==================== design 1
### Power grid, design 1

The bar under the picture is 50 um long. Pins as bars on the die edge. Tap cells in gray.
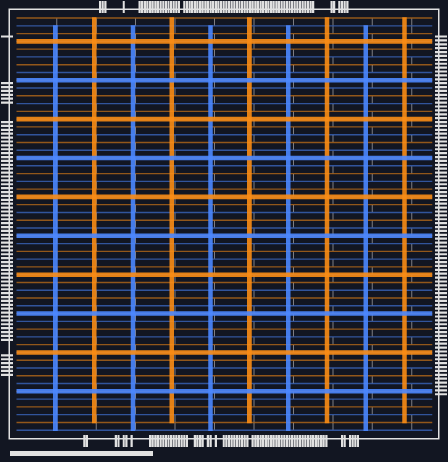
### Placement by cell class, design 1

The bar under the picture is 50 um long.
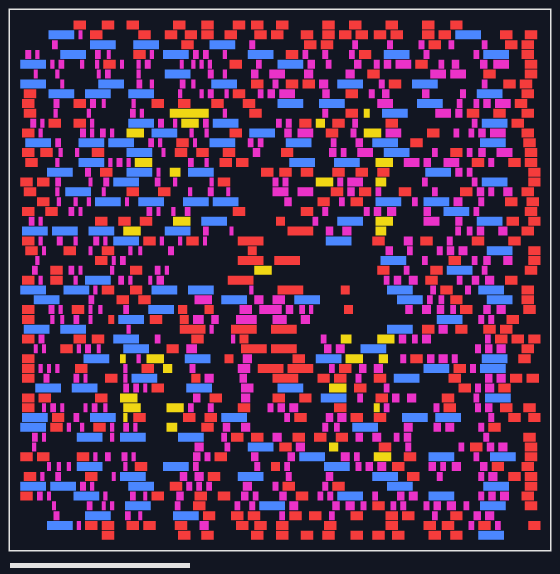
--- src/rtl/alu_arbiter.sv ---
// Round-robin arbiter sharing one combinational ALU between two requesters,
// with one registered response slot each. Optional counters: ALU_ARB_STATS_EN.

module alu_arbiter_slot #(
  parameter int WIDTH = 32
) (
  input  logic             i_clk,
  input  logic             i_rst,
  input  logic             i_wr,
  input  logic [WIDTH-1:0] i_wdata,
  input  logic             i_wzero,
  input  logic             i_ready,
  output logic             o_valid,
  output logic [WIDTH-1:0] o_result,
  output logic             o_zero
);
  logic             r_valid;
  logic [WIDTH-1:0] r_result;
  logic             r_zero;

  // A landing writeback wins over a same-edge consume, keeping the slot full.
  always_ff @(posedge i_clk) begin
    if (i_rst) begin
      r_valid  <= 1'b0;
      r_result <= '0;
      r_zero   <= 1'b0;
    end else if (i_wr) begin
      r_valid  <= 1'b1;
      r_result <= i_wdata;
      r_zero   <= i_wzero;
    end else if (i_ready) begin
      r_valid  <= 1'b0;
    end
  end

  assign o_valid  = r_valid;
  assign o_result = r_result;
  assign o_zero   = r_zero;
endmodule

module alu_arbiter #(
  parameter int WIDTH = 32,
  parameter int OPW   = 4
) (
  input  logic             i_clk,
  input  logic             i_rst,
  input  logic             i_req0_valid,
  output logic             o_req0_ready,
  input  logic [OPW-1:0]   i_req0_op,
  input  logic [WIDTH-1:0] i_req0_a,
  input  logic [WIDTH-1:0] i_req0_b,
  output logic             o_rsp0_valid,
  input  logic             i_rsp0_ready,
  output logic [WIDTH-1:0] o_rsp0_result,
  output logic             o_rsp0_zero,
  input  logic             i_req1_valid,
  output logic             o_req1_ready,
  input  logic [OPW-1:0]   i_req1_op,
  input  logic [WIDTH-1:0] i_req1_a,
  input  logic [WIDTH-1:0] i_req1_b,
  output logic             o_rsp1_valid,
  input  logic             i_rsp1_ready,
  output logic [WIDTH-1:0] o_rsp1_result,
  output logic             o_rsp1_zero,
  output logic [WIDTH-1:0] o_alu_a,
  output logic [WIDTH-1:0] o_alu_b,
  output logic [OPW-1:0]   o_alu_op,
  input  logic [WIDTH-1:0] i_alu_out,
  input  logic             i_alu_all_zeroes
`ifdef ALU_ARB_STATS_EN
  ,
  output logic [15:0]      o_stat_issued0,
  output logic [15:0]      o_stat_issued1
`endif
);
  localparam int NUM_REQ = 2;

  typedef struct packed {
    logic [OPW-1:0]   op;
    logic [WIDTH-1:0] a;
    logic [WIDTH-1:0] b;
  } req_t;

  req_t [NUM_REQ-1:0]            w_req;
  logic [NUM_REQ-1:0]            w_req_vld;
  logic [NUM_REQ-1:0]            w_rsp_rdy;
  logic [NUM_REQ-1:0]            w_rsp_vld;
  logic [NUM_REQ-1:0][WIDTH-1:0] w_rsp_res;
  logic [NUM_REQ-1:0]            w_rsp_zero;
  logic [NUM_REQ-1:0]            w_elig;
  logic [NUM_REQ-1:0]            w_grant;
  logic                          w_gid;

  logic r_iss_valid;
  logic r_iss_id;
  req_t r_iss;
  logic r_last;

  assign w_req[0]  = '{op: i_req0_op, a: i_req0_a, b: i_req0_b};
  assign w_req[1]  = '{op: i_req1_op, a: i_req1_a, b: i_req1_b};
  assign w_req_vld = {i_req1_valid, i_req0_valid};
  assign w_rsp_rdy = {i_rsp1_ready, i_rsp0_ready};

  genvar n;
  generate
    for (n = 0; n < NUM_REQ; n++) begin : g_req
      // Ineligible while its previous op is in the ALU or its slot stays full.
      assign w_elig[n] = w_req_vld[n]
                       && !(r_iss_valid && (r_iss_id == 1'(n)))
                       && (!w_rsp_vld[n] || w_rsp_rdy[n]);

      alu_arbiter_slot #(.WIDTH(WIDTH)) u_slot (
        .i_clk    (i_clk),
        .i_rst    (i_rst),
        .i_wr     (r_iss_valid && (r_iss_id == 1'(n))),
        .i_wdata  (i_alu_out),
        .i_wzero  (i_alu_all_zeroes),
        .i_ready  (w_rsp_rdy[n]),
        .o_valid  (w_rsp_vld[n]),
        .o_result (w_rsp_res[n]),
        .o_zero   (w_rsp_zero[n])
      );
    end
  endgenerate

  // r_last holds the most recent winner; on a tie the other one is granted.
  always_comb begin
    w_grant = '0;
    if (!i_rst) begin
      if (w_elig == 2'b11) w_grant = r_last ? 2'b01 : 2'b10;
      else                 w_grant = w_elig;
    end
  end

  assign w_gid = w_grant[1];

  always_ff @(posedge i_clk) begin
    if (i_rst) begin
      r_iss_valid <= 1'b0;
      r_iss_id    <= 1'b0;
      r_iss       <= '0;
      r_last      <= 1'b1;
    end else begin
      r_iss_valid <= |w_grant;
      if (|w_grant) begin
        r_iss_id <= w_gid;
        r_iss    <= w_req[w_gid];
        r_last   <= w_gid;
      end
    end
  end

  assign o_req0_ready  = w_grant[0];
  assign o_req1_ready  = w_grant[1];
  assign o_rsp0_valid  = w_rsp_vld[0];
  assign o_rsp0_result = w_rsp_res[0];
  assign o_rsp0_zero   = w_rsp_zero[0];
  assign o_rsp1_valid  = w_rsp_vld[1];
  assign o_rsp1_result = w_rsp_res[1];
  assign o_rsp1_zero   = w_rsp_zero[1];
  assign o_alu_a       = r_iss.a;
  assign o_alu_b       = r_iss.b;
  assign o_alu_op      = r_iss.op;

`ifdef ALU_ARB_STATS_EN
  logic [NUM_REQ-1:0][15:0] r_stat;

  always_ff @(posedge i_clk) begin
    if (i_rst) begin
      r_stat <= '0;
    end else begin
      for (int k = 0; k < NUM_REQ; k++)
        if (w_grant[k] && (r_stat[k] != 16'hFFFF)) r_stat[k] <= r_stat[k] + 16'd1;
    end
  end

  assign o_stat_issued0 = r_stat[0];
  assign o_stat_issued1 = r_stat[1];
`endif
endmodule

--- config.mk ---
export PLATFORM = sky130hd
export DESIGN_NAME = alu_arbiter
export DESIGN_NICKNAME = d
export VERILOG_FILES = /design/src/rtl/alu_arbiter.sv
export SDC_FILE = /design/constraint.sdc
export NUM_CORES = 1
export LEC_CHECK = 0
export ABC_CLOCK_PERIOD_IN_PS = 2300
export CELL_PAD_IN_SITES_DETAIL_PLACEMENT = 1
export CELL_PAD_IN_SITES_GLOBAL_PLACEMENT = 1
export CORE_MARGIN = 2
export CORE_UTILIZATION = 28
export CTS_BUF_LIST = sky130_fd_sc_hd__clkbuf_8
export CTS_CLUSTER_SIZE = 25
export DETAILED_ROUTE_END_ITERATION = 10
export PLACE_DENSITY_LB_ADDON = 0.1
export SLEW_MARGIN = 20
export SYNTH_ARGS = -nofsm -noshare
export SYNTH_HDL_FRONTEND = slang
export SYNTH_SLANG_ARGS = --single-unit
--- constraint.sdc ---
create_clock -name i_clk -period 2.3 [get_ports i_clk]
set_clock_uncertainty 0.15 [all_clocks]
set_input_delay 0.23 -clock i_clk [delete_from_list [all_inputs] [get_ports i_clk]]
set_output_delay 0.23 -clock i_clk [all_outputs]
set_load 0.02 [all_outputs]
==> job_summary.md <==
## PnR job results

| Metric | Value |
|---|---|
| Final Cycle Share | 90.2% |
| Final std cells w/o fill | 1,277 |
| Combinational share of power | 27.7% |
| Commonest flop | dfxtp_1 |
| Placed inst area | 9330 um2 |
| Yosys chip area | 5940 um2 |
| Post-route setup slack | 226 ps |
| Most frequent logic cell in the layout | clkdlybuf4s50_1 |
| Vias post-DR | 6,487 |
| Number of fill cells in the layout | 2,454 |
| Switching share of power | 32.4% |
| Setup WS pre-CTS | 219 ps |
| Synth cell count leaders | 139 x dfxtp_1, 133 x nand2_1 |
| # Taps | 275 |
| GP Congestion | 0.742 |
| Status | completed |
| DRC | 0 |
| WL final | 24.6 mm |
| Logic share of the area | 28.2% |
| Number of nets in the layout | 1,164 |
| Seq/Total Area, Yosys | 46.8% |
| Yosys stat cell total | 718 |
| Final Hold Vio Count | 0 |
## Picture notes: 'Power grid' of design 1
- VDD: orange
- VSS: blue
- signal pins: 313
- tap cells: 275
core area: 21,000 um2
die height: 150 um
Die X-Extent: 150 um

## Picture notes: 'Placement by cell class' of design 1
- other buffers and delay cells: red (cells 336)
- clock drivers and dummy loads: yellow (cells 32)
- flip-flops: blue (cells 139)
- all other logic: magenta (cells 495)
post-route design area: 9710 um2
sequential cell area share: 28.7%
Layout Utilization: 46.3%
number of core rows: 53

final timing paths:
| path | start | to | slack (ps) | cells past startpoint |
|---|---|---|---|---|
| max | i_rst | o_req0_ready | 230 | 7 |
| min | i_alu_out[0] | g_req[0].u_slot.o_result[0] | 200 | 3 |
| max reg2reg | r_iss_id | o_alu_b[20] | 600 | 5 |
| min reg2reg | g_req[1].u_slot.o_result[30] | g_req[1].u_slot.o_result[30] | 310 | 2 |
critical path: stages:
cell and delay (ps):
dlygate4sd3_1 550, buf_2 180, inv_2 90, buf_12 210, o21ai_0 150, nor2_1 110, buf_4 170
power by group through the flow:
stage	Clock, uW	Combinational (uW)	Sequential (uW)
floorplan	0	605	2990
global placement	0	1780	2760
detailed placement	0	1790	2770
CTS	2010	1800	2710
global route	2110	1910	2740
finish	1930	1770	2710
sequential cells by signal, summed over array words and instances, names as in the netlist:
name	count
o_alu_a	32
o_alu_op	4
g_req.u_slot.o_result	64
g_req.u_slot.o_zero	2
o_alu_b	32
r_iss_valid	1
r_last	1
r_iss_id	1
g_req.u_slot.o_valid	2
kinds of logic after synthesis:
group / after synthesis
AND-OR/OR-AND: 276
buffers and inverters: 85
AND/OR/NAND/NOR: 218
flip-flops: 139

==================== design 2
$ cat src/rtl/point_command_sequencer.sv
// Sequencer that issues one point-move command to the linear-point selection block,
// watches the addressed status field and reports OK / FAULT / TIMEOUT / BAD_LP.
module point_command_sequencer #(
  parameter int unsigned NUM_LP         = 4,
  parameter int unsigned SETTLE_CYCLES  = 4,
  parameter int unsigned TIMEOUT_CYCLES = 1000
) (
  input  logic                  clk_i,
  input  logic                  rst_ni,
  input  logic                  req_valid_i,
  output logic                  req_ready_o,
  input  logic [2:0]            req_lp_i,
  input  logic [2:0]            req_object_i,
  input  logic                  req_command_i,
  output logic [2:0]            lp_o,
  output logic [2:0]            object_number_o,
  output logic                  command_o,
  output logic                  en_o,
  input  logic [5*NUM_LP-1:0]   status_i,
  output logic                  resp_valid_o,
  input  logic                  resp_ready_i,
  output logic [1:0]            resp_code_o,
  output logic                  busy_o
);

  localparam int unsigned TW = $clog2(TIMEOUT_CYCLES + 1);
  localparam int unsigned SW = $clog2(SETTLE_CYCLES + 1);

  localparam logic [1:0] CodeOk      = 2'b00;
  localparam logic [1:0] CodeFault   = 2'b01;
  localparam logic [1:0] CodeTimeout = 2'b10;
  localparam logic [1:0] CodeBadLp   = 2'b11;

  typedef enum logic [2:0] {StIdle, StIssue, StSettle, StWait, StResp} state_e;

  state_e        state_q, state_d;
  logic [2:0]    lp_q, lp_d;
  logic [2:0]    obj_q, obj_d;
  logic          cmd_q, cmd_d;
  logic [1:0]    code_q, code_d;
  logic [TW-1:0] tmo_q, tmo_d;
  logic [SW-1:0] settle_q, settle_d;

  logic          req_ready_q, req_ready_d;
  logic          en_q, en_d;
  logic          resp_valid_q, resp_valid_d;
  logic          busy_q, busy_d;
  logic [2:0]    lp_out_q, lp_out_d;
  logic [2:0]    obj_out_q, obj_out_d;
  logic          cmd_out_q, cmd_out_d;

  logic [4:0]    field;
  logic [TW-1:0] tmo_inc;
  logic          unused_field_bits;

  always_comb begin
    field = '0;
    for (int unsigned k = 0; k < NUM_LP; k++) begin
      if ({29'd0, lp_q} == k) field = status_i[5*k +: 5];
    end
  end

  assign unused_field_bits = ^field[2:1];

  // Counter holds the number of cycles elapsed since the enable pulse, saturating.
  assign tmo_inc = (tmo_q == TW'(TIMEOUT_CYCLES)) ? tmo_q : tmo_q + 1'b1;

  always_comb begin
    state_d  = state_q;
    lp_d     = lp_q;
    obj_d    = obj_q;
    cmd_d    = cmd_q;
    code_d   = code_q;
    tmo_d    = tmo_q;
    settle_d = settle_q;
    unique case (state_q)
      StIdle: begin
        if (req_valid_i) begin
          lp_d  = req_lp_i;
          obj_d = req_object_i;
          cmd_d = req_command_i;
          tmo_d = '0;
          if ({29'd0, req_lp_i} >= NUM_LP) begin
            code_d  = CodeBadLp;
            state_d = StResp;
          end else begin
            state_d = StIssue;
          end
        end
      end
      StIssue: begin
        tmo_d    = TW'(1);
        settle_d = SW'(SETTLE_CYCLES);
        state_d  = StSettle;
      end
      StSettle: begin
        tmo_d    = tmo_inc;
        settle_d = settle_q - 1'b1;
        if (settle_q <= SW'(1)) state_d = StWait;
      end
      StWait: begin
        tmo_d = tmo_inc;
        if (field[3]) begin
          code_d  = CodeFault;
          state_d = StResp;
        end else if (!field[4] && (field[0] == cmd_q)) begin
          code_d  = CodeOk;
          state_d = StResp;
        end else if (tmo_q == TW'(TIMEOUT_CYCLES)) begin
          code_d  = CodeTimeout;
          state_d = StResp;
        end
      end
      StResp: begin
        if (resp_ready_i) state_d = StIdle;
      end
      default: state_d = StIdle;
    endcase
  end

  // Output flops are loaded from the next state so every output is a plain register.
  always_comb begin
    req_ready_d  = (state_d == StIdle);
    busy_d       = (state_d != StIdle);
    en_d         = (state_d == StIssue);
    resp_valid_d = (state_d == StResp);
    lp_out_d     = en_d ? lp_d  : lp_out_q;
    obj_out_d    = en_d ? obj_d : obj_out_q;
    cmd_out_d    = en_d ? cmd_d : cmd_out_q;
  end

  always_ff @(posedge clk_i or negedge rst_ni) begin
    if (!rst_ni) begin
      state_q      <= StIdle;
      lp_q         <= '0;
      obj_q        <= '0;
      cmd_q        <= 1'b0;
      code_q       <= CodeOk;
      tmo_q        <= '0;
      settle_q     <= '0;
      req_ready_q  <= 1'b1;
      en_q         <= 1'b0;
      resp_valid_q <= 1'b0;
      busy_q       <= 1'b0;
      lp_out_q     <= '0;
      obj_out_q    <= '0;
      cmd_out_q    <= 1'b0;
    end else begin
      state_q      <= state_d;
      lp_q         <= lp_d;
      obj_q        <= obj_d;
      cmd_q        <= cmd_d;
      code_q       <= code_d;
      tmo_q        <= tmo_d;
      settle_q     <= settle_d;
      req_ready_q  <= req_ready_d;
      en_q         <= en_d;
      resp_valid_q <= resp_valid_d;
      busy_q       <= busy_d;
      lp_out_q     <= lp_out_d;
      obj_out_q    <= obj_out_d;
      cmd_out_q    <= cmd_out_d;
    end
  end

  assign req_ready_o     = req_ready_q;
  assign en_o            = en_q;
  assign resp_valid_o    = resp_valid_q;
  assign resp_code_o     = code_q;
  assign busy_o          = busy_q;
  assign lp_o            = lp_out_q;
  assign object_number_o = obj_out_q;
  assign command_o       = cmd_out_q;

endmodule
$ cat config.mk
export PLATFORM = sky130hd
export DESIGN_NAME = point_command_sequencer
export DESIGN_NICKNAME = d
export VERILOG_FILES = /design/src/rtl/point_command_sequencer.sv
export SDC_FILE = /design/constraint.sdc
export NUM_CORES = 1
export LEC_CHECK = 0
export CORE_UTILIZATION = 25
export CTS_CLUSTER_DIAMETER = 60
export DETAILED_ROUTE_END_ITERATION = 10
export PLACE_DENSITY = 0.46
export SLEW_MARGIN = 5
export SYNTH_ARGS = -nofsm -noshare
export SYNTH_HDL_FRONTEND = slang
export SYNTH_SLANG_ARGS = --single-unit
$ cat constraint.sdc
create_clock -name clk_i -period 2 [get_ports clk_i]
set_input_delay 0.6 -clock clk_i [delete_from_list [all_inputs] [get_ports clk_i]]
set_output_delay 0.6 -clock clk_i [all_outputs]
set_load 0.1 [all_outputs]
### Power grid, design 2

The bar under the picture is 20 um long. Pins as bars on the die edge. Tap cells in gray.
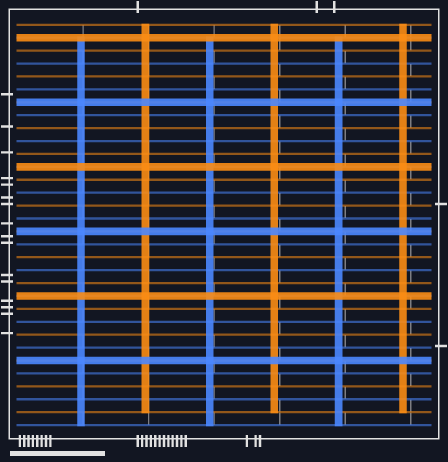
- VDD: orange
- VSS: blue
- met5 straps: 6
- met1 rails: 32
- met4 straps: 6
- tap cells: 99
- signal pins: 44
Worst VDD drop: 0.838 mV
Die X-Extent: 90.2 um
core area: 7370 um2
die height: 90.2 um

==> job_summary.md <==
## PnR job results

| Metric | Value |
|---|---|
| Synth top cell by count | dfrtp_1 |
| I/O pin cnt | 44 |
| Critical-path maximum fanout | 5 |
| CTS tree | done |
| Synthesized Nets | 224 |
| Share of cells above drive strength 1 | 25.3% |
| Routed Antenna Nets | 0 |
| Yosys chip area | 1940 um2 |
| Largest net degree at the start of global routing | 20 |
| Syn Std Cell Area | 1940 um2 |
| Clk_skew | 4.49 ps |
| And+or+nand+nor area frac | 21.9% |
| Main area contributors | dfrtp_1 45%, nand2_1 5.0%, mux2_2 4.6%, mux4_2 3.5%, ha_1 2.6% |
| Tool warnings | 37 |
| Lkg Pwr | 0.00123 uW |
| P_seq | 1290 uW |
| DR pass1 iterations | 4 |
| Yosys xor share | 1.80% |
| Sink Count | 36 |
| Cell Type Count | 53 |
| Most frequent logic cell in the layout | dfrtp_1 |
| Status | completed |
| Critical path class | input port to flop |
| Fin. max-slew vios | 0 |
| FF-to-FF Start | state_q[0] |
| CP Data Required Time | 2220 ps |
| Setup WS pre-CTS | -364 ps |
| Inserted Diodes | 0 |
| CP endpoint kind | flop |
| Multiplexer share | 9.14% |
| Number of nets in the layout | 275 |
| Final worst hold slack | 251 ps |
| CP startpoint | status_i[15] |
| Max-cap violations | 0 |
| Post-cts resize count | 4 |
| F_max | 519 MHz |
| Largest logic family | simple AND/OR/NAND/NOR gates |
| Yosys adder share | 2.58% |
| Yosys aoi share | 14.3% |
| Final std cells w/o fill | 340 |
| Slew @ Worst Pin | 456 ps |
| 1st-iter DRT viols | 82 |
| Setup violators final | 0 |
| Total Power | 4450 uW |
| EDFF count, synth | 0 |
| Pre-Place Util | 26.4% |
| Hold Crit Class | input port to async pin |
| P_clk | 713 uW |
| Yosys top cell area share | 45.1% |
| Worst skew pair latency | 290 ps |
| Num CTS Buffers | 5 |
| Ys flops | 36 |
| Hold_buf cts | 0 |
| PwrDens | 1600 nW/um2 |
| Vias in the first global route | 1,652 |
### Placement by cell class, design 2

The bar under the picture is 20 um long.
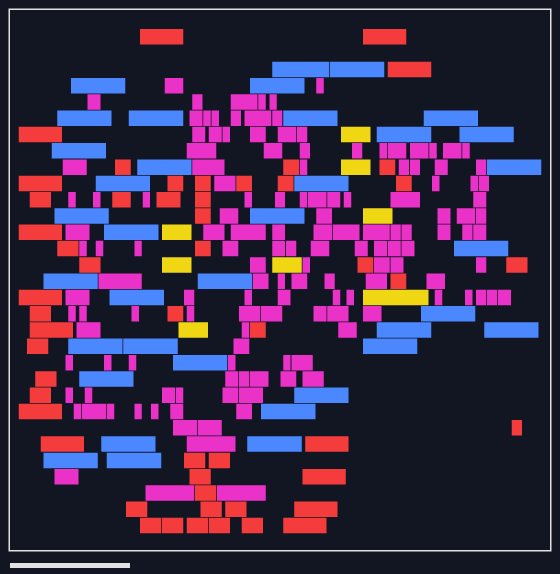
- all other logic: magenta (cells 145)
- flip-flops: blue (cells 36)
- other buffers and delay cells: red (cells 52)
- clock drivers and dummy loads: yellow (cells 8)
Layout Utilization: 37.8%
number of core rows: 31
post-route design area: 2790 um2

[state kept, by name (all words and copies together) (netlist names), 2 cells and up]
register / cells
settle_q: 3
object_number_o: 3
tmo_q: 10
resp_code_o: 2
obj_q: 3
lp_o: 3
lp_q: 3
state_q: 3
[area by class of cell]
type,count,area (um2)
fill,755,4580
multi-input combinational,135,977
sequential,36,902
timing repair buffer,52,618
tap,99,124
clock buffer,7,96.3
inverter,10,37.5
clock inverter,1,30.0
[worst max-delay path: stages]
cell and delay [ps]:
clkdlybuf4s50_1 390, mux4_2 500, o21a_1 220, nor2_2 210, o32a_1 220
[final timing paths]
| check | end | slack [ps] | cells past startpoint |
|---|---|---|---|
| max | resp_valid_o | 70 | 5 |
| min | tmo_q[9] | 250 | 1 |
| max reg2reg | lp_o[0] | 200 | 4 |
| min reg2reg | obj_q[2] | 470 | 2 |
| max in group asynchronous | state_q[1] | 1290 | 2 |
| min in group clk_i | obj_q[2] | 470 | 2 |
[metal layers]
metal	wire length [um]	GRT usage [%]	vias to the layer above
li1	-	-	789
met1	2240	16.4	757
met2	2180	19.7	27
met3	154	3.05	5
met4	44	3.23	0
met5	0	0	-

==================== design 3
## config.mk

```make
export PLATFORM = sky130hd
export DESIGN_NAME = muldiv_unit
export DESIGN_NICKNAME = d
export VERILOG_FILES = /design/src/rtl/muldiv_unit.sv
export SDC_FILE = /design/constraint.sdc
export NUM_CORES = 1
export LEC_CHECK = 0
export ABC_CLOCK_PERIOD_IN_PS = 6200
export CORE_MARGIN = 3
export CORE_UTILIZATION = 45
export CTS_CLUSTER_SIZE = 30
export DETAILED_ROUTE_END_ITERATION = 8
export MAX_ROUTING_LAYER = met4
export PLACE_DENSITY = 0.68
export SLEW_MARGIN = 10
export SYNTH_ARGS = -nofsm -noshare
export SYNTH_HDL_FRONTEND = slang
export SYNTH_SLANG_ARGS = --single-unit
```

## constraint.sdc

```tcl
create_clock -name clk -period 6.2 [get_ports clk]
set_clock_uncertainty 0.1 [all_clocks]
set_input_delay 1.24 -clock clk [delete_from_list [all_inputs] [get_ports clk]]
set_output_delay 1.24 -clock clk [all_outputs]
set_load 0.03 [all_outputs]
```

## src/rtl/muldiv_unit.sv

```systemverilog
// Iterative RV32M multiply/divide unit: shift-add multiply and restoring divide,
// one bit per cycle, with register-file write-back strobe on completion.
module muldiv_unit #(
    parameter int WIDTH = 32
) (
    input  logic                     clk,
    input  logic                     rst,
    input  logic                     start,
    input  logic [2:0]               op,
    input  logic [WIDTH-1:0]         a,
    input  logic [WIDTH-1:0]         b,
    input  logic [$clog2(WIDTH)-1:0] rd_addr,
    output logic                     busy,
    output logic                     done,
    output logic [WIDTH-1:0]         result,
    output logic [$clog2(WIDTH)-1:0] wr_addr,
    output logic                     wr_en
);
    localparam int AW = $clog2(WIDTH);
    localparam int CW = $clog2(WIDTH + 1);

    localparam logic [2:0] OP_MUL    = 3'b000;
    localparam logic [2:0] OP_MULH   = 3'b001;
    localparam logic [2:0] OP_MULHSU = 3'b010;
    localparam logic [2:0] OP_DIV    = 3'b100;
    localparam logic [2:0] OP_REM    = 3'b110;

    typedef enum logic [1:0] {IDLE, CALC, DONE} state_t;

    state_t state, state_nxt;

    logic [2*WIDTH-1:0] acc_q;
    logic [WIDTH-1:0]   opd_q;
    logic [2:0]         op_q;
    logic               neg_q;
    logic [AW-1:0]      rd_q;
    logic [CW-1:0]      cnt_q;

    logic accept;
    logic last_step;

    logic             a_signed, b_signed, a_neg, b_neg, res_neg;
    logic [WIDTH-1:0] a_mag, b_mag;
    logic             special;
    logic [WIDTH-1:0] special_val;

    logic [WIDTH:0]     mul_sum, div_shift, div_diff;
    logic [2*WIDTH-1:0] acc_step, prod_fixed;
    logic [WIDTH-1:0]   div_val, final_val;

    assign accept    = start && (state != CALC);
    assign last_step = (state == CALC) && (cnt_q == CW'(1));

    // Operand decode at issue: magnitudes, result sign, and the cases that bypass CALC.
    always_comb begin
        // NOTE: every combinational output gets a default first so no path can infer a latch.
        a_signed    = op inside {OP_MULH, OP_MULHSU, OP_DIV, OP_REM};
        b_signed    = op inside {OP_MULH, OP_DIV, OP_REM};
        a_neg       = a_signed & a[WIDTH-1];
        b_neg       = b_signed & b[WIDTH-1];
        a_mag       = a_neg ? -a : a;
        b_mag       = b_neg ? -b : b;
        res_neg     = (op == OP_REM) ? a_neg : (a_neg ^ b_neg);
        special     = 1'b0;
        special_val = '0;
        if (op[2] && (b == '0)) begin
            special     = 1'b1;
            special_val = op[1] ? a : '1;
        end else if ((op == OP_DIV || op == OP_REM) &&
                     (a == {1'b1, {(WIDTH-1){1'b0}}}) && (b == '1)) begin
            special     = 1'b1;
            special_val = (op == OP_DIV) ? a : '0;
        end
    end

    // acc_q holds {accumulator, multiplier} for multiply and {remainder, quotient} for divide.
    always_comb begin
        mul_sum   = {1'b0, acc_q[2*WIDTH-1:WIDTH]} + (acc_q[0] ? {1'b0, opd_q} : '0);
        div_shift = acc_q[2*WIDTH-1:WIDTH-1];
        div_diff  = div_shift - {1'b0, opd_q};
        if (op_q[2]) begin
            acc_step = div_diff[WIDTH] ? {div_shift[WIDTH-1:0], acc_q[WIDTH-2:0], 1'b0}
                                       : {div_diff[WIDTH-1:0],  acc_q[WIDTH-2:0], 1'b1};
        end else begin
            acc_step = {mul_sum, acc_q[WIDTH-1:1]};
        end
        prod_fixed = neg_q ? -acc_step : acc_step;
        div_val    = op_q[1] ? acc_step[2*WIDTH-1:WIDTH] : acc_step[WIDTH-1:0];
        if (op_q[2]) begin
            final_val = neg_q ? -div_val : div_val;
        end else if (op_q == OP_MUL) begin
            final_val = prod_fixed[WIDTH-1:0];
        end else begin
            final_val = prod_fixed[2*WIDTH-1:WIDTH];
        end
    end

    always_ff @(posedge clk or negedge rst) begin
        // NOTE: state is written with <= so every register samples pre-edge values.
        if (!rst) begin
            state <= IDLE;
        end else begin
            state <= state_nxt;
        end
    end

    always_comb begin
        state_nxt = state;
        case (state)
            IDLE, DONE: begin
                if (accept) begin
                    state_nxt = special ? DONE : CALC;
                end else begin
                    state_nxt = IDLE;
                end
            end
            CALC:    if (last_step) state_nxt = DONE;
            default: state_nxt = IDLE;
        endcase
    end

    always_comb begin
        busy = (state == CALC);
        done = (state == DONE);
    end

    assign wr_en = done && (wr_addr != '0);

    // NOTE: the datapath is a handful of flops, so it is reset too; an aborted op then leaves nothing stale.
    always_ff @(posedge clk or negedge rst) begin
        if (!rst) begin
            acc_q   <= '0;
            opd_q   <= '0;
            op_q    <= '0;
            neg_q   <= 1'b0;
            rd_q    <= '0;
            cnt_q   <= '0;
            result  <= '0;
            wr_addr <= '0;
        end else if (accept) begin
            op_q  <= op;
            neg_q <= res_neg;
            rd_q  <= rd_addr;
            cnt_q <= CW'(WIDTH);
            if (special) begin
                result  <= special_val;
                wr_addr <= rd_addr;
            end else if (op[2]) begin
                acc_q <= {{WIDTH{1'b0}}, a_mag};
                opd_q <= b_mag;
            end else begin
                acc_q <= {{WIDTH{1'b0}}, b_mag};
                opd_q <= a_mag;
            end
        end else if (state == CALC) begin
            acc_q <= acc_step;
            cnt_q <= cnt_q - CW'(1);
            if (last_step) begin
                result  <= final_val;
                wr_addr <= rd_q;
            end
        end
    end
endmodule
```

### Power grid, design 3

The bar under the picture is 50 um long. Pins as bars on the die edge. Tap cells in gray.
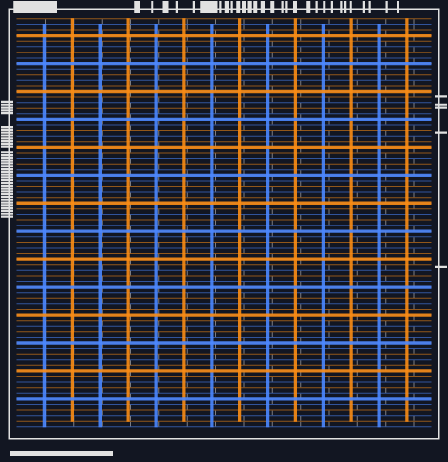
- VDD: orange
- VSS: blue
- met1 rails: 74
- rows: 73
- met5 straps: 14
- signal pins: 115
- met4 straps: 14
die height: 208 um
Die X-Extent: 208 um

### Placement by cell class, design 3

The bar under the picture is 50 um long.
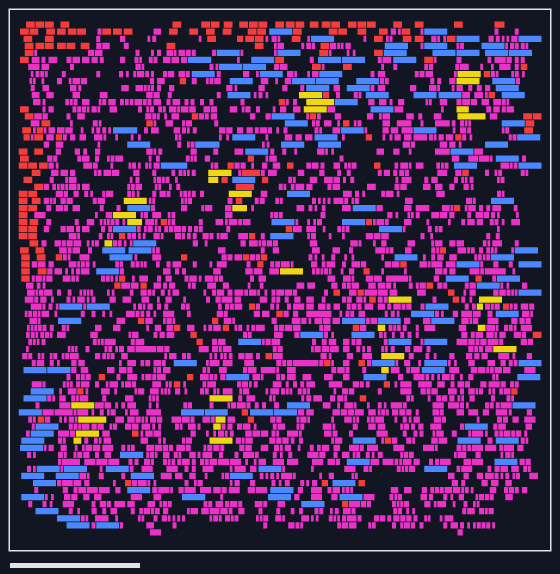
- all other logic: magenta (cells 2,257)
- other buffers and delay cells: red (cells 192)
- flip-flops: blue (cells 150)
- clock drivers and dummy loads: yellow (cells 32)
sequential cell area share: 18.1%
number of core rows: 73
core area: 40,100 um2
Layout Utilization: 51.8%
post-route design area: 20,800 um2

==> job_summary.md <==
## PnR job results

| Metric | Value |
|---|---|
| Status | completed |
| Post-synth ARST share | 100% |
| Sink Count | 150 |
| Commonest flop | dfrtp_1 |
| Synthesized Nets | 2,727 |
| Fin. max-slew vios | 0 |
| Top logic cells by instance count in the layout | 293 x nand2_1, 276 x nor2_1, 240 x a21oi_1 |
| Syn Std Cell Area | 18,400 um2 |
| Most frequent CP cell | buf_4 |
| Seq/Total Area, Yosys | 20.4% |
| Critical path data arrival time | 6270 ps |
| EDFF count, synth | 0 |
| Final worst hold slack | 377 ps |
| Final Cycle Share | 97.2% |
| Yosys warns | 0 |
| Main area contributors | dfrtp_1 20%, a21oi_1 6.6%, o21ai_0 6.3%, nand2_1 6.0%, nor2_1 5.7% |
| CP endpoint | result[31] |
| Number of fill cells in the layout | 4,004 |
| DRC | 0 |
| Critical Path Start Type | flop |
| Hold_buf cts | 0 |
| Slowest cell on crit path | or4b_1 |
| Worst flop-to-flop path endpoint | result[31] |
| Syn Inst Count | 2,579 |
| Post-cts resize count | 0 |
| Share of cells above drive strength 1 | 7.79% |
| R2R depth | 19 |
| Cells along the critical path | inv_1, ha_1, fa_1, nand2b_1, a21oi_2, o21ai_2, o31a_1, o21a_4, xnor2_4, buf_4, buf_4, mux2i_1, a32o_1, or4b_1, buf_4, nor4_2, a41oi_1, a21oi_2, a41oi_1 |
| Routed Antenna Nets | 0 |
| Largest net degree at the start of global routing | 129 |
| RSZ-0062 raised after global routing | false |
| Die Area | 43,400 um2 |
| Logic inverters | 78 |
| Synth cell count leaders | 296 x nand2_1, 279 x nor2_1, 242 x a21oi_1, 231 x o21ai_0, 150 x dfrtp_1 |
| Vias in the first global route | 19,273 |
| WHS Endpoint | cnt_q[5] |
| Most frequent logic cell in the layout | nand2_1 |
| Non-clock buffer share | 8.43% |
| Synthesized area per cell | 7.14 um2 |
| FF-to-FF Start | acc_q[31] |
| Setup WS pre-CTS | 117 ps |
| CTS root buffer | clkbuf_16 |
| Tool warnings | 34 |
| Critical path class | flop to flop |
| Synth area leader | dfrtp_1 |
| R2r setup slk | 170 ps |
| Worst skew pair latency | 480 ps |
| WL final | 87.0 mm |
| Clkbuf count | 18 |
| Pre-Place Util | 45.9% |
| Initial antenna violation count | 4 |
| Largest logic family | AND-OR/OR-AND gates |
| Yosys chip area | 18,400 um2 |
| F_max | 166 MHz |
| Setup violators final | 0 |
| Yosys adder share | 5.04% |
| CP Data Required Time | 6450 ps |
| Synth top cell by count | nand2_1 |
| Max-cap violations | 0 |
| Hold Path Cell Cnt | 1 |
| Multiplexer share | 5.68% |
-- critical path, delay by kind of cell (launching register included) --
family,cells,cell delay (ps)
compound gates,8,2020
xor+xnor,1,190
fa+ha+maj,2,640
buf+inv,4,1000
flops,1,350
mux,1,280
simple gates,3,1310
-- routing by layer --
| metal | vias up | GRT usage, % |
|---|---|---|
| li1 | 9494 | - |
| met1 | 10034 | 53.8 |
| met2 | 1185 | 57.9 |
| met3 | 220 | 7.57 |
| met4 | 0 | 18.3 |
| met5 | - | - |
-- logic make-up after synthesis --
family	after synthesis
AOI/OAI and AO/OA	855
adders and majority gates	73
muxes	99
and+or+nand+nor	992
xor gates and xnor gates	160
buffers and inverters	250
DFF	150
-- sequential cells by signal, indices dropped and copies added, names as in the netlist --
| name | flops |
|---|---|
| result | 32 |
| cnt_q | 6 |
| op_q | 3 |
| opd_q | 32 |
| rd_q | 5 |
| state | 2 |
| acc_q | 64 |
| wr_addr | 5 |
| neg_q | 1 |

==================== design 4
File: src/rtl/cpu_run_ctrl.sv
// Run/halt sequencer for the single-cycle MIPS core: syscall decode, operator
// single-step and resume, commit/cycle-counter enables, and a pause counter.
module cpu_run_ctrl #(
  parameter int unsigned PRINT_CODE = 34,
  parameter int unsigned EXIT_CODE  = 10,
  parameter int unsigned CNT_W      = 32
) (
  input  logic             clk,
  input  logic             clr,
  input  logic             syscall,
  input  logic [31:0]      r1,
  input  logic             go,
  input  logic             step_mode,
  input  logic             step,
  output logic             cpu_en,
  output logic             cycle_en,
  output logic             print_strobe,
  output logic             halted,
  output logic             done,
  output logic [1:0]       state,
  output logic [CNT_W-1:0] pause_cnt
);

  localparam logic [1:0] S_RUN   = 2'd0;
  localparam logic [1:0] S_STEP  = 2'd1;
  localparam logic [1:0] S_PAUSE = 2'd2;
  localparam logic [1:0] S_DONE  = 2'd3;

  localparam logic [31:0]      PRINT_VAL = 32'(PRINT_CODE);
  localparam logic [31:0]      EXIT_VAL  = 32'(EXIT_CODE);
  localparam logic [CNT_W-1:0] CNT_ONE   = CNT_W'(1);

  logic [1:0]       state_q, state_d;
  logic             go_q, go_d;
  logic             step_q, step_d;
  logic [CNT_W-1:0] pause_cnt_q, pause_cnt_d;

  logic is_print, halt_req, exit_req, go_rise, step_rise;

  assign is_print  = syscall & (r1 == PRINT_VAL);
  assign halt_req  = syscall & (r1 != PRINT_VAL);
  assign exit_req  = syscall & (r1 == EXIT_VAL);
  assign go_rise   = go & ~go_q;
  assign step_rise = step & ~step_q;
  assign go_d      = go;
  assign step_d    = step;

  // In PAUSE the go edge commits the pending syscall so the PC moves past it.
  always_comb begin
    // NOTE: every always_comb output gets a default first so no path can infer a latch.
    cpu_en = 1'b0;
    unique case (state_q)
      S_RUN:   cpu_en = ~halt_req;
      S_STEP:  cpu_en = step_rise & ~halt_req;
      S_PAUSE: cpu_en = go_rise;
      S_DONE:  cpu_en = 1'b0;
      default: cpu_en = 1'b0;
    endcase
  end

  // Exit outranks pause, and any halt outranks a step_mode change.
  always_comb begin
    state_d     = state_q;
    pause_cnt_d = pause_cnt_q;
    unique case (state_q)
      S_RUN, S_STEP: begin
        if (exit_req) begin
          state_d = S_DONE;
        end else if (halt_req) begin
          state_d     = S_PAUSE;
          pause_cnt_d = pause_cnt_q + CNT_ONE;
        end else if (state_q == S_RUN && step_mode) begin
          state_d = S_STEP;
        end else if (state_q == S_STEP && !step_mode) begin
          state_d = S_RUN;
        end
      end
      S_PAUSE: begin
        if (go_rise) state_d = step_mode ? S_STEP : S_RUN;
      end
      S_DONE:  state_d = S_DONE;
      default: state_d = S_RUN;
    endcase
  end

  always_ff @(posedge clk or posedge clr) begin
    if (clr) begin
      state_q     <= S_RUN;
      go_q        <= 1'b0;
      step_q      <= 1'b0;
      pause_cnt_q <= '0;
    end else begin
      // NOTE: sequential state uses non-blocking assignment so all flops sample the same pre-edge values.
      state_q     <= state_d;
      go_q        <= go_d;
      step_q      <= step_d;
      pause_cnt_q <= pause_cnt_d;
    end
  end

  assign cycle_en     = cpu_en;
  assign print_strobe = cpu_en & is_print;
  assign halted       = (state_q == S_PAUSE) | (state_q == S_DONE);
  assign done         = (state_q == S_DONE);
  assign state        = state_q;
  assign pause_cnt    = pause_cnt_q;

endmodule

File: config.mk
export PLATFORM = sky130hd
export DESIGN_NAME = cpu_run_ctrl
export DESIGN_NICKNAME = d
export VERILOG_FILES = /design/src/rtl/cpu_run_ctrl.sv
export SDC_FILE = /design/constraint.sdc
export NUM_CORES = 1
export LEC_CHECK = 0
export CAP_MARGIN = 20
export CORE_MARGIN = 5
export CORE_UTILIZATION = 25
export DETAILED_ROUTE_END_ITERATION = 16
export PLACE_DENSITY = 0.55
export SLEW_MARGIN = 20
export SYNTH_ARGS = -nofsm -noshare
export SYNTH_HDL_FRONTEND = slang
export SYNTH_SLANG_ARGS = --single-unit
File: constraint.sdc
create_clock -name clk -period 2.49 [get_ports clk]
set_input_delay 0.3735 -clock clk [delete_from_list [all_inputs] [get_ports clk]]
set_output_delay 0.3735 -clock clk [all_outputs]
set_load 0.01 [all_outputs]
### Power grid, design 4

The bar under the picture is 20 um long. Pins as bars on the die edge. Tap cells in gray.
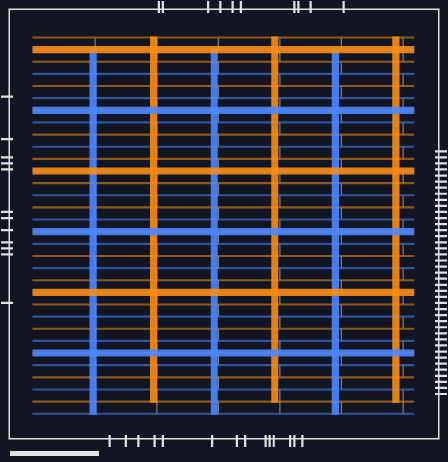
- VSS: blue
- VDD: orange
- met1 rails: 32
- met5 straps: 6
- signal pins: 77
- rows: 31
Worst VDD drop: 0.300 mV
Die X-Extent: 95.9 um
die height: 95.9 um

==> job_summary.md <==
## PnR job results

| Metric | Value |
|---|---|
| Max Root-Sink Buffers | 2 |
| GRT busiest layer | met2 |
| Setup Buffers After CTS | 2 |
| Critical Path Start Type | input port |
| P_clk | 519 uW |
| Number of core rows | 31 |
| Commonest flop | dfrtp_1 |
| Comb group | 532 uW |
| Synthesized area per cell | 9.92 um2 |
| Slew @ Worst Pin | 510 ps |
| Critical-path maximum fanout | 2 |
| Die Area | 9200 um2 |
| 1st-iter DRT viols | 28 |
| Slowest cell on crit path | clkdlybuf4s50_1 |
| Yosys adder share | 0.678% |
| Critical path class | input port to primary output |
| Worst-path clk slew | 80 ps |
| Status | completed |
| Final Cycle Share | 95.1% |
| Hold Crit Class | flop to flop |
## flip-flops by register name, summed over array words and instances (netlist names)
signal and count:
pause_cnt 32, state 2, go_q 1, step_q 1
## final timing paths
path | startpoint | end | slack, ps | depth (start not counted)
min in group asynchronous | clr | pause_cnt[10] | 490 | 3
min | pause_cnt[31] | pause_cnt[31] | 480 | 1
max | r1[4] | cycle_en | 120 | 6
max reg2reg | pause_cnt[0] | pause_cnt[24] | 470 | 6
max in group asynchronous | clr | pause_cnt[17] | 1680 | 3
min reg2reg | pause_cnt[31] | pause_cnt[31] | 480 | 1
## final cells by class
class | instances | area [um2]
Tap cell | 99 | 124
Clock inverter | 3 | 42.5
Clock buffer | 5 | 68.8
Fill cell | 723 | 4250
Multi-Input combinational cell | 133 | 925
Sequential cell | 36 | 901
Timing Repair Buffer | 89 | 868
Inverter | 10 | 37.5
## cell families (layout without fill, tap and decap cells)
kind of cell,count (synthesis),count (layout)
compound gates,11,11
xor+xnor,31,31
fa+ha+maj,1,1
buf+inv,17,107
flops,36,36
mux,1,1
simple gates,89,89

==================== design 5
**config.mk**
```make
export PLATFORM = sky130hd
export DESIGN_NAME = muldiv_unit
export DESIGN_NICKNAME = d
export VERILOG_FILES = /design/src/rtl/muldiv_pkg.sv /design/src/rtl/muldiv_div_step.sv /design/src/rtl/muldiv_unit.sv
export SDC_FILE = /design/constraint.sdc
export NUM_CORES = 1
export LEC_CHECK = 0
export ABC_AREA = 1
export CORE_MARGIN = 3
export CORE_UTILIZATION = 35
export CTS_BUF_LIST = sky130_fd_sc_hd__clkbuf_16
export CTS_CLUSTER_SIZE = 12
export DETAILED_ROUTE_END_ITERATION = 6
export GPL_TIMING_DRIVEN = 1
export SETUP_SLACK_MARGIN = 0.05
export SLEW_MARGIN = 30
export SYNTH_ARGS = -nofsm -noshare
export SYNTH_HDL_FRONTEND = slang
export SYNTH_SLANG_ARGS = --single-unit
```
**constraint.sdc**
```tcl
create_clock -name clk -period 6.05 [get_ports clk]
set_clock_uncertainty 0.15 [all_clocks]
set_input_delay 1.21 -clock clk [delete_from_list [all_inputs] [get_ports clk]]
set_output_delay 1.21 -clock clk [all_outputs]
set_load 0.02 [all_outputs]
```
**src/rtl/muldiv_pkg.sv**
```systemverilog
// muldiv_pkg: shared opcode encodings, FSM state type and constants for the
// iterative RV32M multiply/divide unit.
package muldiv_pkg;

  localparam int XLEN_DEF = 32;

  // RV32M funct3 encodings
  localparam logic [2:0] F3_MUL    = 3'd0;
  localparam logic [2:0] F3_MULH   = 3'd1;
  localparam logic [2:0] F3_MULHSU = 3'd2;
  localparam logic [2:0] F3_MULHU  = 3'd3;
  localparam logic [2:0] F3_DIV    = 3'd4;
  localparam logic [2:0] F3_DIVU   = 3'd5;
  localparam logic [2:0] F3_REM    = 3'd6;
  localparam logic [2:0] F3_REMU   = 3'd7;

  typedef enum logic [1:0] {
    ST_IDLE = 2'd0,
    ST_RUN  = 2'd1,
    ST_DONE = 2'd2
  } state_e;

  localparam logic [XLEN_DEF-1:0] XLEN_MIN = 32'h8000_0000;
  localparam logic [XLEN_DEF-1:0] ALL_ONES = 32'hFFFF_FFFF;

  // rs1 is treated as signed for MUL, MULH, MULHSU, DIV, REM
  function automatic logic a_is_signed(input logic [2:0] f3);
    return (f3 == F3_MUL) || (f3 == F3_MULH) || (f3 == F3_MULHSU) ||
           (f3 == F3_DIV) || (f3 == F3_REM);
  endfunction

  // rs2 is treated as signed for MUL, MULH, DIV, REM
  function automatic logic b_is_signed(input logic [2:0] f3);
    return (f3 == F3_MUL) || (f3 == F3_MULH) ||
           (f3 == F3_DIV) || (f3 == F3_REM);
  endfunction

endpackage

```
**src/rtl/muldiv_div_step.sv**
```systemverilog
// muldiv_div_step: one combinational restoring-division step. Shifts the next
// dividend bit into the partial remainder and subtracts the divisor when it fits.
module muldiv_div_step #(
  parameter int XLEN = 32
) (
  input  logic [XLEN-1:0] rem_i,
  input  logic            bit_i,
  input  logic [XLEN-1:0] divisor_i,
  output logic [XLEN-1:0] rem_o,
  output logic            q_o
);

  logic [XLEN:0] shifted;
  logic [XLEN:0] diff;
  logic [XLEN:0] sel;
  logic          unused_sel_msb;

  // trial subtract; the kept remainder is always below the divisor so its MSB is zero
  always_comb begin
    shifted = {rem_i, bit_i};
    diff    = shifted - {1'b0, divisor_i};
    q_o     = (shifted >= {1'b0, divisor_i});
    sel     = q_o ? diff : shifted;
    rem_o   = sel[XLEN-1:0];
  end

  assign unused_sel_msb = sel[XLEN];

endmodule

```
**src/rtl/muldiv_unit.sv**
```systemverilog
// muldiv_unit: iterative RV32M multiply/divide unit (shift-add multiply,
// restoring divide, one bit per cycle). Divide-by-zero and signed overflow
// finish on a fast path. Define MULDIV_FAST_MUL_EN to compute all multiplies
// with a single-cycle 33x33 signed product instead of iterating.
module muldiv_unit
  import muldiv_pkg::*;
#(
  parameter int XLEN = 32,
  parameter int RD_W = 5
) (
  input  logic            clk,
  input  logic            reset,
  input  logic            start,
  input  logic [2:0]      funct3,
  input  logic [XLEN-1:0] rs1_val,
  input  logic [XLEN-1:0] rs2_val,
  input  logic [RD_W-1:0] rd_in,
  output logic            busy,
  output logic            done,
  output logic [XLEN-1:0] result,
  output logic [RD_W-1:0] rd_out,
  output logic            regwrite_out
);

  localparam int CW = $clog2(XLEN + 1);

  state_e            state_q, state_d;
  logic [CW-1:0]     cnt_q, cnt_d;
  // {hi, lo}: product accumulator / multiplier for MUL*, {remainder, quotient} for DIV*
  logic [2*XLEN-1:0] acc_q, acc_d;
  logic [XLEN-1:0]   opb_q, opb_d;      // multiplicand or divisor magnitude
  logic [2:0]        op_q, op_d;
  logic              neg_q, neg_d;      // negate product / quotient at the end
  logic              negr_q, negr_d;    // negate remainder at the end
  logic              fast_q, fast_d;    // acc_q low word already holds the answer
  logic              busy_q, busy_d;
  logic              done_q, done_d;
  logic [XLEN-1:0]   result_q, result_d;
  logic [RD_W-1:0]   rd_q, rd_d;
  logic              wr_q, wr_d;

  // operand decode at accept time
  logic            a_neg, b_neg;
  logic [XLEN-1:0] a_mag, b_mag;
  logic            div_zero, div_ovf;
  logic            fast_hit;
  logic [XLEN-1:0] fast_val;

  assign a_neg    = a_is_signed(funct3) & rs1_val[XLEN-1];
  assign b_neg    = b_is_signed(funct3) & rs2_val[XLEN-1];
  assign a_mag    = a_neg ? -rs1_val : rs1_val;
  assign b_mag    = b_neg ? -rs2_val : rs2_val;
  assign div_zero = funct3[2] && (rs2_val == '0);
  assign div_ovf  = ((funct3 == F3_DIV) || (funct3 == F3_REM)) &&
                    (rs1_val == XLEN_MIN) && (rs2_val == ALL_ONES);

`ifdef MULDIV_FAST_MUL_EN
  logic signed [XLEN:0]     fm_a, fm_b;
  logic signed [2*XLEN+1:0] fm_p;
  logic [1:0]               unused_fm_top;
  assign fm_a          = {a_is_signed(funct3) & rs1_val[XLEN-1], rs1_val};
  assign fm_b          = {b_is_signed(funct3) & rs2_val[XLEN-1], rs2_val};
  assign fm_p          = fm_a * fm_b;
  assign unused_fm_top = fm_p[2*XLEN+1:2*XLEN];
`endif

  // pick the cases that bypass the iterative datapath
  always_comb begin
    fast_hit = 1'b0;
    fast_val = '0;
    if (div_zero) begin
      fast_hit = 1'b1;
      fast_val = funct3[1] ? rs1_val : ALL_ONES;
    end else if (div_ovf) begin
      fast_hit = 1'b1;
      fast_val = funct3[1] ? '0 : XLEN_MIN;
    end
`ifdef MULDIV_FAST_MUL_EN
    else if (!funct3[2]) begin
      fast_hit = 1'b1;
      fast_val = (funct3 == F3_MUL) ? fm_p[XLEN-1:0] : fm_p[2*XLEN-1:XLEN];
    end
`endif
  end

  // one iteration of each algorithm from the shared accumulator
  logic [XLEN-1:0]   ds_rem;
  logic              ds_q;
  logic [XLEN:0]     mul_sum;
  logic [2*XLEN-1:0] mul_next, div_next;

  muldiv_div_step #(.XLEN(XLEN)) u_div_step (
    .rem_i     (acc_q[2*XLEN-1:XLEN]),
    .bit_i     (acc_q[XLEN-1]),
    .divisor_i (opb_q),
    .rem_o     (ds_rem),
    .q_o       (ds_q)
  );

  assign mul_sum  = {1'b0, acc_q[2*XLEN-1:XLEN]} + (acc_q[0] ? {1'b0, opb_q} : '0);
  assign mul_next = {mul_sum, acc_q[XLEN-1:1]};
  assign div_next = {ds_rem, acc_q[XLEN-2:0], ds_q};

  // sign correction and word select once iteration is finished
  logic [2*XLEN-1:0] prod_fix;
  logic [XLEN-1:0]   quo_fix, rem_fix, final_val;

  assign prod_fix = neg_q  ? -acc_q : acc_q;
  assign quo_fix  = neg_q  ? -acc_q[XLEN-1:0] : acc_q[XLEN-1:0];
  assign rem_fix  = negr_q ? -acc_q[2*XLEN-1:XLEN] : acc_q[2*XLEN-1:XLEN];

  // result mux for the DONE cycle
  always_comb begin
    final_val = '0;
    if (fast_q) begin
      final_val = acc_q[XLEN-1:0];
    end else begin
      case (op_q)
        F3_MUL:                      final_val = prod_fix[XLEN-1:0];
        F3_MULH, F3_MULHSU, F3_MULHU: final_val = prod_fix[2*XLEN-1:XLEN];
        F3_DIV, F3_DIVU:             final_val = quo_fix;
        default:                     final_val = rem_fix;
      endcase
    end
  end

  // next-state and datapath update
  always_comb begin
    state_d  = state_q;
    cnt_d    = cnt_q;
    acc_d    = acc_q;
    opb_d    = opb_q;
    op_d     = op_q;
    neg_d    = neg_q;
    negr_d   = negr_q;
    fast_d   = fast_q;
    busy_d   = busy_q;
    done_d   = 1'b0;
    result_d = result_q;
    rd_d     = rd_q;
    wr_d     = 1'b0;
    case (state_q)
      ST_IDLE: begin
        if (start) begin
          busy_d = 1'b1;
          op_d   = funct3;
          rd_d   = rd_in;
          opb_d  = b_mag;
          neg_d  = a_neg ^ b_neg;
          negr_d = a_neg;
          if (fast_hit) begin
            acc_d   = {{XLEN{1'b0}}, fast_val};
            fast_d  = 1'b1;
            state_d = ST_DONE;
          end else begin
            acc_d   = {{XLEN{1'b0}}, a_mag};
            fast_d  = 1'b0;
            cnt_d   = CW'(XLEN);
            state_d = ST_RUN;
          end
        end
      end
      ST_RUN: begin
        acc_d = op_q[2] ? div_next : mul_next;
        cnt_d = cnt_q - 1'b1;
        if (cnt_q == CW'(1)) state_d = ST_DONE;
      end
      ST_DONE: begin
        state_d  = ST_IDLE;
        busy_d   = 1'b0;
        done_d   = 1'b1;
        result_d = final_val;
        wr_d     = (rd_q != '0);
      end
      default: state_d = ST_IDLE;
    endcase
  end

  // state and registered outputs; reset aborts any operation in flight
  always_ff @(posedge clk or negedge reset) begin
    if (!reset) begin
      state_q  <= ST_IDLE;
      cnt_q    <= '0;
      acc_q    <= '0;
      opb_q    <= '0;
      op_q     <= '0;
      neg_q    <= 1'b0;
      negr_q   <= 1'b0;
      fast_q   <= 1'b0;
      busy_q   <= 1'b0;
      done_q   <= 1'b0;
      result_q <= '0;
      rd_q     <= '0;
      wr_q     <= 1'b0;
    end else begin
      state_q  <= state_d;
      cnt_q    <= cnt_d;
      acc_q    <= acc_d;
      opb_q    <= opb_d;
      op_q     <= op_d;
      neg_q    <= neg_d;
      negr_q   <= negr_d;
      fast_q   <= fast_d;
      busy_q   <= busy_d;
      done_q   <= done_d;
      result_q <= result_d;
      rd_q     <= rd_d;
      wr_q     <= wr_d;
    end
  end

  assign busy         = busy_q;
  assign done         = done_q;
  assign result       = result_q;
  assign rd_out       = rd_q;
  assign regwrite_out = wr_q;

endmodule

```
### Power grid, design 5

The bar under the picture is 50 um long. Pins as bars on the die edge. Tap cells in gray.
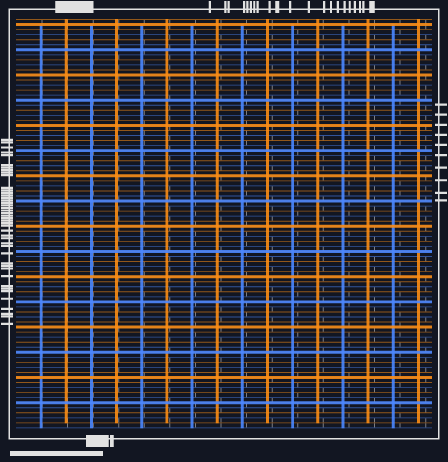
- VSS: blue
- VDD: orange
- met1 rails: 82
- met5 straps: 16
- met4 straps: 16
die height: 231 um
core area: 49,500 um2

### Placement by cell class, design 5

The bar under the picture is 50 um long.
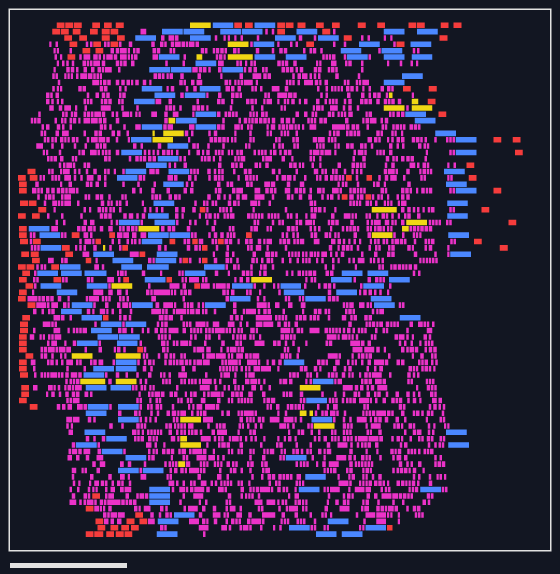
- flip-flops: blue (cells 150)
- all other logic: magenta (cells 2,884)
- other buffers and delay cells: red (cells 137)
- clock drivers and dummy loads: yellow (cells 32)
sequential cell area share: 18.8%
post-route design area: 20,000 um2

==> job_summary.md <==
## PnR job results

| Metric | Value |
|---|---|
| Status | completed |
| Clock-cell share of area | 3.11% |
| Critical Path Start Type | flop |
| Logic inverters | 410 |
| RSZ-0062 raised after global routing | false |
| Clkbuf count | 17 |
| Share of cells above drive strength 1 | 3.72% |
| Multiplexer share | 0% |
| Critical path data arrival time | 4020 ps |
| Post-DP HPWL | 55.7 mm |
| Largest net degree at the start of global routing | 64 |
| Reg area | 3760 um2 |
| Worst VDD drop | 0.179 mV |
| Worst flop-to-flop path endpoint | acc_q[47] |
| Via-per-instance ratio | 5.30 |
| Routing usage on met1 | 39.4% |
| Combinational share of power | 8.9% |
| Ys flops | 150 |
| Pre-Place Util | 35.8% |
| Slew @ Worst Pin | 988 ps |
| Max_slew headroom | 33.7% |
| Sink Count | 150 |
| Yosys stat cell total | 3,136 |
| H-Tree Depth | 4 |
| Yosys chip area | 17,700 um2 |
| Syn Std Cell Area | 17,700 um2 |
| CP startpoint | acc_q[0] |
| Total grt overflow | 0 |
| Logic area | 12,000 um2 |
| Hold Path Cell Cnt | 2 |
| P_seq | 1000 uW |
| Signal buffers | 137 |
| Fin. max-slew vios | 0 |
| Met2 WL | 28.8 mm |
| Commonest flop | dfrtp_1 |
| Number of core rows | 81 |
| Seq/Total Area, Yosys | 21.2% |
| Syn Inst Count | 3,136 |
| Inserted Diodes | 0 |
| #MultiIn Comb | 2,474 |
| Crit path time final | 3850 ps |
| Setup TNS Final | 0 ps |
| WL per Instance | 18.4 um |
| Largest logic family | simple AND/OR/NAND/NOR gates |
| Yosys aoi share | 16.9% |
| DRC | 0 |
| Switching share of power | 25.8% |
| Critical path depth | 15 |
| Metal-1 WL | 33.6 mm |
| GP Congestion | 1.05 |
| Logic share of the area | 59.7% |
| Yosys top cell area share | 21.4% |
| CTS root buffer | clkbuf_16 |
| WHS Endpoint | result[22] |
| M2 GR Usage | 37.7% |
| Placed inst area | 19,400 um2 |
| FF-to-FF Start | acc_q[0] |
| Die Area | 53,300 um2 |
| Most frequent CP cell | nand2_1 |
| Post-route setup slack | 2200 ps |
### Clock wires, drivers and flops, design 5

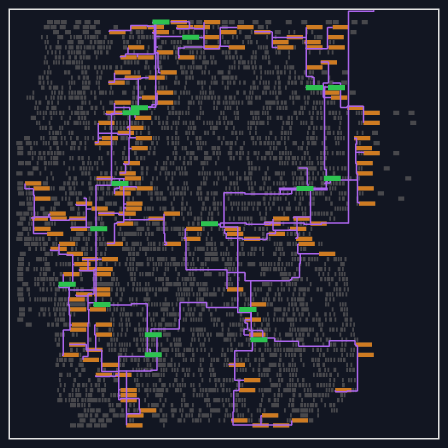
- clock wires: purple (length 2,600 um)
- cells driving clock nets: green (count 17)
- flip-flops: orange (count 150)
- flops lie: all over the die
P_clk: 1180 uW
Clock power frac: 49.3%
worst skew pair latency: 480 ps

cell usage in the layout (no fill, tap or decap), types with 5 or more instances in the layout:
cell type | Yosys | layout
inv_6 | 0 | 5
a22oi_1 | 17 | 17
xor2_1 | 50 | 50
nand3_2 | 5 | 5
nor2_1 | 367 | 365
nor2_4 | 6 | 7
ha_1 | 71 | 71
nand3_1 | 253 | 253
o211ai_1 | 11 | 11
buf_4 | 5 | 23
xnor2_1 | 20 | 20
nor2_2 | 9 | 10
clkinv_1 | 7 | 10
a21oi_1 | 232 | 232
or2_2 | 9 | 9
nand2_1 | 1009 | 1007
dfrtp_1 | 150 | 148
clkbuf_16 | 0 | 17
inv_2 | 7 | 7
inv_1 | 396 | 395
nor3_1 | 30 | 30
o22ai_1 | 6 | 6
o21ai_0 | 225 | 225
nand4_1 | 53 | 53
clkdlybuf4s50_1 | 0 | 113
o21ai_1 | 18 | 18
o21bai_1 | 6 | 6
a31oi_1 | 11 | 11
nand2_2 | 7 | 9
nand3b_1 | 18 | 18

==================== design 6
==> src/rtl/mem_arbiter_pkg.sv <==
// Shared types and constants for the two-port memory arbiter.
// Holds the FSM states, the access-width encodings, the port-select enum and the starvation default.
package mem_arbiter_pkg;

  localparam int unsigned ADDR_W           = 32;
  localparam int unsigned DATA_W           = 32;
  localparam int unsigned WIDTH_W          = 2;
  localparam int unsigned CNT_W            = 2;
  localparam int unsigned STARVE_LIMIT_DEF = 3;

  localparam logic [WIDTH_W-1:0] WIDTH_BYTE = 2'd0;
  localparam logic [WIDTH_W-1:0] WIDTH_HALF = 2'd1;
  localparam logic [WIDTH_W-1:0] WIDTH_WORD = 2'd2;

  typedef enum logic [1:0] {
    IDLE = 2'd0,
    BUSY = 2'd1,
    RESP = 2'd2
  } state_t;

  typedef enum logic {
    SEL_DATA = 1'b0,
    SEL_INST = 1'b1
  } port_sel_t;

  // Command presented on the shared memory port.
  typedef struct packed {
    logic [ADDR_W-1:0]  addr;
    logic [DATA_W-1:0]  wdata;
    logic               we;
    logic [WIDTH_W-1:0] width;
    logic               zeroextend;
  } mem_cmd_t;

  function automatic logic [CNT_W-1:0] sat_inc(input logic [CNT_W-1:0] value);
    return (value == {CNT_W{1'b1}}) ? value : value + CNT_W'(1);
  endfunction

endpackage

==> src/rtl/mem_arbiter_arb_pick.sv <==
// Priority and starvation decision: data normally wins, but a waiting
// instruction fetch is forced through once it has lost STARVE_LIMIT times.
module arb_pick
  import mem_arbiter_pkg::*;
#(
  parameter int unsigned STARVE_LIMIT = STARVE_LIMIT_DEF
) (
  input  logic             inst_req,
  input  logic             data_req,
  input  logic [CNT_W-1:0] count,
  output port_sel_t        sel_c,
  output logic [CNT_W-1:0] next_count_c
);

  always_comb begin
    sel_c        = SEL_DATA;
    next_count_c = count;
    if (inst_req && (count == CNT_W'(STARVE_LIMIT))) begin
      sel_c        = SEL_INST;
      next_count_c = '0;
    end else if (data_req) begin
      sel_c = SEL_DATA;
      // Only a data win that leaves a fetch waiting counts as a loss.
      if (inst_req) begin
        next_count_c = sat_inc(count);
      end
    end else if (inst_req) begin
      sel_c        = SEL_INST;
      next_count_c = '0;
    end
  end

endmodule

==> src/rtl/mem_arbiter.sv <==
// Arbitrates an instruction-fetch port and a load/store port onto one
// memory port; one transaction at a time, IDLE -> BUSY -> RESP.
module mem_arbiter
  import mem_arbiter_pkg::*;
#(
  parameter int unsigned STARVE_LIMIT = STARVE_LIMIT_DEF
) (
  input  logic               i_clk,
  input  logic               i_rst_n,
  input  logic               i_inst_req,
  input  logic [ADDR_W-1:0]  i_inst_addr,
  output logic               o_inst_ack,
  output logic [DATA_W-1:0]  o_inst_rdata,
  input  logic               i_data_req,
  input  logic [ADDR_W-1:0]  i_data_addr,
  input  logic [DATA_W-1:0]  i_data_wdata,
  input  logic               i_data_we,
  input  logic [WIDTH_W-1:0] i_data_width,
  input  logic               i_data_zeroextend,
  output logic               o_data_ack,
  output logic [DATA_W-1:0]  o_data_rdata,
  output logic               o_mem_req,
  output logic [ADDR_W-1:0]  o_mem_addr,
  output logic [DATA_W-1:0]  o_mem_wdata,
  output logic               o_mem_we,
  output logic [WIDTH_W-1:0] o_mem_width,
  output logic               o_mem_zeroextend,
  input  logic               i_mem_ack,
  input  logic [DATA_W-1:0]  i_mem_rdata
);

  state_t            state, state_nxt;
  port_sel_t         sel, sel_nxt, pick_sel;
  logic [CNT_W-1:0]  count, count_nxt, pick_count;
  mem_cmd_t          cmd, cmd_nxt, inst_cmd, data_cmd;
  logic              mem_req, mem_req_nxt;
  logic              inst_ack, inst_ack_nxt;
  logic              data_ack, data_ack_nxt;
  logic [DATA_W-1:0] inst_rdata, inst_rdata_nxt;
  logic [DATA_W-1:0] data_rdata, data_rdata_nxt;

  arb_pick #(
    .STARVE_LIMIT(STARVE_LIMIT)
  ) u_arb_pick (
    .inst_req     (i_inst_req),
    .data_req     (i_data_req),
    .count        (count),
    .sel_c        (pick_sel),
    .next_count_c (pick_count)
  );

  // Fetches are always plain word reads.
  always_comb begin
    inst_cmd            = '0;
    inst_cmd.addr       = i_inst_addr;
    inst_cmd.we         = 1'b0;
    inst_cmd.width      = WIDTH_WORD;
    inst_cmd.zeroextend = 1'b0;

    data_cmd            = '0;
    data_cmd.addr       = i_data_addr;
    data_cmd.wdata      = i_data_wdata;
    data_cmd.we         = i_data_we;
    data_cmd.width      = i_data_width;
    data_cmd.zeroextend = i_data_zeroextend;
  end

  always_comb begin
    state_nxt      = state;
    sel_nxt        = sel;
    count_nxt      = count;
    cmd_nxt        = cmd;
    mem_req_nxt    = mem_req;
    inst_ack_nxt   = 1'b0;
    data_ack_nxt   = 1'b0;
    inst_rdata_nxt = inst_rdata;
    data_rdata_nxt = data_rdata;

    case (state)
      IDLE: begin
        if (i_inst_req || i_data_req) begin
          sel_nxt     = pick_sel;
          count_nxt   = pick_count;
          cmd_nxt     = (pick_sel == SEL_INST) ? inst_cmd : data_cmd;
          mem_req_nxt = 1'b1;
          state_nxt   = BUSY;
        end
      end
      BUSY: begin
        if (i_mem_ack) begin
          mem_req_nxt = 1'b0;
          if (sel == SEL_INST) begin
            inst_ack_nxt   = 1'b1;
            inst_rdata_nxt = i_mem_rdata;
          end else begin
            data_ack_nxt   = 1'b1;
            data_rdata_nxt = i_mem_rdata;
          end
          state_nxt = RESP;
        end
      end
      // Ack is visible for this one cycle; requesters drop req before the next IDLE sample.
      RESP: begin
        state_nxt = IDLE;
      end
      default: begin
        state_nxt   = IDLE;
        mem_req_nxt = 1'b0;
      end
    endcase
  end

  always_ff @(posedge i_clk) begin
    if (!i_rst_n) begin
      state      <= IDLE;
      sel        <= SEL_DATA;
      count      <= '0;
      cmd        <= '0;
      mem_req    <= 1'b0;
      inst_ack   <= 1'b0;
      data_ack   <= 1'b0;
      inst_rdata <= '0;
      data_rdata <= '0;
    end else begin
      state      <= state_nxt;
      sel        <= sel_nxt;
      count      <= count_nxt;
      cmd        <= cmd_nxt;
      mem_req    <= mem_req_nxt;
      inst_ack   <= inst_ack_nxt;
      data_ack   <= data_ack_nxt;
      inst_rdata <= inst_rdata_nxt;
      data_rdata <= data_rdata_nxt;
    end
  end

  assign o_mem_req        = mem_req;
  assign o_mem_addr       = cmd.addr;
  assign o_mem_wdata      = cmd.wdata;
  assign o_mem_we         = cmd.we;
  assign o_mem_width      = cmd.width;
  assign o_mem_zeroextend = cmd.zeroextend;
  assign o_inst_ack       = inst_ack;
  assign o_inst_rdata     = inst_rdata;
  assign o_data_ack       = data_ack;
  assign o_data_rdata     = data_rdata;

endmodule

==> config.mk <==
export PLATFORM = sky130hd
export DESIGN_NAME = mem_arbiter
export DESIGN_NICKNAME = d
export VERILOG_FILES = /design/src/rtl/mem_arbiter_pkg.sv /design/src/rtl/mem_arbiter_arb_pick.sv /design/src/rtl/mem_arbiter.sv
export SDC_FILE = /design/constraint.sdc
export NUM_CORES = 1
export LEC_CHECK = 0
export CAP_MARGIN = 0
export CORE_AREA = 10 10 127 129
export CTS_CLUSTER_DIAMETER = 30
export DETAILED_ROUTE_END_ITERATION = 8
export DIE_AREA = 0 0 137 139
export MAX_ROUTING_LAYER = met4
export PLACE_DENSITY_LB_ADDON = 0.15
export SLEW_MARGIN = 20
export SYNTH_ARGS = -nofsm -noshare
export SYNTH_HDL_FRONTEND = slang
export SYNTH_SLANG_ARGS = --single-unit
==> constraint.sdc <==
create_clock -name i_clk -period 1.8 [get_ports i_clk]
set_input_delay 0.36 -clock i_clk [delete_from_list [all_inputs] [get_ports i_clk]]
set_output_delay 0.36 -clock i_clk [all_outputs]
set_load 0.005 [all_outputs]
### Power grid, design 6

The bar under the picture is 50 um long. Pins as bars on the die edge. Tap cells in gray.
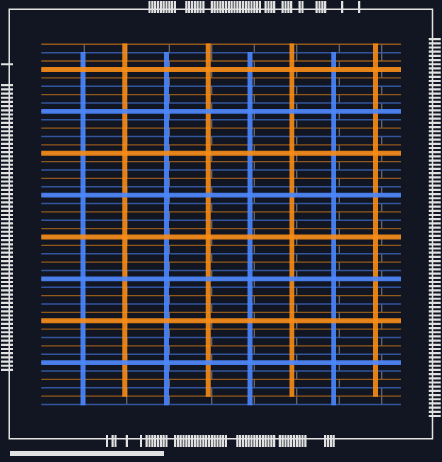
- VSS: blue
- VDD: orange
- met5 straps: 8
- rows: 43
- tap cells: 180
Worst VDD drop: 0.633 mV
Die X-Extent: 137 um
die height: 139 um

==> job_summary.md <==
## PnR job results

| Metric | Value |
|---|---|
| Final worst hold slack | 285 ps |
| Layout Utilization | 64.9% |
| Met3 usage | 6.52% |
| Sw Pwr | 1930 uW |
| Ys flops | 140 |
| Routing usage on met1 | 22.1% |
| Internal Pwr Total | 6350 uW |
| Sequential power share | 40.9% |
| Largest class | buffers |
| Seq_cells | 140 |
| Slew @ Worst Pin | 368 ps |
| CTS tree | done |
| Critical path buffer and inverter count | 1 |
| Share of cells above drive strength 1 | 6.98% |
| Hold_buf cts | 0 |
| Switching share of power | 23.3% |
| Status | completed |
| Largest net degree at the start of global routing | 71 |
| DR pass1 iterations | 4 |
| P_clk | 3540 uW |
| Largest logic family | AND-OR/OR-AND gates |
| Critical-path maximum fanout | 2 |
| Worst skew pair latency | 420 ps |
| CP max stage delay | 570 ps |
| Final Hold Vio Count | 0 |
| Total grt overflow | 0 |
| DRC | 0 |
| Initial antenna violation count | 0 |
| Yosys adder share | 0.233% |
| Max Root-Sink Buffers | 2 |
| CP startpoint | o_inst_rdata[27] |
| CTS root buffer | clkbuf_16 |
| Critical path data arrival time | 1330 ps |
| Vias in the first global route | 5,169 |
| I/O pin cnt | 272 |
| Num CTS Buffers | 17 |
| Met3 WL | 1.63 mm |
| Area growth syn-to-layout | 65.4% |
| Top power group | clock |
| # Taps | 180 |
| GRT busiest layer | met2 |
| Critical path depth | 1 |
| Post-DP HPWL | 14.1 mm |
| Tool warnings | 26 |
| Number of fill cells in the layout | 1,083 |
| H-Tree Depth | 4 |
| Setup Buffers After CTS | 0 |
| I/O Buffers | 271 |
| Final Cycle Share | 93.9% |
| Clock-cell share of area | 6.73% |
| Sequential cell area share | 31.6% |
| Max_slew headroom | 75.5% |
| Most frequent logic cell in the layout | clkdlybuf4s50_1 |
| Setup WS pre-CTS | -4.42 ps |
| Clk_skew | 7.46 ps |
| Metal-1 WL | 7.94 mm |
| Yosys xor share | 0% |
synth_stat cells (2+ instances only):
| master | count | area share [%] |
|---|---|---|
| nor2_1 | 5 | 0.35 |
| a21oi_1 | 5 | 0.47 |
| a21boi_1 | 3 | 0.42 |
| dfxtp_1 | 140 | 52 |
| o21bai_1 | 32 | 4.5 |
| buf_2 | 12 | 1.1 |
| clkbuf_2 | 3 | 0.28 |
| a21boi_0 | 29 | 4.1 |
| o311a_1 | 32 | 6.0 |
| and3_1 | 32 | 3.7 |
| nand3_1 | 66 | 6.2 |
| clkbuf_1 | 35 | 2.5 |
| or3_1 | 2 | 0.23 |
| nand2_1 | 36 | 2.5 |
| buf_6 | 5 | 1.1 |
| o21ai_0 | 66 | 6.2 |
| a22o_1 | 35 | 5.7 |
| buf_1 | 6 | 0.42 |
| inv_1 | 2 | 0.14 |
state kept, by name, indices dropped and copies added, names as in the netlist:
register / flops
o_mem_wdata: 32
o_mem_req: 1
o_data_rdata: 32
state: 2
o_mem_width: 2
o_data_ack: 1
sel: 1
o_mem_we: 1
o_mem_zeroextend: 1
o_inst_ack: 1
o_inst_rdata: 32
count: 2
o_mem_addr: 32

==================== design 7
`config.mk`:
```
export PLATFORM = sky130hd
export DESIGN_NAME = idct_transpose_buf
export DESIGN_NICKNAME = d
export VERILOG_FILES = /design/src/rtl/idct_pkg.sv /design/src/rtl/idct_tbuf_bank.sv /design/src/rtl/idct_transpose_buf.sv
export SDC_FILE = /design/constraint.sdc
export NUM_CORES = 2
export LEC_CHECK = 0
export CAP_MARGIN = 15
export CELL_PAD_IN_SITES_DETAIL_PLACEMENT = 1
export CELL_PAD_IN_SITES_GLOBAL_PLACEMENT = 1
export CORE_ASPECT_RATIO = 0.6
export CORE_UTILIZATION = 40
export DETAILED_ROUTE_END_ITERATION = 6
export PLACE_DENSITY_LB_ADDON = 0.1
export SYNTH_ARGS = -nofsm -noshare
export SYNTH_HDL_FRONTEND = slang
export SYNTH_HIERARCHICAL = 1
export SYNTH_SLANG_ARGS = --single-unit
```
`constraint.sdc`:
```
create_clock -name clock -period 38.8 [get_ports clock]
set_input_delay 7.76 -clock clock [delete_from_list [all_inputs] [get_ports clock]]
set_output_delay 7.76 -clock clock [all_outputs]
set_load 0.03 [all_outputs]
```
`src/rtl/idct_pkg.sv`:
```
// Shared IDCT types and constants used by the row pass, transpose buffer and column pass.
package idct_pkg;

   localparam int INT16_W = 16;
   localparam int IDCT_N  = 8;

   typedef logic signed [INT16_W-1:0] int16_t;
   typedef int16_t [IDCT_N-1:0]       row_t;

   // Fixed-point cosine weights (2048*sqrt(2)*cos(k*pi/16)) for the butterfly stages.
   localparam int W1 = 2841;
   localparam int W2 = 2676;
   localparam int W3 = 2408;
   localparam int W5 = 1609;
   localparam int W6 = 1108;
   localparam int W7 = 565;

   // Rounding and scaling constants shared by the row and column passes.
   localparam int C128  = 128;
   localparam int C181  = 181;
   localparam int C4    = 4;
   localparam int C8192 = 8192;

endpackage

```
`src/rtl/idct_tbuf_bank.sv`:
```
// One N x N sample bank: row-wide write port, column-wide combinational read port.
module idct_tbuf_bank
   import idct_pkg::*;
#(
   parameter int WIDTH = INT16_W,
   parameter int N     = IDCT_N,
   localparam int IW   = (N > 1) ? $clog2(N) : 1
) (
   input  logic               clock,
   input  logic               we,
   input  logic [IW-1:0]      wrow,
   input  logic [N*WIDTH-1:0] wdata,
   input  logic [IW-1:0]      rcol,
   output logic [N*WIDTH-1:0] rdata
);

   // mem[row][col]; a row write drops in_data straight in since element c sits at c*WIDTH
   logic [N-1:0][N-1:0][WIDTH-1:0] mem;

   // Sample storage is deliberately unreset: the top gates the output while a bank is empty.
   always_ff @(posedge clock) begin
      if (we) mem[wrow] <= wdata;
   end

   for (genvar r = 0; r < N; r++) begin : g_col
      assign rdata[r*WIDTH +: WIDTH] = mem[r][rcol];
   end

endmodule

```
`src/rtl/idct_transpose_buf.sv`:
```
// Ping-pong 8x8 transpose buffer: rows in from the row-pass IDCT, columns out to the column pass.
module idct_transpose_buf
   import idct_pkg::*;
#(
   parameter int WIDTH = INT16_W,
   parameter int N     = IDCT_N
) (
   input  logic               clock,
   input  logic               reset,
   input  logic               in_valid,
   output logic               in_ready,
   input  logic [N*WIDTH-1:0] in_data,
   output logic               out_valid,
   input  logic               out_ready,
   output logic [N*WIDTH-1:0] out_data,
   output logic               out_last
);

   localparam int IW = (N > 1) ? $clog2(N) : 1;
   localparam logic [IW-1:0] LAST = IW'(N - 1);

   logic [1:0]                  full;
   logic                        wsel, rsel;
   logic [IW-1:0]               wrow, rcol;
   logic                        wfire, rfire, wlast, rlast;
   logic [1:0]                  full_set, full_clr;
   logic [1:0][N*WIDTH-1:0]     bank_rdata;

   assign in_ready  = !full[wsel];
   assign out_valid = full[rsel];
   assign wfire     = in_valid && in_ready;
   assign rfire     = out_valid && out_ready;
   assign wlast     = (wrow == LAST);
   assign rlast     = (rcol == LAST);

   // Flag updates for both banks; a bank filling and the other draining can coincide.
   always_comb begin
      full_set = '0;
      full_clr = '0;
      if (wfire && wlast) full_set[wsel] = 1'b1;
      if (rfire && rlast) full_clr[rsel] = 1'b1;
   end

   // Write/read pointers and full flags; counters wrap explicitly at N-1.
   always_ff @(posedge clock) begin
      if (reset) begin
         full <= '0;
         wsel <= 1'b0;
         rsel <= 1'b0;
         wrow <= '0;
         rcol <= '0;
      end else begin
         full <= (full | full_set) & ~full_clr;
         if (wfire) begin
            if (wlast) begin
               wrow <= '0;
               wsel <= ~wsel;
            end else begin
               wrow <= wrow + 1'b1;
            end
         end
         if (rfire) begin
            if (rlast) begin
               rcol <= '0;
               rsel <= ~rsel;
            end else begin
               rcol <= rcol + 1'b1;
            end
         end
      end
   end

   for (genvar b = 0; b < 2; b++) begin : g_bank
      idct_tbuf_bank #(.WIDTH(WIDTH), .N(N)) u_bank (
         .clock (clock),
         .we    (wfire && (wsel == 1'(b))),
         .wrow  (wrow),
         .wdata (in_data),
         .rcol  (rcol),
         .rdata (bank_rdata[b])
      );
   end

   // Column mux with zero gating so stale samples never leak out of an empty bank.
   always_comb begin
      out_data = '0;
      if (out_valid) out_data = bank_rdata[rsel];
   end

   assign out_last = out_valid && rlast;

endmodule

```
==> job_summary.md <==
## PnR job results

| Metric | Value |
|---|---|
| GP Congestion | 0.716 |
| Area growth syn-to-layout | 14.1% |
| Initial antenna violation count | 21 |
| Routed Antenna Nets | 0 |
| Vias post-DR | 35,704 |
| Critical path data arrival time | 6370 ps |
| Main area contributors | edfxtp_1 76%, mux4_2 10%, mux4_1 4.7%, mux2_2 3.6%, mux2i_1 1.6% |
| Yosys adder share | 0.0622% |
| Yosys warns | 6 |
| I/O pin cnt | 263 |
| WL final | 198 mm |
| Largest logic family | multiplexers |
| Share of cells above drive strength 1 | 25.3% |
| Synthesized area per cell | 24.2 um2 |
| Yosys top cell area share | 76.5% |
| Setup WS pre-CTS | 25,420 ps |
| Max Root-Sink Buffers | 4 |
| Placed inst area | 85,400 um2 |
| CP max stage delay | 940 ps |
| Seq/Total Area, Yosys | 76.7% |
| Crit path time final | 14,130 ps |
| Setup Buffers After CTS | 0 |
| Ys flops | 2,058 |
| Die Area | 203,000 um2 |
| DR pass1 iterations | 7 |
| Final Hold Vio Count | 0 |
| Dpl cells | 6,113 |
| Synthesized Nets | 3,461 |
| Yosys chip area | 80,400 um2 |
| Most frequent logic cell in the layout | edfxtp_1 |
| CTS tree | done |
| Slew @ Worst Pin | 1250 ps |
| F_max | 70.8 MHz |
| WL per Instance | 30.7 um |
| Sw Pwr | 894 uW |
| Cell family with most CP delay | buffers and inverters |
| Critical path class | flop to primary output |
| Switching share of power | 20.0% |
| Post-synth ARST share | 0% |
| Post-route design area | 91,700 um2 |
| Top power group | registers |
| And+or+nand+nor area frac | 0.898% |
| CTS root buffer | clkbuf_16 |
| Tool warnings | 54 |
| Num CTS Buffers | 201 |
| Syn Std Cell Area | 80,400 um2 |
| Combinational share of power | 2.1% |
| Via-per-instance ratio | 5.52 |
| Top logic cells by instance count in the layout | 2,048 x edfxtp_1, 368 x mux4_2, 262 x clkdlybuf4s50_1 |
| Layout Utilization | 45.9% |
| Most frequent CP cell | buf_4 |
| H-Tree Depth | 4 |
| Setup violators final | 0 |
| Status | completed |
| Commonest flop | edfxtp_1 |
| Synth top cell by count | edfxtp_1 |
| Pre-Place Util | 40.3% |
| Total grt overflow | 0 |
| Final Cycle Share | 36.4% |
| Total Power | 4470 uW |
| First-pass GRT wire length | 283 mm |
| I/O Buffers | 262 |
| Slowest cell on crit path | buf_4 |
| Multiplexer share | 20.2% |
| Hold_buf cts | 0 |
| Largest net degree at the start of global routing | 168 |
==> final cells by class <==
class / count / share of cell area, %
inverters: 3 / 0.0123
repair buffers: 321 / 3.54
clock buffers: 250 / 5.82
clock inverters: 94 / 0.948
flip-flops and latches: 2058 / 67.3
well taps: 2644 / 3.61
diodes: 4 / 0.0109
multi-input cells: 1092 / 18.8
==> state kept, by name, indices dropped and copies added, names as in the netlist <==
| signal | cells |
|---|---|
| wrow | 3 |
| wsel | 1 |
| g_bank.u_bank/mem | 2048 |
| rsel | 1 |
| full | 2 |
| rcol | 3 |
==> path summary, 6_finish.rpt <==
kind / from / to / slack [ps] / cells past startpoint
worst max-delay path: rcol[2] / out_data[122] / 24670 / 8
worst min register to register: wrow[0] / wrow[0] / 570 / 2
worst min-delay path: wrow[0] / wrow[0] / 570 / 2
worst max register to register: wsel / g_bank[0].u_bank/mem[37] / 34840 / 6
==> routing by layer <==
metal	wire, um	track usage [%]	vias up
li1	-	-	14933
met1	90100	27.6	19610
met2	95000	31.6	880
met3	9330	3.22	271
met4	4000	4.49	10
met5	60	0	-
### Power grid, design 7

The bar under the picture is 200 um long. Pins as bars on the die edge. Tap cells in gray.
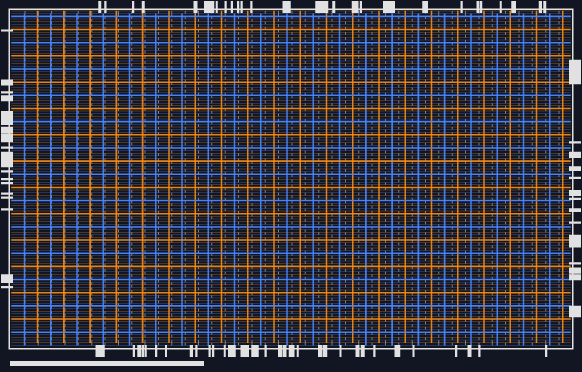
- VSS: blue
- VDD: orange
- rows: 127
- met1 rails: 128
core area: 200,000 um2
Die X-Extent: 581 um
Worst VDD drop: 0.0355 mV

### Cell placement, design 7

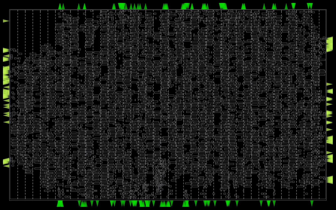
# Taps: 2,644
number of fill cells in the layout: 17,635
final std cells w/o fill: 6,466

### Clock wires, drivers and flops, design 7

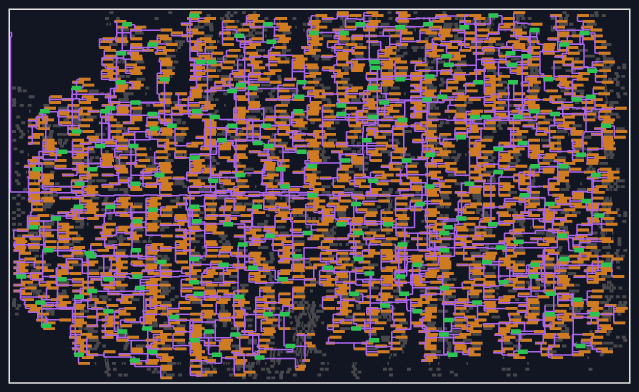
- clock wires: purple (length 25.3 mm)
- flip-flops: orange (count 2,058)
- cells driving clock nets: green (count 201)
- flops lie: all over the die
clk_skew: 29.6 ps
worst skew pair latency: 840 ps
P_clk: 1900 uW
Clock power frac: 42.5%


==================== design 8
===== src/rtl/johnson_phase_decoder_pkg.sv =====
// Shared types and helpers for the Johnson phase decoder: lock FSM states,
// phase-count and index-width sizing, and the phase successor.
package johnson_dec_pkg;

    typedef enum logic [1:0] {
        UNLOCKED,
        ACQUIRE,
        LOCKED
    } lock_state_t;

    function automatic int ph_count(input int width);
        return 2 * width;
    endfunction

    function automatic int idx_w(input int width);
        return $clog2(2 * width);
    endfunction

    function automatic int succ(input int p, input int ph);
        return (p + 1) % ph;
    endfunction

endpackage


===== src/rtl/johnson_phase_decoder_if.sv =====
// Code input and decoded-output bundle of the Johnson phase decoder.
interface johnson_phase_decoder_if
    import johnson_dec_pkg::*;
#(
    parameter int WIDTH = 4,
    parameter int ERR_W = 8
);
    localparam int PH = ph_count(WIDTH);
    localparam int PW = idx_w(WIDTH);

    logic [WIDTH-1:0] q_in;
    logic             err_clr;
    logic [PW-1:0]    phase;
    logic [PH-1:0]    phase_onehot;
    logic             step;
    logic             wrap;
    logic             fault;
    logic             locked;
    logic [ERR_W-1:0] err_count;

    modport master (
        output q_in, err_clr,
        input  phase, phase_onehot, step, wrap, fault, locked, err_count
    );

    modport slave (
        input  q_in, err_clr,
        output phase, phase_onehot, step, wrap, fault, locked, err_count
    );

endinterface


===== src/rtl/johnson_code_decode.sv =====
// Combinational Johnson code to {legal, phase}. Illegal codes report phase 0.
module johnson_code_decode
    import johnson_dec_pkg::*;
#(
    parameter int  WIDTH = 4,
    localparam int PH    = ph_count(WIDTH),
    localparam int PW    = idx_w(WIDTH)
) (
    input  logic [WIDTH-1:0] q,
    output logic             legal,
    output logic [PW-1:0]    phase
);

    logic [WIDTH-1:0] cand;

    // Phases 0..WIDTH fill ones from the bottom; later phases clear from the bottom.
    always_comb begin
        legal = 1'b0;
        phase = '0;
        cand  = '0;
        for (int p = 0; p < PH; p++) begin
            for (int i = 0; i < WIDTH; i++)
                cand[i] = (p <= WIDTH) ? (i < p) : (i >= p - WIDTH);
            if (q == cand) begin
                legal = 1'b1;
                phase = PW'(p);
            end
        end
    end

endmodule


===== src/rtl/johnson_phase_decoder.sv =====
// Johnson code checker/decoder with lock FSM. Define JOHNSON_DEC_ERRCNT_EN
// to build the saturating fault counter; otherwise err_count is tied to 0.
module johnson_phase_decoder
    import johnson_dec_pkg::*;
#(
    parameter int WIDTH      = 4,
    parameter int LOCK_COUNT = 4,
    parameter int ERR_W      = 8
) (
    input  logic                    clk,
    input  logic                    reset,
    johnson_phase_decoder_if.slave  bus
);

    localparam int PH = ph_count(WIDTH);
    localparam int PW = idx_w(WIDTH);
    localparam int CW = 8;

    logic          dec_legal;
    logic [PW-1:0] dec_phase;
    logic [PW-1:0] prev_phase;
    logic          prev_valid;
    lock_state_t   state;
    logic [CW-1:0] cnt;
    logic [CW-1:0] cnt_nxt;
    logic          is_step;
    logic          is_fault;

    johnson_code_decode #(.WIDTH(WIDTH)) u_dec (
        .q     (bus.q_in),
        .legal (dec_legal),
        .phase (dec_phase)
    );

    // Hold and first-sample cases leave both flags clear.
    always_comb begin
        is_step  = 1'b0;
        is_fault = 1'b0;
        if (!dec_legal)
            is_fault = 1'b1;
        else if (prev_valid && dec_phase != prev_phase) begin
            if (dec_phase == PW'(succ(int'(prev_phase), PH)))
                is_step = 1'b1;
            else
                is_fault = 1'b1;
        end
    end

    assign cnt_nxt = cnt + CW'(1);

    always_ff @(posedge clk or posedge reset) begin
        if (reset) begin
            prev_valid       <= 1'b0;
            prev_phase       <= '0;
            bus.phase        <= '0;
            bus.phase_onehot <= '0;
            bus.step         <= 1'b0;
            bus.wrap         <= 1'b0;
            bus.fault        <= 1'b0;
        end else begin
            prev_valid <= dec_legal;
            if (dec_legal)
                prev_phase <= dec_phase;
            bus.phase        <= dec_phase;
            bus.phase_onehot <= dec_legal ? (PH'(1) << dec_phase) : '0;
            bus.step         <= is_step;
            bus.wrap         <= is_step && (dec_phase == '0);
            bus.fault        <= is_fault;
        end
    end

    always_ff @(posedge clk or posedge reset) begin
        if (reset) begin
            state      <= UNLOCKED;
            cnt        <= '0;
            bus.locked <= 1'b0;
        end else begin
            case (state)
                UNLOCKED: if (dec_legal && !is_fault) begin
                    state <= ACQUIRE;
                    cnt   <= '0;
                end
                ACQUIRE: if (is_fault) begin
                    state <= UNLOCKED;
                    cnt   <= '0;
                end else if (is_step) begin
                    cnt <= cnt_nxt;
                    if (cnt_nxt == CW'(LOCK_COUNT)) begin
                        state      <= LOCKED;
                        bus.locked <= 1'b1;
                    end
                end
                LOCKED: if (is_fault) begin
                    state      <= UNLOCKED;
                    cnt        <= '0;
                    bus.locked <= 1'b0;
                end
                default: begin
                    state      <= UNLOCKED;
                    bus.locked <= 1'b0;
                end
            endcase
        end
    end

`ifdef JOHNSON_DEC_ERRCNT_EN
    // Clear beats a coincident fault.
    always_ff @(posedge clk or posedge reset) begin
        if (reset)
            bus.err_count <= '0;
        else if (bus.err_clr)
            bus.err_count <= '0;
        else if (is_fault && bus.err_count != '1)
            bus.err_count <= bus.err_count + ERR_W'(1);
    end
`else
    logic unused_err_clr;
    assign unused_err_clr = bus.err_clr;
    assign bus.err_count  = '0;
`endif

endmodule

===== src/flat_wrapper.sv =====
// flat-port wrapper written by rule: the top's interface ports become plain ports
module johnson_phase_decoder_flat import johnson_dec_pkg::*;
#(
    parameter int WIDTH      = 4,
    parameter int LOCK_COUNT = 4,
    parameter int ERR_W      = 8
)
  (clk, reset, bus_q_in, bus_err_clr, bus_phase, bus_phase_onehot, bus_step, bus_wrap, bus_fault, bus_locked, bus_err_count);
  johnson_phase_decoder_if #(.WIDTH(WIDTH), .ERR_W(ERR_W)) bus_i ();
  input  logic clk;
  input  logic reset;
  input wire logic [$bits(bus_i.q_in)-1:0] bus_q_in;
  input wire logic [$bits(bus_i.err_clr)-1:0] bus_err_clr;
  output wire logic [$bits(bus_i.phase)-1:0] bus_phase;
  output wire logic [$bits(bus_i.phase_onehot)-1:0] bus_phase_onehot;
  output wire logic [$bits(bus_i.step)-1:0] bus_step;
  output wire logic [$bits(bus_i.wrap)-1:0] bus_wrap;
  output wire logic [$bits(bus_i.fault)-1:0] bus_fault;
  output wire logic [$bits(bus_i.locked)-1:0] bus_locked;
  output wire logic [$bits(bus_i.err_count)-1:0] bus_err_count;
  assign bus_i.q_in = bus_q_in;
  assign bus_i.err_clr = bus_err_clr;
  assign bus_phase = bus_i.phase;
  assign bus_phase_onehot = bus_i.phase_onehot;
  assign bus_step = bus_i.step;
  assign bus_wrap = bus_i.wrap;
  assign bus_fault = bus_i.fault;
  assign bus_locked = bus_i.locked;
  assign bus_err_count = bus_i.err_count;
  johnson_phase_decoder #(.WIDTH(WIDTH), .LOCK_COUNT(LOCK_COUNT), .ERR_W(ERR_W)) u_core (.clk(clk), .reset(reset), .bus(bus_i));
endmodule

===== config.mk =====
export PLATFORM = sky130hd
export DESIGN_NAME = johnson_phase_decoder_flat
export DESIGN_NICKNAME = d
export VERILOG_FILES = /design/src/rtl/johnson_phase_decoder_pkg.sv /design/src/rtl/johnson_phase_decoder_if.sv /design/src/rtl/johnson_code_decode.sv /design/src/rtl/johnson_phase_decoder.sv /design/src/flat_wrapper.sv
export SDC_FILE = /design/constraint.sdc
export NUM_CORES = 1
export LEC_CHECK = 0
export ABC_AREA = 0
export CAP_MARGIN = 20
export CORE_MARGIN = 5
export CORE_UTILIZATION = 25
export CTS_CLUSTER_DIAMETER = 60
export DETAILED_ROUTE_END_ITERATION = 8
export SYNTH_ARGS = -nofsm -noshare
export SYNTH_HDL_FRONTEND = slang
export SYNTH_SLANG_ARGS = --single-unit

===== constraint.sdc =====
create_clock -name clk -period 6.5 [get_ports clk]
set_input_delay 0.65 -clock clk [delete_from_list [all_inputs] [get_ports clk]]
set_output_delay 0.65 -clock clk [all_outputs]
set_load 0.02 [all_outputs]

### Power grid, design 8

The bar under the picture is 20 um long. Pins as bars on the die edge. Tap cells in gray.
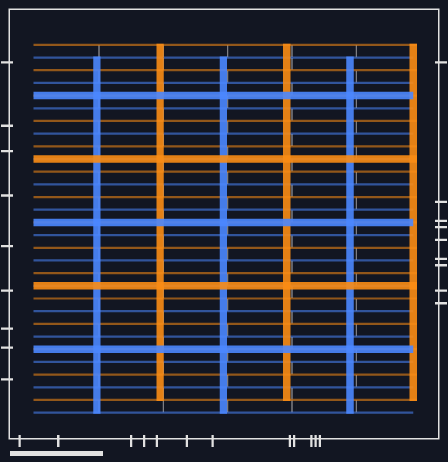
- VDD: orange
- VSS: blue
- met1 rails: 30
- rows: 29
core area: 6420 um2
Worst VDD drop: 0.0578 mV

### Placement by cell class, design 8

The bar under the picture is 20 um long.
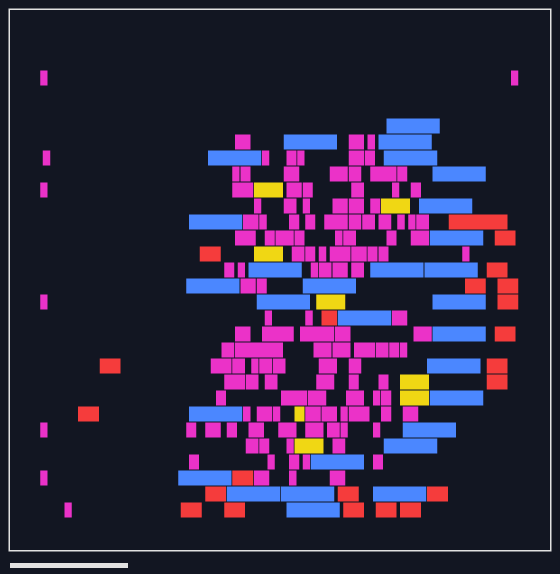
- clock drivers and dummy loads: yellow (cells 8)
- other buffers and delay cells: red (cells 22)
- flip-flops: blue (cells 29)
- all other logic: magenta (cells 135)
sequential cell area share: 36.1%
post-route design area: 2010 um2

==> job_summary.md <==
## PnR job results

| Metric | Value |
|---|---|
| Final std cells w/o fill | 271 |
| Slew @ Worst Pin | 743 ps |
| Number of core rows | 29 |
| Yosys aoi share | 16.4% |
| Worst-path clk slew | 70 ps |
| FF-to-FF Start | u_core.prev_phase[0] |
| Die Area | 8430 um2 |
| WHS Endpoint | u_core.cnt[4] |
| CP Data Required Time | 6710 ps |
| GP Congestion | 0.827 |
| R2r setup slk | 3350 ps |
| Ys flops | 29 |
| And+or+nand+nor area frac | 24.6% |
| Status | completed |
| Routed Antenna Nets | 0 |
| Critical Path Start Type | input port |
| Sink Count | 29 |
| CTS tree | done |
| CP startpoint | bus_q_in[2] |
| Pre-Place Util | 26.0% |
| CTS root buffer | clkbuf_8 |
| Dpl cells | 262 |
| Max_slew headroom | 50.3% |
| DRC | 0 |
| Setup Buffers After CTS | 0 |
| Critical path depth | 8 |
| WL per Instance | 13.3 um |
| Most frequent logic cell in the layout | dfrtp_1 |
| I/O Buffers | 20 |
| Cell family with most CP delay | simple AND/OR/NAND/NOR gates |
| DR pass1 iterations | 4 |
| Critical-path maximum fanout | 20 |
| CP endpoint kind | flop |
| Yosys xor share | 2.09% |
| Syn Std Cell Area | 1670 um2 |
| F_max | 276 MHz |
| Synth area leader | dfrtp_1 |
| CP endpoint | u_core.cnt[6] |
| Final worst hold slack | 561 ps |
| Cells along the critical path | clkdlybuf4s50_1, nor4bb_1, a31oi_1, mux4_2, nor3_4, nand4_1, or4b_1, o211ai_1 |
| Worst flop-to-flop path endpoint | u_core.cnt[6] |
| 1st-iter DRT viols | 115 |
| Via-per-instance ratio | 4.98 |
| First-pass GRT wire length | 6.32 mm |
| Lkg Pwr | 0.000856 uW |
| Die height | 91.8 um |
| R2R depth | 8 |
| Commonest flop | dfrtp_1 |
| Setup violators final | 0 |
| Fin. max-slew vios | 0 |
| H-Tree Depth | 2 |
| Die X-Extent | 91.8 um |
| Setup TNS Final | 0 ps |
| RSZ-0062 raised after global routing | false |
| Synth cell count leaders | 29 x dfrtp_1, 14 x nand2_1, 9 x buf_4, 9 x nor2_1, 8 x nor3_1 |
| Total Power | 471 uW |
| Yosys chip area | 1670 um2 |
| PwrDens | 234 nW/um2 |
| Seq/Total Area, Yosys | 43.4% |
| Hold Crit Start | u_core.cnt[4] |
| Critical path buffer and inverter count | 1 |
| Num CTS Buffers | 5 |
| Reg area | 726 um2 |
| Logic area | 830 um2 |
### Clock wires, drivers and flops, design 8

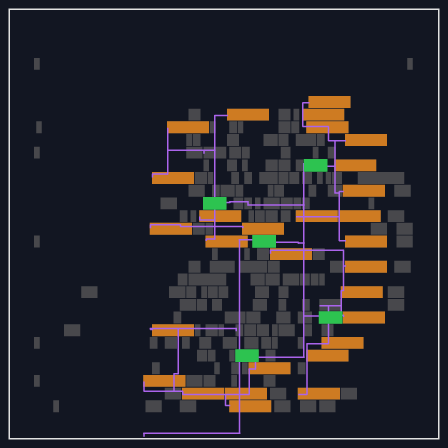
- clock wires: purple (length 435 um)
- cells driving clock nets: green (count 5)
- flip-flops: orange (count 29)
- routed clock nets: 6
clk_skew: 7.39 ps
P_clk: 165 uW
worst skew pair latency: 290 ps

## state kept, by name (all words and copies together), names as in the netlist
register	flops
u_core.bus.fault	1
u_core.state	2
u_core.cnt	8
u_core.bus.locked	1
u_core.prev_valid	1
u_core.bus.wrap	1
u_core.bus.step	1
u_core.bus.phase_onehot	8
u_core.prev_phase	3
u_core.bus.phase	3
## report_power, final
| part | switching [uW] | total [uW] | internal, uW | leakage, uW |
|---|---|---|---|---|
| registers | 12.5 | 202 | 190 | 0.000388 |
| logic | 60.6 | 104 | 43.0 | 0.000414 |
| clock network | 69.4 | 165 | 95.5 | 0.0000542 |
## final cells by class
type,instances,area share (%)
multi-input combinational,129,41.3
timing repair buffer,22,11.7
sequential,29,36.1
tap,77,4.79
clock buffer,7,4.79
inverter,6,1.12
clock inverter,1,0.249
## per-stage QoR
stage / setup slack (ps) / util (%)
global placement: 2610 / 29.3
global route: 2630 / 31.3
finish: 2870 / 31.3
detailed placement: 2580 / 29.3
floorplan: 3850 / -
CTS: 2870 / 30.9
## layer usage
layer  GRT usage (%)  up-vias  wire (um)
met5               0        -          0
met4            4.46        0         82
met3            2.86        7        313
met2            12.2       55       1500
met1            13.5      636       1720
li1                -      651          -

==================== design 9
[src/rtl/fetch_unit.sv]
// Instruction fetch front end: owns the fetch PC, issues imem reads,
// tracks in-flight requests and buffers returned instructions for decode.
module fetch_unit #(
   parameter logic [31:0] RESET_PC = 32'h0000_0000,
   parameter int          DEPTH    = 2
) (
   input  logic        clk,
   input  logic        rst,
   input  logic        redirect_valid,
   input  logic [31:0] redirect_PC,
   output logic        imem_req_valid,
   output logic [31:0] imem_req_addr,
   input  logic        imem_req_ready,
   input  logic        imem_resp_valid,
   input  logic [31:0] imem_resp_data,
   output logic        inst_valid,
   output logic [31:0] inst,
   output logic [31:0] inst_PC,
   input  logic        inst_ready
);

   localparam int PW = $clog2(DEPTH);
   localparam int CW = PW + 1;
   localparam int UW = CW + 2;

   logic [31:0]   fetch_pc;

   logic [31:0]   ifq [DEPTH];
   logic [PW-1:0] ifq_wr;
   logic [PW-1:0] ifq_rd;
   logic [CW-1:0] ifq_cnt;

   logic [31:0]   buf_pc   [DEPTH];
   logic [31:0]   buf_inst [DEPTH];
   logic [PW-1:0] buf_wr;
   logic [PW-1:0] buf_rd;
   logic [CW-1:0] buf_cnt;

   logic [CW-1:0] drop_cnt;
   logic [CW-1:0] drop_sum;
   logic [CW-1:0] drop_next;

   logic [UW-1:0] used;
   logic          pop;
   logic          accept;
   logic          resp_take;
   logic          resp_drop;
   logic [1:0]    unused_pc_lo;

   assign unused_pc_lo = redirect_PC[1:0];

   assign inst_valid = buf_cnt != '0;
   assign inst       = buf_inst[buf_rd];
   assign inst_PC    = buf_pc[buf_rd];
   assign pop        = inst_valid && inst_ready;

   // A slot freed by this cycle's pop is reusable, which sustains
   // one instruction per cycle with a single-cycle memory.
   always_comb begin
      used = UW'(ifq_cnt) + UW'(drop_cnt) + UW'(buf_cnt)
           - UW'(pop);
   end

   assign imem_req_valid = !rst && !redirect_valid
                        && (used < UW'(DEPTH));
   assign imem_req_addr  = fetch_pc;
   assign accept         = imem_req_valid && imem_req_ready;

   assign resp_drop = imem_resp_valid && drop_cnt != '0;
   assign resp_take = imem_resp_valid && drop_cnt == '0
                   && ifq_cnt != '0;

   // Everything still in flight at a redirect becomes stale.
   assign drop_sum  = drop_cnt + ifq_cnt;
   assign drop_next = drop_sum
                    - CW'(imem_resp_valid && drop_sum != '0);

   always_ff @(posedge clk or posedge rst) begin
      if (rst) begin
         fetch_pc <= RESET_PC;
         ifq_wr   <= '0;
         ifq_rd   <= '0;
         ifq_cnt  <= '0;
         buf_wr   <= '0;
         buf_rd   <= '0;
         buf_cnt  <= '0;
         drop_cnt <= '0;
         for (int i = 0; i < DEPTH; i++) begin
            ifq[i]      <= '0;
            buf_pc[i]   <= '0;
            buf_inst[i] <= '0;
         end
      end else if (redirect_valid) begin
         fetch_pc <= {redirect_PC[31:2], 2'b00};
         ifq_wr   <= '0;
         ifq_rd   <= '0;
         ifq_cnt  <= '0;
         buf_wr   <= '0;
         buf_rd   <= '0;
         buf_cnt  <= '0;
         drop_cnt <= drop_next;
      end else begin
         if (accept) begin
            ifq[ifq_wr] <= fetch_pc;
            ifq_wr      <= ifq_wr + PW'(1);
            fetch_pc    <= fetch_pc + 32'd4;
         end
         if (resp_take) begin
            buf_pc[buf_wr]   <= ifq[ifq_rd];
            buf_inst[buf_wr] <= imem_resp_data;
            buf_wr           <= buf_wr + PW'(1);
            ifq_rd           <= ifq_rd + PW'(1);
         end
         if (pop)
            buf_rd <= buf_rd + PW'(1);
         ifq_cnt  <= ifq_cnt + CW'(accept) - CW'(resp_take);
         buf_cnt  <= buf_cnt + CW'(resp_take) - CW'(pop);
         drop_cnt <= drop_cnt - CW'(resp_drop);
      end
   end

   // A response with nothing outstanding is a memory protocol error.
   always_ff @(posedge clk) begin
      if (!rst)
         assert (!(imem_resp_valid && ifq_cnt == '0
                   && drop_cnt == '0));
   end

endmodule

[config.mk]
export PLATFORM = sky130hd
export DESIGN_NAME = fetch_unit
export DESIGN_NICKNAME = d
export VERILOG_FILES = /design/src/rtl/fetch_unit.sv
export SDC_FILE = /design/constraint.sdc
export NUM_CORES = 1
export LEC_CHECK = 0
export CAP_MARGIN = 15
export CORE_ASPECT_RATIO = 0.6
export CORE_MARGIN = 2
export CORE_UTILIZATION = 49
export DETAILED_ROUTE_END_ITERATION = 10
export GPL_TIMING_DRIVEN = 1
export HOLD_SLACK_MARGIN = 0.06
export PLACE_DENSITY = 0.77
export SLEW_MARGIN = 10
export SYNTH_ARGS = -nofsm -noshare
export SYNTH_HDL_FRONTEND = slang
export SYNTH_SLANG_ARGS = --single-unit
[constraint.sdc]
create_clock -name clk -period 6.6 [get_ports clk]
set_input_delay 0.99 -clock clk [delete_from_list [all_inputs] [get_ports clk]]
set_output_delay 0.99 -clock clk [all_outputs]
set_load 0.02 [all_outputs]
### Cell placement, design 9

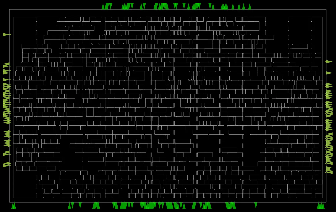
seq_cells: 224
final std cells w/o fill: 1,267

### Metal layers overlaid, design 9

The bar under the picture is 50 um long. Only two layers are drawn.
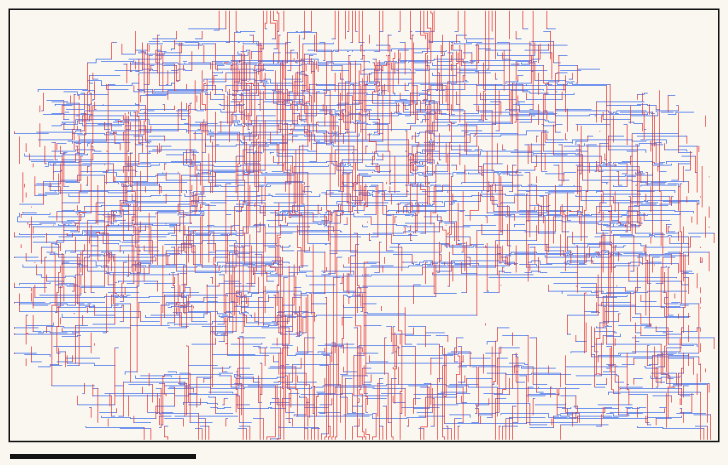
- met1: blue (wire length 11,400 um)
- met2: red (wire length 10,000 um)
vias post-DR: 6,931
WL per Instance: 18.3 um
total global-route track usage: 21.7%
WL final: 23.2 mm

### Power grid, design 9

The bar under the picture is 50 um long. Pins as bars on the die edge. Tap cells in gray.
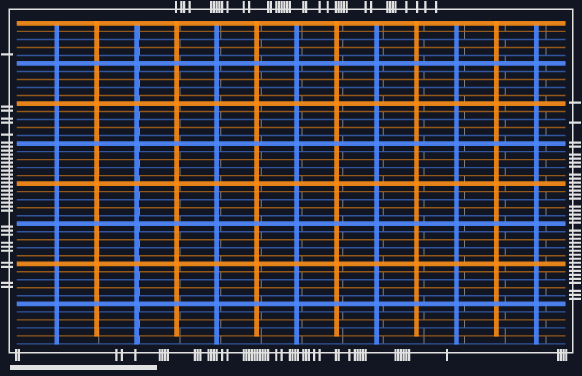
- VDD: orange
- VSS: blue
- rows: 40
- met4 straps: 13
- met5 straps: 8
- signal pins: 168
- met1 rails: 41
Worst VDD drop: 0.292 mV
Die X-Extent: 191 um
die height: 116 um

==> job_summary.md <==
## PnR job results

| Metric | Value |
|---|---|
| CP startpoint | inst_ready |
| Post-DP HPWL | 15.4 mm |
| R2R depth | 11 |
| Clk_skew | 13.7 ps |
| CP Data Required Time | 5610 ps |
| CP endpoint | imem_req_valid |
| Sw Pwr | 1710 uW |
| Logic share of the area | 33.9% |
| Multiplexer share | 23.7% |
| Met3 WL | 1.39 mm |
| Largest class | sequential cells |
| Via-per-instance ratio | 5.47 |
| Synthesized area per cell | 12.3 um2 |
| First-pass GRT wire length | 37.6 mm |
| M2 GR Usage | 32.6% |
| Metal-1 WL | 11.4 mm |
| Seq/Total Area, Yosys | 54.6% |
| Max Root-Sink Buffers | 3 |
| Vias in the first global route | 6,965 |
| Setup TNS Final | 0 ps |
| Crit path time final | 5090 ps |
| Lkg Pwr | 0.00576 uW |
| Layout Utilization | 63.1% |
| P_clk | 1290 uW |
| Status | completed |
| H-Tree Depth | 1 |
| Final Cycle Share | 77.2% |
| Synth area leader | dfrtp_1 |
| P_seq | 2070 uW |
| Pre-Place Util | 50.6% |
| Synth top cell by count | dfrtp_1 |
| Post-cts resize count | 0 |
| Worst flop-to-flop path endpoint | ifq[38] |
| # Taps | 273 |
| Sequential cell area share | 43.8% |
| Main area contributors | dfrtp_1 55%, mux2_2 20%, mux2i_1 3.5%, nand2_1 2.6%, o21ai_0 2.0% |
| WHS Endpoint | buf_pc[9] |
| Num CTS Buffers | 22 |
## critical path, cell delays in order
cell	delay (ps)
clkdlybuf4s50_1	510
nand3_1	130
o21ai_0	100
ha_1	250
a21o_1	190
ha_1	190
fa_1	450
nor3_2	220
nand2_1	230
nor2_1	210
clkdlybuf4s50_1	630
## cell usage in the layout (no fill, tap or decap), types with 3 or more instances in the layout
cell type	n
o211ai_1	10
mux2i_1	36
dfrtp_1	222
clkbuf_1	6
clkbuf_16	23
clkinvlp_4	3
a21oi_1	30
xor2_1	8
buf_4	10
o21ai_0	42
nand3_1	20
xnor2_1	11
mux2_2	184
nor3_1	4
nand4_1	8
o311ai_0	14
nor2_1	46
a21o_1	3
inv_1	15
ha_1	11
clkbuf_8	4
nand2b_1	3
clkdlybuf4s50_1	160
nor2b_1	3
conb_1	4
nand2_1	72
nor3_4	3
## flip-flops by register name (all words and copies together) (netlist names)
signal	flops
ifq_wr	1
imem_req_addr	30
buf_rd	1
ifq_rd	1
buf_pc	60
buf_cnt	2
drop_cnt	2
buf_inst	64
buf_wr	1
ifq_cnt	2
ifq	60

==================== design 10
## src/rtl/dump_xmit_pkg.sv

```systemverilog
// Shared types and defaults for the capture-RAM dump transmitter.
//   dump_state_t : dump_xmit control states
//   DUMP_*       : default widths and WAIT_DATA abort limit
package dump_xmit_pkg;

    typedef enum logic [1:0] {
        IDLE      = 2'd0,
        WAIT_DATA = 2'd1,
        WAIT_TX   = 2'd2,
        ACK       = 2'd3
    } dump_state_t;

    localparam int DUMP_DATA_W  = 8;     // RAM read data / UART byte
    localparam int DUMP_CNT_W   = 10;    // holds 0..512 bytes
    localparam int DUMP_TIMEOUT = 4096;  // clk cycles in WAIT_DATA before abort

endpackage

```

## src/rtl/dump_xmit_if.sv

```systemverilog
// Bundle of all dump_xmit handshakes: command processor, capture block and
// UART transmitter.
//   master : dump_xmit side (drives start_dump, dump_sent, trmt, status pulses)
//   slave  : environment side (command processor / capture block / uart_tx)
interface dump_xmit_if import dump_xmit_pkg::*; #(
    parameter int DATA_W = DUMP_DATA_W,
    parameter int CNT_W  = DUMP_CNT_W
) ();
    // command processor
    logic              dump_req;
    logic              capture_done;
    logic              clr_capture_done;
    logic              busy;
    logic              dump_ack;
    logic              dump_nak;
    logic [CNT_W-1:0]  byte_cnt;
    // capture block
    logic              start_dump;
    logic              send_dump;
    logic              dump_sent;
    logic              dump_finished;
    logic [DATA_W-1:0] ram_rdata;
    // uart transmitter
    logic [DATA_W-1:0] tx_data;
    logic              trmt;
    logic              tx_done;

    modport master (
        input  dump_req, capture_done, send_dump, dump_finished, ram_rdata, tx_done,
        output clr_capture_done, busy, dump_ack, dump_nak, byte_cnt,
               start_dump, dump_sent, tx_data, trmt
    );

    modport slave (
        output dump_req, capture_done, send_dump, dump_finished, ram_rdata, tx_done,
        input  clr_capture_done, busy, dump_ack, dump_nak, byte_cnt,
               start_dump, dump_sent, tx_data, trmt
    );
endinterface

```

## src/rtl/dump_xmit.sv

```systemverilog
// Consumer end of the capture-RAM dump handshake.
// Kicks the capture block on a host request, forwards each RAM byte to the
// UART, acknowledges each byte once the UART has shifted it out, and ends on
// dump_finished (ack + clear capture_done) or on a WAIT_DATA timeout (nak).
// Ports:
//   clk, rst_n : clock, asynchronous active-low reset
//   bus        : dump_xmit_if.master (all handshake, data and status signals)
// Every output is a register; pulses last exactly one clk.
module dump_xmit import dump_xmit_pkg::*; #(
    parameter int TIMEOUT = DUMP_TIMEOUT   // must be >= 2
) (
    input  logic          clk,
    input  logic          rst_n,
    dump_xmit_if.master   bus
);

    localparam int             TO_W   = (TIMEOUT > 2) ? $clog2(TIMEOUT) : 1;
    localparam logic [TO_W-1:0] TO_MAX = TO_W'(TIMEOUT - 1);

    dump_state_t     state;
    logic [TO_W-1:0] to_cnt;

    always_ff @(posedge clk or negedge rst_n) begin
        if (!rst_n) begin
            state                <= IDLE;
            to_cnt               <= '0;
            bus.start_dump       <= 1'b0;
            bus.trmt             <= 1'b0;
            bus.dump_sent        <= 1'b0;
            bus.dump_ack         <= 1'b0;
            bus.dump_nak         <= 1'b0;
            bus.clr_capture_done <= 1'b0;
            bus.busy             <= 1'b0;
            bus.tx_data          <= '0;
            bus.byte_cnt         <= '0;
        end else begin
            // pulse outputs default low; each branch raises at most one cycle
            bus.start_dump       <= 1'b0;
            bus.trmt             <= 1'b0;
            bus.dump_sent        <= 1'b0;
            bus.dump_ack         <= 1'b0;
            bus.dump_nak         <= 1'b0;
            bus.clr_capture_done <= 1'b0;

            case (state)
                IDLE: begin
                    if (bus.dump_req) begin
                        if (bus.capture_done) begin
                            bus.start_dump <= 1'b1;
                            bus.byte_cnt   <= '0;
                            bus.busy       <= 1'b1;
                            to_cnt         <= '0;
                            state          <= WAIT_DATA;
                        end else begin
                            bus.dump_nak   <= 1'b1;
                        end
                    end
                end

                WAIT_DATA: begin
                    if (bus.send_dump) begin
                        bus.tx_data <= bus.ram_rdata;
                        bus.trmt    <= 1'b1;
                        state       <= WAIT_TX;
                    end else if (to_cnt == TO_MAX) begin
                        // capture block stalled: abort, leave capture_done set
                        bus.dump_nak <= 1'b1;
                        bus.busy     <= 1'b0;
                        state        <= IDLE;
                    end else begin
                        to_cnt <= to_cnt + 1'b1;
                    end
                end

                // send_dump stays high here until dump_sent; only tx_done matters
                WAIT_TX: begin
                    if (bus.tx_done) begin
                        bus.dump_sent <= 1'b1;
                        if (bus.byte_cnt != '1)
                            bus.byte_cnt <= bus.byte_cnt + 1'b1;
                        state <= ACK;
                    end
                end

                // dump_sent is high this cycle, so dump_finished is valid now
                ACK: begin
                    if (bus.dump_finished) begin
                        bus.dump_ack         <= 1'b1;
                        bus.clr_capture_done <= 1'b1;
                        bus.busy             <= 1'b0;
                        state                <= IDLE;
                    end else begin
                        to_cnt <= '0;
                        state  <= WAIT_DATA;
                    end
                end

                default: begin
                    bus.busy <= 1'b0;
                    state    <= IDLE;
                end
            endcase
        end
    end

endmodule
```

## src/flat_wrapper.sv

```systemverilog
// flat-port wrapper written by rule: the top's interface ports become plain ports
module dump_xmit_flat import dump_xmit_pkg::*;
#(
    parameter int TIMEOUT = DUMP_TIMEOUT                  
)
  (clk, rst_n, bus_dump_req, bus_capture_done, bus_send_dump, bus_dump_finished, bus_ram_rdata, bus_tx_done, bus_clr_capture_done, bus_busy, bus_dump_ack, bus_dump_nak, bus_byte_cnt, bus_start_dump, bus_dump_sent, bus_tx_data, bus_trmt);
  dump_xmit_if bus_i ();
  input  logic clk;
  input  logic rst_n;
  input wire logic [$bits(bus_i.dump_req)-1:0] bus_dump_req;
  input wire logic [$bits(bus_i.capture_done)-1:0] bus_capture_done;
  input wire logic [$bits(bus_i.send_dump)-1:0] bus_send_dump;
  input wire logic [$bits(bus_i.dump_finished)-1:0] bus_dump_finished;
  input wire logic [$bits(bus_i.ram_rdata)-1:0] bus_ram_rdata;
  input wire logic [$bits(bus_i.tx_done)-1:0] bus_tx_done;
  output wire logic [$bits(bus_i.clr_capture_done)-1:0] bus_clr_capture_done;
  output wire logic [$bits(bus_i.busy)-1:0] bus_busy;
  output wire logic [$bits(bus_i.dump_ack)-1:0] bus_dump_ack;
  output wire logic [$bits(bus_i.dump_nak)-1:0] bus_dump_nak;
  output wire logic [$bits(bus_i.byte_cnt)-1:0] bus_byte_cnt;
  output wire logic [$bits(bus_i.start_dump)-1:0] bus_start_dump;
  output wire logic [$bits(bus_i.dump_sent)-1:0] bus_dump_sent;
  output wire logic [$bits(bus_i.tx_data)-1:0] bus_tx_data;
  output wire logic [$bits(bus_i.trmt)-1:0] bus_trmt;
  assign bus_i.dump_req = bus_dump_req;
  assign bus_i.capture_done = bus_capture_done;
  assign bus_i.send_dump = bus_send_dump;
  assign bus_i.dump_finished = bus_dump_finished;
  assign bus_i.ram_rdata = bus_ram_rdata;
  assign bus_i.tx_done = bus_tx_done;
  assign bus_clr_capture_done = bus_i.clr_capture_done;
  assign bus_busy = bus_i.busy;
  assign bus_dump_ack = bus_i.dump_ack;
  assign bus_dump_nak = bus_i.dump_nak;
  assign bus_byte_cnt = bus_i.byte_cnt;
  assign bus_start_dump = bus_i.start_dump;
  assign bus_dump_sent = bus_i.dump_sent;
  assign bus_tx_data = bus_i.tx_data;
  assign bus_trmt = bus_i.trmt;
  dump_xmit #(.TIMEOUT(TIMEOUT)) u_core (.clk(clk), .rst_n(rst_n), .bus(bus_i));
endmodule
```

## config.mk

```make
export PLATFORM = sky130hd
export DESIGN_NAME = dump_xmit_flat
export DESIGN_NICKNAME = d
export VERILOG_FILES = /design/src/rtl/dump_xmit_pkg.sv /design/src/rtl/dump_xmit_if.sv /design/src/rtl/dump_xmit.sv /design/src/flat_wrapper.sv
export SDC_FILE = /design/constraint.sdc
export NUM_CORES = 1
export LEC_CHECK = 0
export CAP_MARGIN = 25
export CORE_MARGIN = 2
export CORE_UTILIZATION = 46
export DETAILED_ROUTE_END_ITERATION = 10
export GPL_TIMING_DRIVEN = 0
export PLACE_DENSITY = 0.76
export SYNTH_ARGS = -nofsm -noshare
export SYNTH_HDL_FRONTEND = slang
export SYNTH_SLANG_ARGS = --single-unit
```

## constraint.sdc

```tcl
create_clock -name clk -period 2 [get_ports clk]
set_clock_uncertainty 0.2 [all_clocks]
set_input_delay 0.4 -clock clk [delete_from_list [all_inputs] [get_ports clk]]
set_output_delay 0.4 -clock clk [all_outputs]
set_load 0.03 [all_outputs]
```

==> job_summary.md <==
## PnR job results

| Metric | Value |
|---|---|
| Status | finished with violations |
| Violated checks | negative hold slack |
| Final worst hold slack | -2.46 ps |
| CP endpoint kind | primary output |
| CP max stage delay | 670 ps |
| Placed inst area | 2400 um2 |
| Final Cycle Share | 97.2% |
| Metal-1 WL | 1.89 mm |
| Die Area | 4760 um2 |
| Layout Utilization | 63.2% |
| Slew @ Worst Pin | 821 ps |
| Share of cells above drive strength 1 | 19.3% |
| Cell family with most CP delay | buffers and inverters |
| Pre-Place Util | 48.2% |
| Seq_cells | 38 |
| CP Data Required Time | 1400 ps |
| DRC | 0 |
| GP Congestion | 0.874 |
| GRT busiest layer | met2 |
| Sink Count | 38 |
| Routing usage on met1 | 26.3% |
| Yosys chip area | 1940 um2 |
| Setup violators final | 0 |
| Total global-route track usage | 18.8% |
| Top logic cells by instance count in the layout | 36 x dfrtp_1, 25 x clkdlybuf4s50_1, 14 x nand2_1 |
| Fin. max-slew vios | 0 |
| Worst flop-to-flop path endpoint | u_core.bus.byte_cnt[9] |
| Critical path data arrival time | 1340 ps |
| Hold_buf cts | 0 |
| Yosys top cell area share | 49.0% |
| Routed Antenna Nets | 0 |
| Num CTS Buffers | 5 |
| EDFF count, synth | 0 |
| FF-to-FF Start | u_core.bus.byte_cnt[1] |
| Signal buffers | 47 |
| Initial antenna violation count | 0 |
| Logic area | 962 um2 |
| H-Tree Depth | 2 |
| Final Hold Vio Count | 14 |
| Final std cells w/o fill | 283 |
| Synthesized area per cell | 10.5 um2 |
| DR pass1 iterations | 5 |
| Number of core rows | 23 |
| Clock power frac | 19.8% |
| Post-route setup slack | 55.1 ps |
| Synthesized Nets | 202 |
| Max reg flops | 12 |
| Setup WS pre-CTS | -323 ps |
| Max Root-Sink Buffers | 2 |
| # Taps | 50 |
| Tool warnings | 27 |
| Sequential cell area share | 37.4% |
| Vias post-DR | 1,656 |
| Non-clock buffer share | 17.8% |
| Combinational share of power | 42.2% |
| Crit path time final | 1940 ps |
| #MultiIn Comb | 135 |
| First-pass GRT wire length | 6.60 mm |
| WL final | 4.07 mm |
| Met2 WL | 1.79 mm |
| Critical path class | flop to primary output |
| Post-DP HPWL | 2.86 mm |
| Cell Type Count | 47 |
## Yosys cell counts (all sizes together), types with 2 or more instances
library cell,instances
nor2,11
or3,3
a221o,2
mux2,9
inv,4
dfrtp,38
a21o,3
nand3,8
or4,5
and4,3
and3,5
a211oi,2
nand4,5
nor3,4
ha,2
nand2,15
o21a,2
o21ai,8
nor4,2
a21oi,9
nand2b,4
o31ai,6
buf,7
a31oi,12
a31o,2
## kinds of logic (layout without fill, tap and decap cells)
logic type | after synthesis | after routing | share of synthesized area [%]
adder cells (fa/ha/maj) | 2 | 2 | 1.29
AND/OR/NAND/NOR | 73 | 73 | 22.7
multiplexers | 9 | 9 | 5.22
flip-flops | 38 | 38 | 49.0
AND-OR/OR-AND | 51 | 51 | 17.7
buffers and inverters | 12 | 60 | 4.19
## power groups by stage
stage / clock (uW) / combinational [uW] / sequential, uW
6_report: 552 / 1180 / 1060
5_1_grt: 599 / 1280 / 1090
4_1_cts: 573 / 1180 / 1060
3_5_place_dp: 0 / 1170 / 1070
3_3_place_gp: 0 / 1160 / 1060
2_1_floorplan: 0 / 487 / 1320
### Power grid, design 10

The bar under the picture is 20 um long. Pins as bars on the die edge. Tap cells in gray.
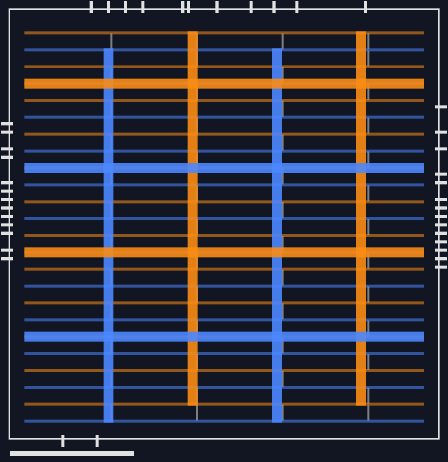
- VDD: orange
- VSS: blue
- met5 straps: 4
- met4 straps: 4
- rows: 23
- met1 rails: 24
die height: 69.0 um
Die X-Extent: 69.0 um
Worst VDD drop: 0.837 mV
core area: 4030 um2


==================== design 11
### Power grid, design 11

The bar under the picture is 10 um long. Pins as bars on the die edge. Tap cells in gray.
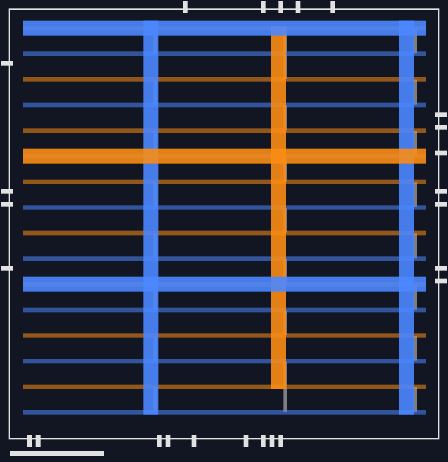
### Placement by cell class, design 11

The bar under the picture is 10 um long.
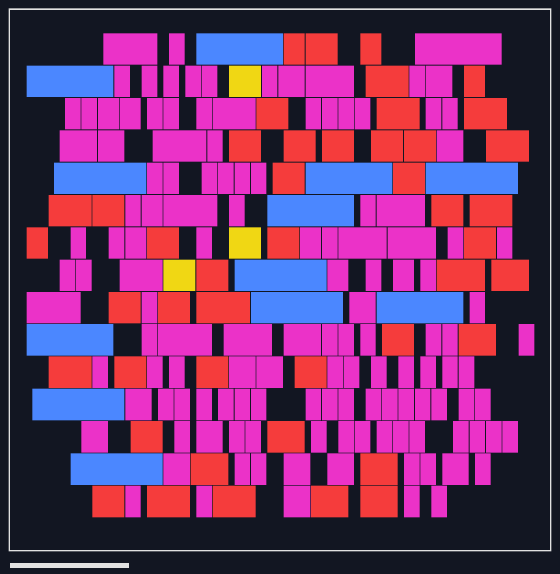
==> src/rtl/hazard_ctrl_if.sv <==
// Decode-to-controller bundle: decode-stage operand/destination info in,
// pipeline-register control strobes out.
interface hazard_ctrl_if;
  logic       id_valid;
  logic [2:0] id_rs;
  logic       id_rs_used;
  logic [2:0] id_rt;
  logic       id_rt_used;
  logic       id_dec_use;
  logic [2:0] id_writereg;
  logic       id_regWrite;
  logic       id_memRead;
  logic       id_halt;
  logic       id_flush;
  logic       dmem_stall;

  logic       stall;
  logic       bubble;
  logic       flush;
  logic       freeze;
  logic       halt_done;

  // Pipeline side: drives the decode view, consumes the control strobes.
  modport master (
    output id_valid, id_rs, id_rs_used, id_rt, id_rt_used, id_dec_use,
    output id_writereg, id_regWrite, id_memRead, id_halt, id_flush,
    output dmem_stall,
    input  stall, bubble, flush, freeze, halt_done
  );

  // Controller side.
  modport slave (
    input  id_valid, id_rs, id_rs_used, id_rt, id_rt_used, id_dec_use,
    input  id_writereg, id_regWrite, id_memRead, id_halt, id_flush,
    input  dmem_stall,
    output stall, bubble, flush, freeze, halt_done
  );
endinterface

==> src/rtl/hazard_ctrl.sv <==
// Hazard/sequencing controller for the 5-stage core: scoreboards in-flight
// destinations, raises stall/bubble/flush/freeze, and drains the pipe on halt.
module hazard_ctrl #(
  parameter int FWD          = 0,
  parameter int DRAIN_CYCLES = 3
) (
  input  logic          clk,
  input  logic          rst,
  hazard_ctrl_if.slave  bus
);

  typedef enum logic [1:0] {
    RUN    = 2'd0,
    DRAIN  = 2'd1,
    HALTED = 2'd2
  } state_t;

  typedef struct packed {
    logic       v;
    logic [2:0] dest;
    logic       ld;
  } sbEntry_t;

  localparam int CntW = (DRAIN_CYCLES > 1) ? $clog2(DRAIN_CYCLES) : 1;
  localparam logic [CntW-1:0] CntLast = CntW'(DRAIN_CYCLES - 1);

  state_t          state, stateNext;
  logic [CntW-1:0] cnt, cntNext;
  sbEntry_t        sbEx, sbMem, sbExNext;

  logic running;
  logic frozen;
  logic matchEx, matchMem, dmatchEx, dmatchMem;
  logic hazardRaw, hazard;

  assign running = (state == RUN);
  assign frozen  = bus.dmem_stall;

  // WB results reach decode through the register-file write-through bypass,
  // so only EX and MEM producers can ever cause a hazard.
  always_comb begin
    matchEx   = sbEx.v  & ((bus.id_rs_used & (bus.id_rs == sbEx.dest)) |
                           (bus.id_rt_used & (bus.id_rt == sbEx.dest)));
    matchMem  = sbMem.v & ((bus.id_rs_used & (bus.id_rs == sbMem.dest)) |
                           (bus.id_rt_used & (bus.id_rt == sbMem.dest)));
    dmatchEx  = sbEx.v  & bus.id_dec_use & bus.id_rs_used & (bus.id_rs == sbEx.dest);
    dmatchMem = sbMem.v & bus.id_dec_use & bus.id_rs_used & (bus.id_rs == sbMem.dest);

    if (FWD == 0) begin
      hazardRaw = matchEx | matchMem;
    end else begin
      hazardRaw = (matchEx & sbEx.ld) | dmatchEx | (dmatchMem & sbMem.ld);
    end

    hazard = bus.id_valid & running & hazardRaw;
  end

  // Priority freeze > hazard > flush; everything is forced low during reset.
  always_comb begin
    bus.freeze    = ~rst & frozen;
    bus.stall     = ~rst & ~frozen & (hazard | ~running);
    bus.bubble    = ~rst & ~frozen & hazard;
    bus.flush     = ~rst & ~frozen & ~hazard & bus.id_valid & bus.id_flush & running;
    bus.halt_done = ~rst & (state == HALTED);
  end

  // Next-state: halt is accepted only once its own operands are clean; the
  // drain counter then runs on non-frozen edges until the pipe is empty.
  always_comb begin
    stateNext = state;
    cntNext   = cnt;
    sbExNext  = '0;

    case (state)
      RUN: begin
        if (bus.id_valid & bus.id_halt & ~hazard) begin
          stateNext = DRAIN;
          cntNext   = '0;
        end
      end
      DRAIN: begin
        cntNext = cnt + 1'b1;
        if (cnt == CntLast) begin
          stateNext = HALTED;
        end
      end
      HALTED: begin
        stateNext = HALTED;
      end
      default: begin
        stateNext = RUN;
      end
    endcase

    if (bus.id_valid & bus.id_regWrite & ~hazard & running) begin
      sbExNext.v    = 1'b1;
      sbExNext.dest = bus.id_writereg;
      sbExNext.ld   = bus.id_memRead;
    end
  end

  // A frozen cycle holds the scoreboard and the FSM exactly as they are.
  always_ff @(posedge clk) begin
    if (rst) begin
      state <= RUN;
      cnt   <= '0;
      sbEx  <= '0;
      sbMem <= '0;
    end else if (!frozen) begin
      state <= stateNext;
      cnt   <= cntNext;
      sbMem <= sbEx;
      sbEx  <= sbExNext;
    end
  end

endmodule

==> src/flat_wrapper.sv <==
// flat-port wrapper written by rule: the top's interface ports become plain ports
module hazard_ctrl_flat 
#(
  parameter int FWD          = 0,
  parameter int DRAIN_CYCLES = 3
)
  (clk, rst, bus_id_valid, bus_id_rs, bus_id_rs_used, bus_id_rt, bus_id_rt_used, bus_id_dec_use, bus_id_writereg, bus_id_regWrite, bus_id_memRead, bus_id_halt, bus_id_flush, bus_dmem_stall, bus_stall, bus_bubble, bus_flush, bus_freeze, bus_halt_done);
  hazard_ctrl_if bus_i ();
  input  logic clk;
  input  logic rst;
  input wire logic [$bits(bus_i.id_valid)-1:0] bus_id_valid;
  input wire logic [$bits(bus_i.id_rs)-1:0] bus_id_rs;
  input wire logic [$bits(bus_i.id_rs_used)-1:0] bus_id_rs_used;
  input wire logic [$bits(bus_i.id_rt)-1:0] bus_id_rt;
  input wire logic [$bits(bus_i.id_rt_used)-1:0] bus_id_rt_used;
  input wire logic [$bits(bus_i.id_dec_use)-1:0] bus_id_dec_use;
  input wire logic [$bits(bus_i.id_writereg)-1:0] bus_id_writereg;
  input wire logic [$bits(bus_i.id_regWrite)-1:0] bus_id_regWrite;
  input wire logic [$bits(bus_i.id_memRead)-1:0] bus_id_memRead;
  input wire logic [$bits(bus_i.id_halt)-1:0] bus_id_halt;
  input wire logic [$bits(bus_i.id_flush)-1:0] bus_id_flush;
  input wire logic [$bits(bus_i.dmem_stall)-1:0] bus_dmem_stall;
  output wire logic [$bits(bus_i.stall)-1:0] bus_stall;
  output wire logic [$bits(bus_i.bubble)-1:0] bus_bubble;
  output wire logic [$bits(bus_i.flush)-1:0] bus_flush;
  output wire logic [$bits(bus_i.freeze)-1:0] bus_freeze;
  output wire logic [$bits(bus_i.halt_done)-1:0] bus_halt_done;
  assign bus_i.id_valid = bus_id_valid;
  assign bus_i.id_rs = bus_id_rs;
  assign bus_i.id_rs_used = bus_id_rs_used;
  assign bus_i.id_rt = bus_id_rt;
  assign bus_i.id_rt_used = bus_id_rt_used;
  assign bus_i.id_dec_use = bus_id_dec_use;
  assign bus_i.id_writereg = bus_id_writereg;
  assign bus_i.id_regWrite = bus_id_regWrite;
  assign bus_i.id_memRead = bus_id_memRead;
  assign bus_i.id_halt = bus_id_halt;
  assign bus_i.id_flush = bus_id_flush;
  assign bus_i.dmem_stall = bus_dmem_stall;
  assign bus_stall = bus_i.stall;
  assign bus_bubble = bus_i.bubble;
  assign bus_flush = bus_i.flush;
  assign bus_freeze = bus_i.freeze;
  assign bus_halt_done = bus_i.halt_done;
  hazard_ctrl #(.FWD(FWD), .DRAIN_CYCLES(DRAIN_CYCLES)) u_core (.clk(clk), .rst(rst), .bus(bus_i));
endmodule
==> config.mk <==
export PLATFORM = sky130hd
export DESIGN_NAME = hazard_ctrl_flat
export DESIGN_NICKNAME = d
export VERILOG_FILES = /design/src/rtl/hazard_ctrl_if.sv /design/src/rtl/hazard_ctrl.sv /design/src/flat_wrapper.sv
export SDC_FILE = /design/constraint.sdc
export NUM_CORES = 1
export LEC_CHECK = 0
export ABC_AREA = 1
export ABC_CLOCK_PERIOD_IN_PS = 1600
export CAP_MARGIN = 20
export CORE_UTILIZATION = 46
export DETAILED_ROUTE_END_ITERATION = 8
export PLACE_DENSITY = 0.76
export SYNTH_ARGS = -nofsm -noshare
export SYNTH_HDL_FRONTEND = slang
export SYNTH_SLANG_ARGS = --single-unit
==> constraint.sdc <==
create_clock -name clk -period 1.6 [get_ports clk]
set_input_delay 0.32 -clock clk [delete_from_list [all_inputs] [get_ports clk]]
set_output_delay 0.32 -clock clk [all_outputs]
set_load 0.01 [all_outputs]
==> job_summary.md <==
## PnR job results

| Metric | Value |
|---|---|
| Largest net degree at the start of global routing | 7 |
| Clock power frac | 21.8% |
| Vias in the first global route | 880 |
| Max_slew headroom | 77.5% |
| Number of nets in the layout | 220 |
| Metal-1 WL | 1.03 mm |
| Setup violators final | 3 |
| Total grt overflow | 0 |
| WL final | 2.29 mm |
| Vias post-DR | 1,014 |
| Post-route setup slack | -225 ps |
| PwrDens | 624 nW/um2 |
| Crit path time final | 1820 ps |
| Post-DP HPWL | 1.70 mm |
| Cell Type Count | 17 |
| Synth area leader | dfxtp_1 |
| Yosys warns | 0 |
| Ys flops | 12 |
| CTS root buffer | clkbuf_4 |
| Syn Inst Count | 145 |
| Multiplexer share | 0% |
| DR top layer | met4 |
| And+or+nand+nor area frac | 45.8% |
| P_seq | 332 uW |
| Most frequent logic cell in the layout | nand2_1 |
| Synthesized Nets | 170 |
| Setup Buffers After CTS | 3 |
| Final worst hold slack | 493 ps |
| Yosys aoi share | 7.64% |
| Placed inst area | 1260 um2 |
| Initial antenna violation count | 0 |
| Top logic cells by instance count in the layout | 43 x nand2_1, 26 x nor2_1, 23 x buf_4 |
| GP Congestion | 0.872 |
| Violated checks | negative setup slack |
| Post-cts resize count | 35 |
| Critical path class | flop to primary output |
| Post-synth ARST share | 0% |
| Yosys adder share | 7.20% |
| I/O pin cnt | 25 |
| CP Data Required Time | 1280 ps |
| Dpl cells | 211 |
| Reg area | 248 um2 |
| Area growth syn-to-layout | 53.7% |
| 1st-iter DRT viols | 19 |
| Yosys xor share | 0% |
| Critical path data arrival time | 1500 ps |
| Status | finished with violations |
| Pre-Place Util | 49.7% |
| Num CTS Buffers | 3 |
| Logic area | 564 um2 |
| I/O Buffers | 22 |
| CTS tree | done |
| Max Root-Sink Buffers | 2 |
| Final Cycle Share | 114% |
| Total global-route track usage | 23.7% |
| Top power group | registers |
About 'Power grid' of design 11:
- VDD: orange
- VSS: blue
- signal pins: 25
- met5 straps: 3
- met4 straps: 3
- tap cells: 25
core area: 1750 um2
Worst VDD drop: 0.484 mV
Die X-Extent: 45.4 um
die height: 45.4 um

About 'Placement by cell class' of design 11:
- cells driving clock nets: yellow (cells 3)
- all other logic: magenta (cells 133)
- other buffers and delay cells: red (cells 45)
- flip-flops: blue (cells 12)
post-route design area: 1340 um2
Layout Utilization: 76.5%
number of core rows: 15
sequential cell area share: 18.6%

==> path summary, 6_finish.rpt <==
kind                       start  cells past startpoint  slack, ps             to
setup / recovery  u_core.sbEx[1]                     11       -220      bus_stall
hold / removal     u_core.cnt[1]                      2        490  u_core.cnt[1]
setup reg to reg  u_core.sbEx[1]                     15        100  u_core.cnt[0]
hold reg to reg    u_core.cnt[1]                      2        490  u_core.cnt[1]
==> state kept, by name (all words and copies together) (netlist names) <==
name	count
u_core.cnt	2
u_core.sbEx	4
u_core.sbMem	4
u_core.state	2
==> critical path: stages, from the launching register on <==
cell and delay, ps:
dfxtp_2 350, inv_2 50, nand2_2 50, nand2_2 50
nor2_2 110, nand2_1 60, nand2_2 90, nand2_4 60
nand2_4 70, nand2_4 60, a21oi_2 140, buf_2 140
==> area by class of cell <==
class	instances	area share (%)
well taps	25	2.34
flip-flops and latches	12	18.6
inverters	27	7.59
clock buffers	3	1.69
multi-input cells	106	42.3
repair buffers	45	27.6
==> routing by layer <==
layer | up-vias | track usage (%)
met5 | - | 0
met4 | 0 | 7.27
met3 | 2 | 3.57
met2 | 17 | 41.7
met1 | 458 | 29.3
li1 | 537 | -

==================== design 12
<file path="config.mk">
export PLATFORM = sky130hd
export DESIGN_NAME = spi_master
export DESIGN_NICKNAME = d
export VERILOG_FILES = /design/src/rtl/spi_pkg.sv /design/src/rtl/spi_clk_gen.sv /design/src/rtl/spi_master.sv
export SDC_FILE = /design/constraint.sdc
export NUM_CORES = 1
export LEC_CHECK = 0
export ABC_CLOCK_PERIOD_IN_PS = 1600
export CORE_MARGIN = 2
export CORE_UTILIZATION = 47
export CTS_CLUSTER_SIZE = 8
export DETAILED_ROUTE_END_ITERATION = 12
export GPL_ROUTABILITY_DRIVEN = 0
export PLACE_DENSITY = 0.86
export SLEW_MARGIN = 20
export SYNTH_ARGS = -nofsm -noshare
export SYNTH_HDL_FRONTEND = slang
export SYNTH_SLANG_ARGS = --single-unit
</file>
<file path="constraint.sdc">
create_clock -name clk -period 1.6 [get_ports clk]
set_clock_uncertainty 0.1 [all_clocks]
set_input_delay 0.48 -clock clk [delete_from_list [all_inputs] [get_ports clk]]
set_output_delay 0.48 -clock clk [all_outputs]
set_load 0.01 [all_outputs]
</file>
<file path="src/rtl/spi_pkg.sv">
// Shared types and default parameters for the SPI mode-0 master.
package spi_pkg;

    typedef enum logic [2:0] {
        IDLE  = 3'd0,
        SETUP = 3'd1,
        SHIFT = 3'd2,
        HOLD  = 3'd3,
        GAP   = 3'd4
    } spi_state_t;

    localparam int SPI_DATA_W   = 8;
    localparam int SPI_HALF_DIV = 2;

endpackage

</file>
<file path="src/rtl/spi_clk_gen.sv">
// Half-period timer for the SPI master: tick every HALF_DIV cycles while running,
// qualified into SCLK rise/fall strobes.
module spi_clk_gen import spi_pkg::*; #(
    parameter int HALF_DIV = SPI_HALF_DIV
) (
    input  logic clk,
    input  logic rst_n,
    input  logic run,
    input  logic sclk,
    input  logic edge_en,
    output logic tick,
    output logic rise,
    output logic fall
);

    localparam int HC_W = (HALF_DIV > 1) ? $clog2(HALF_DIV) : 1;
    localparam logic [HC_W-1:0] HC_LAST = HC_W'(HALF_DIV - 1);

    logic [HC_W-1:0] hc;

    always_ff @(posedge clk or negedge rst_n) begin
        if (!rst_n) begin
            hc <= '0;
        end else if (!run || tick) begin
            hc <= '0;
        end else begin
            hc <= hc + 1'b1;
        end
    end

    assign tick = run && (hc == HC_LAST);
    assign rise = tick && edge_en && !sclk;
    assign fall = tick && edge_en && sclk;

endmodule

</file>
<file path="src/rtl/spi_master.sv">
// SPI mode-0 master: one DATA_W-bit MSB-first frame per start/ready handshake.
// Define SPI_MASTER_BURST_EN to chain back-to-back words under one chip-select window.
//
// state | meaning
// IDLE  | cs high, ready, waiting for start
// SETUP | cs low, MSB on MOSI, sclk low for one half-period
// SHIFT | 2*DATA_W sclk edges, then one trailing low half-period
// HOLD  | cs still low for one half-period after the last edge
// GAP   | cs high for one half-period before accepting again
module spi_master import spi_pkg::*; #(
    parameter int DATA_W   = SPI_DATA_W,
    parameter int HALF_DIV = SPI_HALF_DIV
) (
    input  logic              clk,
    input  logic              rst_n,
    input  logic              start,
    input  logic [DATA_W-1:0] tx_data,
    output logic              ready,
    output logic [DATA_W-1:0] rx_data,
    output logic              rx_valid,
    output logic              spi_sclk,
    output logic              spi_cs_n,
    output logic              spi_mosi,
    input  logic              spi_miso
);

    localparam int EC_W = $clog2(2 * DATA_W + 1);
    localparam logic [EC_W-1:0] EC_LAST      = EC_W'(2 * DATA_W);
    localparam logic [EC_W-1:0] EC_FALL_LAST = EC_W'(2 * DATA_W - 1);

    spi_state_t        state;
    logic [EC_W-1:0]   ec;
    logic [DATA_W-1:0] tx_sr;
    logic [DATA_W-1:0] rx_sr;
    logic              run, edge_en, tick, rise, fall, hold_end, accept;

    assign run      = (state != IDLE);
    assign edge_en  = (state == SETUP) || ((state == SHIFT) && (ec != EC_LAST));
    assign hold_end = (state == HOLD) && tick;

`ifdef SPI_MASTER_BURST_EN
    assign ready = (state == IDLE) || hold_end;
`else
    assign ready = (state == IDLE);
`endif

    assign accept = start && ready;

    spi_clk_gen #(.HALF_DIV(HALF_DIV)) u_clk_gen (
        .clk     (clk),
        .rst_n   (rst_n),
        .run     (run),
        .sclk    (spi_sclk),
        .edge_en (edge_en),
        .tick    (tick),
        .rise    (rise),
        .fall    (fall)
    );

    always_ff @(posedge clk or negedge rst_n) begin
        if (!rst_n) begin
            state    <= IDLE;
            ec       <= '0;
            tx_sr    <= '0;
            rx_sr    <= '0;
            rx_data  <= '0;
            rx_valid <= 1'b0;
            spi_sclk <= 1'b0;
            spi_cs_n <= 1'b1;
            spi_mosi <= 1'b0;
        end else begin
            rx_valid <= 1'b0;

            if (rise) begin
                spi_sclk <= 1'b1;
                rx_sr    <= {rx_sr[DATA_W-2:0], spi_miso};
                ec       <= ec + 1'b1;
            end

            // The last falling edge leaves MOSI on the final bit until HOLD ends.
            if (fall) begin
                spi_sclk <= 1'b0;
                ec       <= ec + 1'b1;
                if (ec != EC_FALL_LAST) begin
                    tx_sr    <= tx_sr << 1;
                    spi_mosi <= tx_sr[DATA_W-2];
                end
            end

            case (state)
                IDLE: begin
                    if (accept) begin
                        state    <= SETUP;
                        ec       <= '0;
                        tx_sr    <= tx_data;
                        spi_mosi <= tx_data[DATA_W-1];
                        spi_cs_n <= 1'b0;
                    end
                end
                SETUP: begin
                    if (tick) state <= SHIFT;
                end
                SHIFT: begin
                    if (tick && (ec == EC_LAST)) state <= HOLD;
                end
                HOLD: begin
                    if (hold_end) begin
                        rx_valid <= 1'b1;
                        rx_data  <= rx_sr;
                        // A chained word re-enters SHIFT with sclk low; its first
                        // half-period doubles as MOSI setup time for the new MSB.
                        if (accept) begin
                            state    <= SHIFT;
                            ec       <= '0;
                            tx_sr    <= tx_data;
                            spi_mosi <= tx_data[DATA_W-1];
                        end else begin
                            state    <= GAP;
                            spi_cs_n <= 1'b1;
                            spi_mosi <= 1'b0;
                        end
                    end
                end
                GAP: begin
                    if (tick) state <= IDLE;
                end
                default: state <= IDLE;
            endcase
        end
    end

endmodule

</file>
### Power grid, design 12

The bar under the picture is 20 um long. Pins as bars on the die edge. Tap cells in gray.
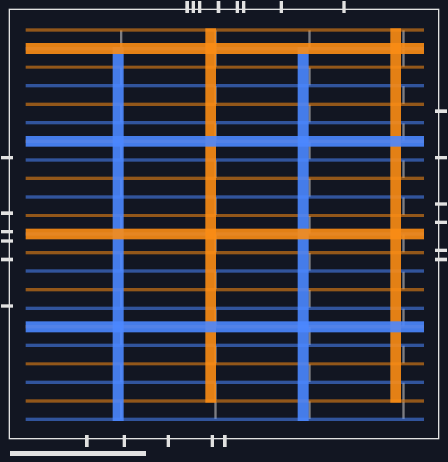
- VDD: orange
- VSS: blue
- met1 rails: 22
- signal pins: 25
- tap cells: 46
- met5 straps: 4
- rows: 21
core area: 3340 um2
die height: 62.8 um

==> job_summary.md <==
## PnR job results

| Metric | Value |
|---|---|
| 1st-iter DRT viols | 87 |
| Tool warnings | 30 |
| Initial antenna violation count | 0 |
| FF-to-FF Start | state[2] |
| CP startpoint | state[2] |
| Post-DP HPWL | 2.38 mm |
| Status | finished with violations |
| And+or+nand+nor area frac | 22.6% |
| Sw Pwr | 1940 uW |
| DR pass1 iterations | 4 |
| Setup WS pre-CTS | -252 ps |
| Number of nets in the layout | 234 |
| Critical path class | flop to flop |
| Most frequent logic cell in the layout | nand2_1 |
| Critical path data arrival time | 2030 ps |
| Critical Path Start Type | flop |
| Ys flops | 36 |
| Setup Buffers After CTS | 12 |
| Vias in the first global route | 1,395 |
| Setup TNS Final | -3270 ps |
| Post-route setup slack | -226 ps |
| Final std cells w/o fill | 266 |
| Internal Pwr Total | 3230 uW |
| Yosys chip area | 1620 um2 |
| R2r setup slk | -230 ps |
| WL per Instance | 16.4 um |
| R2R depth | 6 |
| Share of cells above drive strength 1 | 43.2% |
| First-pass GRT wire length | 6.64 mm |
| Yosys warns | 0 |
| Setup violators final | 24 |
| Violated checks | negative setup slack |
| Syn Std Cell Area | 1620 um2 |
| I/O Buffers | 24 |
| Switching share of power | 37.5% |
| Total global-route track usage | 22.7% |
| CTS root buffer | clkbuf_4 |
| Yosys top cell area share | 53.9% |
| Top logic cells by instance count in the layout | 44 x nand2_1, 35 x dfrtp_1, 27 x buf_4 |
| Yosys stat cell total | 153 |
| H-Tree Depth | 2 |
| Synth cell count leaders | 45 x nand2_1, 35 x dfrtp_1, 9 x nand3_1, 8 x mux2_4, 6 x o211ai_1 |
| Hold_buf cts | 0 |
| Dpl cells | 237 |
| WL final | 4.35 mm |
| Yosys aoi share | 8.09% |
| Final Hold Vio Count | 0 |
| Sink Count | 36 |
| Total grt overflow | 0 |
| Largest logic family | simple AND/OR/NAND/NOR gates |
| Post-cts resize count | 52 |
| Pre-Place Util | 48.7% |
| Synth area leader | dfrtp_1 |
| PwrDens | 2120 nW/um2 |
| Inserted Diodes | 0 |
| Lkg Pwr | 0.00114 uW |
| Num CTS Buffers | 5 |
| Worst-path clk slew | 120 ps |
| Sequential power share | 32.1% |
| Clock power frac | 12.8% |
### Placement by cell class, design 12

The bar under the picture is 20 um long.
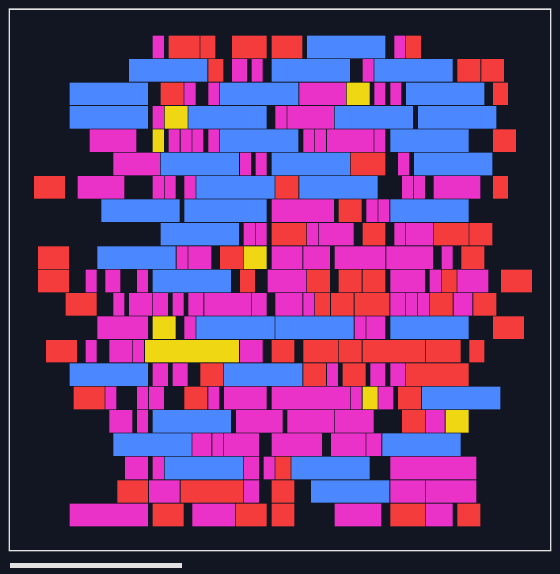
- all other logic: magenta (cells 115)
- flip-flops: blue (cells 36)
- clock drivers and dummy loads: yellow (cells 8)
- other buffers and delay cells: red (cells 61)
Layout Utilization: 72.9%
number of core rows: 21
sequential cell area share: 37.1%

metal layers:
metal | GRT usage [%] | vias to the layer above | part of all wire (%)
li1 | - | 653 | -
met1 | 28.0 | 723 | 43
met2 | 36.0 | 57 | 49
met3 | 7.75 | 13 | 5.5
met4 | 10.6 | 0 | 2.9
met5 | 0 | - | 0
layout make-up:
type	count	area, um2
timing repair buffer	61	533
multi-input combinational	108	837
tap	46	57.6
clock buffer	6	41.3
inverter	6	22.5
timing repair inverter	1	5.00
clock inverter	2	35.0
sequential	36	902
fill	230	903
power by group through the flow:
stage / Clock [uW] / Sequential [uW] / Combinational, uW
after floorplan: 0 / 1700 / 1100
after global placement: 0 / 1620 / 2060
after detailed placement: 0 / 1640 / 2140
after CTS: 637 / 1640 / 2560
after global routing: 699 / 1720 / 3050
final: 659 / 1660 / 2850
registers in the layout, summed over array words and instances, names as in the netlist:
register	cells
spi_mosi	1
spi_sclk	1
rx_valid	1
spi_cs_n	1
u_clk_gen.hc	1
rx_data	8
state	3
ec	5
tx_sr	7
rx_sr	8
critical path, cell delays in order (launching register included):
cell,delay [ps]
dfrtp_1,430
buf_6,130
and4bb_4,360
a21oi_4,110
buf_12,150
or3_4,330
a21oi_2,140

==================== design 13
### Power grid, design 13

The bar under the picture is 50 um long. Pins as bars on the die edge. Tap cells in gray.
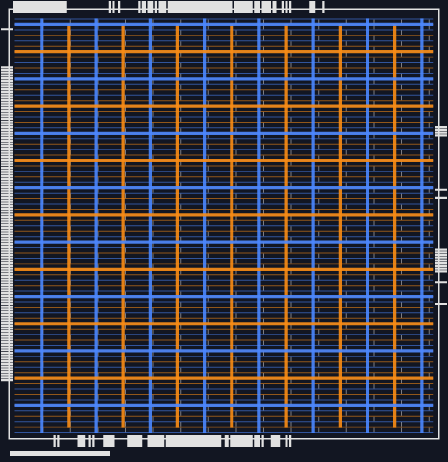
### Placement by cell class, design 13

The bar under the picture is 50 um long.
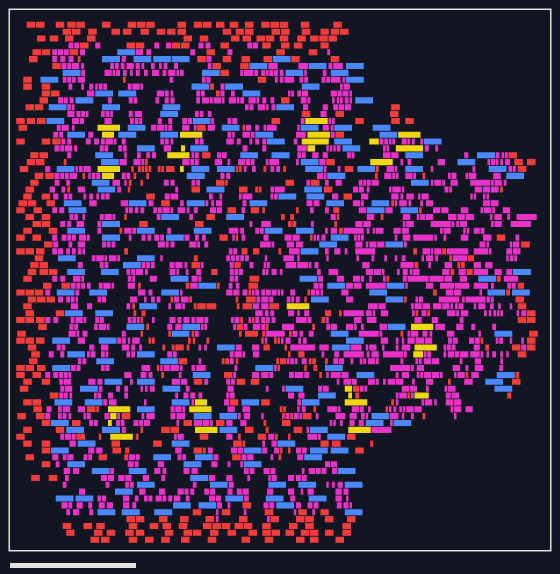
File: config.mk
export PLATFORM = sky130hd
export DESIGN_NAME = rs_single_error_corrector
export DESIGN_NICKNAME = d
export VERILOG_FILES = /design/src/rtl/rs_single_error_corrector.sv
export SDC_FILE = /design/constraint.sdc
export NUM_CORES = 1
export LEC_CHECK = 0
export CAP_MARGIN = 10
export CORE_MARGIN = 2
export CORE_UTILIZATION = 29
export CTS_CLUSTER_SIZE = 20
export DETAILED_ROUTE_END_ITERATION = 12
export GPL_TIMING_DRIVEN = 0
export HOLD_SLACK_MARGIN = 0.06
export PLACE_DENSITY_LB_ADDON = 0.15
export SETUP_SLACK_MARGIN = 0.15
export SYNTH_ARGS = -nofsm -noshare
export SYNTH_HDL_FRONTEND = slang
export SYNTH_SLANG_ARGS = --single-unit
File: constraint.sdc
create_clock -name clk -period 4.8 [get_ports clk]
set_clock_uncertainty 0.1 [all_clocks]
set_input_delay 0.96 -clock clk [delete_from_list [all_inputs] [get_ports clk]]
set_output_delay 0.96 -clock clk [all_outputs]
set_load 0.01 [all_outputs]
File: src/rtl/rs_single_error_corrector.sv
// RS(18,16) single-symbol corrector: serial Chien-style search over positions using S1/S2.
// Latency 1 cycle (zero/degenerate syndromes), 2+j (error at j), 1+N (exhausted); output held until out_ready.
module rs_single_error_corrector #(
    parameter int N            = 18,
    parameter int SYMBOL_WIDTH = 8,
    parameter int POS_WIDTH    = 5
) (
    input  logic                         clk,
    input  logic                         rst,
    input  logic                         in_valid,
    output logic                         in_ready,
    input  logic [N*SYMBOL_WIDTH-1:0]    v_in,
    input  logic [SYMBOL_WIDTH-1:0]      s1,
    input  logic [SYMBOL_WIDTH-1:0]      s2,
    output logic                         out_valid,
    input  logic                         out_ready,
    output logic [N*SYMBOL_WIDTH-1:0]    v_out,
    output logic                         corrected,
    output logic                         uncorrectable,
    output logic [POS_WIDTH-1:0]         err_pos,
    output logic [SYMBOL_WIDTH-1:0]      err_val
);

    typedef enum logic [1:0] {IDLE, SEARCH, OUT} state_t;

    localparam logic [SYMBOL_WIDTH-1:0] PRIM_LO   = SYMBOL_WIDTH'(8'h1D);
    localparam logic [SYMBOL_WIDTH-1:0] ONE       = SYMBOL_WIDTH'(8'h01);
    localparam logic [SYMBOL_WIDTH-1:0] ALPHA     = SYMBOL_WIDTH'(8'h02);
    localparam logic [SYMBOL_WIDTH-1:0] ALPHA_INV = SYMBOL_WIDTH'(8'h8E);
    localparam logic [POS_WIDTH-1:0]    LAST_POS  = POS_WIDTH'(N - 1);

    function automatic logic [SYMBOL_WIDTH-1:0] gf_add(
        input logic [SYMBOL_WIDTH-1:0] a,
        input logic [SYMBOL_WIDTH-1:0] b
    );
        return a ^ b;
    endfunction

    // Shift-and-add multiply modulo x^8+x^4+x^3+x^2+1.
    function automatic logic [SYMBOL_WIDTH-1:0] gf_mul(
        input logic [SYMBOL_WIDTH-1:0] a,
        input logic [SYMBOL_WIDTH-1:0] b
    );
        logic [SYMBOL_WIDTH-1:0] p;
        logic [SYMBOL_WIDTH-1:0] t;
        p = '0;
        t = a;
        for (int k = 0; k < SYMBOL_WIDTH; k++) begin
            if (b[k]) p = gf_add(p, t);
            t = t[SYMBOL_WIDTH-1] ? ((t << 1) ^ PRIM_LO) : (t << 1);
        end
        return p;
    endfunction

    state_t                     r_state;
    state_t                     w_next;
    logic [N*SYMBOL_WIDTH-1:0]  r_v;
    logic [SYMBOL_WIDTH-1:0]    r_s1;
    logic [SYMBOL_WIDTH-1:0]    r_s2;
    logic [POS_WIDTH-1:0]       r_j;
    logic [SYMBOL_WIDTH-1:0]    r_x;
    logic [SYMBOL_WIDTH-1:0]    r_y;
    logic                       r_corrected;
    logic                       r_uncorr;
    logic [POS_WIDTH-1:0]       r_err_pos;
    logic [SYMBOL_WIDTH-1:0]    r_err_val;

    logic                       w_s1_zero;
    logic                       w_s2_zero;
    logic                       w_match;
    logic                       w_last;
    logic [SYMBOL_WIDTH-1:0]    w_s1x;
    logic [SYMBOL_WIDTH-1:0]    w_eval;
    logic [SYMBOL_WIDTH-1:0]    w_x_next;
    logic [SYMBOL_WIDTH-1:0]    w_y_next;

    assign w_s1_zero = (s1 == '0);
    assign w_s2_zero = (s2 == '0);
    // With X = alpha^j, S1*X == S2 exactly when the single error sits at j.
    assign w_s1x     = gf_mul(r_s1, r_x);
    assign w_eval    = gf_mul(r_s1, r_y);
    assign w_match   = (w_s1x == r_s2);
    assign w_last    = (r_j == LAST_POS);
    assign w_x_next  = gf_mul(r_x, ALPHA);
    assign w_y_next  = gf_mul(r_y, ALPHA_INV);

    always_ff @(posedge clk) begin
        if (rst) r_state <= IDLE;
        else     r_state <= w_next;
    end

    always_comb begin
        w_next = r_state;
        case (r_state)
            IDLE: begin
                if (in_valid) begin
                    if (w_s1_zero || w_s2_zero) w_next = OUT;
                    else                        w_next = SEARCH;
                end
            end
            SEARCH: begin
                if (w_match || w_last) w_next = OUT;
            end
            OUT: begin
                if (out_ready) w_next = IDLE;
            end
            default: w_next = IDLE;
        endcase
    end

    always_ff @(posedge clk) begin
        if (rst) begin
            r_v         <= '0;
            r_s1        <= '0;
            r_s2        <= '0;
            r_j         <= '0;
            r_x         <= ONE;
            r_y         <= ONE;
            r_corrected <= 1'b0;
            r_uncorr    <= 1'b0;
            r_err_pos   <= '0;
            r_err_val   <= '0;
        end else begin
            case (r_state)
                IDLE: begin
                    if (in_valid) begin
                        r_v         <= v_in;
                        r_s1        <= s1;
                        r_s2        <= s2;
                        r_j         <= '0;
                        r_x         <= ONE;
                        r_y         <= ONE;
                        r_corrected <= 1'b0;
                        r_uncorr    <= w_s1_zero ^ w_s2_zero;
                        r_err_pos   <= '0;
                        r_err_val   <= '0;
                    end
                end
                SEARCH: begin
                    if (w_match) begin
                        for (int i = 0; i < N; i++) begin
                            if (r_j == POS_WIDTH'(i))
                                r_v[i*SYMBOL_WIDTH +: SYMBOL_WIDTH] <=
                                    gf_add(r_v[i*SYMBOL_WIDTH +: SYMBOL_WIDTH], w_eval);
                        end
                        r_corrected <= 1'b1;
                        r_err_pos   <= r_j;
                        r_err_val   <= w_eval;
                    end else if (w_last) begin
                        r_uncorr    <= 1'b1;
                    end else begin
                        r_j         <= r_j + 1'b1;
                        r_x         <= w_x_next;
                        r_y         <= w_y_next;
                    end
                end
                default: ;
            endcase
        end
    end

    assign in_ready      = (r_state == IDLE) && !rst;
    assign out_valid     = (r_state == OUT);
    assign v_out         = r_v;
    assign corrected     = r_corrected;
    assign uncorrectable = r_uncorr;
    assign err_pos       = r_err_pos;
    assign err_val       = r_err_val;

endmodule

==> job_summary.md <==
## PnR job results

| Metric | Value |
|---|---|
| Seq_cells | 198 |
| Lkg Pwr | 0.00603 uW |
| Clock-cell share of area | 3.47% |
| Share of cells above drive strength 1 | 5.35% |
| Status | completed |
| Logic area | 8110 um2 |
| Worst skew pair latency | 460 ps |
| Final Cycle Share | 92.3% |
| WL final | 64.5 mm |
| Hold Path Cell Cnt | 2 |
| R2r setup slk | 370 ps |
| Num CTS Buffers | 17 |
| Yosys top cell area share | 31.0% |
| Number of nets in the layout | 2,213 |
| DR pass1 iterations | 5 |
| Main area contributors | dfxtp_1 31%, o21ai_0 7.0%, nand2_1 6.7%, a21oi_1 6.0%, nor4b_1 4.9% |
| Ys flops | 198 |
| Synthesized Nets | 1,851 |
| Tool warnings | 29 |
| Vias post-DR | 14,476 |
| Post-cts resize count | 1 |
| Largest net degree at the start of global routing | 18 |
| Synth top cell by count | nand2_1 |
| #MultiIn Comb | 1,293 |
| Post-DP HPWL | 48.9 mm |
| CP endpoint kind | flop |
| Slew @ Worst Pin | 1350 ps |
| Cells along the critical path | buf_2, xnor2_1, xor2_1, nand2_1, xnor3_1, xnor3_1, nand4_1, buf_2, or4_1, buf_2, buf_2, o211ai_1, o31ai_1 |
| Worst-path clk slew | 80 ps |
| Hold_buf cts | 0 |
| Worst flop-to-flop path endpoint | v_out[65] |
| WL per Instance | 24.4 um |
| Yosys chip area | 12,800 um2 |
| Setup violators final | 0 |
| Logic share of the area | 46.1% |
| R2R depth | 13 |
| DRC | 0 |
| Fin. max-slew vios | 0 |
| Critical-path maximum fanout | 10 |
| Syn Inst Count | 1,681 |
| Initial antenna violation count | 6 |
| EDFF count, synth | 0 |
| CP max stage delay | 570 ps |
| Max-cap violations | 0 |
| Slowest cell on crit path | or4_1 |
| Final worst hold slack | 364 ps |
| First-pass GRT wire length | 93.3 mm |
| Seq/Total Area, Yosys | 31.0% |
| Reg area | 3960 um2 |
| Synth area leader | dfxtp_1 |
| Cell family with most CP delay | XOR/XNOR gates |
| WHS Endpoint | corrected |
| CTS root buffer | clkbuf_16 |
| Hold Crit Start | corrected |
| Inserted Diodes | 3 |
| Critical path class | flop to flop |
| Clkbuf count | 20 |
| Max Root-Sink Buffers | 2 |
| Total global-route track usage | 27.2% |
| Yosys warns | 0 |
| Pre-Place Util | 29.5% |
| RSZ-0062 raised after global routing | false |
| Vias in the first global route | 14,188 |
| Most frequent logic cell in the layout | clkdlybuf4s50_1 |
| CP Data Required Time | 5000 ps |
Notes on 'Power grid' of design 13 above:
- VSS: blue
- VDD: orange
- tap cells: 585
- rows: 76
- signal pins: 325
- met5 straps: 15
core area: 43,300 um2
Worst VDD drop: 0.233 mV
die height: 214 um
Die X-Extent: 214 um

Notes on 'Placement by cell class' of design 13 above:
- clock drivers and dummy loads: yellow (cells 32)
- other buffers and delay cells: red (cells 497)
- all other logic: magenta (cells 1,329)
- flip-flops: blue (cells 198)
number of core rows: 76
post-route design area: 17,600 um2

logic make-up (layout without fill, tap and decap cells):
logic type                 after synthesis  in the layout  synth area share, %
and+or+nand+nor                        610            610                 24.9
AOI/OAI and AO/OA                      523            523                 24.5
DFF                                    198            198                 31.0
buffers and inverters                  190            565                 5.93
xor gates and xnor gates               134            134                 11.5
muxes                                   20             20                 1.64
adders and majority gates                6              6                0.587
other                                    0              3                    0
metal layers:
layer	GRT usage (%)	share of wire [%]	vias up
li1	-	-	6669
met1	34.3	41	7013
met2	44.2	46	674
met3	6.13	8.1	114
met4	12.6	4.4	6
met5	0	0.065	-
metrics by stage:
step           power, uW  std cells  util (%)
2_1_floorplan       3230       1681         -
3_3_place_gp        4400       2589      38.7
3_5_place_dp        4450       2604      39.1
4_1_cts             6010       2636      40.5
5_1_grt             6290       2642      40.6
6_report            6070       2644      40.6
power breakdown:
group          leakage (uW)  switching, uW  internal (uW)
logic               0.00411           1610            926
clock network      0.000303            746            822
registers           0.00162            156           1810
registers in the layout, indices dropped and copies added (netlist names):
register / cells
r_s1: 8
uncorrectable: 1
r_state: 2
corrected: 1
err_pos: 5
r_y: 8
r_j: 5
v_out: 144
r_x: 8
err_val: 8
r_s2: 8

==================== design 14
**src/rtl/logic_unit_arbiter.sv**
```systemverilog
// Two-requester round-robin front end for one shared N-bit AND/OR/XOR/NOT unit.
// The result is registered with the winner's ID and held until consumed.
module logic_unit_arbiter #(
    parameter int N = 4
) (
    input  logic         clk,
    input  logic         rst,
    input  logic         req0_valid,
    output logic         req0_ready,
    input  logic [1:0]   req0_op,
    input  logic [N-1:0] req0_a,
    input  logic [N-1:0] req0_b,
    input  logic         req1_valid,
    output logic         req1_ready,
    input  logic [1:0]   req1_op,
    input  logic [N-1:0] req1_a,
    input  logic [N-1:0] req1_b,
    output logic         res_valid,
    input  logic         res_ready,
    output logic         res_id,
    output logic [N-1:0] res_data
);

    typedef enum logic {IDLE, HOLD} state_t;

    state_t       state_q;
    logic [N-1:0] res_data_q;
    logic         res_id_q;
    logic         last_q;

    logic         free;
    logic         gnt_valid;
    logic         gnt_id;
    logic         accept;
    logic [1:0]   mux_op;
    logic [N-1:0] mux_a;
    logic [N-1:0] mux_b;
    logic [N-1:0] lu_d;

    assign free = (state_q == IDLE) | res_ready;

    always_comb begin
        gnt_valid = req0_valid | req1_valid;
        gnt_id    = 1'b0;
        if (req0_valid && req1_valid) begin
            gnt_id = ~last_q;
        end else if (req1_valid) begin
            gnt_id = 1'b1;
        end
    end

    // Readys stay low while reset is asserted even though state reads IDLE.
    assign accept     = free & gnt_valid & ~rst;
    assign req0_ready = accept & ~gnt_id;
    assign req1_ready = accept & gnt_id;

    assign mux_op = gnt_id ? req1_op : req0_op;
    assign mux_a  = gnt_id ? req1_a  : req0_a;
    assign mux_b  = gnt_id ? req1_b  : req0_b;

    always_comb begin
        case (mux_op)
            2'b00:   lu_d = mux_a & mux_b;
            2'b01:   lu_d = mux_a | mux_b;
            2'b10:   lu_d = mux_a ^ mux_b;
            default: lu_d = ~mux_a;
        endcase
    end

    always_ff @(posedge clk or posedge rst) begin
        if (rst) begin
            state_q    <= IDLE;
            res_data_q <= '0;
            res_id_q   <= 1'b0;
            last_q     <= 1'b1;
        end else begin
            case (state_q)
                IDLE: begin
                    if (accept) begin
                        state_q    <= HOLD;
                        res_data_q <= lu_d;
                        res_id_q   <= gnt_id;
                        last_q     <= gnt_id;
                    end
                end
                HOLD: begin
                    if (accept) begin
                        res_data_q <= lu_d;
                        res_id_q   <= gnt_id;
                        last_q     <= gnt_id;
                    end else if (res_ready) begin
                        state_q <= IDLE;
                    end
                end
                default: state_q <= IDLE;
            endcase
        end
    end

    assign res_valid = (state_q == HOLD);
    assign res_data  = res_data_q;
    assign res_id    = res_id_q;

endmodule

```
**config.mk**
```make
export PLATFORM = sky130hd
export DESIGN_NAME = logic_unit_arbiter
export DESIGN_NICKNAME = d
export VERILOG_FILES = /design/src/rtl/logic_unit_arbiter.sv
export SDC_FILE = /design/constraint.sdc
export NUM_CORES = 1
export LEC_CHECK = 0
export ABC_CLOCK_PERIOD_IN_PS = 5170
export CAP_MARGIN = 15
export CORE_MARGIN = 2
export CORE_UTILIZATION = 30
export DETAILED_ROUTE_END_ITERATION = 12
export GPL_TIMING_DRIVEN = 0
export MAX_ROUTING_LAYER = met4
export PLACE_DENSITY = 0.71
export SLEW_MARGIN = 10
export SYNTH_ARGS = -nofsm -noshare
export SYNTH_HDL_FRONTEND = slang
export SYNTH_SLANG_ARGS = --single-unit
```
**constraint.sdc**
```tcl
create_clock -name clk -period 5.17 [get_ports clk]
set_clock_uncertainty 0.05 [all_clocks]
set_input_delay 1.034 -clock clk [delete_from_list [all_inputs] [get_ports clk]]
set_output_delay 1.034 -clock clk [all_outputs]
set_load 0.05 [all_outputs]
```
### Power grid, design 14

The bar under the picture is 20 um long. Pins as bars on the die edge. Tap cells in gray.
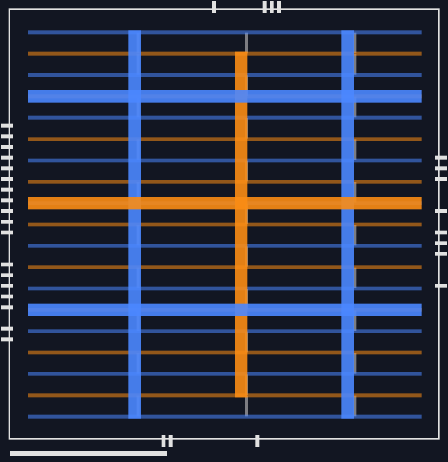
- VDD: orange
- VSS: blue
- tap cells: 30
- met5 straps: 3
- met1 rails: 19
- signal pins: 33
- rows: 18
Worst VDD drop: 0.103 mV
die height: 54.5 um
Die X-Extent: 54.5 um
core area: 2450 um2

### Placement by cell class, design 14

The bar under the picture is 20 um long.
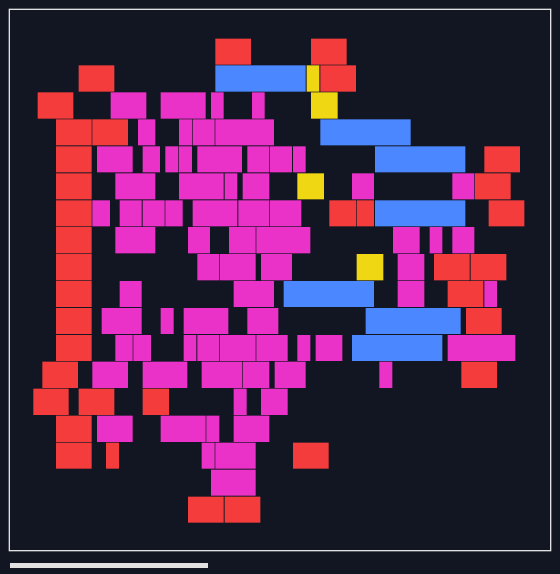
- all other logic: magenta (cells 72)
- flip-flops: blue (cells 7)
- other buffers and delay cells: red (cells 35)
- clock drivers and dummy loads: yellow (cells 4)
post-route design area: 1140 um2
Layout Utilization: 46.4%
sequential cell area share: 15.5%
number of core rows: 18

==> job_summary.md <==
## PnR job results

| Metric | Value |
|---|---|
| Status | completed |
| Total global-route track usage | 14.6% |
| Ys flops | 7 |
| Cell family with most CP delay | buffers and inverters |
| Post-DP HPWL | 1.54 mm |
| Yosys xor share | 0% |
| Signal buffers | 35 |
| Total grt overflow | 0 |
| DR pass1 iterations | 4 |
| Clock-cell share of area | 2.31% |
| RSZ-0062 raised after global routing | false |
| Max Root-Sink Buffers | 2 |
| Critical path data arrival time | 3250 ps |
| # Taps | 30 |
| Synth top cell by count | inv_1 |
| Initial antenna violation count | 0 |
| WL per Instance | 12.4 um |
| Largest class | multi-input combinational cells |
| Seq_cells | 7 |
| F_max | 231 MHz |
| #MultiIn Comb | 63 |
| Tool warnings | 30 |
| I/O Buffers | 31 |
| Pre-Place Util | 31.2% |
| Inserted Diodes | 0 |
| FF-to-FF Start | last_q |
| Max_slew headroom | 67.0% |
| Yosys warns | 0 |
| Final Cycle Share | 83.7% |
| Reg area | 176 um2 |
| Setup Buffers After CTS | 0 |
| CTS root buffer | clkbuf_4 |
| GP Congestion | 0.812 |
| Syn Std Cell Area | 766 um2 |
| Share of cells above drive strength 1 | 13.6% |
| Synth cell count leaders | 9 x inv_1, 8 x ha_1, 6 x dfrtp_1, 6 x mux2_2, 6 x mux2i_1 |
| Yosys top cell area share | 19.6% |
| Number of fill cells in the layout | 269 |
| Cell Type Count | 28 |
| Num CTS Buffers | 3 |
| Multiplexer share | 18.6% |
| Main area contributors | dfrtp_1 20%, ha_1 13%, mux2_2 8.8%, mux2i_1 7.8%, a221oi_1 4.6% |
| H-Tree Depth | 1 |
| Most frequent CP cell | clkdlybuf4s50_1 |
| Area growth syn-to-layout | 48.9% |
| Cells along the critical path | clkdlybuf4s50_1, a21boi_4, buf_4, nor3b_1, clkdlybuf4s50_1 |
| CP startpoint | req1_valid |
| Crit path time final | 4330 ps |
| Yosys chip area | 766 um2 |
| Non-clock buffer share | 29.3% |
| I/O pin cnt | 33 |
==> registers in the layout, summed over array words and instances (netlist names) <==
signal,count
res_data,4
last_q,1
res_id,1
res_valid,1
==> metal layers <==
layer | global-route usage, % | vias up | part of all wire (%)
met5 | - | - | 0
met4 | 3.75 | 0 | 0
met3 | 1.91 | 0 | 7.1
met2 | 25.3 | 35 | 47
met1 | 17.8 | 345 | 45
li1 | - | 379 | -
==> cells in the final DEF (no fill, tap or decap), types with 4 or more instances in the layout <==
cell             instances
nand2_1                  4
ha_1                     8
a21boi_0                 4
mux2_2                   6
inv_1                    9
a221oi_1                 4
mux2i_1                  6
dfrtp_1                  6
clkdlybuf4s50_1         31
nand2b_1                 4
==> power by group <==
part	internal (uW)	switching (uW)	total [uW]
sequential	67.4	6.73	74.2
clock	29.3	18.1	47.4
combinational	65.6	82.7	148
total	162	107	270
==> metrics by stage <==
step	power [uW]	instance area, um2	instances	setup WS (ps)
6_report	270	1140	148	840
5_1_grt	291	1140	148	714
4_1_cts	274	1140	148	833
3_5_place_dp	224	1110	144	826
3_3_place_gp	221	1110	144	829
2_1_floorplan	169	766	83	1350

==================== design 15
File: src/rtl/audio_adc_rx.sv
// audio_adc_rx: serial audio receiver for the codec ADC path.
//
// Oversamples the codec bit clock, LR clock and ADC data in the 18.432 MHz domain.
// Deserializes left-justified, MSB-first stereo frames and presents each complete
// left/right pair as parallel samples with a valid/ack handshake.
//
// Ports:
//   CLK_18_4      in   system clock, all logic on its rising edge
//   RST_N         in   asynchronous active-low reset
//   AUD_BCK       in   codec bit clock (asynchronous)
//   AUD_ADCLRCK   in   codec LR clock, low = left, high = right (asynchronous)
//   AUD_ADCDAT    in   serial ADC data, valid at BCK rising edges (asynchronous)
//   sample_ack    in   consumer acknowledge of the held pair
//   left_sample   out  last complete left sample (two's complement)
//   right_sample  out  last complete right sample (two's complement)
//   sample_valid  out  high while an unacknowledged pair is held
//   overrun       out  one-cycle pulse when a new pair overwrites an unacknowledged one
//   frame_err     out  one-cycle pulse when a channel ends with too few bits
module audio_adc_rx #(
    parameter int unsigned DATA_WIDTH = 16
) (
    input  logic                  CLK_18_4,
    input  logic                  RST_N,
    input  logic                  AUD_BCK,
    input  logic                  AUD_ADCLRCK,
    input  logic                  AUD_ADCDAT,
    input  logic                  sample_ack,
    output logic [DATA_WIDTH-1:0] left_sample,
    output logic [DATA_WIDTH-1:0] right_sample,
    output logic                  sample_valid,
    output logic                  overrun,
    output logic                  frame_err
);

    localparam int unsigned CntW = $clog2(DATA_WIDTH + 1);
    localparam logic [CntW-1:0] LastCnt = CntW'(DATA_WIDTH - 1);

    typedef enum logic [1:0] {
        StAlign,
        StShift,
        StHold
    } state_e;

    // Synchronizers; s3 exists only on BCK and LRCK for edge detection.
    logic bck_s1_q, bck_s2_q, bck_s3_q;
    logic lr_s1_q, lr_s2_q, lr_s3_q;
    logic dat_s1_q, dat_s2_q;

    logic bck_rise;
    logic lr_edge;

    state_e                state_q, state_d;
    logic [CntW-1:0]       bit_cnt_q, bit_cnt_d;
    logic [DATA_WIDTH-1:0] shift_q, shift_d;
    logic                  chan_q, chan_d;
    logic [DATA_WIDTH-1:0] left_hold_q, left_hold_d;
    logic                  left_ok_q, left_ok_d;
    logic [DATA_WIDTH-1:0] left_sample_q, left_sample_d;
    logic [DATA_WIDTH-1:0] right_sample_q, right_sample_d;
    logic                  sample_valid_q, sample_valid_d;
    logic                  overrun_q, overrun_d;
    logic                  frame_err_q, frame_err_d;

    // Working values after any LRCK edge has been applied in this cycle.
    logic                  capture;
    logic [CntW-1:0]       cnt_v;
    logic                  chan_v;
    logic [DATA_WIDTH-1:0] shift_v;

    always_ff @(posedge CLK_18_4 or negedge RST_N) begin
        if (!RST_N) begin
            bck_s1_q <= 1'b0;
            bck_s2_q <= 1'b0;
            bck_s3_q <= 1'b0;
            lr_s1_q  <= 1'b0;
            lr_s2_q  <= 1'b0;
            lr_s3_q  <= 1'b0;
            dat_s1_q <= 1'b0;
            dat_s2_q <= 1'b0;
        end else begin
            bck_s1_q <= AUD_BCK;
            bck_s2_q <= bck_s1_q;
            bck_s3_q <= bck_s2_q;
            lr_s1_q  <= AUD_ADCLRCK;
            lr_s2_q  <= lr_s1_q;
            lr_s3_q  <= lr_s2_q;
            dat_s1_q <= AUD_ADCDAT;
            dat_s2_q <= dat_s1_q;
        end
    end

    assign bck_rise = bck_s2_q & ~bck_s3_q;
    assign lr_edge  = lr_s2_q ^ lr_s3_q;

    always_comb begin
        state_d        = state_q;
        bit_cnt_d      = bit_cnt_q;
        shift_d        = shift_q;
        chan_d         = chan_q;
        left_hold_d    = left_hold_q;
        left_ok_d      = left_ok_q;
        left_sample_d  = left_sample_q;
        right_sample_d = right_sample_q;
        sample_valid_d = sample_valid_q;
        overrun_d      = 1'b0;
        frame_err_d    = 1'b0;
        capture        = 1'b0;
        cnt_v          = bit_cnt_q;
        chan_v         = chan_q;
        shift_v        = {shift_q[DATA_WIDTH-2:0], dat_s2_q};

        if (sample_ack && sample_valid_q) begin
            sample_valid_d = 1'b0;
        end

        // An LRCK edge always restarts a channel; a coincident BCK rise then
        // becomes the MSB of the new channel.
        if (lr_edge) begin
            if (state_q == StShift) begin
                frame_err_d = 1'b1;
            end
            if (!lr_s2_q) begin
                left_ok_d = 1'b0;
            end
            cnt_v     = '0;
            chan_v    = lr_s2_q;
            chan_d    = lr_s2_q;
            bit_cnt_d = '0;
            state_d   = StShift;
            capture   = bck_rise;
        end else if (state_q == StShift) begin
            capture = bck_rise;
        end

        if (capture) begin
            shift_d   = shift_v;
            bit_cnt_d = cnt_v + CntW'(1);
            if (cnt_v == LastCnt) begin
                state_d = StHold;
                if (!chan_v) begin
                    left_hold_d = shift_v;
                    left_ok_d   = 1'b1;
                end else if (left_ok_q) begin
                    left_sample_d  = left_hold_q;
                    right_sample_d = shift_v;
                    sample_valid_d = 1'b1;
                    left_ok_d      = 1'b0;
                    overrun_d      = sample_valid_q & ~sample_ack;
                end
                // A right channel with no preceding complete left is dropped silently.
            end
        end
    end

    always_ff @(posedge CLK_18_4 or negedge RST_N) begin
        if (!RST_N) begin
            state_q        <= StAlign;
            bit_cnt_q      <= '0;
            shift_q        <= '0;
            chan_q         <= 1'b0;
            left_hold_q    <= '0;
            left_ok_q      <= 1'b0;
            left_sample_q  <= '0;
            right_sample_q <= '0;
            sample_valid_q <= 1'b0;
            overrun_q      <= 1'b0;
            frame_err_q    <= 1'b0;
        end else begin
            state_q        <= state_d;
            bit_cnt_q      <= bit_cnt_d;
            shift_q        <= shift_d;
            chan_q         <= chan_d;
            left_hold_q    <= left_hold_d;
            left_ok_q      <= left_ok_d;
            left_sample_q  <= left_sample_d;
            right_sample_q <= right_sample_d;
            sample_valid_q <= sample_valid_d;
            overrun_q      <= overrun_d;
            frame_err_q    <= frame_err_d;
        end
    end

    assign left_sample  = left_sample_q;
    assign right_sample = right_sample_q;
    assign sample_valid = sample_valid_q;
    assign overrun      = overrun_q;
    assign frame_err    = frame_err_q;

endmodule

File: config.mk
export PLATFORM = sky130hd
export DESIGN_NAME = audio_adc_rx
export DESIGN_NICKNAME = d
export VERILOG_FILES = /design/src/rtl/audio_adc_rx.sv
export SDC_FILE = /design/constraint.sdc
export NUM_CORES = 1
export LEC_CHECK = 0
export CAP_MARGIN = 10
export CORE_MARGIN = 2
export CORE_UTILIZATION = 39
export CTS_BUF_LIST = sky130_fd_sc_hd__clkbuf_4
export DETAILED_ROUTE_END_ITERATION = 10
export PLACE_DENSITY = 0.59
export RECOVER_POWER = 50
export SYNTH_ARGS = -nofsm -noshare
export SYNTH_HDL_FRONTEND = slang
export SYNTH_SLANG_ARGS = --single-unit
File: constraint.sdc
create_clock -name CLK_18_4 -period 7.4 [get_ports CLK_18_4]
set_input_delay 1.48 -clock CLK_18_4 [delete_from_list [all_inputs] [get_ports CLK_18_4]]
set_output_delay 1.48 -clock CLK_18_4 [all_outputs]
set_load 0.005 [all_outputs]
==> job_summary.md <==
## PnR job results

| Metric | Value |
|---|---|
| Inserted Diodes | 0 |
| Combinational share of power | 6.5% |
| Crit path time final | 4110 ps |
| Yosys stat cell total | 189 |
| EDFF count, synth | 0 |
| Post-cts resize count | 0 |
| Signal buffers | 40 |
| Vias in the first global route | 1,564 |
| Multiplexer share | 24.8% |
| Post-DP HPWL | 2.80 mm |
| CTS root buffer | clkbuf_4 |
| Setup violators final | 0 |
| Seq_cells | 83 |
| Largest net degree at the start of global routing | 84 |
| Setup Buffers After CTS | 0 |
| Violated checks | max-capacitance violations, max-slew violations |
| Non-clock buffer share | 10.5% |
| Fin. max-slew vios | 26 |
| Routing usage on met1 | 16.5% |
| Post-synth ARST share | 100% |
| RSZ-0062 raised after global routing | false |
| P_seq | 528 uW |
| R2R depth | 4 |
| Synth cell count leaders | 83 x dfrtp_1, 28 x mux2_1, 26 x mux2_2, 10 x mux2_4, 7 x nand2_1 |
| Cell Type Count | 26 |
| And+or+nand+nor area frac | 3.74% |
| Max-cap violations | 1 |
| DR pass1 iterations | 3 |
| Critical path class | flop to flop |
| Logic share of the area | 26.6% |
| Final Cycle Share | 55.5% |
| Status | finished with violations |
| Tool warnings | 27 |
| Synth area leader | dfrtp_1 |
| H-Tree Depth | 3 |
## placed cells by master (no fill, tap or decap)
cell | Yosys | layout
nand2_1 | 7 | 7
clkbuf_4 | 0 | 10
xor2_1 | 2 | 2
mux2_4 | 10 | 10
inv_1 | 1 | 1
nand2b_1 | 3 | 3
buf_4 | 0 | 1
mux2_2 | 26 | 26
inv_6 | 0 | 1
ha_1 | 3 | 3
nand4_1 | 1 | 1
maj3_1 | 1 | 1
nor2_1 | 3 | 3
nor2b_1 | 1 | 1
a22o_1 | 1 | 1
and3b_1 | 1 | 1
xnor2_1 | 0 | 1
mux2i_1 | 3 | 3
a21oi_1 | 1 | 2
dfrtp_1 | 83 | 83
bufinv_16 | 0 | 2
o21ai_0 | 1 | 1
clkinv_2 | 0 | 1
clkinvlp_4 | 0 | 2
and2_1 | 2 | 2
nand4_4 | 1 | 1
mux2_1 | 28 | 28
dlygate4sd3_1 | 0 | 3
or2b_1 | 1 | 1
clkdlybuf4s50_1 | 0 | 36
## worst max-delay path, cell delays in order (launching register included)
cell,delay [ps]
dfrtp_1,440
xnor2_1,270
a21oi_1,1750
nand4_4,940
mux2_1,580
### Power grid, design 15

The bar under the picture is 20 um long. Pins as bars on the die edge. Tap cells in gray.
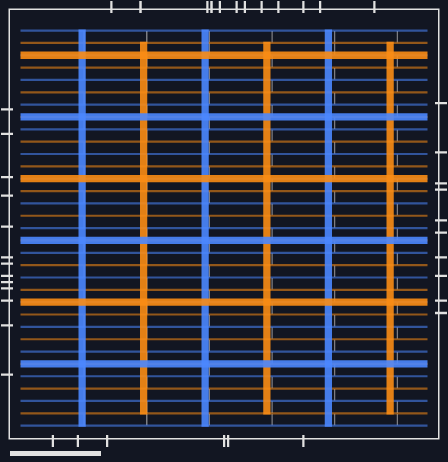
- VSS: blue
- VDD: orange
- met1 rails: 33
- signal pins: 41
- met5 straps: 6
- rows: 32
- met4 straps: 6
die height: 94.3 um
Worst VDD drop: 0.0942 mV

### Placement by cell class, design 15

The bar under the picture is 20 um long.
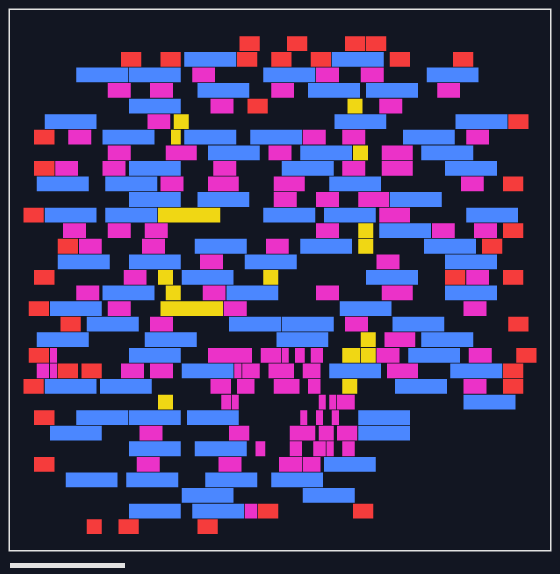
- all other logic: magenta (cells 99)
- flip-flops: blue (cells 83)
- clock drivers and dummy loads: yellow (cells 16)
- other buffers and delay cells: red (cells 40)
Layout Utilization: 48.3%
number of core rows: 32
sequential cell area share: 55.0%
core area: 7810 um2

### Clock wires, drivers and flops, design 15

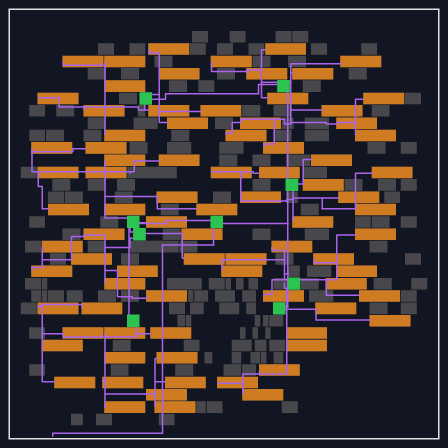
- clock wires: purple (length 937 um)
- cells driving clock nets: green (count 9)
- flip-flops: orange (count 83)
- routed clock nets: 10
- flops lie: all over the die
Clock power frac: 33.4%
clk_skew: 18.9 ps
P_clk: 293 uW
worst skew pair latency: 420 ps


==================== design 16
### Power grid, design 16

The bar under the picture is 20 um long. Pins as bars on the die edge. Tap cells in gray.
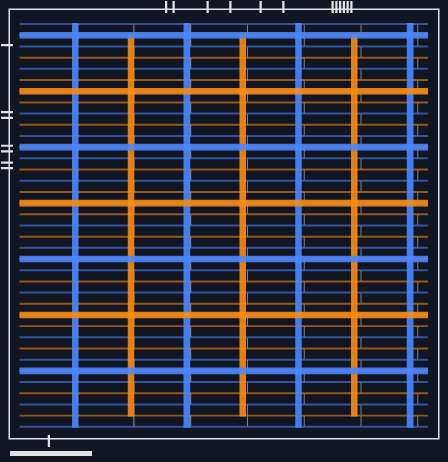
### Placement by cell class, design 16

The bar under the picture is 20 um long.
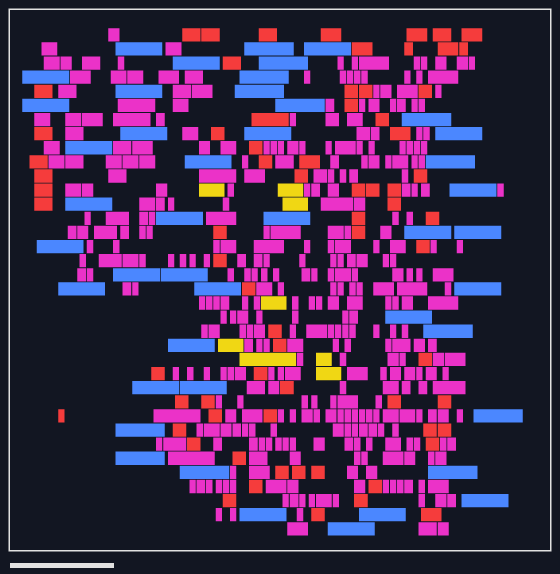
### Clock wires, drivers and flops, design 16

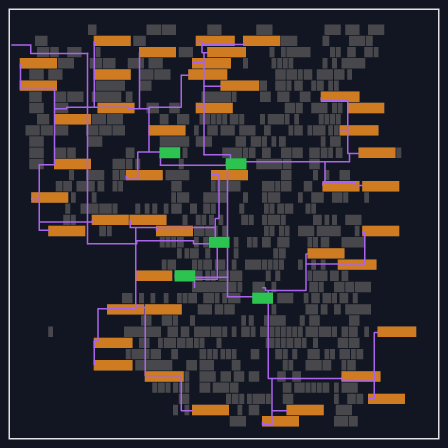
--- config.mk ---
export PLATFORM = sky130hd
export DESIGN_NAME = ps2_host_tx
export DESIGN_NICKNAME = d
export VERILOG_FILES = /design/src/rtl/ps2_host_tx.sv
export SDC_FILE = /design/constraint.sdc
export NUM_CORES = 1
export LEC_CHECK = 0
export ABC_AREA = 1
export CAP_MARGIN = 15
export CORE_MARGIN = 2
export CORE_UTILIZATION = 30
export DETAILED_ROUTE_END_ITERATION = 10
export MAX_ROUTING_LAYER = met4
export PLACE_DENSITY = 0.45
export RECOVER_POWER = 25
export SETUP_SLACK_MARGIN = 0.15
export SLEW_MARGIN = 15
export SYNTH_ARGS = -nofsm -noshare
export SYNTH_HDL_FRONTEND = slang
export SYNTH_SLANG_ARGS = --single-unit
--- constraint.sdc ---
create_clock -name clk -period 2.18 [get_ports clk]
set_input_delay 0.545 -clock clk [delete_from_list [all_inputs] [get_ports clk]]
set_output_delay 0.545 -clock clk [all_outputs]
set_load 0.03 [all_outputs]
--- src/rtl/ps2_host_tx.sv ---
// ps2_host_tx: PS/2 host-to-device command transmitter with inhibit, start, data, parity, stop, ack and timeout
// Ports:
//   clk, rst_n               system clock, asynchronous active-low reset
//   ps2_clk_in, ps2_data_in  raw PS/2 line samples (synchronized internally)
//   ps2_clk_oe, ps2_data_oe  open-drain pull-low enables for the PS/2 lines
//   tx_data, tx_valid        command byte and send request
//   tx_ready, busy           idle / in-transfer status
//   done, ack_err, timeout_err  end-of-transfer pulse with its error flags
module ps2_host_tx #(
    parameter int INHIBIT_CYCLES = 5000,
    parameter int TIMEOUT_CYCLES = 1000000
) (
    input  logic       clk,
    input  logic       rst_n,
    input  logic       ps2_clk_in,
    input  logic       ps2_data_in,
    output logic       ps2_clk_oe,
    output logic       ps2_data_oe,
    input  logic [7:0] tx_data,
    input  logic       tx_valid,
    output logic       tx_ready,
    output logic       busy,
    output logic       done,
    output logic       ack_err,
    output logic       timeout_err
);
    localparam int CW = $clog2((INHIBIT_CYCLES > TIMEOUT_CYCLES ? INHIBIT_CYCLES : TIMEOUT_CYCLES) + 1);
    typedef enum logic [2:0] {IDLE, INHIBIT, REQ, SEND, WAIT_IDLE, FINISH} state_t;
    state_t state, state_n;
    logic [2:0] ck_s;
    logic [1:0] dt_s;
    logic [CW-1:0] cnt, cnt_n;
    logic [3:0] bits, bits_n;
    logic [8:0] sh, sh_n;
    logic dreg, dreg_n, ack_r, ack_n, to_r, to_n;
    logic fall, ck_sync, dt_sync, expired;
    // ck_s[1] is the synchronized clock, ck_s[2] its previous value
    assign ck_sync = ck_s[1];
    assign dt_sync = dt_s[1];
    assign fall = ck_s[2] & ~ck_s[1];
    assign expired = 32'(cnt) + 1 >= TIMEOUT_CYCLES;
    // the REQ cycle also holds the clock low, so INHIBIT lasts one cycle less
    // and the total clock-low time equals INHIBIT_CYCLES
    always_comb begin
        state_n = state;
        cnt_n = cnt + 1'b1;
        bits_n = bits;
        sh_n = sh;
        dreg_n = dreg;
        ack_n = ack_r;
        to_n = to_r;
        case (state)
            IDLE: begin
                cnt_n = '0;
                if (tx_valid) begin
                    state_n = INHIBIT;
                    sh_n = {~^tx_data, tx_data};
                    bits_n = '0;
                    ack_n = 1'b0;
                    to_n = 1'b0;
                end
            end
            INHIBIT: state_n = (32'(cnt) + 2 >= INHIBIT_CYCLES) ? REQ : INHIBIT;
            REQ: begin
                state_n = SEND;
                cnt_n = '0;
                dreg_n = 1'b1;
            end
            SEND: begin
                if (expired) begin
                    state_n = FINISH;
                    to_n = 1'b1;
                    dreg_n = 1'b0;
                end else if (fall) begin
                    bits_n = bits + 1'b1;
                    if (bits < 4'd9) begin
                        dreg_n = ~sh[0];
                        sh_n = sh >> 1;
                    end else if (bits == 4'd9) begin
                        dreg_n = 1'b0;
                    end else begin
                        ack_n = dt_sync;
                        state_n = WAIT_IDLE;
                    end
                end
            end
            WAIT_IDLE: begin
                if (expired) begin
                    state_n = FINISH;
                    to_n = 1'b1;
                end else if (ck_sync & dt_sync) begin
                    state_n = FINISH;
                end
            end
            FINISH: state_n = IDLE;
            default: state_n = IDLE;
        endcase
    end
    always_ff @(posedge clk or negedge rst_n) begin
        if (!rst_n) begin
            state <= IDLE;
            ck_s <= '1;
            dt_s <= '1;
            cnt <= '0;
            bits <= '0;
            sh <= '0;
            dreg <= 1'b0;
            ack_r <= 1'b0;
            to_r <= 1'b0;
        end else begin
            state <= state_n;
            ck_s <= {ck_s[1:0], ps2_clk_in};
            dt_s <= {dt_s[0], ps2_data_in};
            cnt <= cnt_n;
            bits <= bits_n;
            sh <= sh_n;
            dreg <= dreg_n;
            ack_r <= ack_n;
            to_r <= to_n;
        end
    end
    assign ps2_clk_oe = (state == INHIBIT) || (state == REQ);
    assign ps2_data_oe = (state == REQ) || ((state == SEND) && dreg);
    assign tx_ready = state == IDLE;
    assign busy = ~tx_ready;
    assign done = state == FINISH;
    assign ack_err = done & ack_r & ~to_r;
    assign timeout_err = done & to_r;
endmodule

==> job_summary.md <==
## PnR job results

| Metric | Value |
|---|---|
| CTS tree | done |
| Number of fill cells in the layout | 1,038 |
| Lkg Pwr | 0.00180 uW |
| Status | finished with violations |
| Cells along the critical path | ha_4, nand2_4, nor2_4, buf_6, nand4_1, nand2_2, nand3_2, nand2_2, a21oi_2, nand2_2, buf_4, nand2_2, nand2_1, nand2_1, nand2_1, nand2_1 |
| I/O Buffers | 19 |
| Yosys top cell area share | 32.5% |
| Critical path buffer and inverter count | 2 |
| Sequential power share | 39.5% |
| Slew @ Worst Pin | 1260 ps |
| Setup violators final | 1 |
| Violated checks | negative setup slack |
| Max-cap violations | 0 |
| Num CTS Buffers | 5 |
| PwrDens | 656 nW/um2 |
| Routing usage on met1 | 21.2% |
| RSZ-0062 raised after global routing | true |
| I/O pin cnt | 20 |
| Number of nets in the layout | 507 |
| Critical Path Start Type | flop |
| Post-route setup slack | -20.6 ps |
| Hold Crit Class | flop to flop |
## Picture notes: 'Power grid' of design 16
- VDD: orange
- VSS: blue
- met5 straps: 7
- rows: 36
Die X-Extent: 104 um
Worst VDD drop: 0.367 mV

## Picture notes: 'Placement by cell class' of design 16
- other buffers and delay cells: red (cells 70)
- clock drivers and dummy loads: yellow (cells 8)
- all other logic: magenta (cells 367)
- flip-flops: blue (cells 44)
post-route design area: 4190 um2
sequential cell area share: 26.7%
Layout Utilization: 43.1%
number of core rows: 36

## Picture notes: 'Clock wires, drivers and flops' of design 16
- flip-flops: orange (count 44)
- cells driving clock nets: green (count 5)
- clock wires: purple (length 743 um)
- flops lie: all over the die
Clock power frac: 25.1%
P_clk: 690 uW
worst skew pair latency: 300 ps
clk_skew: 6.32 ps

[path summary, 6_finish.rpt]
check | end | start | slack, ps | cells after the start
worst max-delay path | state[1] | cnt[2] | -20 | 16
worst min-delay path | ck_s[1] | ck_s[0] | 360 | 0
worst max register to register | state[1] | cnt[2] | -20 | 16
worst min register to register | ck_s[1] | ck_s[0] | 360 | 0
max in group asynchronous | state[1] | rst_n | 830 | 2
min in group asynchronous | bits[2] | rst_n | 480 | 1
[area by class of cell]
cell class	count	area, um2	area share, %
inverters	50	188	4.48
clock inverters	2	38.8	0.926
repair buffers	70	587	14.0
multi-input cells	317	2010	48.0
well taps	133	166	3.97
clock buffers	6	82.6	1.97
flip-flops and latches	44	1120	26.7
[per-stage QoR]
step                utilization [%]  TNS, ps
floorplan                         -        0
global placement               37.0     -595
detailed placement             37.0     -304
CTS                            40.6        0
global route                   43.1    -1420
finish                         43.1    -20.6
[cell families after synthesis]
group	count (synthesis)	share of synthesized area, %
xor+xnor	25	7.54
mux	8	2.67
buf+inv	56	7.50
compound gates	37	7.87
simple gates	239	35.1
flops	44	36.9
fa+ha+maj	6	2.50

==================== design 17
### Power grid, design 17

The bar under the picture is 20 um long. Pins as bars on the die edge. Tap cells in gray.
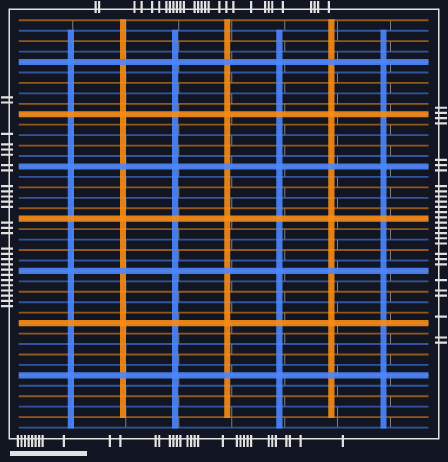
### Placement by cell class, design 17

The bar under the picture is 20 um long.
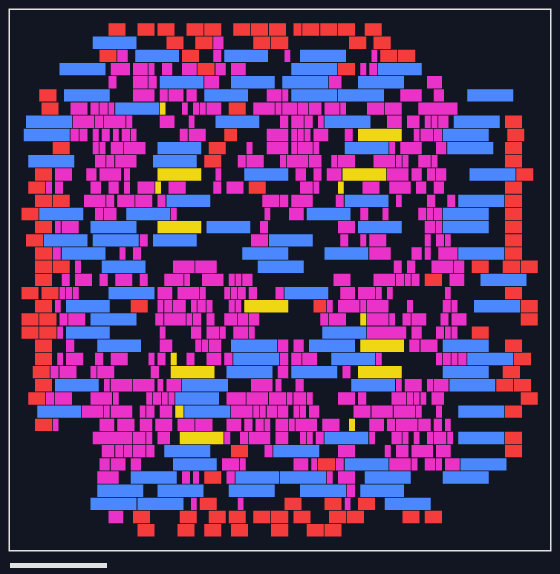
## src/rtl/seg_display_bank_pkg.sv

```systemverilog
// Shared constants for the seven-segment display bank: blank pattern, source modes, glyph table.
package seg_display_bank_pkg;

    localparam logic [6:0] SEG_BLANK = 7'h7F;
    localparam logic       MODE_WORD = 1'b0;
    localparam logic       MODE_BYTE = 1'b1;

    // Active-low gfedcba glyphs; b and d are lower-case
    localparam logic [6:0] GLYPH_0 = 7'h40;
    localparam logic [6:0] GLYPH_1 = 7'h79;
    localparam logic [6:0] GLYPH_2 = 7'h24;
    localparam logic [6:0] GLYPH_3 = 7'h30;
    localparam logic [6:0] GLYPH_4 = 7'h19;
    localparam logic [6:0] GLYPH_5 = 7'h12;
    localparam logic [6:0] GLYPH_6 = 7'h02;
    localparam logic [6:0] GLYPH_7 = 7'h78;
    localparam logic [6:0] GLYPH_8 = 7'h00;
    localparam logic [6:0] GLYPH_9 = 7'h10;
    localparam logic [6:0] GLYPH_A = 7'h08;
    localparam logic [6:0] GLYPH_B = 7'h03;
    localparam logic [6:0] GLYPH_C = 7'h46;
    localparam logic [6:0] GLYPH_D = 7'h21;
    localparam logic [6:0] GLYPH_E = 7'h06;
    localparam logic [6:0] GLYPH_F = 7'h0E;

endpackage

```

## src/rtl/seg_display_bank_hex7seg_decode.sv

```systemverilog
// Combinational hex nibble to active-low seven-segment glyph decoder.
module hex7seg_decode
    import seg_display_bank_pkg::*;
(
    input  logic [3:0] i_hex,
    output logic [6:0] o_seg_c
);

    always_comb begin
        o_seg_c = SEG_BLANK;
        case (i_hex)
            4'h0: o_seg_c = GLYPH_0;
            4'h1: o_seg_c = GLYPH_1;
            4'h2: o_seg_c = GLYPH_2;
            4'h3: o_seg_c = GLYPH_3;
            4'h4: o_seg_c = GLYPH_4;
            4'h5: o_seg_c = GLYPH_5;
            4'h6: o_seg_c = GLYPH_6;
            4'h7: o_seg_c = GLYPH_7;
            4'h8: o_seg_c = GLYPH_8;
            4'h9: o_seg_c = GLYPH_9;
            4'hA: o_seg_c = GLYPH_A;
            4'hB: o_seg_c = GLYPH_B;
            4'hC: o_seg_c = GLYPH_C;
            4'hD: o_seg_c = GLYPH_D;
            4'hE: o_seg_c = GLYPH_E;
            4'hF: o_seg_c = GLYPH_F;
            default: o_seg_c = SEG_BLANK;
        endcase
    end

endmodule

```

## src/rtl/seg_display_bank.sv

```systemverilog
// N-digit hex display bank: direct word or PS2 byte-history source, leading-zero blanking,
// optional per-digit blinking enabled by defining SEG_BLINK_EN.
module seg_display_bank
    import seg_display_bank_pkg::*;
#(
    parameter int unsigned NUM_DIGITS = 8,
    parameter int unsigned BLINK_DIV  = 25000000
)(
    input  logic                      clock,
    input  logic                      reset,
    input  logic                      wr_en,
    input  logic [4*NUM_DIGITS-1:0]   wr_data,
    input  logic                      byte_valid,
    input  logic [7:0]                byte_data,
    input  logic                      mode,
    input  logic                      lz_blank_en,
    input  logic [NUM_DIGITS-1:0]     blink_mask,
    output logic [7*NUM_DIGITS-1:0]   seg_out,
    output logic [7:0]                byte_count,
    output logic                      byte_dropped
);

    localparam int unsigned W  = 4 * NUM_DIGITS;
    localparam int unsigned SW = 7 * NUM_DIGITS;

    logic [W-1:0]                  r_contents;
    logic [W-1:0]                  w_shifted;
    logic                          w_byte_mode;
    logic [NUM_DIGITS-1:0][6:0]    w_glyph;
    logic [NUM_DIGITS-1:0]         w_lz_blank;
    logic [NUM_DIGITS-1:0]         w_blink_blank;
    logic [SW-1:0]                 w_seg_next;

    assign w_byte_mode = (mode == MODE_BYTE);

    // Byte history enters from the right; a single digit keeps only the low nibble
    generate
        if (NUM_DIGITS == 1) begin : g_shift_one
            assign w_shifted = byte_data[3:0];
        end else begin : g_shift_many
            assign w_shifted = {r_contents[W-9:0], byte_data};
        end
    endgenerate

    always_ff @(posedge clock or posedge reset) begin
        if (reset) begin
            r_contents   <= '0;
            byte_count   <= 8'd0;
            byte_dropped <= 1'b0;
        end else begin
            byte_dropped <= 1'b0;
            if (wr_en) begin
                r_contents <= wr_data;
                if (w_byte_mode && byte_valid) begin
                    byte_dropped <= 1'b1;
                end
            end else if (w_byte_mode && byte_valid) begin
                r_contents <= w_shifted;
                byte_count <= byte_count + 8'd1;
            end
        end
    end

    generate
        for (genvar g = 0; g < NUM_DIGITS; g++) begin : g_dec
            hex7seg_decode u_dec (
                .i_hex   (r_contents[4*g +: 4]),
                .o_seg_c (w_glyph[g])
            );
        end
    endgenerate

    // Leading-zero prefix chain walks from the most significant digit down
    always_comb begin
        logic v_all_zero;
        v_all_zero = 1'b1;
        w_lz_blank = '0;
        for (int i = int'(NUM_DIGITS) - 1; i >= 0; i--) begin
            v_all_zero    = v_all_zero && (r_contents[4*i +: 4] == 4'h0);
            w_lz_blank[i] = lz_blank_en && v_all_zero && (i != 0);
        end
    end

`ifdef SEG_BLINK_EN
    localparam int unsigned CNT_W = $clog2(BLINK_DIV);

    logic [CNT_W-1:0] r_blink_cnt;
    logic             r_blink_phase;

    always_ff @(posedge clock or posedge reset) begin
        if (reset) begin
            r_blink_cnt   <= '0;
            r_blink_phase <= 1'b0;
        end else if (r_blink_cnt == CNT_W'(BLINK_DIV - 1)) begin
            r_blink_cnt   <= '0;
            r_blink_phase <= ~r_blink_phase;
        end else begin
            r_blink_cnt   <= r_blink_cnt + CNT_W'(1);
        end
    end

    assign w_blink_blank = r_blink_phase ? blink_mask : '0;
`else
    logic w_unused_blink;
    assign w_unused_blink = (^blink_mask) ^ (BLINK_DIV < 2);
    assign w_blink_blank  = '0;
`endif

    always_comb begin
        w_seg_next = '1;
        for (int i = 0; i < int'(NUM_DIGITS); i++) begin
            w_seg_next[7*i +: 7] = (w_lz_blank[i] || w_blink_blank[i]) ? SEG_BLANK : w_glyph[i];
        end
    end

    always_ff @(posedge clock or posedge reset) begin
        if (reset) begin
            seg_out <= '1;
        end else begin
            seg_out <= w_seg_next;
        end
    end

endmodule

```

## config.mk

```make
export PLATFORM = sky130hd
export DESIGN_NAME = seg_display_bank
export DESIGN_NICKNAME = d
export VERILOG_FILES = /design/src/rtl/seg_display_bank_pkg.sv /design/src/rtl/seg_display_bank_hex7seg_decode.sv /design/src/rtl/seg_display_bank.sv
export SDC_FILE = /design/constraint.sdc
export NUM_CORES = 1
export LEC_CHECK = 0
export CAP_MARGIN = 5
export CORE_MARGIN = 2
export CORE_UTILIZATION = 47
export CTS_CLUSTER_SIZE = 20
export DETAILED_ROUTE_END_ITERATION = 10
export PLACE_DENSITY = 0.75
export SYNTH_ARGS = -nofsm -noshare
export SYNTH_HDL_FRONTEND = slang
export SYNTH_SLANG_ARGS = --single-unit
```

## constraint.sdc

```tcl
create_clock -name clock -period 4.5 [get_ports clock]
set_input_delay 0.675 -clock clock [delete_from_list [all_inputs] [get_ports clock]]
set_output_delay 0.675 -clock clock [all_outputs]
set_load 0.03 [all_outputs]
```

==> job_summary.md <==
## PnR job results

| Metric | Value |
|---|---|
| Hold_buf cts | 0 |
| Met2 WL | 5.84 mm |
| Yosys warns | 0 |
| Sw Pwr | 933 uW |
| Synth area leader | dfstp_2 |
| Slew @ Worst Pin | 1060 ps |
| Post-cts resize count | 0 |
| Clock power frac | 24.5% |
| Cell Type Count | 46 |
| Setup Buffers After CTS | 0 |
| RSZ-0062 raised after global routing | false |
| Commonest flop | dfstp_2 |
| Worst-path clk slew | 60 ps |
| Logic area | 2690 um2 |
| P_seq | 1220 uW |
| Met3 WL | 420 um |
| Synth cell count leaders | 84 x nand2_1, 67 x o21ai_0, 56 x dfstp_2, 43 x ha_1, 41 x dfrtp_1 |
| First-pass GRT wire length | 19.7 mm |
| Fin. max-slew vios | 0 |
| Top logic cells by instance count in the layout | 109 x clkdlybuf4s50_1, 83 x nand2_1, 67 x o21ai_0 |
| CP max stage delay | 610 ps |
| DR pass1 iterations | 4 |
| Signal buffers | 112 |
| Synthesized area per cell | 9.85 um2 |
| Status | completed |
| Main area contributors | dfstp_2 27%, dfrtp_1 19%, ha_1 9.9%, mux2i_1 7.2%, o21ai_0 6.2% |
| Most frequent logic cell in the layout | clkdlybuf4s50_1 |
| Share of cells above drive strength 1 | 12.7% |
| Number of nets in the layout | 738 |
| EDFF count, synth | 0 |
| Worst skew pair latency | 330 ps |
| GP Congestion | 0.869 |
| Clk_skew | 3.98 ps |
| Setup violators final | 0 |
| Yosys chip area | 5430 um2 |
| Largest class | multi-input combinational cells |
| Critical Path Start Type | input port |
| Via-per-instance ratio | 5.43 |
| P_clk | 680 uW |
| Max Root-Sink Buffers | 2 |
| Syn Inst Count | 551 |
| I/O Buffers | 110 |
| Clkbuf count | 15 |
| Logic share of the area | 39.2% |
| Slowest cell on crit path | or2_2 |
| Yosys top cell area share | 27.1% |
| Initial antenna violation count | 0 |
| Worst VDD drop | 0.231 mV |
| 1st-iter DRT viols | 185 |
| Tool warnings | 68 |
| Hold Crit Class | flop to flop |
| Critical-path maximum fanout | 14 |
| #MultiIn Comb | 389 |
| Logic inverters | 32 |
| CTS root buffer | clkbuf_16 |
| Setup TNS Final | 0 ps |
Notes on 'Power grid' of design 17 above:
- VSS: blue
- VDD: orange
- met4 straps: 7
- rows: 39
- met5 straps: 7
die height: 111 um
core area: 11,300 um2

Notes on 'Placement by cell class' of design 17 above:
- clock drivers and dummy loads: yellow (cells 16)
- other buffers and delay cells: red (cells 112)
- all other logic: magenta (cells 421)
- flip-flops: blue (cells 97)
number of core rows: 39
Layout Utilization: 60.5%
sequential cell area share: 36.5%
post-route design area: 6850 um2

-- registers in the layout, indices dropped and copies added (netlist names) --
name	count
byte_count	8
byte_dropped	1
r_contents	32
seg_out	56
-- path summary, 6_finish.rpt --
check,startpoint,end,slack (ps),cells after the start
setup / recovery,lz_blank_en,seg_out[31],1840,5
hold / removal,byte_count[7],byte_count[7],480,1
setup reg to reg,r_contents[28],seg_out[31],1890,6
hold reg to reg,byte_count[7],byte_count[7],480,1
max in group asynchronous,reset,seg_out[28],2700,3
min in group asynchronous,reset,byte_count[2],830,2
-- metrics by stage --
stage	hold WS [ps]	cell area (um2)	setup WS [ps]	power, uW	util (%)
after CTS	486	6850	1890	2790	60.5
final	477	6850	1840	2770	60.5
after floorplan	535	5430	1380	1760	-
after global placement	468	6600	1610	2090	58.3
after global routing	517	6850	1700	2920	60.5
after detailed placement	476	6600	1540	2110	58.3
-- kinds of logic after synthesis --
group                      synth area share [%]
AOI/OAI and AO/OA                          16.4
xor gates and xnor gates                   1.13
DFF                                        46.0
and+or+nand+nor                            12.9
adders and majority gates                  9.91
muxes                                      9.06
buffers and inverters                      4.59

==================== design 18
### Power grid, design 18

The bar under the picture is 20 um long. Pins as bars on the die edge. Tap cells in gray.
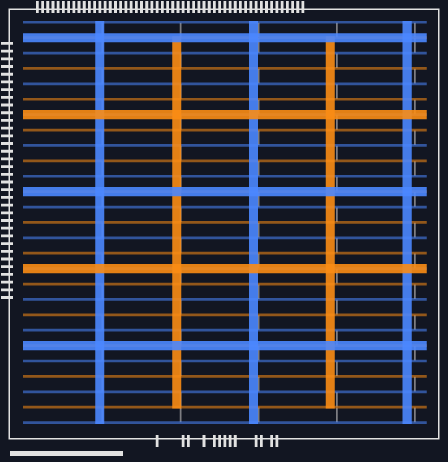
### Placement by cell class, design 18

The bar under the picture is 20 um long.
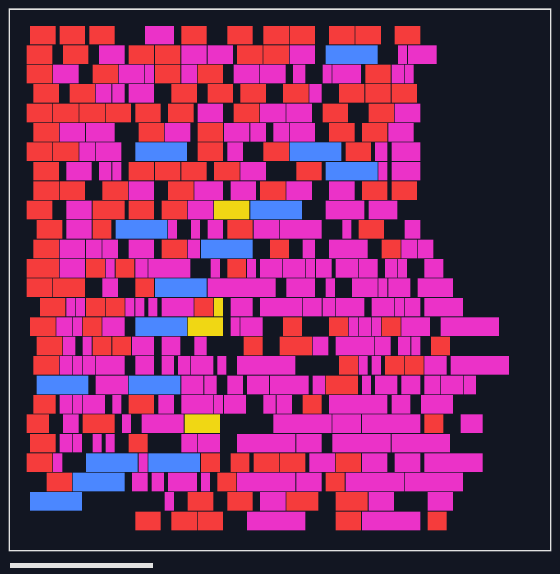
### Clock wires, drivers and flops, design 18

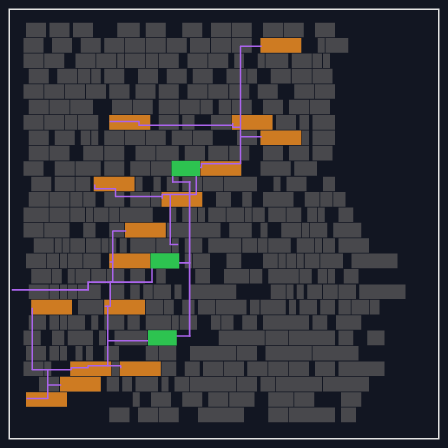
## config.mk

```make
export PLATFORM = sky130hd
export DESIGN_NAME = muxn_arb
export DESIGN_NICKNAME = d
export VERILOG_FILES = /design/src/rtl/muxn_arb_pkg.sv /design/src/rtl/muxn_arb_rr_arbiter.sv /design/src/rtl/muxn_arb.sv
export SDC_FILE = /design/constraint.sdc
export NUM_CORES = 1
export LEC_CHECK = 0
export CORE_MARGIN = 2
export CORE_UTILIZATION = 43
export CTS_CLUSTER_SIZE = 12
export DETAILED_ROUTE_END_ITERATION = 12
export PLACE_DENSITY = 0.86
export SLEW_MARGIN = 20
export SYNTH_ARGS = -nofsm -noshare
export SYNTH_HDL_FRONTEND = slang
export SYNTH_SLANG_ARGS = --single-unit
```

## constraint.sdc

```tcl
create_clock -name clock_i -period 6.55 [get_ports clock_i]
set_input_delay 1.6375 -clock clock_i [delete_from_list [all_inputs] [get_ports clock_i]]
set_output_delay 1.6375 -clock clock_i [all_outputs]
set_load 0.01 [all_outputs]
```

## src/rtl/muxn_arb_pkg.sv

```systemverilog
// Shared definitions for the muxn_arb channel multiplexer.
// Mode encodings used on mode_i.
package muxn_arb_pkg;

  localparam logic MUX_MODE_FIXED = 1'b0;
  localparam logic MUX_MODE_RR    = 1'b1;

endpackage

```

## src/rtl/muxn_arb_rr_arbiter.sv

```systemverilog
// Combinational round-robin search: first requesting channel at or above i_ptr,
// wrapping CHANNELS-1 -> 0 by explicit compare so any channel count works.
module muxn_arb_rr_arbiter
  import muxn_arb_pkg::*;
#(
  parameter int unsigned CHANNELS = 8,
  parameter int unsigned SELBITS  = 3
) (
  input  logic [CHANNELS-1:0] i_req,
  input  logic [SELBITS-1:0]  i_ptr,
  output logic [SELBITS-1:0]  o_gnt_idx,
  output logic                o_gnt_valid
);

  int unsigned w_pos;

  always_comb begin
    o_gnt_idx   = '0;
    o_gnt_valid = 1'b0;
    w_pos       = 0;
    for (int unsigned k = 0; k < CHANNELS; k++) begin
      w_pos = 32'(i_ptr) + k;
      if (w_pos >= CHANNELS) w_pos = w_pos - CHANNELS;
      if (!o_gnt_valid && i_req[SELBITS'(w_pos)]) begin
        o_gnt_valid = 1'b1;
        o_gnt_idx   = SELBITS'(w_pos);
      end
    end
  end

endmodule

```

## src/rtl/muxn_arb.sv

```systemverilog
// N-to-1 valid/ready channel multiplexer with fixed-select or round-robin
// arbitration feeding a one-deep output register.
module muxn_arb
  import muxn_arb_pkg::*;
#(
  parameter int unsigned WIDTH    = 8,
  parameter int unsigned CHANNELS = 8,
  parameter int unsigned SELBITS  = 3
) (
  input  logic                      clock_i,
  input  logic                      reset_i,
  input  logic                      mode_i,
  input  logic [SELBITS-1:0]        sel_i,
  input  logic [CHANNELS-1:0]       valid_i,
  output logic [CHANNELS-1:0]       ready_o,
  input  logic [CHANNELS*WIDTH-1:0] data_i,
  output logic                      valid_o,
  input  logic                      ready_i,
  output logic [WIDTH-1:0]          data_o,
  output logic [SELBITS-1:0]        chan_o
);

  logic               r_valid;
  logic [WIDTH-1:0]   r_data;
  logic [SELBITS-1:0] r_chan;
  logic [SELBITS-1:0] r_ptr;

  logic               w_load;
  logic               w_fix_ok;
  logic               w_rr_valid;
  logic               w_gnt;
  logic [SELBITS-1:0] w_rr_idx;
  logic [SELBITS-1:0] w_gnt_idx;
  logic [WIDTH-1:0]   w_data [CHANNELS];

  for (genvar k = 0; k < CHANNELS; k++) begin : g_unpack
    assign w_data[k] = data_i[k*WIDTH +: WIDTH];
  end

  muxn_arb_rr_arbiter #(
    .CHANNELS (CHANNELS),
    .SELBITS  (SELBITS)
  ) u_rr (
    .i_req       (valid_i),
    .i_ptr       (r_ptr),
    .o_gnt_idx   (w_rr_idx),
    .o_gnt_valid (w_rr_valid)
  );

  // The register can take a word when empty or while its current word drains.
  assign w_load   = !r_valid || ready_i;
  assign w_fix_ok = (32'(sel_i) < CHANNELS) && valid_i[sel_i];

  always_comb begin
    w_gnt_idx = (mode_i == MUX_MODE_RR) ? w_rr_idx : sel_i;
    w_gnt     = !reset_i && w_load &&
                ((mode_i == MUX_MODE_RR) ? w_rr_valid : w_fix_ok);
    ready_o   = '0;
    if (w_gnt) ready_o[w_gnt_idx] = 1'b1;
  end

  // Output register and round-robin pointer; a stall simply holds everything.
  always_ff @(posedge clock_i) begin
    if (reset_i) begin
      r_valid <= 1'b0;
      r_data  <= '0;
      r_chan  <= '0;
      r_ptr   <= '0;
    end else if (w_gnt) begin
      r_valid <= 1'b1;
      r_data  <= w_data[w_gnt_idx];
      r_chan  <= w_gnt_idx;
      if (mode_i == MUX_MODE_RR)
        r_ptr <= (32'(w_gnt_idx) == CHANNELS - 1) ? '0 : w_gnt_idx + SELBITS'(1);
    end else if (ready_i) begin
      r_valid <= 1'b0;
    end
  end

  assign valid_o = r_valid;
  assign data_o  = r_data;
  assign chan_o  = r_chan;

endmodule

```

==> job_summary.md <==
## PnR job results

| Metric | Value |
|---|---|
| Status | completed |
| CTS tree | done |
| CTS root buffer | clkbuf_8 |
| R2r setup slk | 2040 ps |
| Yosys warns | 0 |
| Max Root-Sink Buffers | 2 |
| Share of cells above drive strength 1 | 21.3% |
| WL per Instance | 17.4 um |
| Post-route setup slack | 78.1 ps |
| Multiplexer share | 36.5% |
| Post-synth ARST share | 0% |
| Hold Crit Class | flop to flop |
| Yosys chip area | 2200 um2 |
| Cell Type Count | 60 |
| H-Tree Depth | 1 |
| Signal buffers | 127 |
| Critical path data arrival time | 4830 ps |
| Die Area | 5720 um2 |
| Lkg Pwr | 0.00141 uW |
| Slowest cell on crit path | clkdlybuf4s50_1 |
| CP startpoint | valid_i[2] |
| Sequential power share | 18.6% |
| Total Power | 651 uW |
| Logic area | 1780 um2 |
| Via-per-instance ratio | 5.73 |
| Reg area | 300 um2 |
| Routed Antenna Nets | 0 |
| Combinational share of power | 69.2% |
| Clock-cell share of area | 1.30% |
| PwrDens | 188 nW/um2 |
| Setup violators final | 0 |
| Fin. max-slew vios | 0 |
| Pre-Place Util | 43.7% |
| Critical Path Start Type | input port |
| Placed inst area | 3310 um2 |
| Internal Pwr Total | 391 uW |
| Initial antenna violation count | 0 |
| 1st-iter DRT viols | 166 |
| Die X-Extent | 75.6 um |
| Critical-path maximum fanout | 7 |
| Ys flops | 15 |
| GP Congestion | 0.951 |
| Sink Count | 15 |
| Seq/Total Area, Yosys | 13.6% |
| Max-cap violations | 0 |
| Vias in the first global route | 2,287 |
| Largest logic family | multiplexers |
| CP Data Required Time | 4910 ps |
| Total grt overflow | 0 |
| Max_slew headroom | 57.4% |
| F_max | 155 MHz |
| Critical path buffer and inverter count | 3 |
| Num CTS Buffers | 3 |
| Syn Std Cell Area | 2200 um2 |
| Clkbuf count | 4 |
| Yosys xor share | 3.52% |
| Yosys top cell area share | 15.4% |
| P_seq | 121 uW |
| Post-cts resize count | 5 |
| Comb group | 450 uW |
| # Taps | 70 |
| Slew @ Worst Pin | 640 ps |
| CP max stage delay | 550 ps |
| Hold Path Cell Cnt | 2 |
| Yosys adder share | 1.14% |
| Hold_buf cts | 0 |
| Total global-route track usage | 25.2% |
About 'Power grid' of design 18:
- VSS: blue
- VDD: orange
- rows: 26
- signal pins: 99
- met5 straps: 5
- met4 straps: 5
- tap cells: 70
Worst VDD drop: 0.113 mV
core area: 5040 um2

About 'Placement by cell class' of design 18:
- flip-flops: blue (cells 15)
- all other logic: magenta (cells 206)
- clock drivers and dummy loads: yellow (cells 4)
- other buffers and delay cells: red (cells 127)
sequential cell area share: 8.69%
post-route design area: 3460 um2
number of core rows: 26
Layout Utilization: 68.5%

About 'Clock wires, drivers and flops' of design 18:
- flip-flops: orange (count 15)
- clock wires: purple (length 246 um)
- cells driving clock nets: green (count 3)
- routed clock nets: 4
P_clk: 79.5 uW
clk_skew: 5.31 ps
worst skew pair latency: 260 ps
Clock power frac: 12.2%

==> tightest hold or removal path, delay by kind of cell, from the launching register on <==
kind | cells | cell delay, ps
DFF | 1 | 310
AOI/OAI and AO/OA | 1 | 50
and+or+nand+nor | 1 | 50
==> how the worst max path moves through the flow <==
stage | cells past startpoint | slack, ps | to
final | 10 | 80 | ready_o[6]
after CTS | 13 | -40 | ready_o[7]
after global routing | 13 | -40 | ready_o[5]
after floorplan | 9 | 980 | ready_o[2]
after global placement | 10 | 50 | ready_o[0]
after detailed placement | 10 | -40 | ready_o[1]
==> metal layers <==
layer | up-vias | wire length [um] | share of wire, % | track usage [%]
li1 | 1158 | - | - | -
met1 | 1171 | 2920 | 40 | 34.5
met2 | 84 | 3910 | 53 | 43.2
met3 | 7 | 477 | 6.5 | 3.84
met4 | 0 | 51 | 0.69 | 3.70
met5 | - | 0 | 0 | 0
==> through the flow <==
step | cells | util, % | TNS, ps
final | 422 | 68.5 | 0
after global routing | 422 | 68.5 | -38.1
after CTS | 417 | 66.9 | -35.9
after detailed placement | 412 | 65.7 | -86.8
after global placement | 412 | 65.7 | 0
after floorplan | 236 | - | 0

==================== design 19
### Power grid, design 19

The bar under the picture is 20 um long. Pins as bars on the die edge. Tap cells in gray.
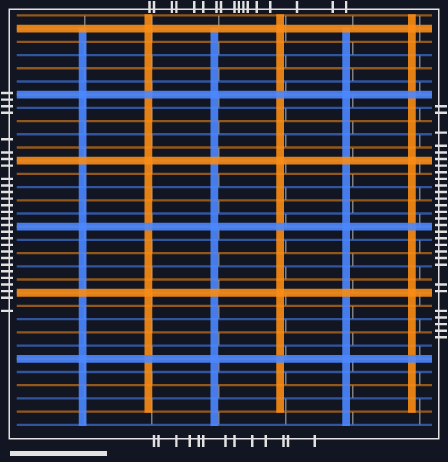
### src/rtl/any1_sel_split_if.sv
// Request/beat bundle between the memory-op issue logic and the bus
// interface unit. Signal suffixes are from the splitter's point of view.
interface any1_sel_split_if #(
    parameter int BUS_BYTES = 8,
    parameter int AW        = 32
);
    localparam int OW = $clog2(BUS_BYTES);

    logic                 req_vld_i;
    logic                 req_rdy_o;
    logic [AW-1:0]        req_adr_i;
    logic [2:0]           req_sz_i;
    logic                 beat_vld_o;
    logic                 beat_rdy_i;
    logic [AW-1:0]        beat_adr_o;
    logic [BUS_BYTES-1:0] beat_sel_o;
    logic [OW-1:0]        beat_ofs_o;
    logic                 beat_first_o;
    logic                 beat_last_o;
    logic                 err_o;

    // Splitter side.
    modport slave (
        input  req_vld_i, req_adr_i, req_sz_i, beat_rdy_i,
        output req_rdy_o, beat_vld_o, beat_adr_o, beat_sel_o, beat_ofs_o,
               beat_first_o, beat_last_o, err_o
    );

    // Issue logic / bus unit side.
    modport master (
        output req_vld_i, req_adr_i, req_sz_i, beat_rdy_i,
        input  req_rdy_o, beat_vld_o, beat_adr_o, beat_sel_o, beat_ofs_o,
               beat_first_o, beat_last_o, err_o
    );
endinterface

### src/rtl/any1_sel_split.sv
// Byte-lane select generator and unaligned-access splitter for the ANY-1
// memory unit. One request (address, size code) becomes one or two bus beats,
// each with a bus-word-aligned address and a byte-lane select. A request whose
// byte span crosses a bus word is split into a low beat and a high beat.
module any1_sel_split #(
    parameter int BUS_BYTES = 8,
    parameter int AW        = 32
) (
    input  logic           clk_i,
    input  logic           rst_i,
    any1_sel_split_if.slave bus
);
    localparam int OW = $clog2(BUS_BYTES);
    localparam logic [AW-1:0] ALIGN_MASK = {{(AW-OW){1'b1}}, {OW{1'b0}}};
    localparam logic [AW-1:0] BUS_STRIDE = AW'(BUS_BYTES);
    localparam logic [8:0]    BB9        = 9'(BUS_BYTES);

    typedef enum logic [1:0] {
        ST_IDLE  = 2'd0,
        ST_BEAT1 = 2'd1,
        ST_BEAT2 = 2'd2
    } state_e;

    state_e               state_q, state_d;
    logic [AW-1:0]        adr_q, adr_d;
    logic [BUS_BYTES-1:0] sel_q, sel_d;
    logic [BUS_BYTES-1:0] sel_hi_q, sel_hi_d;   // lanes held back for beat 2
    logic [OW-1:0]        ofs_q, ofs_d;
    logic                 split_q, split_d;
    logic                 err_q, err_d;

    logic [8:0]             n_bytes_s;
    logic                   legal_s;
    logic [2*BUS_BYTES-1:0] len_mask_s;
    logic [2*BUS_BYTES-1:0] lane_mask_s;
    logic                   beat_vld_s;
    logic                   beat_last_s;
    logic                   beat_hs_s;
    logic                   req_rdy_s;
    logic                   req_acc_s;

    // Build the double-width lane mask for the incoming request and judge its size.
    always_comb begin
        n_bytes_s  = 9'd1 << bus.req_sz_i;
        legal_s    = (bus.req_sz_i <= 3'd5) && (n_bytes_s <= BB9);
        len_mask_s = '0;
        for (int i = 0; i < BUS_BYTES; i++) begin
            len_mask_s[i] = (9'(i) < n_bytes_s);
        end
        lane_mask_s = len_mask_s << bus.req_adr_i[OW-1:0];
    end

    // Beat-side decode from the state register; a new request slips in as the last beat leaves.
    always_comb begin
        beat_vld_s  = (state_q != ST_IDLE);
        beat_last_s = (state_q == ST_BEAT2) || ((state_q == ST_BEAT1) && !split_q);
        beat_hs_s   = beat_vld_s && bus.beat_rdy_i;
        req_rdy_s   = !rst_i && ((state_q == ST_IDLE) || (beat_hs_s && beat_last_s));
        req_acc_s   = bus.req_vld_i && req_rdy_s;
    end

    // Next-state: advance through the beats, then let an accepted request override.
    always_comb begin
        state_d  = state_q;
        adr_d    = adr_q;
        sel_d    = sel_q;
        sel_hi_d = sel_hi_q;
        ofs_d    = ofs_q;
        split_d  = split_q;
        err_d    = 1'b0;

        case (state_q)
            ST_IDLE: begin
                state_d = ST_IDLE;
            end
            ST_BEAT1: begin
                if (beat_hs_s) begin
                    if (split_q) begin
                        state_d = ST_BEAT2;
                        adr_d   = adr_q + BUS_STRIDE;   // wraps at the top of the address space
                        sel_d   = sel_hi_q;
                    end else begin
                        state_d = ST_IDLE;
                    end
                end else begin
                    state_d = ST_BEAT1;
                end
            end
            ST_BEAT2: begin
                if (beat_hs_s) begin
                    state_d = ST_IDLE;
                end else begin
                    state_d = ST_BEAT2;
                end
            end
            default: begin
                state_d = ST_IDLE;
            end
        endcase

        case ({req_acc_s, legal_s})
            2'b11: begin
                state_d  = ST_BEAT1;
                adr_d    = bus.req_adr_i & ALIGN_MASK;
                sel_d    = lane_mask_s[BUS_BYTES-1:0];
                sel_hi_d = lane_mask_s[2*BUS_BYTES-1:BUS_BYTES];
                ofs_d    = bus.req_adr_i[OW-1:0];
                split_d  = |lane_mask_s[2*BUS_BYTES-1:BUS_BYTES];
            end
            2'b10: begin
                // Oversized request: swallow it and flag the error for one cycle.
                state_d = ST_IDLE;
                err_d   = 1'b1;
            end
            default: begin
                err_d = 1'b0;
            end
        endcase
    end

    // State and beat registers; reset abandons any request in flight.
    always_ff @(posedge clk_i) begin
        if (rst_i) begin
            state_q  <= ST_IDLE;
            adr_q    <= '0;
            sel_q    <= '0;
            sel_hi_q <= '0;
            ofs_q    <= '0;
            split_q  <= 1'b0;
            err_q    <= 1'b0;
        end else begin
            state_q  <= state_d;
            adr_q    <= adr_d;
            sel_q    <= sel_d;
            sel_hi_q <= sel_hi_d;
            ofs_q    <= ofs_d;
            split_q  <= split_d;
            err_q    <= err_d;
        end
    end

    assign bus.req_rdy_o    = req_rdy_s;
    assign bus.beat_vld_o   = beat_vld_s;
    assign bus.beat_adr_o   = adr_q;
    assign bus.beat_sel_o   = sel_q;
    assign bus.beat_ofs_o   = ofs_q;
    assign bus.beat_first_o = (state_q == ST_BEAT1);
    assign bus.beat_last_o  = beat_last_s;
    assign bus.err_o        = err_q;

endmodule

### src/flat_wrapper.sv
// flat-port wrapper written by rule: the top's interface ports become plain ports
module any1_sel_split_flat 
#(
    parameter int BUS_BYTES = 8,
    parameter int AW        = 32
)
  (clk_i, rst_i, bus_req_vld_i, bus_req_adr_i, bus_req_sz_i, bus_beat_rdy_i, bus_req_rdy_o, bus_beat_vld_o, bus_beat_adr_o, bus_beat_sel_o, bus_beat_ofs_o, bus_beat_first_o, bus_beat_last_o, bus_err_o);
  any1_sel_split_if #(.BUS_BYTES(BUS_BYTES), .AW(AW)) bus_i ();
  input  logic clk_i;
  input  logic rst_i;
  input wire logic [$bits(bus_i.req_vld_i)-1:0] bus_req_vld_i;
  input wire logic [$bits(bus_i.req_adr_i)-1:0] bus_req_adr_i;
  input wire logic [$bits(bus_i.req_sz_i)-1:0] bus_req_sz_i;
  input wire logic [$bits(bus_i.beat_rdy_i)-1:0] bus_beat_rdy_i;
  output wire logic [$bits(bus_i.req_rdy_o)-1:0] bus_req_rdy_o;
  output wire logic [$bits(bus_i.beat_vld_o)-1:0] bus_beat_vld_o;
  output wire logic [$bits(bus_i.beat_adr_o)-1:0] bus_beat_adr_o;
  output wire logic [$bits(bus_i.beat_sel_o)-1:0] bus_beat_sel_o;
  output wire logic [$bits(bus_i.beat_ofs_o)-1:0] bus_beat_ofs_o;
  output wire logic [$bits(bus_i.beat_first_o)-1:0] bus_beat_first_o;
  output wire logic [$bits(bus_i.beat_last_o)-1:0] bus_beat_last_o;
  output wire logic [$bits(bus_i.err_o)-1:0] bus_err_o;
  assign bus_i.req_vld_i = bus_req_vld_i;
  assign bus_i.req_adr_i = bus_req_adr_i;
  assign bus_i.req_sz_i = bus_req_sz_i;
  assign bus_i.beat_rdy_i = bus_beat_rdy_i;
  assign bus_req_rdy_o = bus_i.req_rdy_o;
  assign bus_beat_vld_o = bus_i.beat_vld_o;
  assign bus_beat_adr_o = bus_i.beat_adr_o;
  assign bus_beat_sel_o = bus_i.beat_sel_o;
  assign bus_beat_ofs_o = bus_i.beat_ofs_o;
  assign bus_beat_first_o = bus_i.beat_first_o;
  assign bus_beat_last_o = bus_i.beat_last_o;
  assign bus_err_o = bus_i.err_o;
  any1_sel_split #(.BUS_BYTES(BUS_BYTES), .AW(AW)) u_core (.clk_i(clk_i), .rst_i(rst_i), .bus(bus_i));
endmodule
### config.mk
export PLATFORM = sky130hd
export DESIGN_NAME = any1_sel_split_flat
export DESIGN_NICKNAME = d
export VERILOG_FILES = /design/src/rtl/any1_sel_split_if.sv /design/src/rtl/any1_sel_split.sv /design/src/flat_wrapper.sv
export SDC_FILE = /design/constraint.sdc
export NUM_CORES = 1
export LEC_CHECK = 0
export ABC_AREA = 1
export CORE_UTILIZATION = 45
export DETAILED_ROUTE_END_ITERATION = 10
export MAX_ROUTING_LAYER = met4
export PLACE_DENSITY = 0.86
export REMOVE_ABC_BUFFERS = 1
export SKIP_LAST_GASP = 1
export SYNTH_ARGS = -nofsm -noshare
export SYNTH_HDL_FRONTEND = slang
export SYNTH_SLANG_ARGS = --single-unit
### constraint.sdc
create_clock -name clk_i -period 1.6 [get_ports clk_i]
set_input_delay 0.32 -clock clk_i [delete_from_list [all_inputs] [get_ports clk_i]]
set_output_delay 0.32 -clock clk_i [all_outputs]
set_load 0.005 [all_outputs]
==> job_summary.md <==
## PnR job results

| Metric | Value |
|---|---|
| Critical path class | flop to flop |
| DR pass1 iterations | 5 |
| Cells along the critical path | inv_4, ha_4, inv_2, buf_6, nand2_4, inv_4, nand3_4, buf_4, o31ai_2, a21oi_1 |
| Main area contributors | dfxtp_1 31%, nand2_1 18%, nand3_1 9.0%, inv_1 6.9%, a21oi_1 6.0% |
| Yosys xor share | 2.36% |
| FF-to-FF Start | u_core.state_q[1] |
| P_clk | 762 uW |
| Critical-path maximum fanout | 5 |
| Max Root-Sink Buffers | 2 |
| Crit path time final | 1720 ps |
| Yosys stat cell total | 542 |
| Cell Type Count | 34 |
| Max-cap violations | 0 |
| Switching share of power | 28.5% |
| Logic area | 2120 um2 |
| Number of core rows | 31 |
| Non-clock buffer share | 29.1% |
| CP startpoint | u_core.state_q[1] |
| Number of nets in the layout | 729 |
| Cell family with most CP delay | buffers and inverters |
| Logic share of the area | 41.1% |
| Critical Path Start Type | flop |
| CP Data Required Time | 1810 ps |
| Seq/Total Area, Yosys | 30.6% |
| Vias in the first global route | 3,738 |
| DRC | 0 |
| Critical path data arrival time | 1930 ps |
| Post-route design area | 5160 um2 |
| CP max stage delay | 390 ps |
| Via-per-instance ratio | 5.35 |
| Placed inst area | 4620 um2 |
| Post-DP HPWL | 7.62 mm |
| Num CTS Buffers | 5 |
| Hold Crit Class | flop to flop |
| CP endpoint kind | flop |
| Synth area leader | dfxtp_1 |
| Worst flop-to-flop path endpoint | u_core.bus.beat_adr_o[17] |
| Clock power frac | 27.8% |
| 1st-iter DRT viols | 307 |
| Violated checks | negative setup slack |
| Dpl cells | 760 |
| Yosys top cell area share | 30.6% |
| Largest class | multi-input combinational cells |
| Routed Antenna Nets | 0 |
| Setup violators final | 39 |
| Status | finished with violations |
| Combinational share of power | 22.7% |
| Clock-cell share of area | 1.65% |
| Final std cells w/o fill | 786 |
| Worst-path clk slew | 100 ps |
| First-pass GRT wire length | 16.9 mm |
| Sequential power share | 49.5% |
| #MultiIn Comb | 405 |
| Post-route setup slack | -118 ps |
| Tool warnings | 29 |
| RSZ-0062 raised after global routing | true |
| EDFF count, synth | 0 |
| F_max | 582 MHz |
| Max reg flops | 29 |
| PwrDens | 531 nW/um2 |
| Yosys adder share | 1.50% |
| Logic inverters | 64 |
| Largest logic family | simple AND/OR/NAND/NOR gates |
| Setup WS pre-CTS | -300 ps |
| I/O pin cnt | 87 |
Notes on 'Power grid' of design 19 above:
- VDD: orange
- VSS: blue
- tap cells: 99
- met5 straps: 6
- rows: 31
- met1 rails: 32
- met4 straps: 6
Die X-Extent: 88.2 um
core area: 7210 um2

layer usage:
layer	vias to the layer above	part of all wire [%]	global-route usage [%]
met5	-	0	-
met4	0	2.8	7.62
met3	33	8.4	4.34
met2	235	49	50.3
met1	1909	40	33.3
li1	2031	-	-
per-stage QoR:
stage | power [uW] | setup TNS [ps] | util (%) | hold slack (ps)
detailed placement | 1930 | -10980 | 64.0 | 465
global placement | 1920 | -9080 | 64.0 | 452
CTS | 2690 | -2640 | 66.8 | 480
global route | 2880 | -6580 | 71.5 | 501
floorplan | 1580 | -21300 | - | 389
finish | 2740 | -1960 | 71.5 | 481
cell usage after synthesis (all sizes together), types with 2 or more instances:
cell type	number
inv	64
o31ai	2
a21oi	40
nor2	56
nand4	11
nand3b	2
buf	17
o211ai	2
ha	4
o21bai	3
o21ai	37
or2	3
nand2	166
nand3	62
xnor2	3
clkbuf	7
xor2	6
dfxtp	51
what timing repair did:
action	4_1_cts	5_1_grt
gates resized	56	79
setup endpoints to repair	64	67
pin swaps	8	19
setup buffers	8	8
cloned	0	3

==================== design 20
### Power grid, design 20

The bar under the picture is 10 um long. Pins as bars on the die edge. Tap cells in gray.
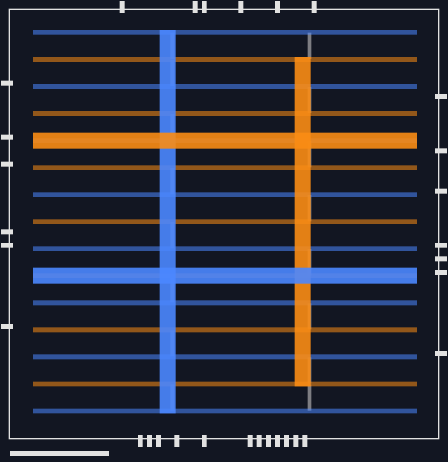
$ cat config.mk
export PLATFORM = sky130hd
export DESIGN_NAME = bcd_digit_packer
export DESIGN_NICKNAME = d
export VERILOG_FILES = /design/src/rtl/bcd_digit_packer.sv
export SDC_FILE = /design/constraint.sdc
export NUM_CORES = 1
export LEC_CHECK = 0
export ABC_AREA = 1
export CORE_MARGIN = 2
export CORE_UTILIZATION = 58
export DETAILED_ROUTE_END_ITERATION = 10
export DONT_BUFFER_PORTS = 1
export PLACE_DENSITY = 0.73
export SLEW_MARGIN = 20
export SYNTH_ARGS = -nofsm -noshare
export SYNTH_HDL_FRONTEND = slang
export SYNTH_SLANG_ARGS = --single-unit
$ cat constraint.sdc
create_clock -name clk -period 1.4 [get_ports clk]
set_clock_uncertainty 0.1 [all_clocks]
set_input_delay 0.21 -clock clk [delete_from_list [all_inputs] [get_ports clk]]
set_output_delay 0.21 -clock clk [all_outputs]
set_load 0.02 [all_outputs]
$ cat src/rtl/bcd_digit_packer.sv
// Packs MSD-first BCD digits into a right-aligned DIGITS-digit word and hands it downstream
// with a valid/ready handshake, flagging any word that contained a non-decimal nibble.
module bcd_digit_packer #(
    parameter int DIGITS = 4,
    parameter int W      = 4 * DIGITS,
    parameter int CW     = $clog2(DIGITS + 1)
) (
    input  logic          clk,
    input  logic          rst,
    input  logic          dig_valid,
    input  logic [3:0]    dig_data,
    input  logic          dig_last,
    output logic          dig_ready,
    output logic          bcd_valid,
    output logic [W-1:0]  bcd_data,
    output logic          bcd_err,
    output logic [CW-1:0] bcd_ndig,
    input  logic          bcd_ready
);

    typedef enum logic {
        COLLECT = 1'b0,
        OUTPUT  = 1'b1
    } state_t;

    state_t        state;
    state_t        state_nxt;
    logic [W-1:0]  acc;
    logic [CW-1:0] cnt;
    logic          err;

    logic          accept;
    logic          closing;
    logic          transfer;
    logic          digit_bad;
    logic [3:0]    digit;

    // Illegal nibbles are replaced by zero so the converter only ever sees decimal digits.
    always_comb begin
        digit_bad = (dig_data > 4'd9);
        digit     = digit_bad ? 4'h0 : dig_data;
        accept    = (state == COLLECT) && dig_valid;
        closing   = dig_last || (cnt == CW'(DIGITS - 1));
        transfer  = (state == OUTPUT) && bcd_ready;
    end

    always_ff @(posedge clk) begin
        if (rst) begin
            state <= COLLECT;
        end else begin
            state <= state_nxt;
        end
    end

    always_comb begin
        state_nxt = state;
        case (state)
            COLLECT: begin
                if (accept && closing) begin
                    state_nxt = OUTPUT;
                end
            end
            OUTPUT: begin
                if (bcd_ready) begin
                    state_nxt = COLLECT;
                end
            end
            default: state_nxt = COLLECT;
        endcase
    end

    // The error flag is sticky for the word being built and only drops on handoff or reset.
    always_ff @(posedge clk) begin
        if (rst) begin
            acc <= '0;
            cnt <= '0;
            err <= 1'b0;
        end else if (transfer) begin
            acc <= '0;
            cnt <= '0;
            err <= 1'b0;
        end else if (accept) begin
            acc <= {acc[W-5:0], digit};
            cnt <= cnt + 1'b1;
            if (digit_bad) begin
                err <= 1'b1;
            end
        end
    end

    assign dig_ready = (state == COLLECT);
    assign bcd_valid = (state == OUTPUT);
    assign bcd_data  = acc;
    assign bcd_err   = err;
    assign bcd_ndig  = cnt;

endmodule

==> job_summary.md <==
## PnR job results

| Metric | Value |
|---|---|
| Status | completed |
| Commonest flop | dfxtp_1 |
| Final Cycle Share | 90.6% |
| Vias post-DR | 685 |
| Number of nets in the layout | 127 |
| Critical path data arrival time | 960 ps |
| Cells along the critical path | inv_2, buf_4 |
| Initial antenna violation count | 0 |
| Synthesized area per cell | 8.67 um2 |
| EDFF count, synth | 0 |
| Met2 WL | 812 um |
| Ys flops | 21 |
| Pre-Place Util | 60.1% |
| I/O Buffers | 0 |
| Largest logic family | simple AND/OR/NAND/NOR gates |
| Setup TNS Final | 0 ps |
| Total global-route track usage | 20.5% |
| CTS root buffer | clkbuf_4 |
| Synth top cell by count | nand2_1 |
| Critical-path maximum fanout | 4 |
| H-Tree Depth | 1 |
| Inserted Diodes | 0 |
| Synth area leader | dfxtp_1 |
| Share of cells above drive strength 1 | 25.2% |
| First-pass GRT wire length | 2.75 mm |
| Hold_buf cts | 7 |
| Largest net degree at the start of global routing | 20 |
| WL final | 1.65 mm |
| Top logic cells by instance count in the layout | 24 x nand2_1, 20 x dfxtp_1, 9 x a21oi_2, 9 x a21oi_1, 8 x inv_1 |
| FF-to-FF Start | bcd_ndig[0] |
| Setup violators final | 0 |
| Core area | 1470 um2 |
| Die Area | 1850 um2 |
| Max Root-Sink Buffers | 2 |
| Hold Path Cell Cnt | 3 |
| Yosys top cell area share | 47.5% |
| Yosys adder share | 2.83% |
| Main area contributors | dfxtp_1 48%, nand2_1 10%, a21oi_2 8.9%, a21oi_1 5.1%, nand2_2 4.2% |
| And+or+nand+nor area frac | 21.9% |
| Routed Antenna Nets | 0 |
| I/O pin cnt | 31 |
| Yosys warns | 0 |
| Setup Buffers After CTS | 0 |
| Hold Crit Start | dig_valid |
About 'Power grid' of design 20:
- VDD: orange
- VSS: blue
- met4 straps: 2
- tap cells: 16
- rows: 14
- met5 straps: 2
Worst VDD drop: 0.726 mV
Die X-Extent: 43.1 um
die height: 43.1 um

==> power by group <==
group / total [uW] / switching [uW] / internal [uW]
clock network: 287 / 175 / 111
logic: 159 / 97.3 / 61.8
registers: 669 / 43.6 / 625
==> worst reg2reg max path, delay by kind of cell, from the launching register on <==
family / cells / cell delay (ps)
adder cells (fa/ha/maj): 2 / 470
AND-OR/OR-AND: 1 / 100
flip-flops: 1 / 330
AND/OR/NAND/NOR: 2 / 100
==> metrics by stage <==
| stage | worst slack [ps] | total power (uW) | cell area (um2) | utilization, % |
|---|---|---|---|---|
| detailed placement | 176 | 824 | 903 | 61.4 |
| finish | 132 | 1110 | 1000 | 68.0 |
| global route | 83.2 | 1160 | 1000 | 68.0 |
| global placement | 233 | 820 | 903 | 61.4 |
| floorplan | 76.6 | 800 | 885 | - |
| CTS | 33.6 | 1120 | 1000 | 67.9 |
==> per-layer routing <==
metal	GRT usage, %	vias up
met4	12.7	0
met3	7.66	5
met2	34.5	19
met1	21.2	307
met5	0	-
li1	-	354
==> cell type report <==
type	count	area [um2]
Clock buffer	4	26.3
Fill cell	129	470
Inverter	10	37.5
Multi-Input combinational cell	68	388
Sequential cell	21	422
Tap cell	16	20.0
Timing Repair Buffer	12	108

==================== design 21
`src/rtl/fetch_unit_pkg.sv`:
```
// Shared constants for the instruction fetch stage.
package fetch_unit_pkg;

    localparam int          FETCH_ADDR_WIDTH = 32;
    localparam int          FETCH_DATA_WIDTH = 32;
    localparam logic [31:0] FETCH_RESET_PC   = 32'h0000_0000;
    // All-zero word doubles as the bubble encoding on the IF/ID register.
    localparam logic [31:0] FETCH_NOP        = 32'h0000_0000;
    localparam logic [31:0] FETCH_PC_INCR    = 32'd4;

endpackage

```
`src/rtl/fetch_unit_pc_reg.sv`:
```
// Program counter: next-PC priority mux, word alignment of redirect targets, reset.
module pc_reg
    import fetch_unit_pkg::*;
#(
    parameter int                    ADDR_WIDTH = FETCH_ADDR_WIDTH,
    parameter logic [ADDR_WIDTH-1:0] RESET_PC   = ADDR_WIDTH'(FETCH_RESET_PC)
) (
    input  logic                  i_clk,
    input  logic                  i_rst,
    input  logic                  i_stall,
    input  logic                  i_branch_taken,
    input  logic [ADDR_WIDTH-1:0] i_branch_target,
    input  logic                  i_jump,
    input  logic [ADDR_WIDTH-1:0] i_jump_target,
    output logic [ADDR_WIDTH-1:0] o_pc,
    output logic [ADDR_WIDTH-1:0] o_pc_plus4
);

    localparam logic [ADDR_WIDTH-1:0] ALIGN_MASK = ~ADDR_WIDTH'(3);
    localparam logic [ADDR_WIDTH-1:0] PC_INCR    = ADDR_WIDTH'(FETCH_PC_INCR);

    logic [ADDR_WIDTH-1:0] pc_q;
    logic [ADDR_WIDTH-1:0] pc_d;
    logic [ADDR_WIDTH-1:0] pc_plus4;

    // Increment wraps naturally at the top of the address space.
    assign pc_plus4 = pc_q + PC_INCR;

    // Next-PC select: branch beats jump, any redirect beats stall.
    always_comb begin
        pc_d = pc_plus4;
        if (i_branch_taken) begin
            pc_d = i_branch_target & ALIGN_MASK;
        end else if (i_jump) begin
            pc_d = i_jump_target & ALIGN_MASK;
        end else if (i_stall) begin
            pc_d = pc_q;
        end
    end

    // PC register with synchronous reset overriding everything.
    always_ff @(posedge i_clk) begin
        if (i_rst) begin
            pc_q <= RESET_PC & ALIGN_MASK;
        end else begin
            pc_q <= pc_d;
        end
    end

    assign o_pc       = pc_q;
    assign o_pc_plus4 = pc_plus4;

endmodule

```
`src/rtl/fetch_unit.sv`:
```
// Instruction fetch stage: PC drives a zero-latency ROM, IF/ID register captures the word.
module fetch_unit
    import fetch_unit_pkg::*;
#(
    parameter int                    ADDR_WIDTH = FETCH_ADDR_WIDTH,
    parameter int                    DATA_WIDTH = FETCH_DATA_WIDTH,
    parameter logic [ADDR_WIDTH-1:0] RESET_PC   = ADDR_WIDTH'(FETCH_RESET_PC)
) (
    input  logic                  i_clk,
    input  logic                  i_rst,
    input  logic                  i_stall,
    input  logic                  i_branch_taken,
    input  logic [ADDR_WIDTH-1:0] i_branch_target,
    input  logic                  i_jump,
    input  logic [ADDR_WIDTH-1:0] i_jump_target,
    output logic [ADDR_WIDTH-1:0] o_imem_addr,
    input  logic [DATA_WIDTH-1:0] i_imem_data,
    output logic [DATA_WIDTH-1:0] o_instr,
    output logic [ADDR_WIDTH-1:0] o_pc,
    output logic [ADDR_WIDTH-1:0] o_pc_plus4,
    output logic                  o_valid
);

    localparam logic [DATA_WIDTH-1:0] NOP = DATA_WIDTH'(FETCH_NOP);

    logic [ADDR_WIDTH-1:0] fetch_pc;
    logic [ADDR_WIDTH-1:0] fetch_pc_plus4;
    logic                  redirect;

    logic [DATA_WIDTH-1:0] id_instr_q;
    logic [ADDR_WIDTH-1:0] id_pc_q;
    logic [ADDR_WIDTH-1:0] id_pc_plus4_q;
    logic                  id_valid_q;

    pc_reg #(
        .ADDR_WIDTH (ADDR_WIDTH),
        .RESET_PC   (RESET_PC)
    ) u_pc_reg (
        .i_clk           (i_clk),
        .i_rst           (i_rst),
        .i_stall         (i_stall),
        .i_branch_taken  (i_branch_taken),
        .i_branch_target (i_branch_target),
        .i_jump          (i_jump),
        .i_jump_target   (i_jump_target),
        .o_pc            (fetch_pc),
        .o_pc_plus4      (fetch_pc_plus4)
    );

    assign o_imem_addr = fetch_pc;
    assign redirect    = i_branch_taken | i_jump;

    // IF/ID register: reset and redirect load a bubble, stall holds, otherwise capture the fetched word.
    always_ff @(posedge i_clk) begin
        if (i_rst || redirect) begin
            id_instr_q    <= NOP;
            id_pc_q       <= '0;
            id_pc_plus4_q <= '0;
            id_valid_q    <= 1'b0;
        end else if (!i_stall) begin
            id_instr_q    <= i_imem_data;
            id_pc_q       <= fetch_pc;
            id_pc_plus4_q <= fetch_pc_plus4;
            id_valid_q    <= 1'b1;
        end
    end

    assign o_instr    = id_instr_q;
    assign o_pc       = id_pc_q;
    assign o_pc_plus4 = id_pc_plus4_q;
    assign o_valid    = id_valid_q;

endmodule

```
`config.mk`:
```
export PLATFORM = sky130hd
export DESIGN_NAME = fetch_unit
export DESIGN_NICKNAME = d
export VERILOG_FILES = /design/src/rtl/fetch_unit_pkg.sv /design/src/rtl/fetch_unit_pc_reg.sv /design/src/rtl/fetch_unit.sv
export SDC_FILE = /design/constraint.sdc
export NUM_CORES = 1
export LEC_CHECK = 0
export ABC_AREA = 1
export CORE_UTILIZATION = 30
export CTS_BUF_LIST = sky130_fd_sc_hd__clkbuf_8
export CTS_CLUSTER_SIZE = 14
export DETAILED_ROUTE_END_ITERATION = 16
export SLEW_MARGIN = 0
export SYNTH_ARGS = -nofsm -noshare
export SYNTH_HDL_FRONTEND = slang
export SYNTH_SLANG_ARGS = --single-unit
```
`constraint.sdc`:
```
create_clock -name i_clk -period 4.7 [get_ports i_clk]
set_clock_uncertainty 0.15 [all_clocks]
set_input_delay 1.175 -clock i_clk [delete_from_list [all_inputs] [get_ports i_clk]]
set_output_delay 1.175 -clock i_clk [all_outputs]
set_load 0.03 [all_outputs]
```
### Power grid, design 21

The bar under the picture is 50 um long. Pins as bars on the die edge. Tap cells in gray.
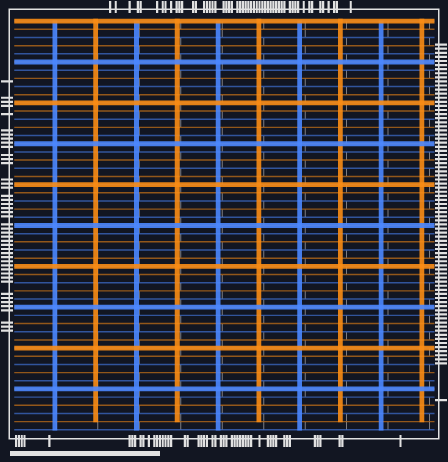
- VSS: blue
- VDD: orange
- rows: 50
- met4 straps: 10
- met1 rails: 51
- tap cells: 260
Die X-Extent: 142 um
die height: 142 um
core area: 19,000 um2
Worst VDD drop: 0.154 mV

==> job_summary.md <==
## PnR job results

| Metric | Value |
|---|---|
| Status | completed |
| P_seq | 1130 uW |
| Number of nets in the layout | 1,166 |
| Reg area | 2460 um2 |
| Hold Crit Class | flop to flop |
| Critical Path Start Type | flop |
| GRT busiest layer | met2 |
| Multiplexer share | 0% |
| EDFF count, synth | 0 |
| Worst skew pair latency | 440 ps |
| Clock power frac | 38.6% |
| Total Power | 2550 uW |
| Fin. max-slew vios | 0 |
| Met2 WL | 9.28 mm |
| Yosys adder share | 0.212% |
| Share of cells above drive strength 1 | 7.16% |
| RSZ-0062 raised after global routing | false |
| CP endpoint kind | primary output |
| Commonest flop | dfxtp_1 |
| Dpl cells | 1,305 |
| Ys flops | 123 |
| WL per Instance | 15.6 um |
| H-Tree Depth | 4 |
| Number of fill cells in the layout | 1,987 |
| WL final | 20.8 mm |
| M2 GR Usage | 31.8% |
| Combinational share of power | 17.2% |
| # Taps | 260 |
| DRC | 0 |
| Num CTS Buffers | 17 |
| CTS tree | done |
| Syn Inst Count | 868 |
| Yosys aoi share | 17.6% |
| Post-synth ARST share | 0% |
| FF-to-FF Start | u_pc_reg.o_pc[2] |
| Synthesized area per cell | 6.82 um2 |
| I/O pin cnt | 230 |
| Non-clock buffer share | 26.2% |
| Internal Pwr Total | 1800 uW |
| Yosys warns | 0 |
| Logic share of the area | 34.0% |
### Placement by cell class, design 21

The bar under the picture is 50 um long.
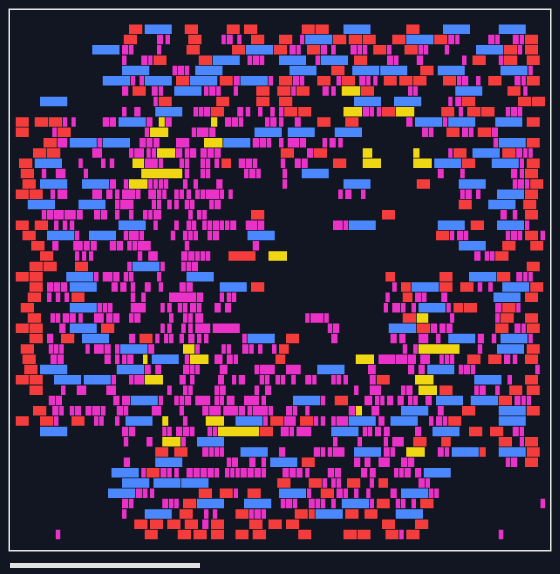
- other buffers and delay cells: red (cells 229)
- flip-flops: blue (cells 123)
- clock drivers and dummy loads: yellow (cells 31)
- all other logic: magenta (cells 693)
sequential cell area share: 28.5%
post-route design area: 8650 um2

[cell usage after synthesis, types with 2 or more instances]
library cell and instances:
o21ai_0 53, nand2_1 228, a21oi_2 5, dfxtp_1 123, o211ai_1 20, nand3_2 7
or2_1 2, clkbuf_1 31, a21oi_1 112, nor2_2 4, nor2_1 110, xnor2_1 3
buf_1 6, nand2_4 2, nor2_4 6, buf_4 8, inv_1 66, xor2_1 4
buf_2 9, nor2_8 2, nand3_1 47, nand2_2 4, o21ai_1 4
[sequential cells by signal, indices dropped and copies added (netlist names)]
| name | cells |
|---|---|
| o_pc | 30 |
| o_instr | 32 |
| o_valid | 1 |
| u_pc_reg.o_pc | 30 |
| o_pc_plus4 | 30 |
[worst max-delay path by stage]
stage | slack, ps | from | end | depth (start not counted)
2_1_floorplan | 2450 | i_branch_taken | o_pc_plus4[2] | 6
3_3_place_gp | 1670 | i_jump | o_pc_plus4[8] | 7
3_5_place_dp | 1660 | i_rst | o_pc_plus4[8] | 7
4_1_cts | 1550 | u_pc_reg.o_pc[19] | o_imem_addr[19] | 1
5_1_grt | 1570 | u_pc_reg.o_pc[19] | o_imem_addr[19] | 1
6_report | 1630 | u_pc_reg.o_pc[19] | o_imem_addr[19] | 1

==================== design 22
### Cell placement, design 22

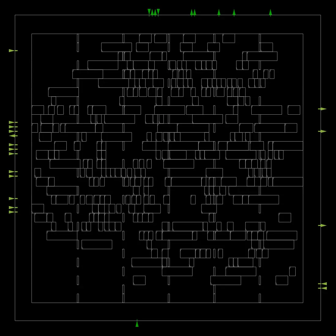
### src/rtl/ks_pwm_out.sv
// Audio output stage for the Karplus-Strong voice: a one-entry sample buffer feeding
// a fixed-frame PWM DAC driver, with frame pacing strobe and underrun accounting.
module ks_pwm_out #(
  parameter int DATA_WIDTH = 8,
  parameter int ATTN_WIDTH = 3,
  parameter int URUN_WIDTH = 8
) (
  input  logic                  clk_i,
  input  logic                  rst_ni,
  input  logic                  enable_i,
  input  logic                  mute_i,
  input  logic [ATTN_WIDTH-1:0] attn_i,
  input  logic [DATA_WIDTH-1:0] sample_i,
  input  logic                  sample_valid_i,
  output logic                  sample_ready_o,
  output logic                  frame_strobe_o,
  output logic                  pwm_o,
  output logic [URUN_WIDTH-1:0] underrun_cnt_o,
  input  logic                  clr_underrun_i
);

  localparam logic [DATA_WIDTH-1:0] MID_DUTY = {1'b1, {(DATA_WIDTH-1){1'b0}}};
  localparam logic [DATA_WIDTH-1:0] CNT_LAST = {DATA_WIDTH{1'b1}};
  localparam logic [URUN_WIDTH-1:0] URUN_MAX = {URUN_WIDTH{1'b1}};

  logic [DATA_WIDTH-1:0]        cnt_reg;
  logic [DATA_WIDTH-1:0]        buf_reg;
  logic [DATA_WIDTH-1:0]        duty_reg;
  logic                         buf_full_reg;
  logic                         pwm_reg;
  logic                         strobe_reg;
  logic [URUN_WIDTH-1:0]        urun_reg;

  logic                         frame_end;
  logic                         xfer;
  logic signed [DATA_WIDTH-1:0] shifted;
  logic [DATA_WIDTH-1:0]        duty_next;

  assign frame_end      = enable_i & (cnt_reg == CNT_LAST);
  // The buffer frees up on the frame-end edge, so a new sample may land in the same cycle.
  assign sample_ready_o = ~buf_full_reg | frame_end;
  assign xfer           = sample_valid_i & sample_ready_o;

  assign frame_strobe_o = strobe_reg;
  assign pwm_o          = pwm_reg;
  assign underrun_cnt_o = urun_reg;

  // Attenuate, then flip the sign bit to get offset-binary duty.
  always_comb begin
    shifted   = $signed(buf_reg) >>> attn_i;
    duty_next = {~shifted[DATA_WIDTH-1], shifted[DATA_WIDTH-2:0]};
    if (mute_i) begin
      duty_next = MID_DUTY;
    end
  end

  always_ff @(posedge clk_i or negedge rst_ni) begin
    if (!rst_ni) begin
      cnt_reg      <= '0;
      buf_reg      <= '0;
      duty_reg     <= MID_DUTY;
      buf_full_reg <= 1'b0;
      pwm_reg      <= 1'b0;
      strobe_reg   <= 1'b0;
      urun_reg     <= '0;
    end else begin
      cnt_reg    <= enable_i ? cnt_reg + 1'b1 : '0;
      pwm_reg    <= enable_i & (cnt_reg < duty_reg);
      strobe_reg <= frame_end;

      if (xfer) begin
        buf_reg <= sample_i;
      end

      // duty_next reads the old buffer content, so a same-cycle transfer never skips a sample.
      if (frame_end) begin
        if (buf_full_reg) begin
          duty_reg <= duty_next;
        end else if (mute_i) begin
          duty_reg <= MID_DUTY;
        end
      end

      buf_full_reg <= xfer | (buf_full_reg & ~frame_end);

      if (clr_underrun_i) begin
        urun_reg <= '0;
      end else if (frame_end && !buf_full_reg && (urun_reg != URUN_MAX)) begin
        urun_reg <= urun_reg + 1'b1;
      end
    end
  end

endmodule

### config.mk
export PLATFORM = sky130hd
export DESIGN_NAME = ks_pwm_out
export DESIGN_NICKNAME = d
export VERILOG_FILES = /design/src/rtl/ks_pwm_out.sv
export SDC_FILE = /design/constraint.sdc
export NUM_CORES = 1
export LEC_CHECK = 0
export ABC_AREA = 1
export CORE_MARGIN = 5
export CORE_UTILIZATION = 30
export DETAILED_ROUTE_END_ITERATION = 7
export GPL_TIMING_DRIVEN = 0
export PLACE_DENSITY_LB_ADDON = 0.15
export SYNTH_ARGS = -nofsm -noshare
export SYNTH_HDL_FRONTEND = slang
export SYNTH_SLANG_ARGS = --single-unit
### constraint.sdc
create_clock -name clk_i -period 4.3 [get_ports clk_i]
set_input_delay 0.86 -clock clk_i [delete_from_list [all_inputs] [get_ports clk_i]]
set_output_delay 0.86 -clock clk_i [all_outputs]
set_load 0.01 [all_outputs]
==> job_summary.md <==
## PnR job results

| Metric | Value |
|---|---|
| I/O Buffers | 25 |
| CP max stage delay | 680 ps |
| Cells along the critical path | clkdlybuf4s50_1, nand3_4, nand2_2, buf_6, clkdlybuf4s50_1 |
| Switching share of power | 25.7% |
| Seq/Total Area, Yosys | 42.7% |
| Hold Path Cell Cnt | 1 |
| I/O pin cnt | 28 |
| Multiplexer share | 0% |
| Post-DP HPWL | 3.37 mm |
| Number of nets in the layout | 333 |
| Tool warnings | 26 |
| Inserted Diodes | 0 |
| WHS Endpoint | cnt_reg[0] |
| Setup violators final | 0 |
| Max_slew headroom | 45.9% |
| Critical path class | input port to primary output |
| Critical path buffer and inverter count | 3 |
| Placed inst area | 2400 um2 |
| Sink Count | 35 |
| Vias in the first global route | 1,689 |
| Max Root-Sink Buffers | 2 |
| Comb group | 71.7 uW |
| Yosys stat cell total | 275 |
| CTS tree | done |
| Setup TNS Final | 0 ps |
| Worst skew pair latency | 280 ps |
| CP endpoint | sample_ready_o |
| Cell family with most CP delay | buffers and inverters |
| Main area contributors | dfrtp_1 41%, nand2_1 16%, nand3_1 11%, inv_1 6.4%, ha_1 5.5% |
| Worst VDD drop | 0.0989 mV |
| CP Data Required Time | 3440 ps |
| Sequential power share | 53.7% |
| Setup WS pre-CTS | 916 ps |
| Core area | 6720 um2 |
| DRC | 0 |
| Crit path time final | 3370 ps |
| PwrDens | 263 nW/um2 |
| Post-route design area | 2480 um2 |
| Status | completed |
| Yosys top cell area share | 41.4% |
| Critical path data arrival time | 2510 ps |
| GP Congestion | 0.801 |
| F_max | 297 MHz |
| Total global-route track usage | 11.7% |
About 'Cell placement' of design 22:
final std cells w/o fill: 388
number of fill cells in the layout: 718
# Taps: 80
sequential cell area share: 35.4%
seq_cells: 35

cell usage in the layout, fill, tap and decap left out:
master,netlist,layout
dfstp_2,1,1
dfrtp_1,34,34
clkdlybuf4s50_1,0,24
o21ai_1,3,3
nand4_1,5,5
nor3_1,2,2
a21oi_1,7,7
xor2_1,1,1
buf_6,1,1
nand2_2,4,4
nand3_1,45,45
inv_1,35,35
a211oi_1,1,1
ha_1,9,9
xnor2_1,1,1
nand3_2,1,1
nor2_1,15,15
clkbuf_1,0,3
a21oi_4,1,1
buf_2,3,4
o21a_1,1,1
nand2_1,90,90
clkbuf_8,0,5
o21ai_0,10,10
nand3_4,1,1
nor2_4,4,4
cell type report:
cell class	instances	area, um2	area share, %
sequential	35	877	35.4
multi-input combinational	201	1020	41.1
buffer	4	26.3	1.06
tap	80	100	4.04
clock buffer	8	80.1	3.23
timing repair buffer	25	245	9.89
inverter	35	131	5.30
routing by layer:
metal  wire length, um  vias to the layer above  GRT usage, %
li1                  -                      955             -
met1              2200                      797          16.5
met2              2000                       33          17.6
met3               209                        5          3.09
met4                40                        0          3.30
met5                 0                        -             0


==> gallery <==
Cell placement.
image #1
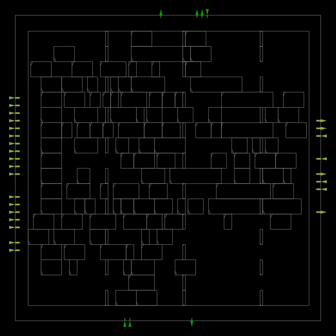
image #2
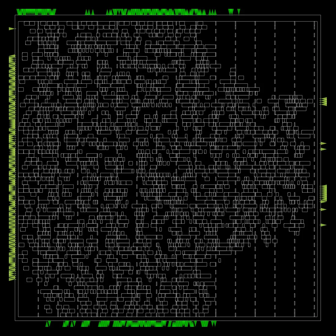
image #3
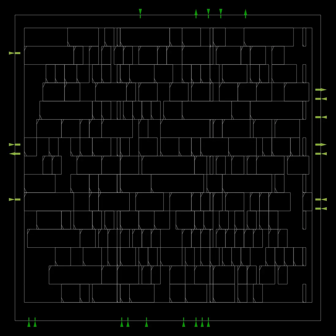
image #4
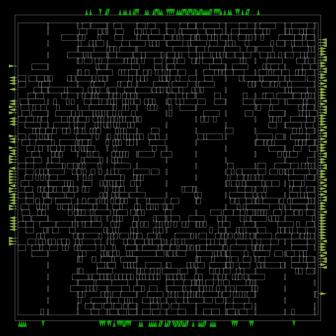
image #5
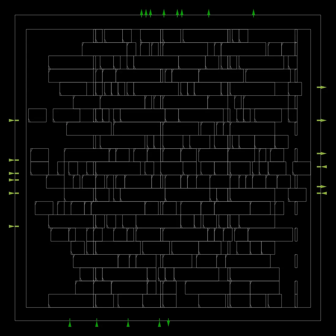
image #6
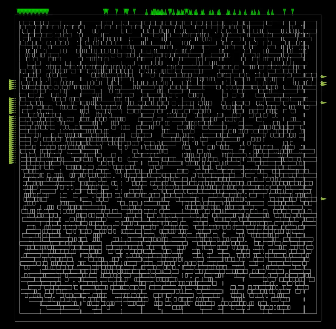
The one with the most sequential cells is image #2.
The one with the fewest cells is image #1.
design 14: image #1
design 11: image #3
design 21: image #4
design 13: image #2
design 12: image #5
design 3: image #6


## Gallery

Cell placement.
Plate I
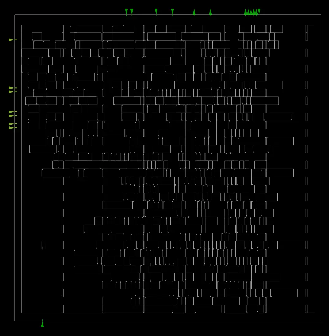
Plate II
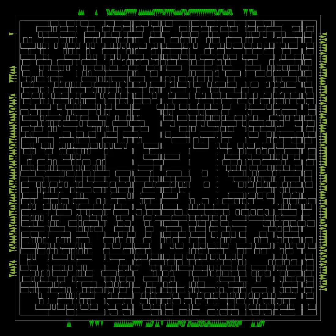
Plate III
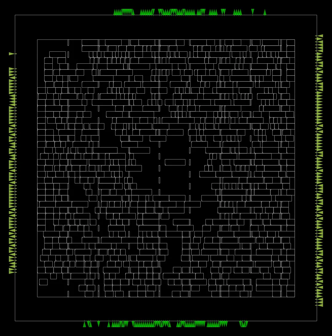
Plate IV
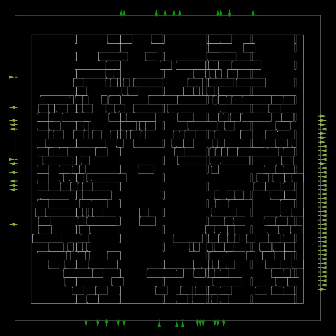
Plate V
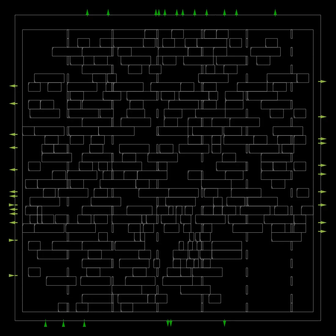
Plate VI
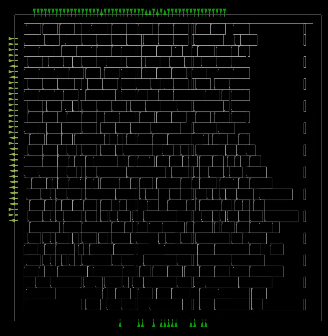
| picture | from |
|---|---|
| Plate I | design 16 |
| Plate II | design 1 |
| Plate VI | design 18 |
| Plate V | design 15 |
| Plate III | design 6 |
| Plate IV | design 4 |
- fewest sequential cells: Plate VI
- most cells: Plate II

Power is estimated from default activity; no workload was simulated.
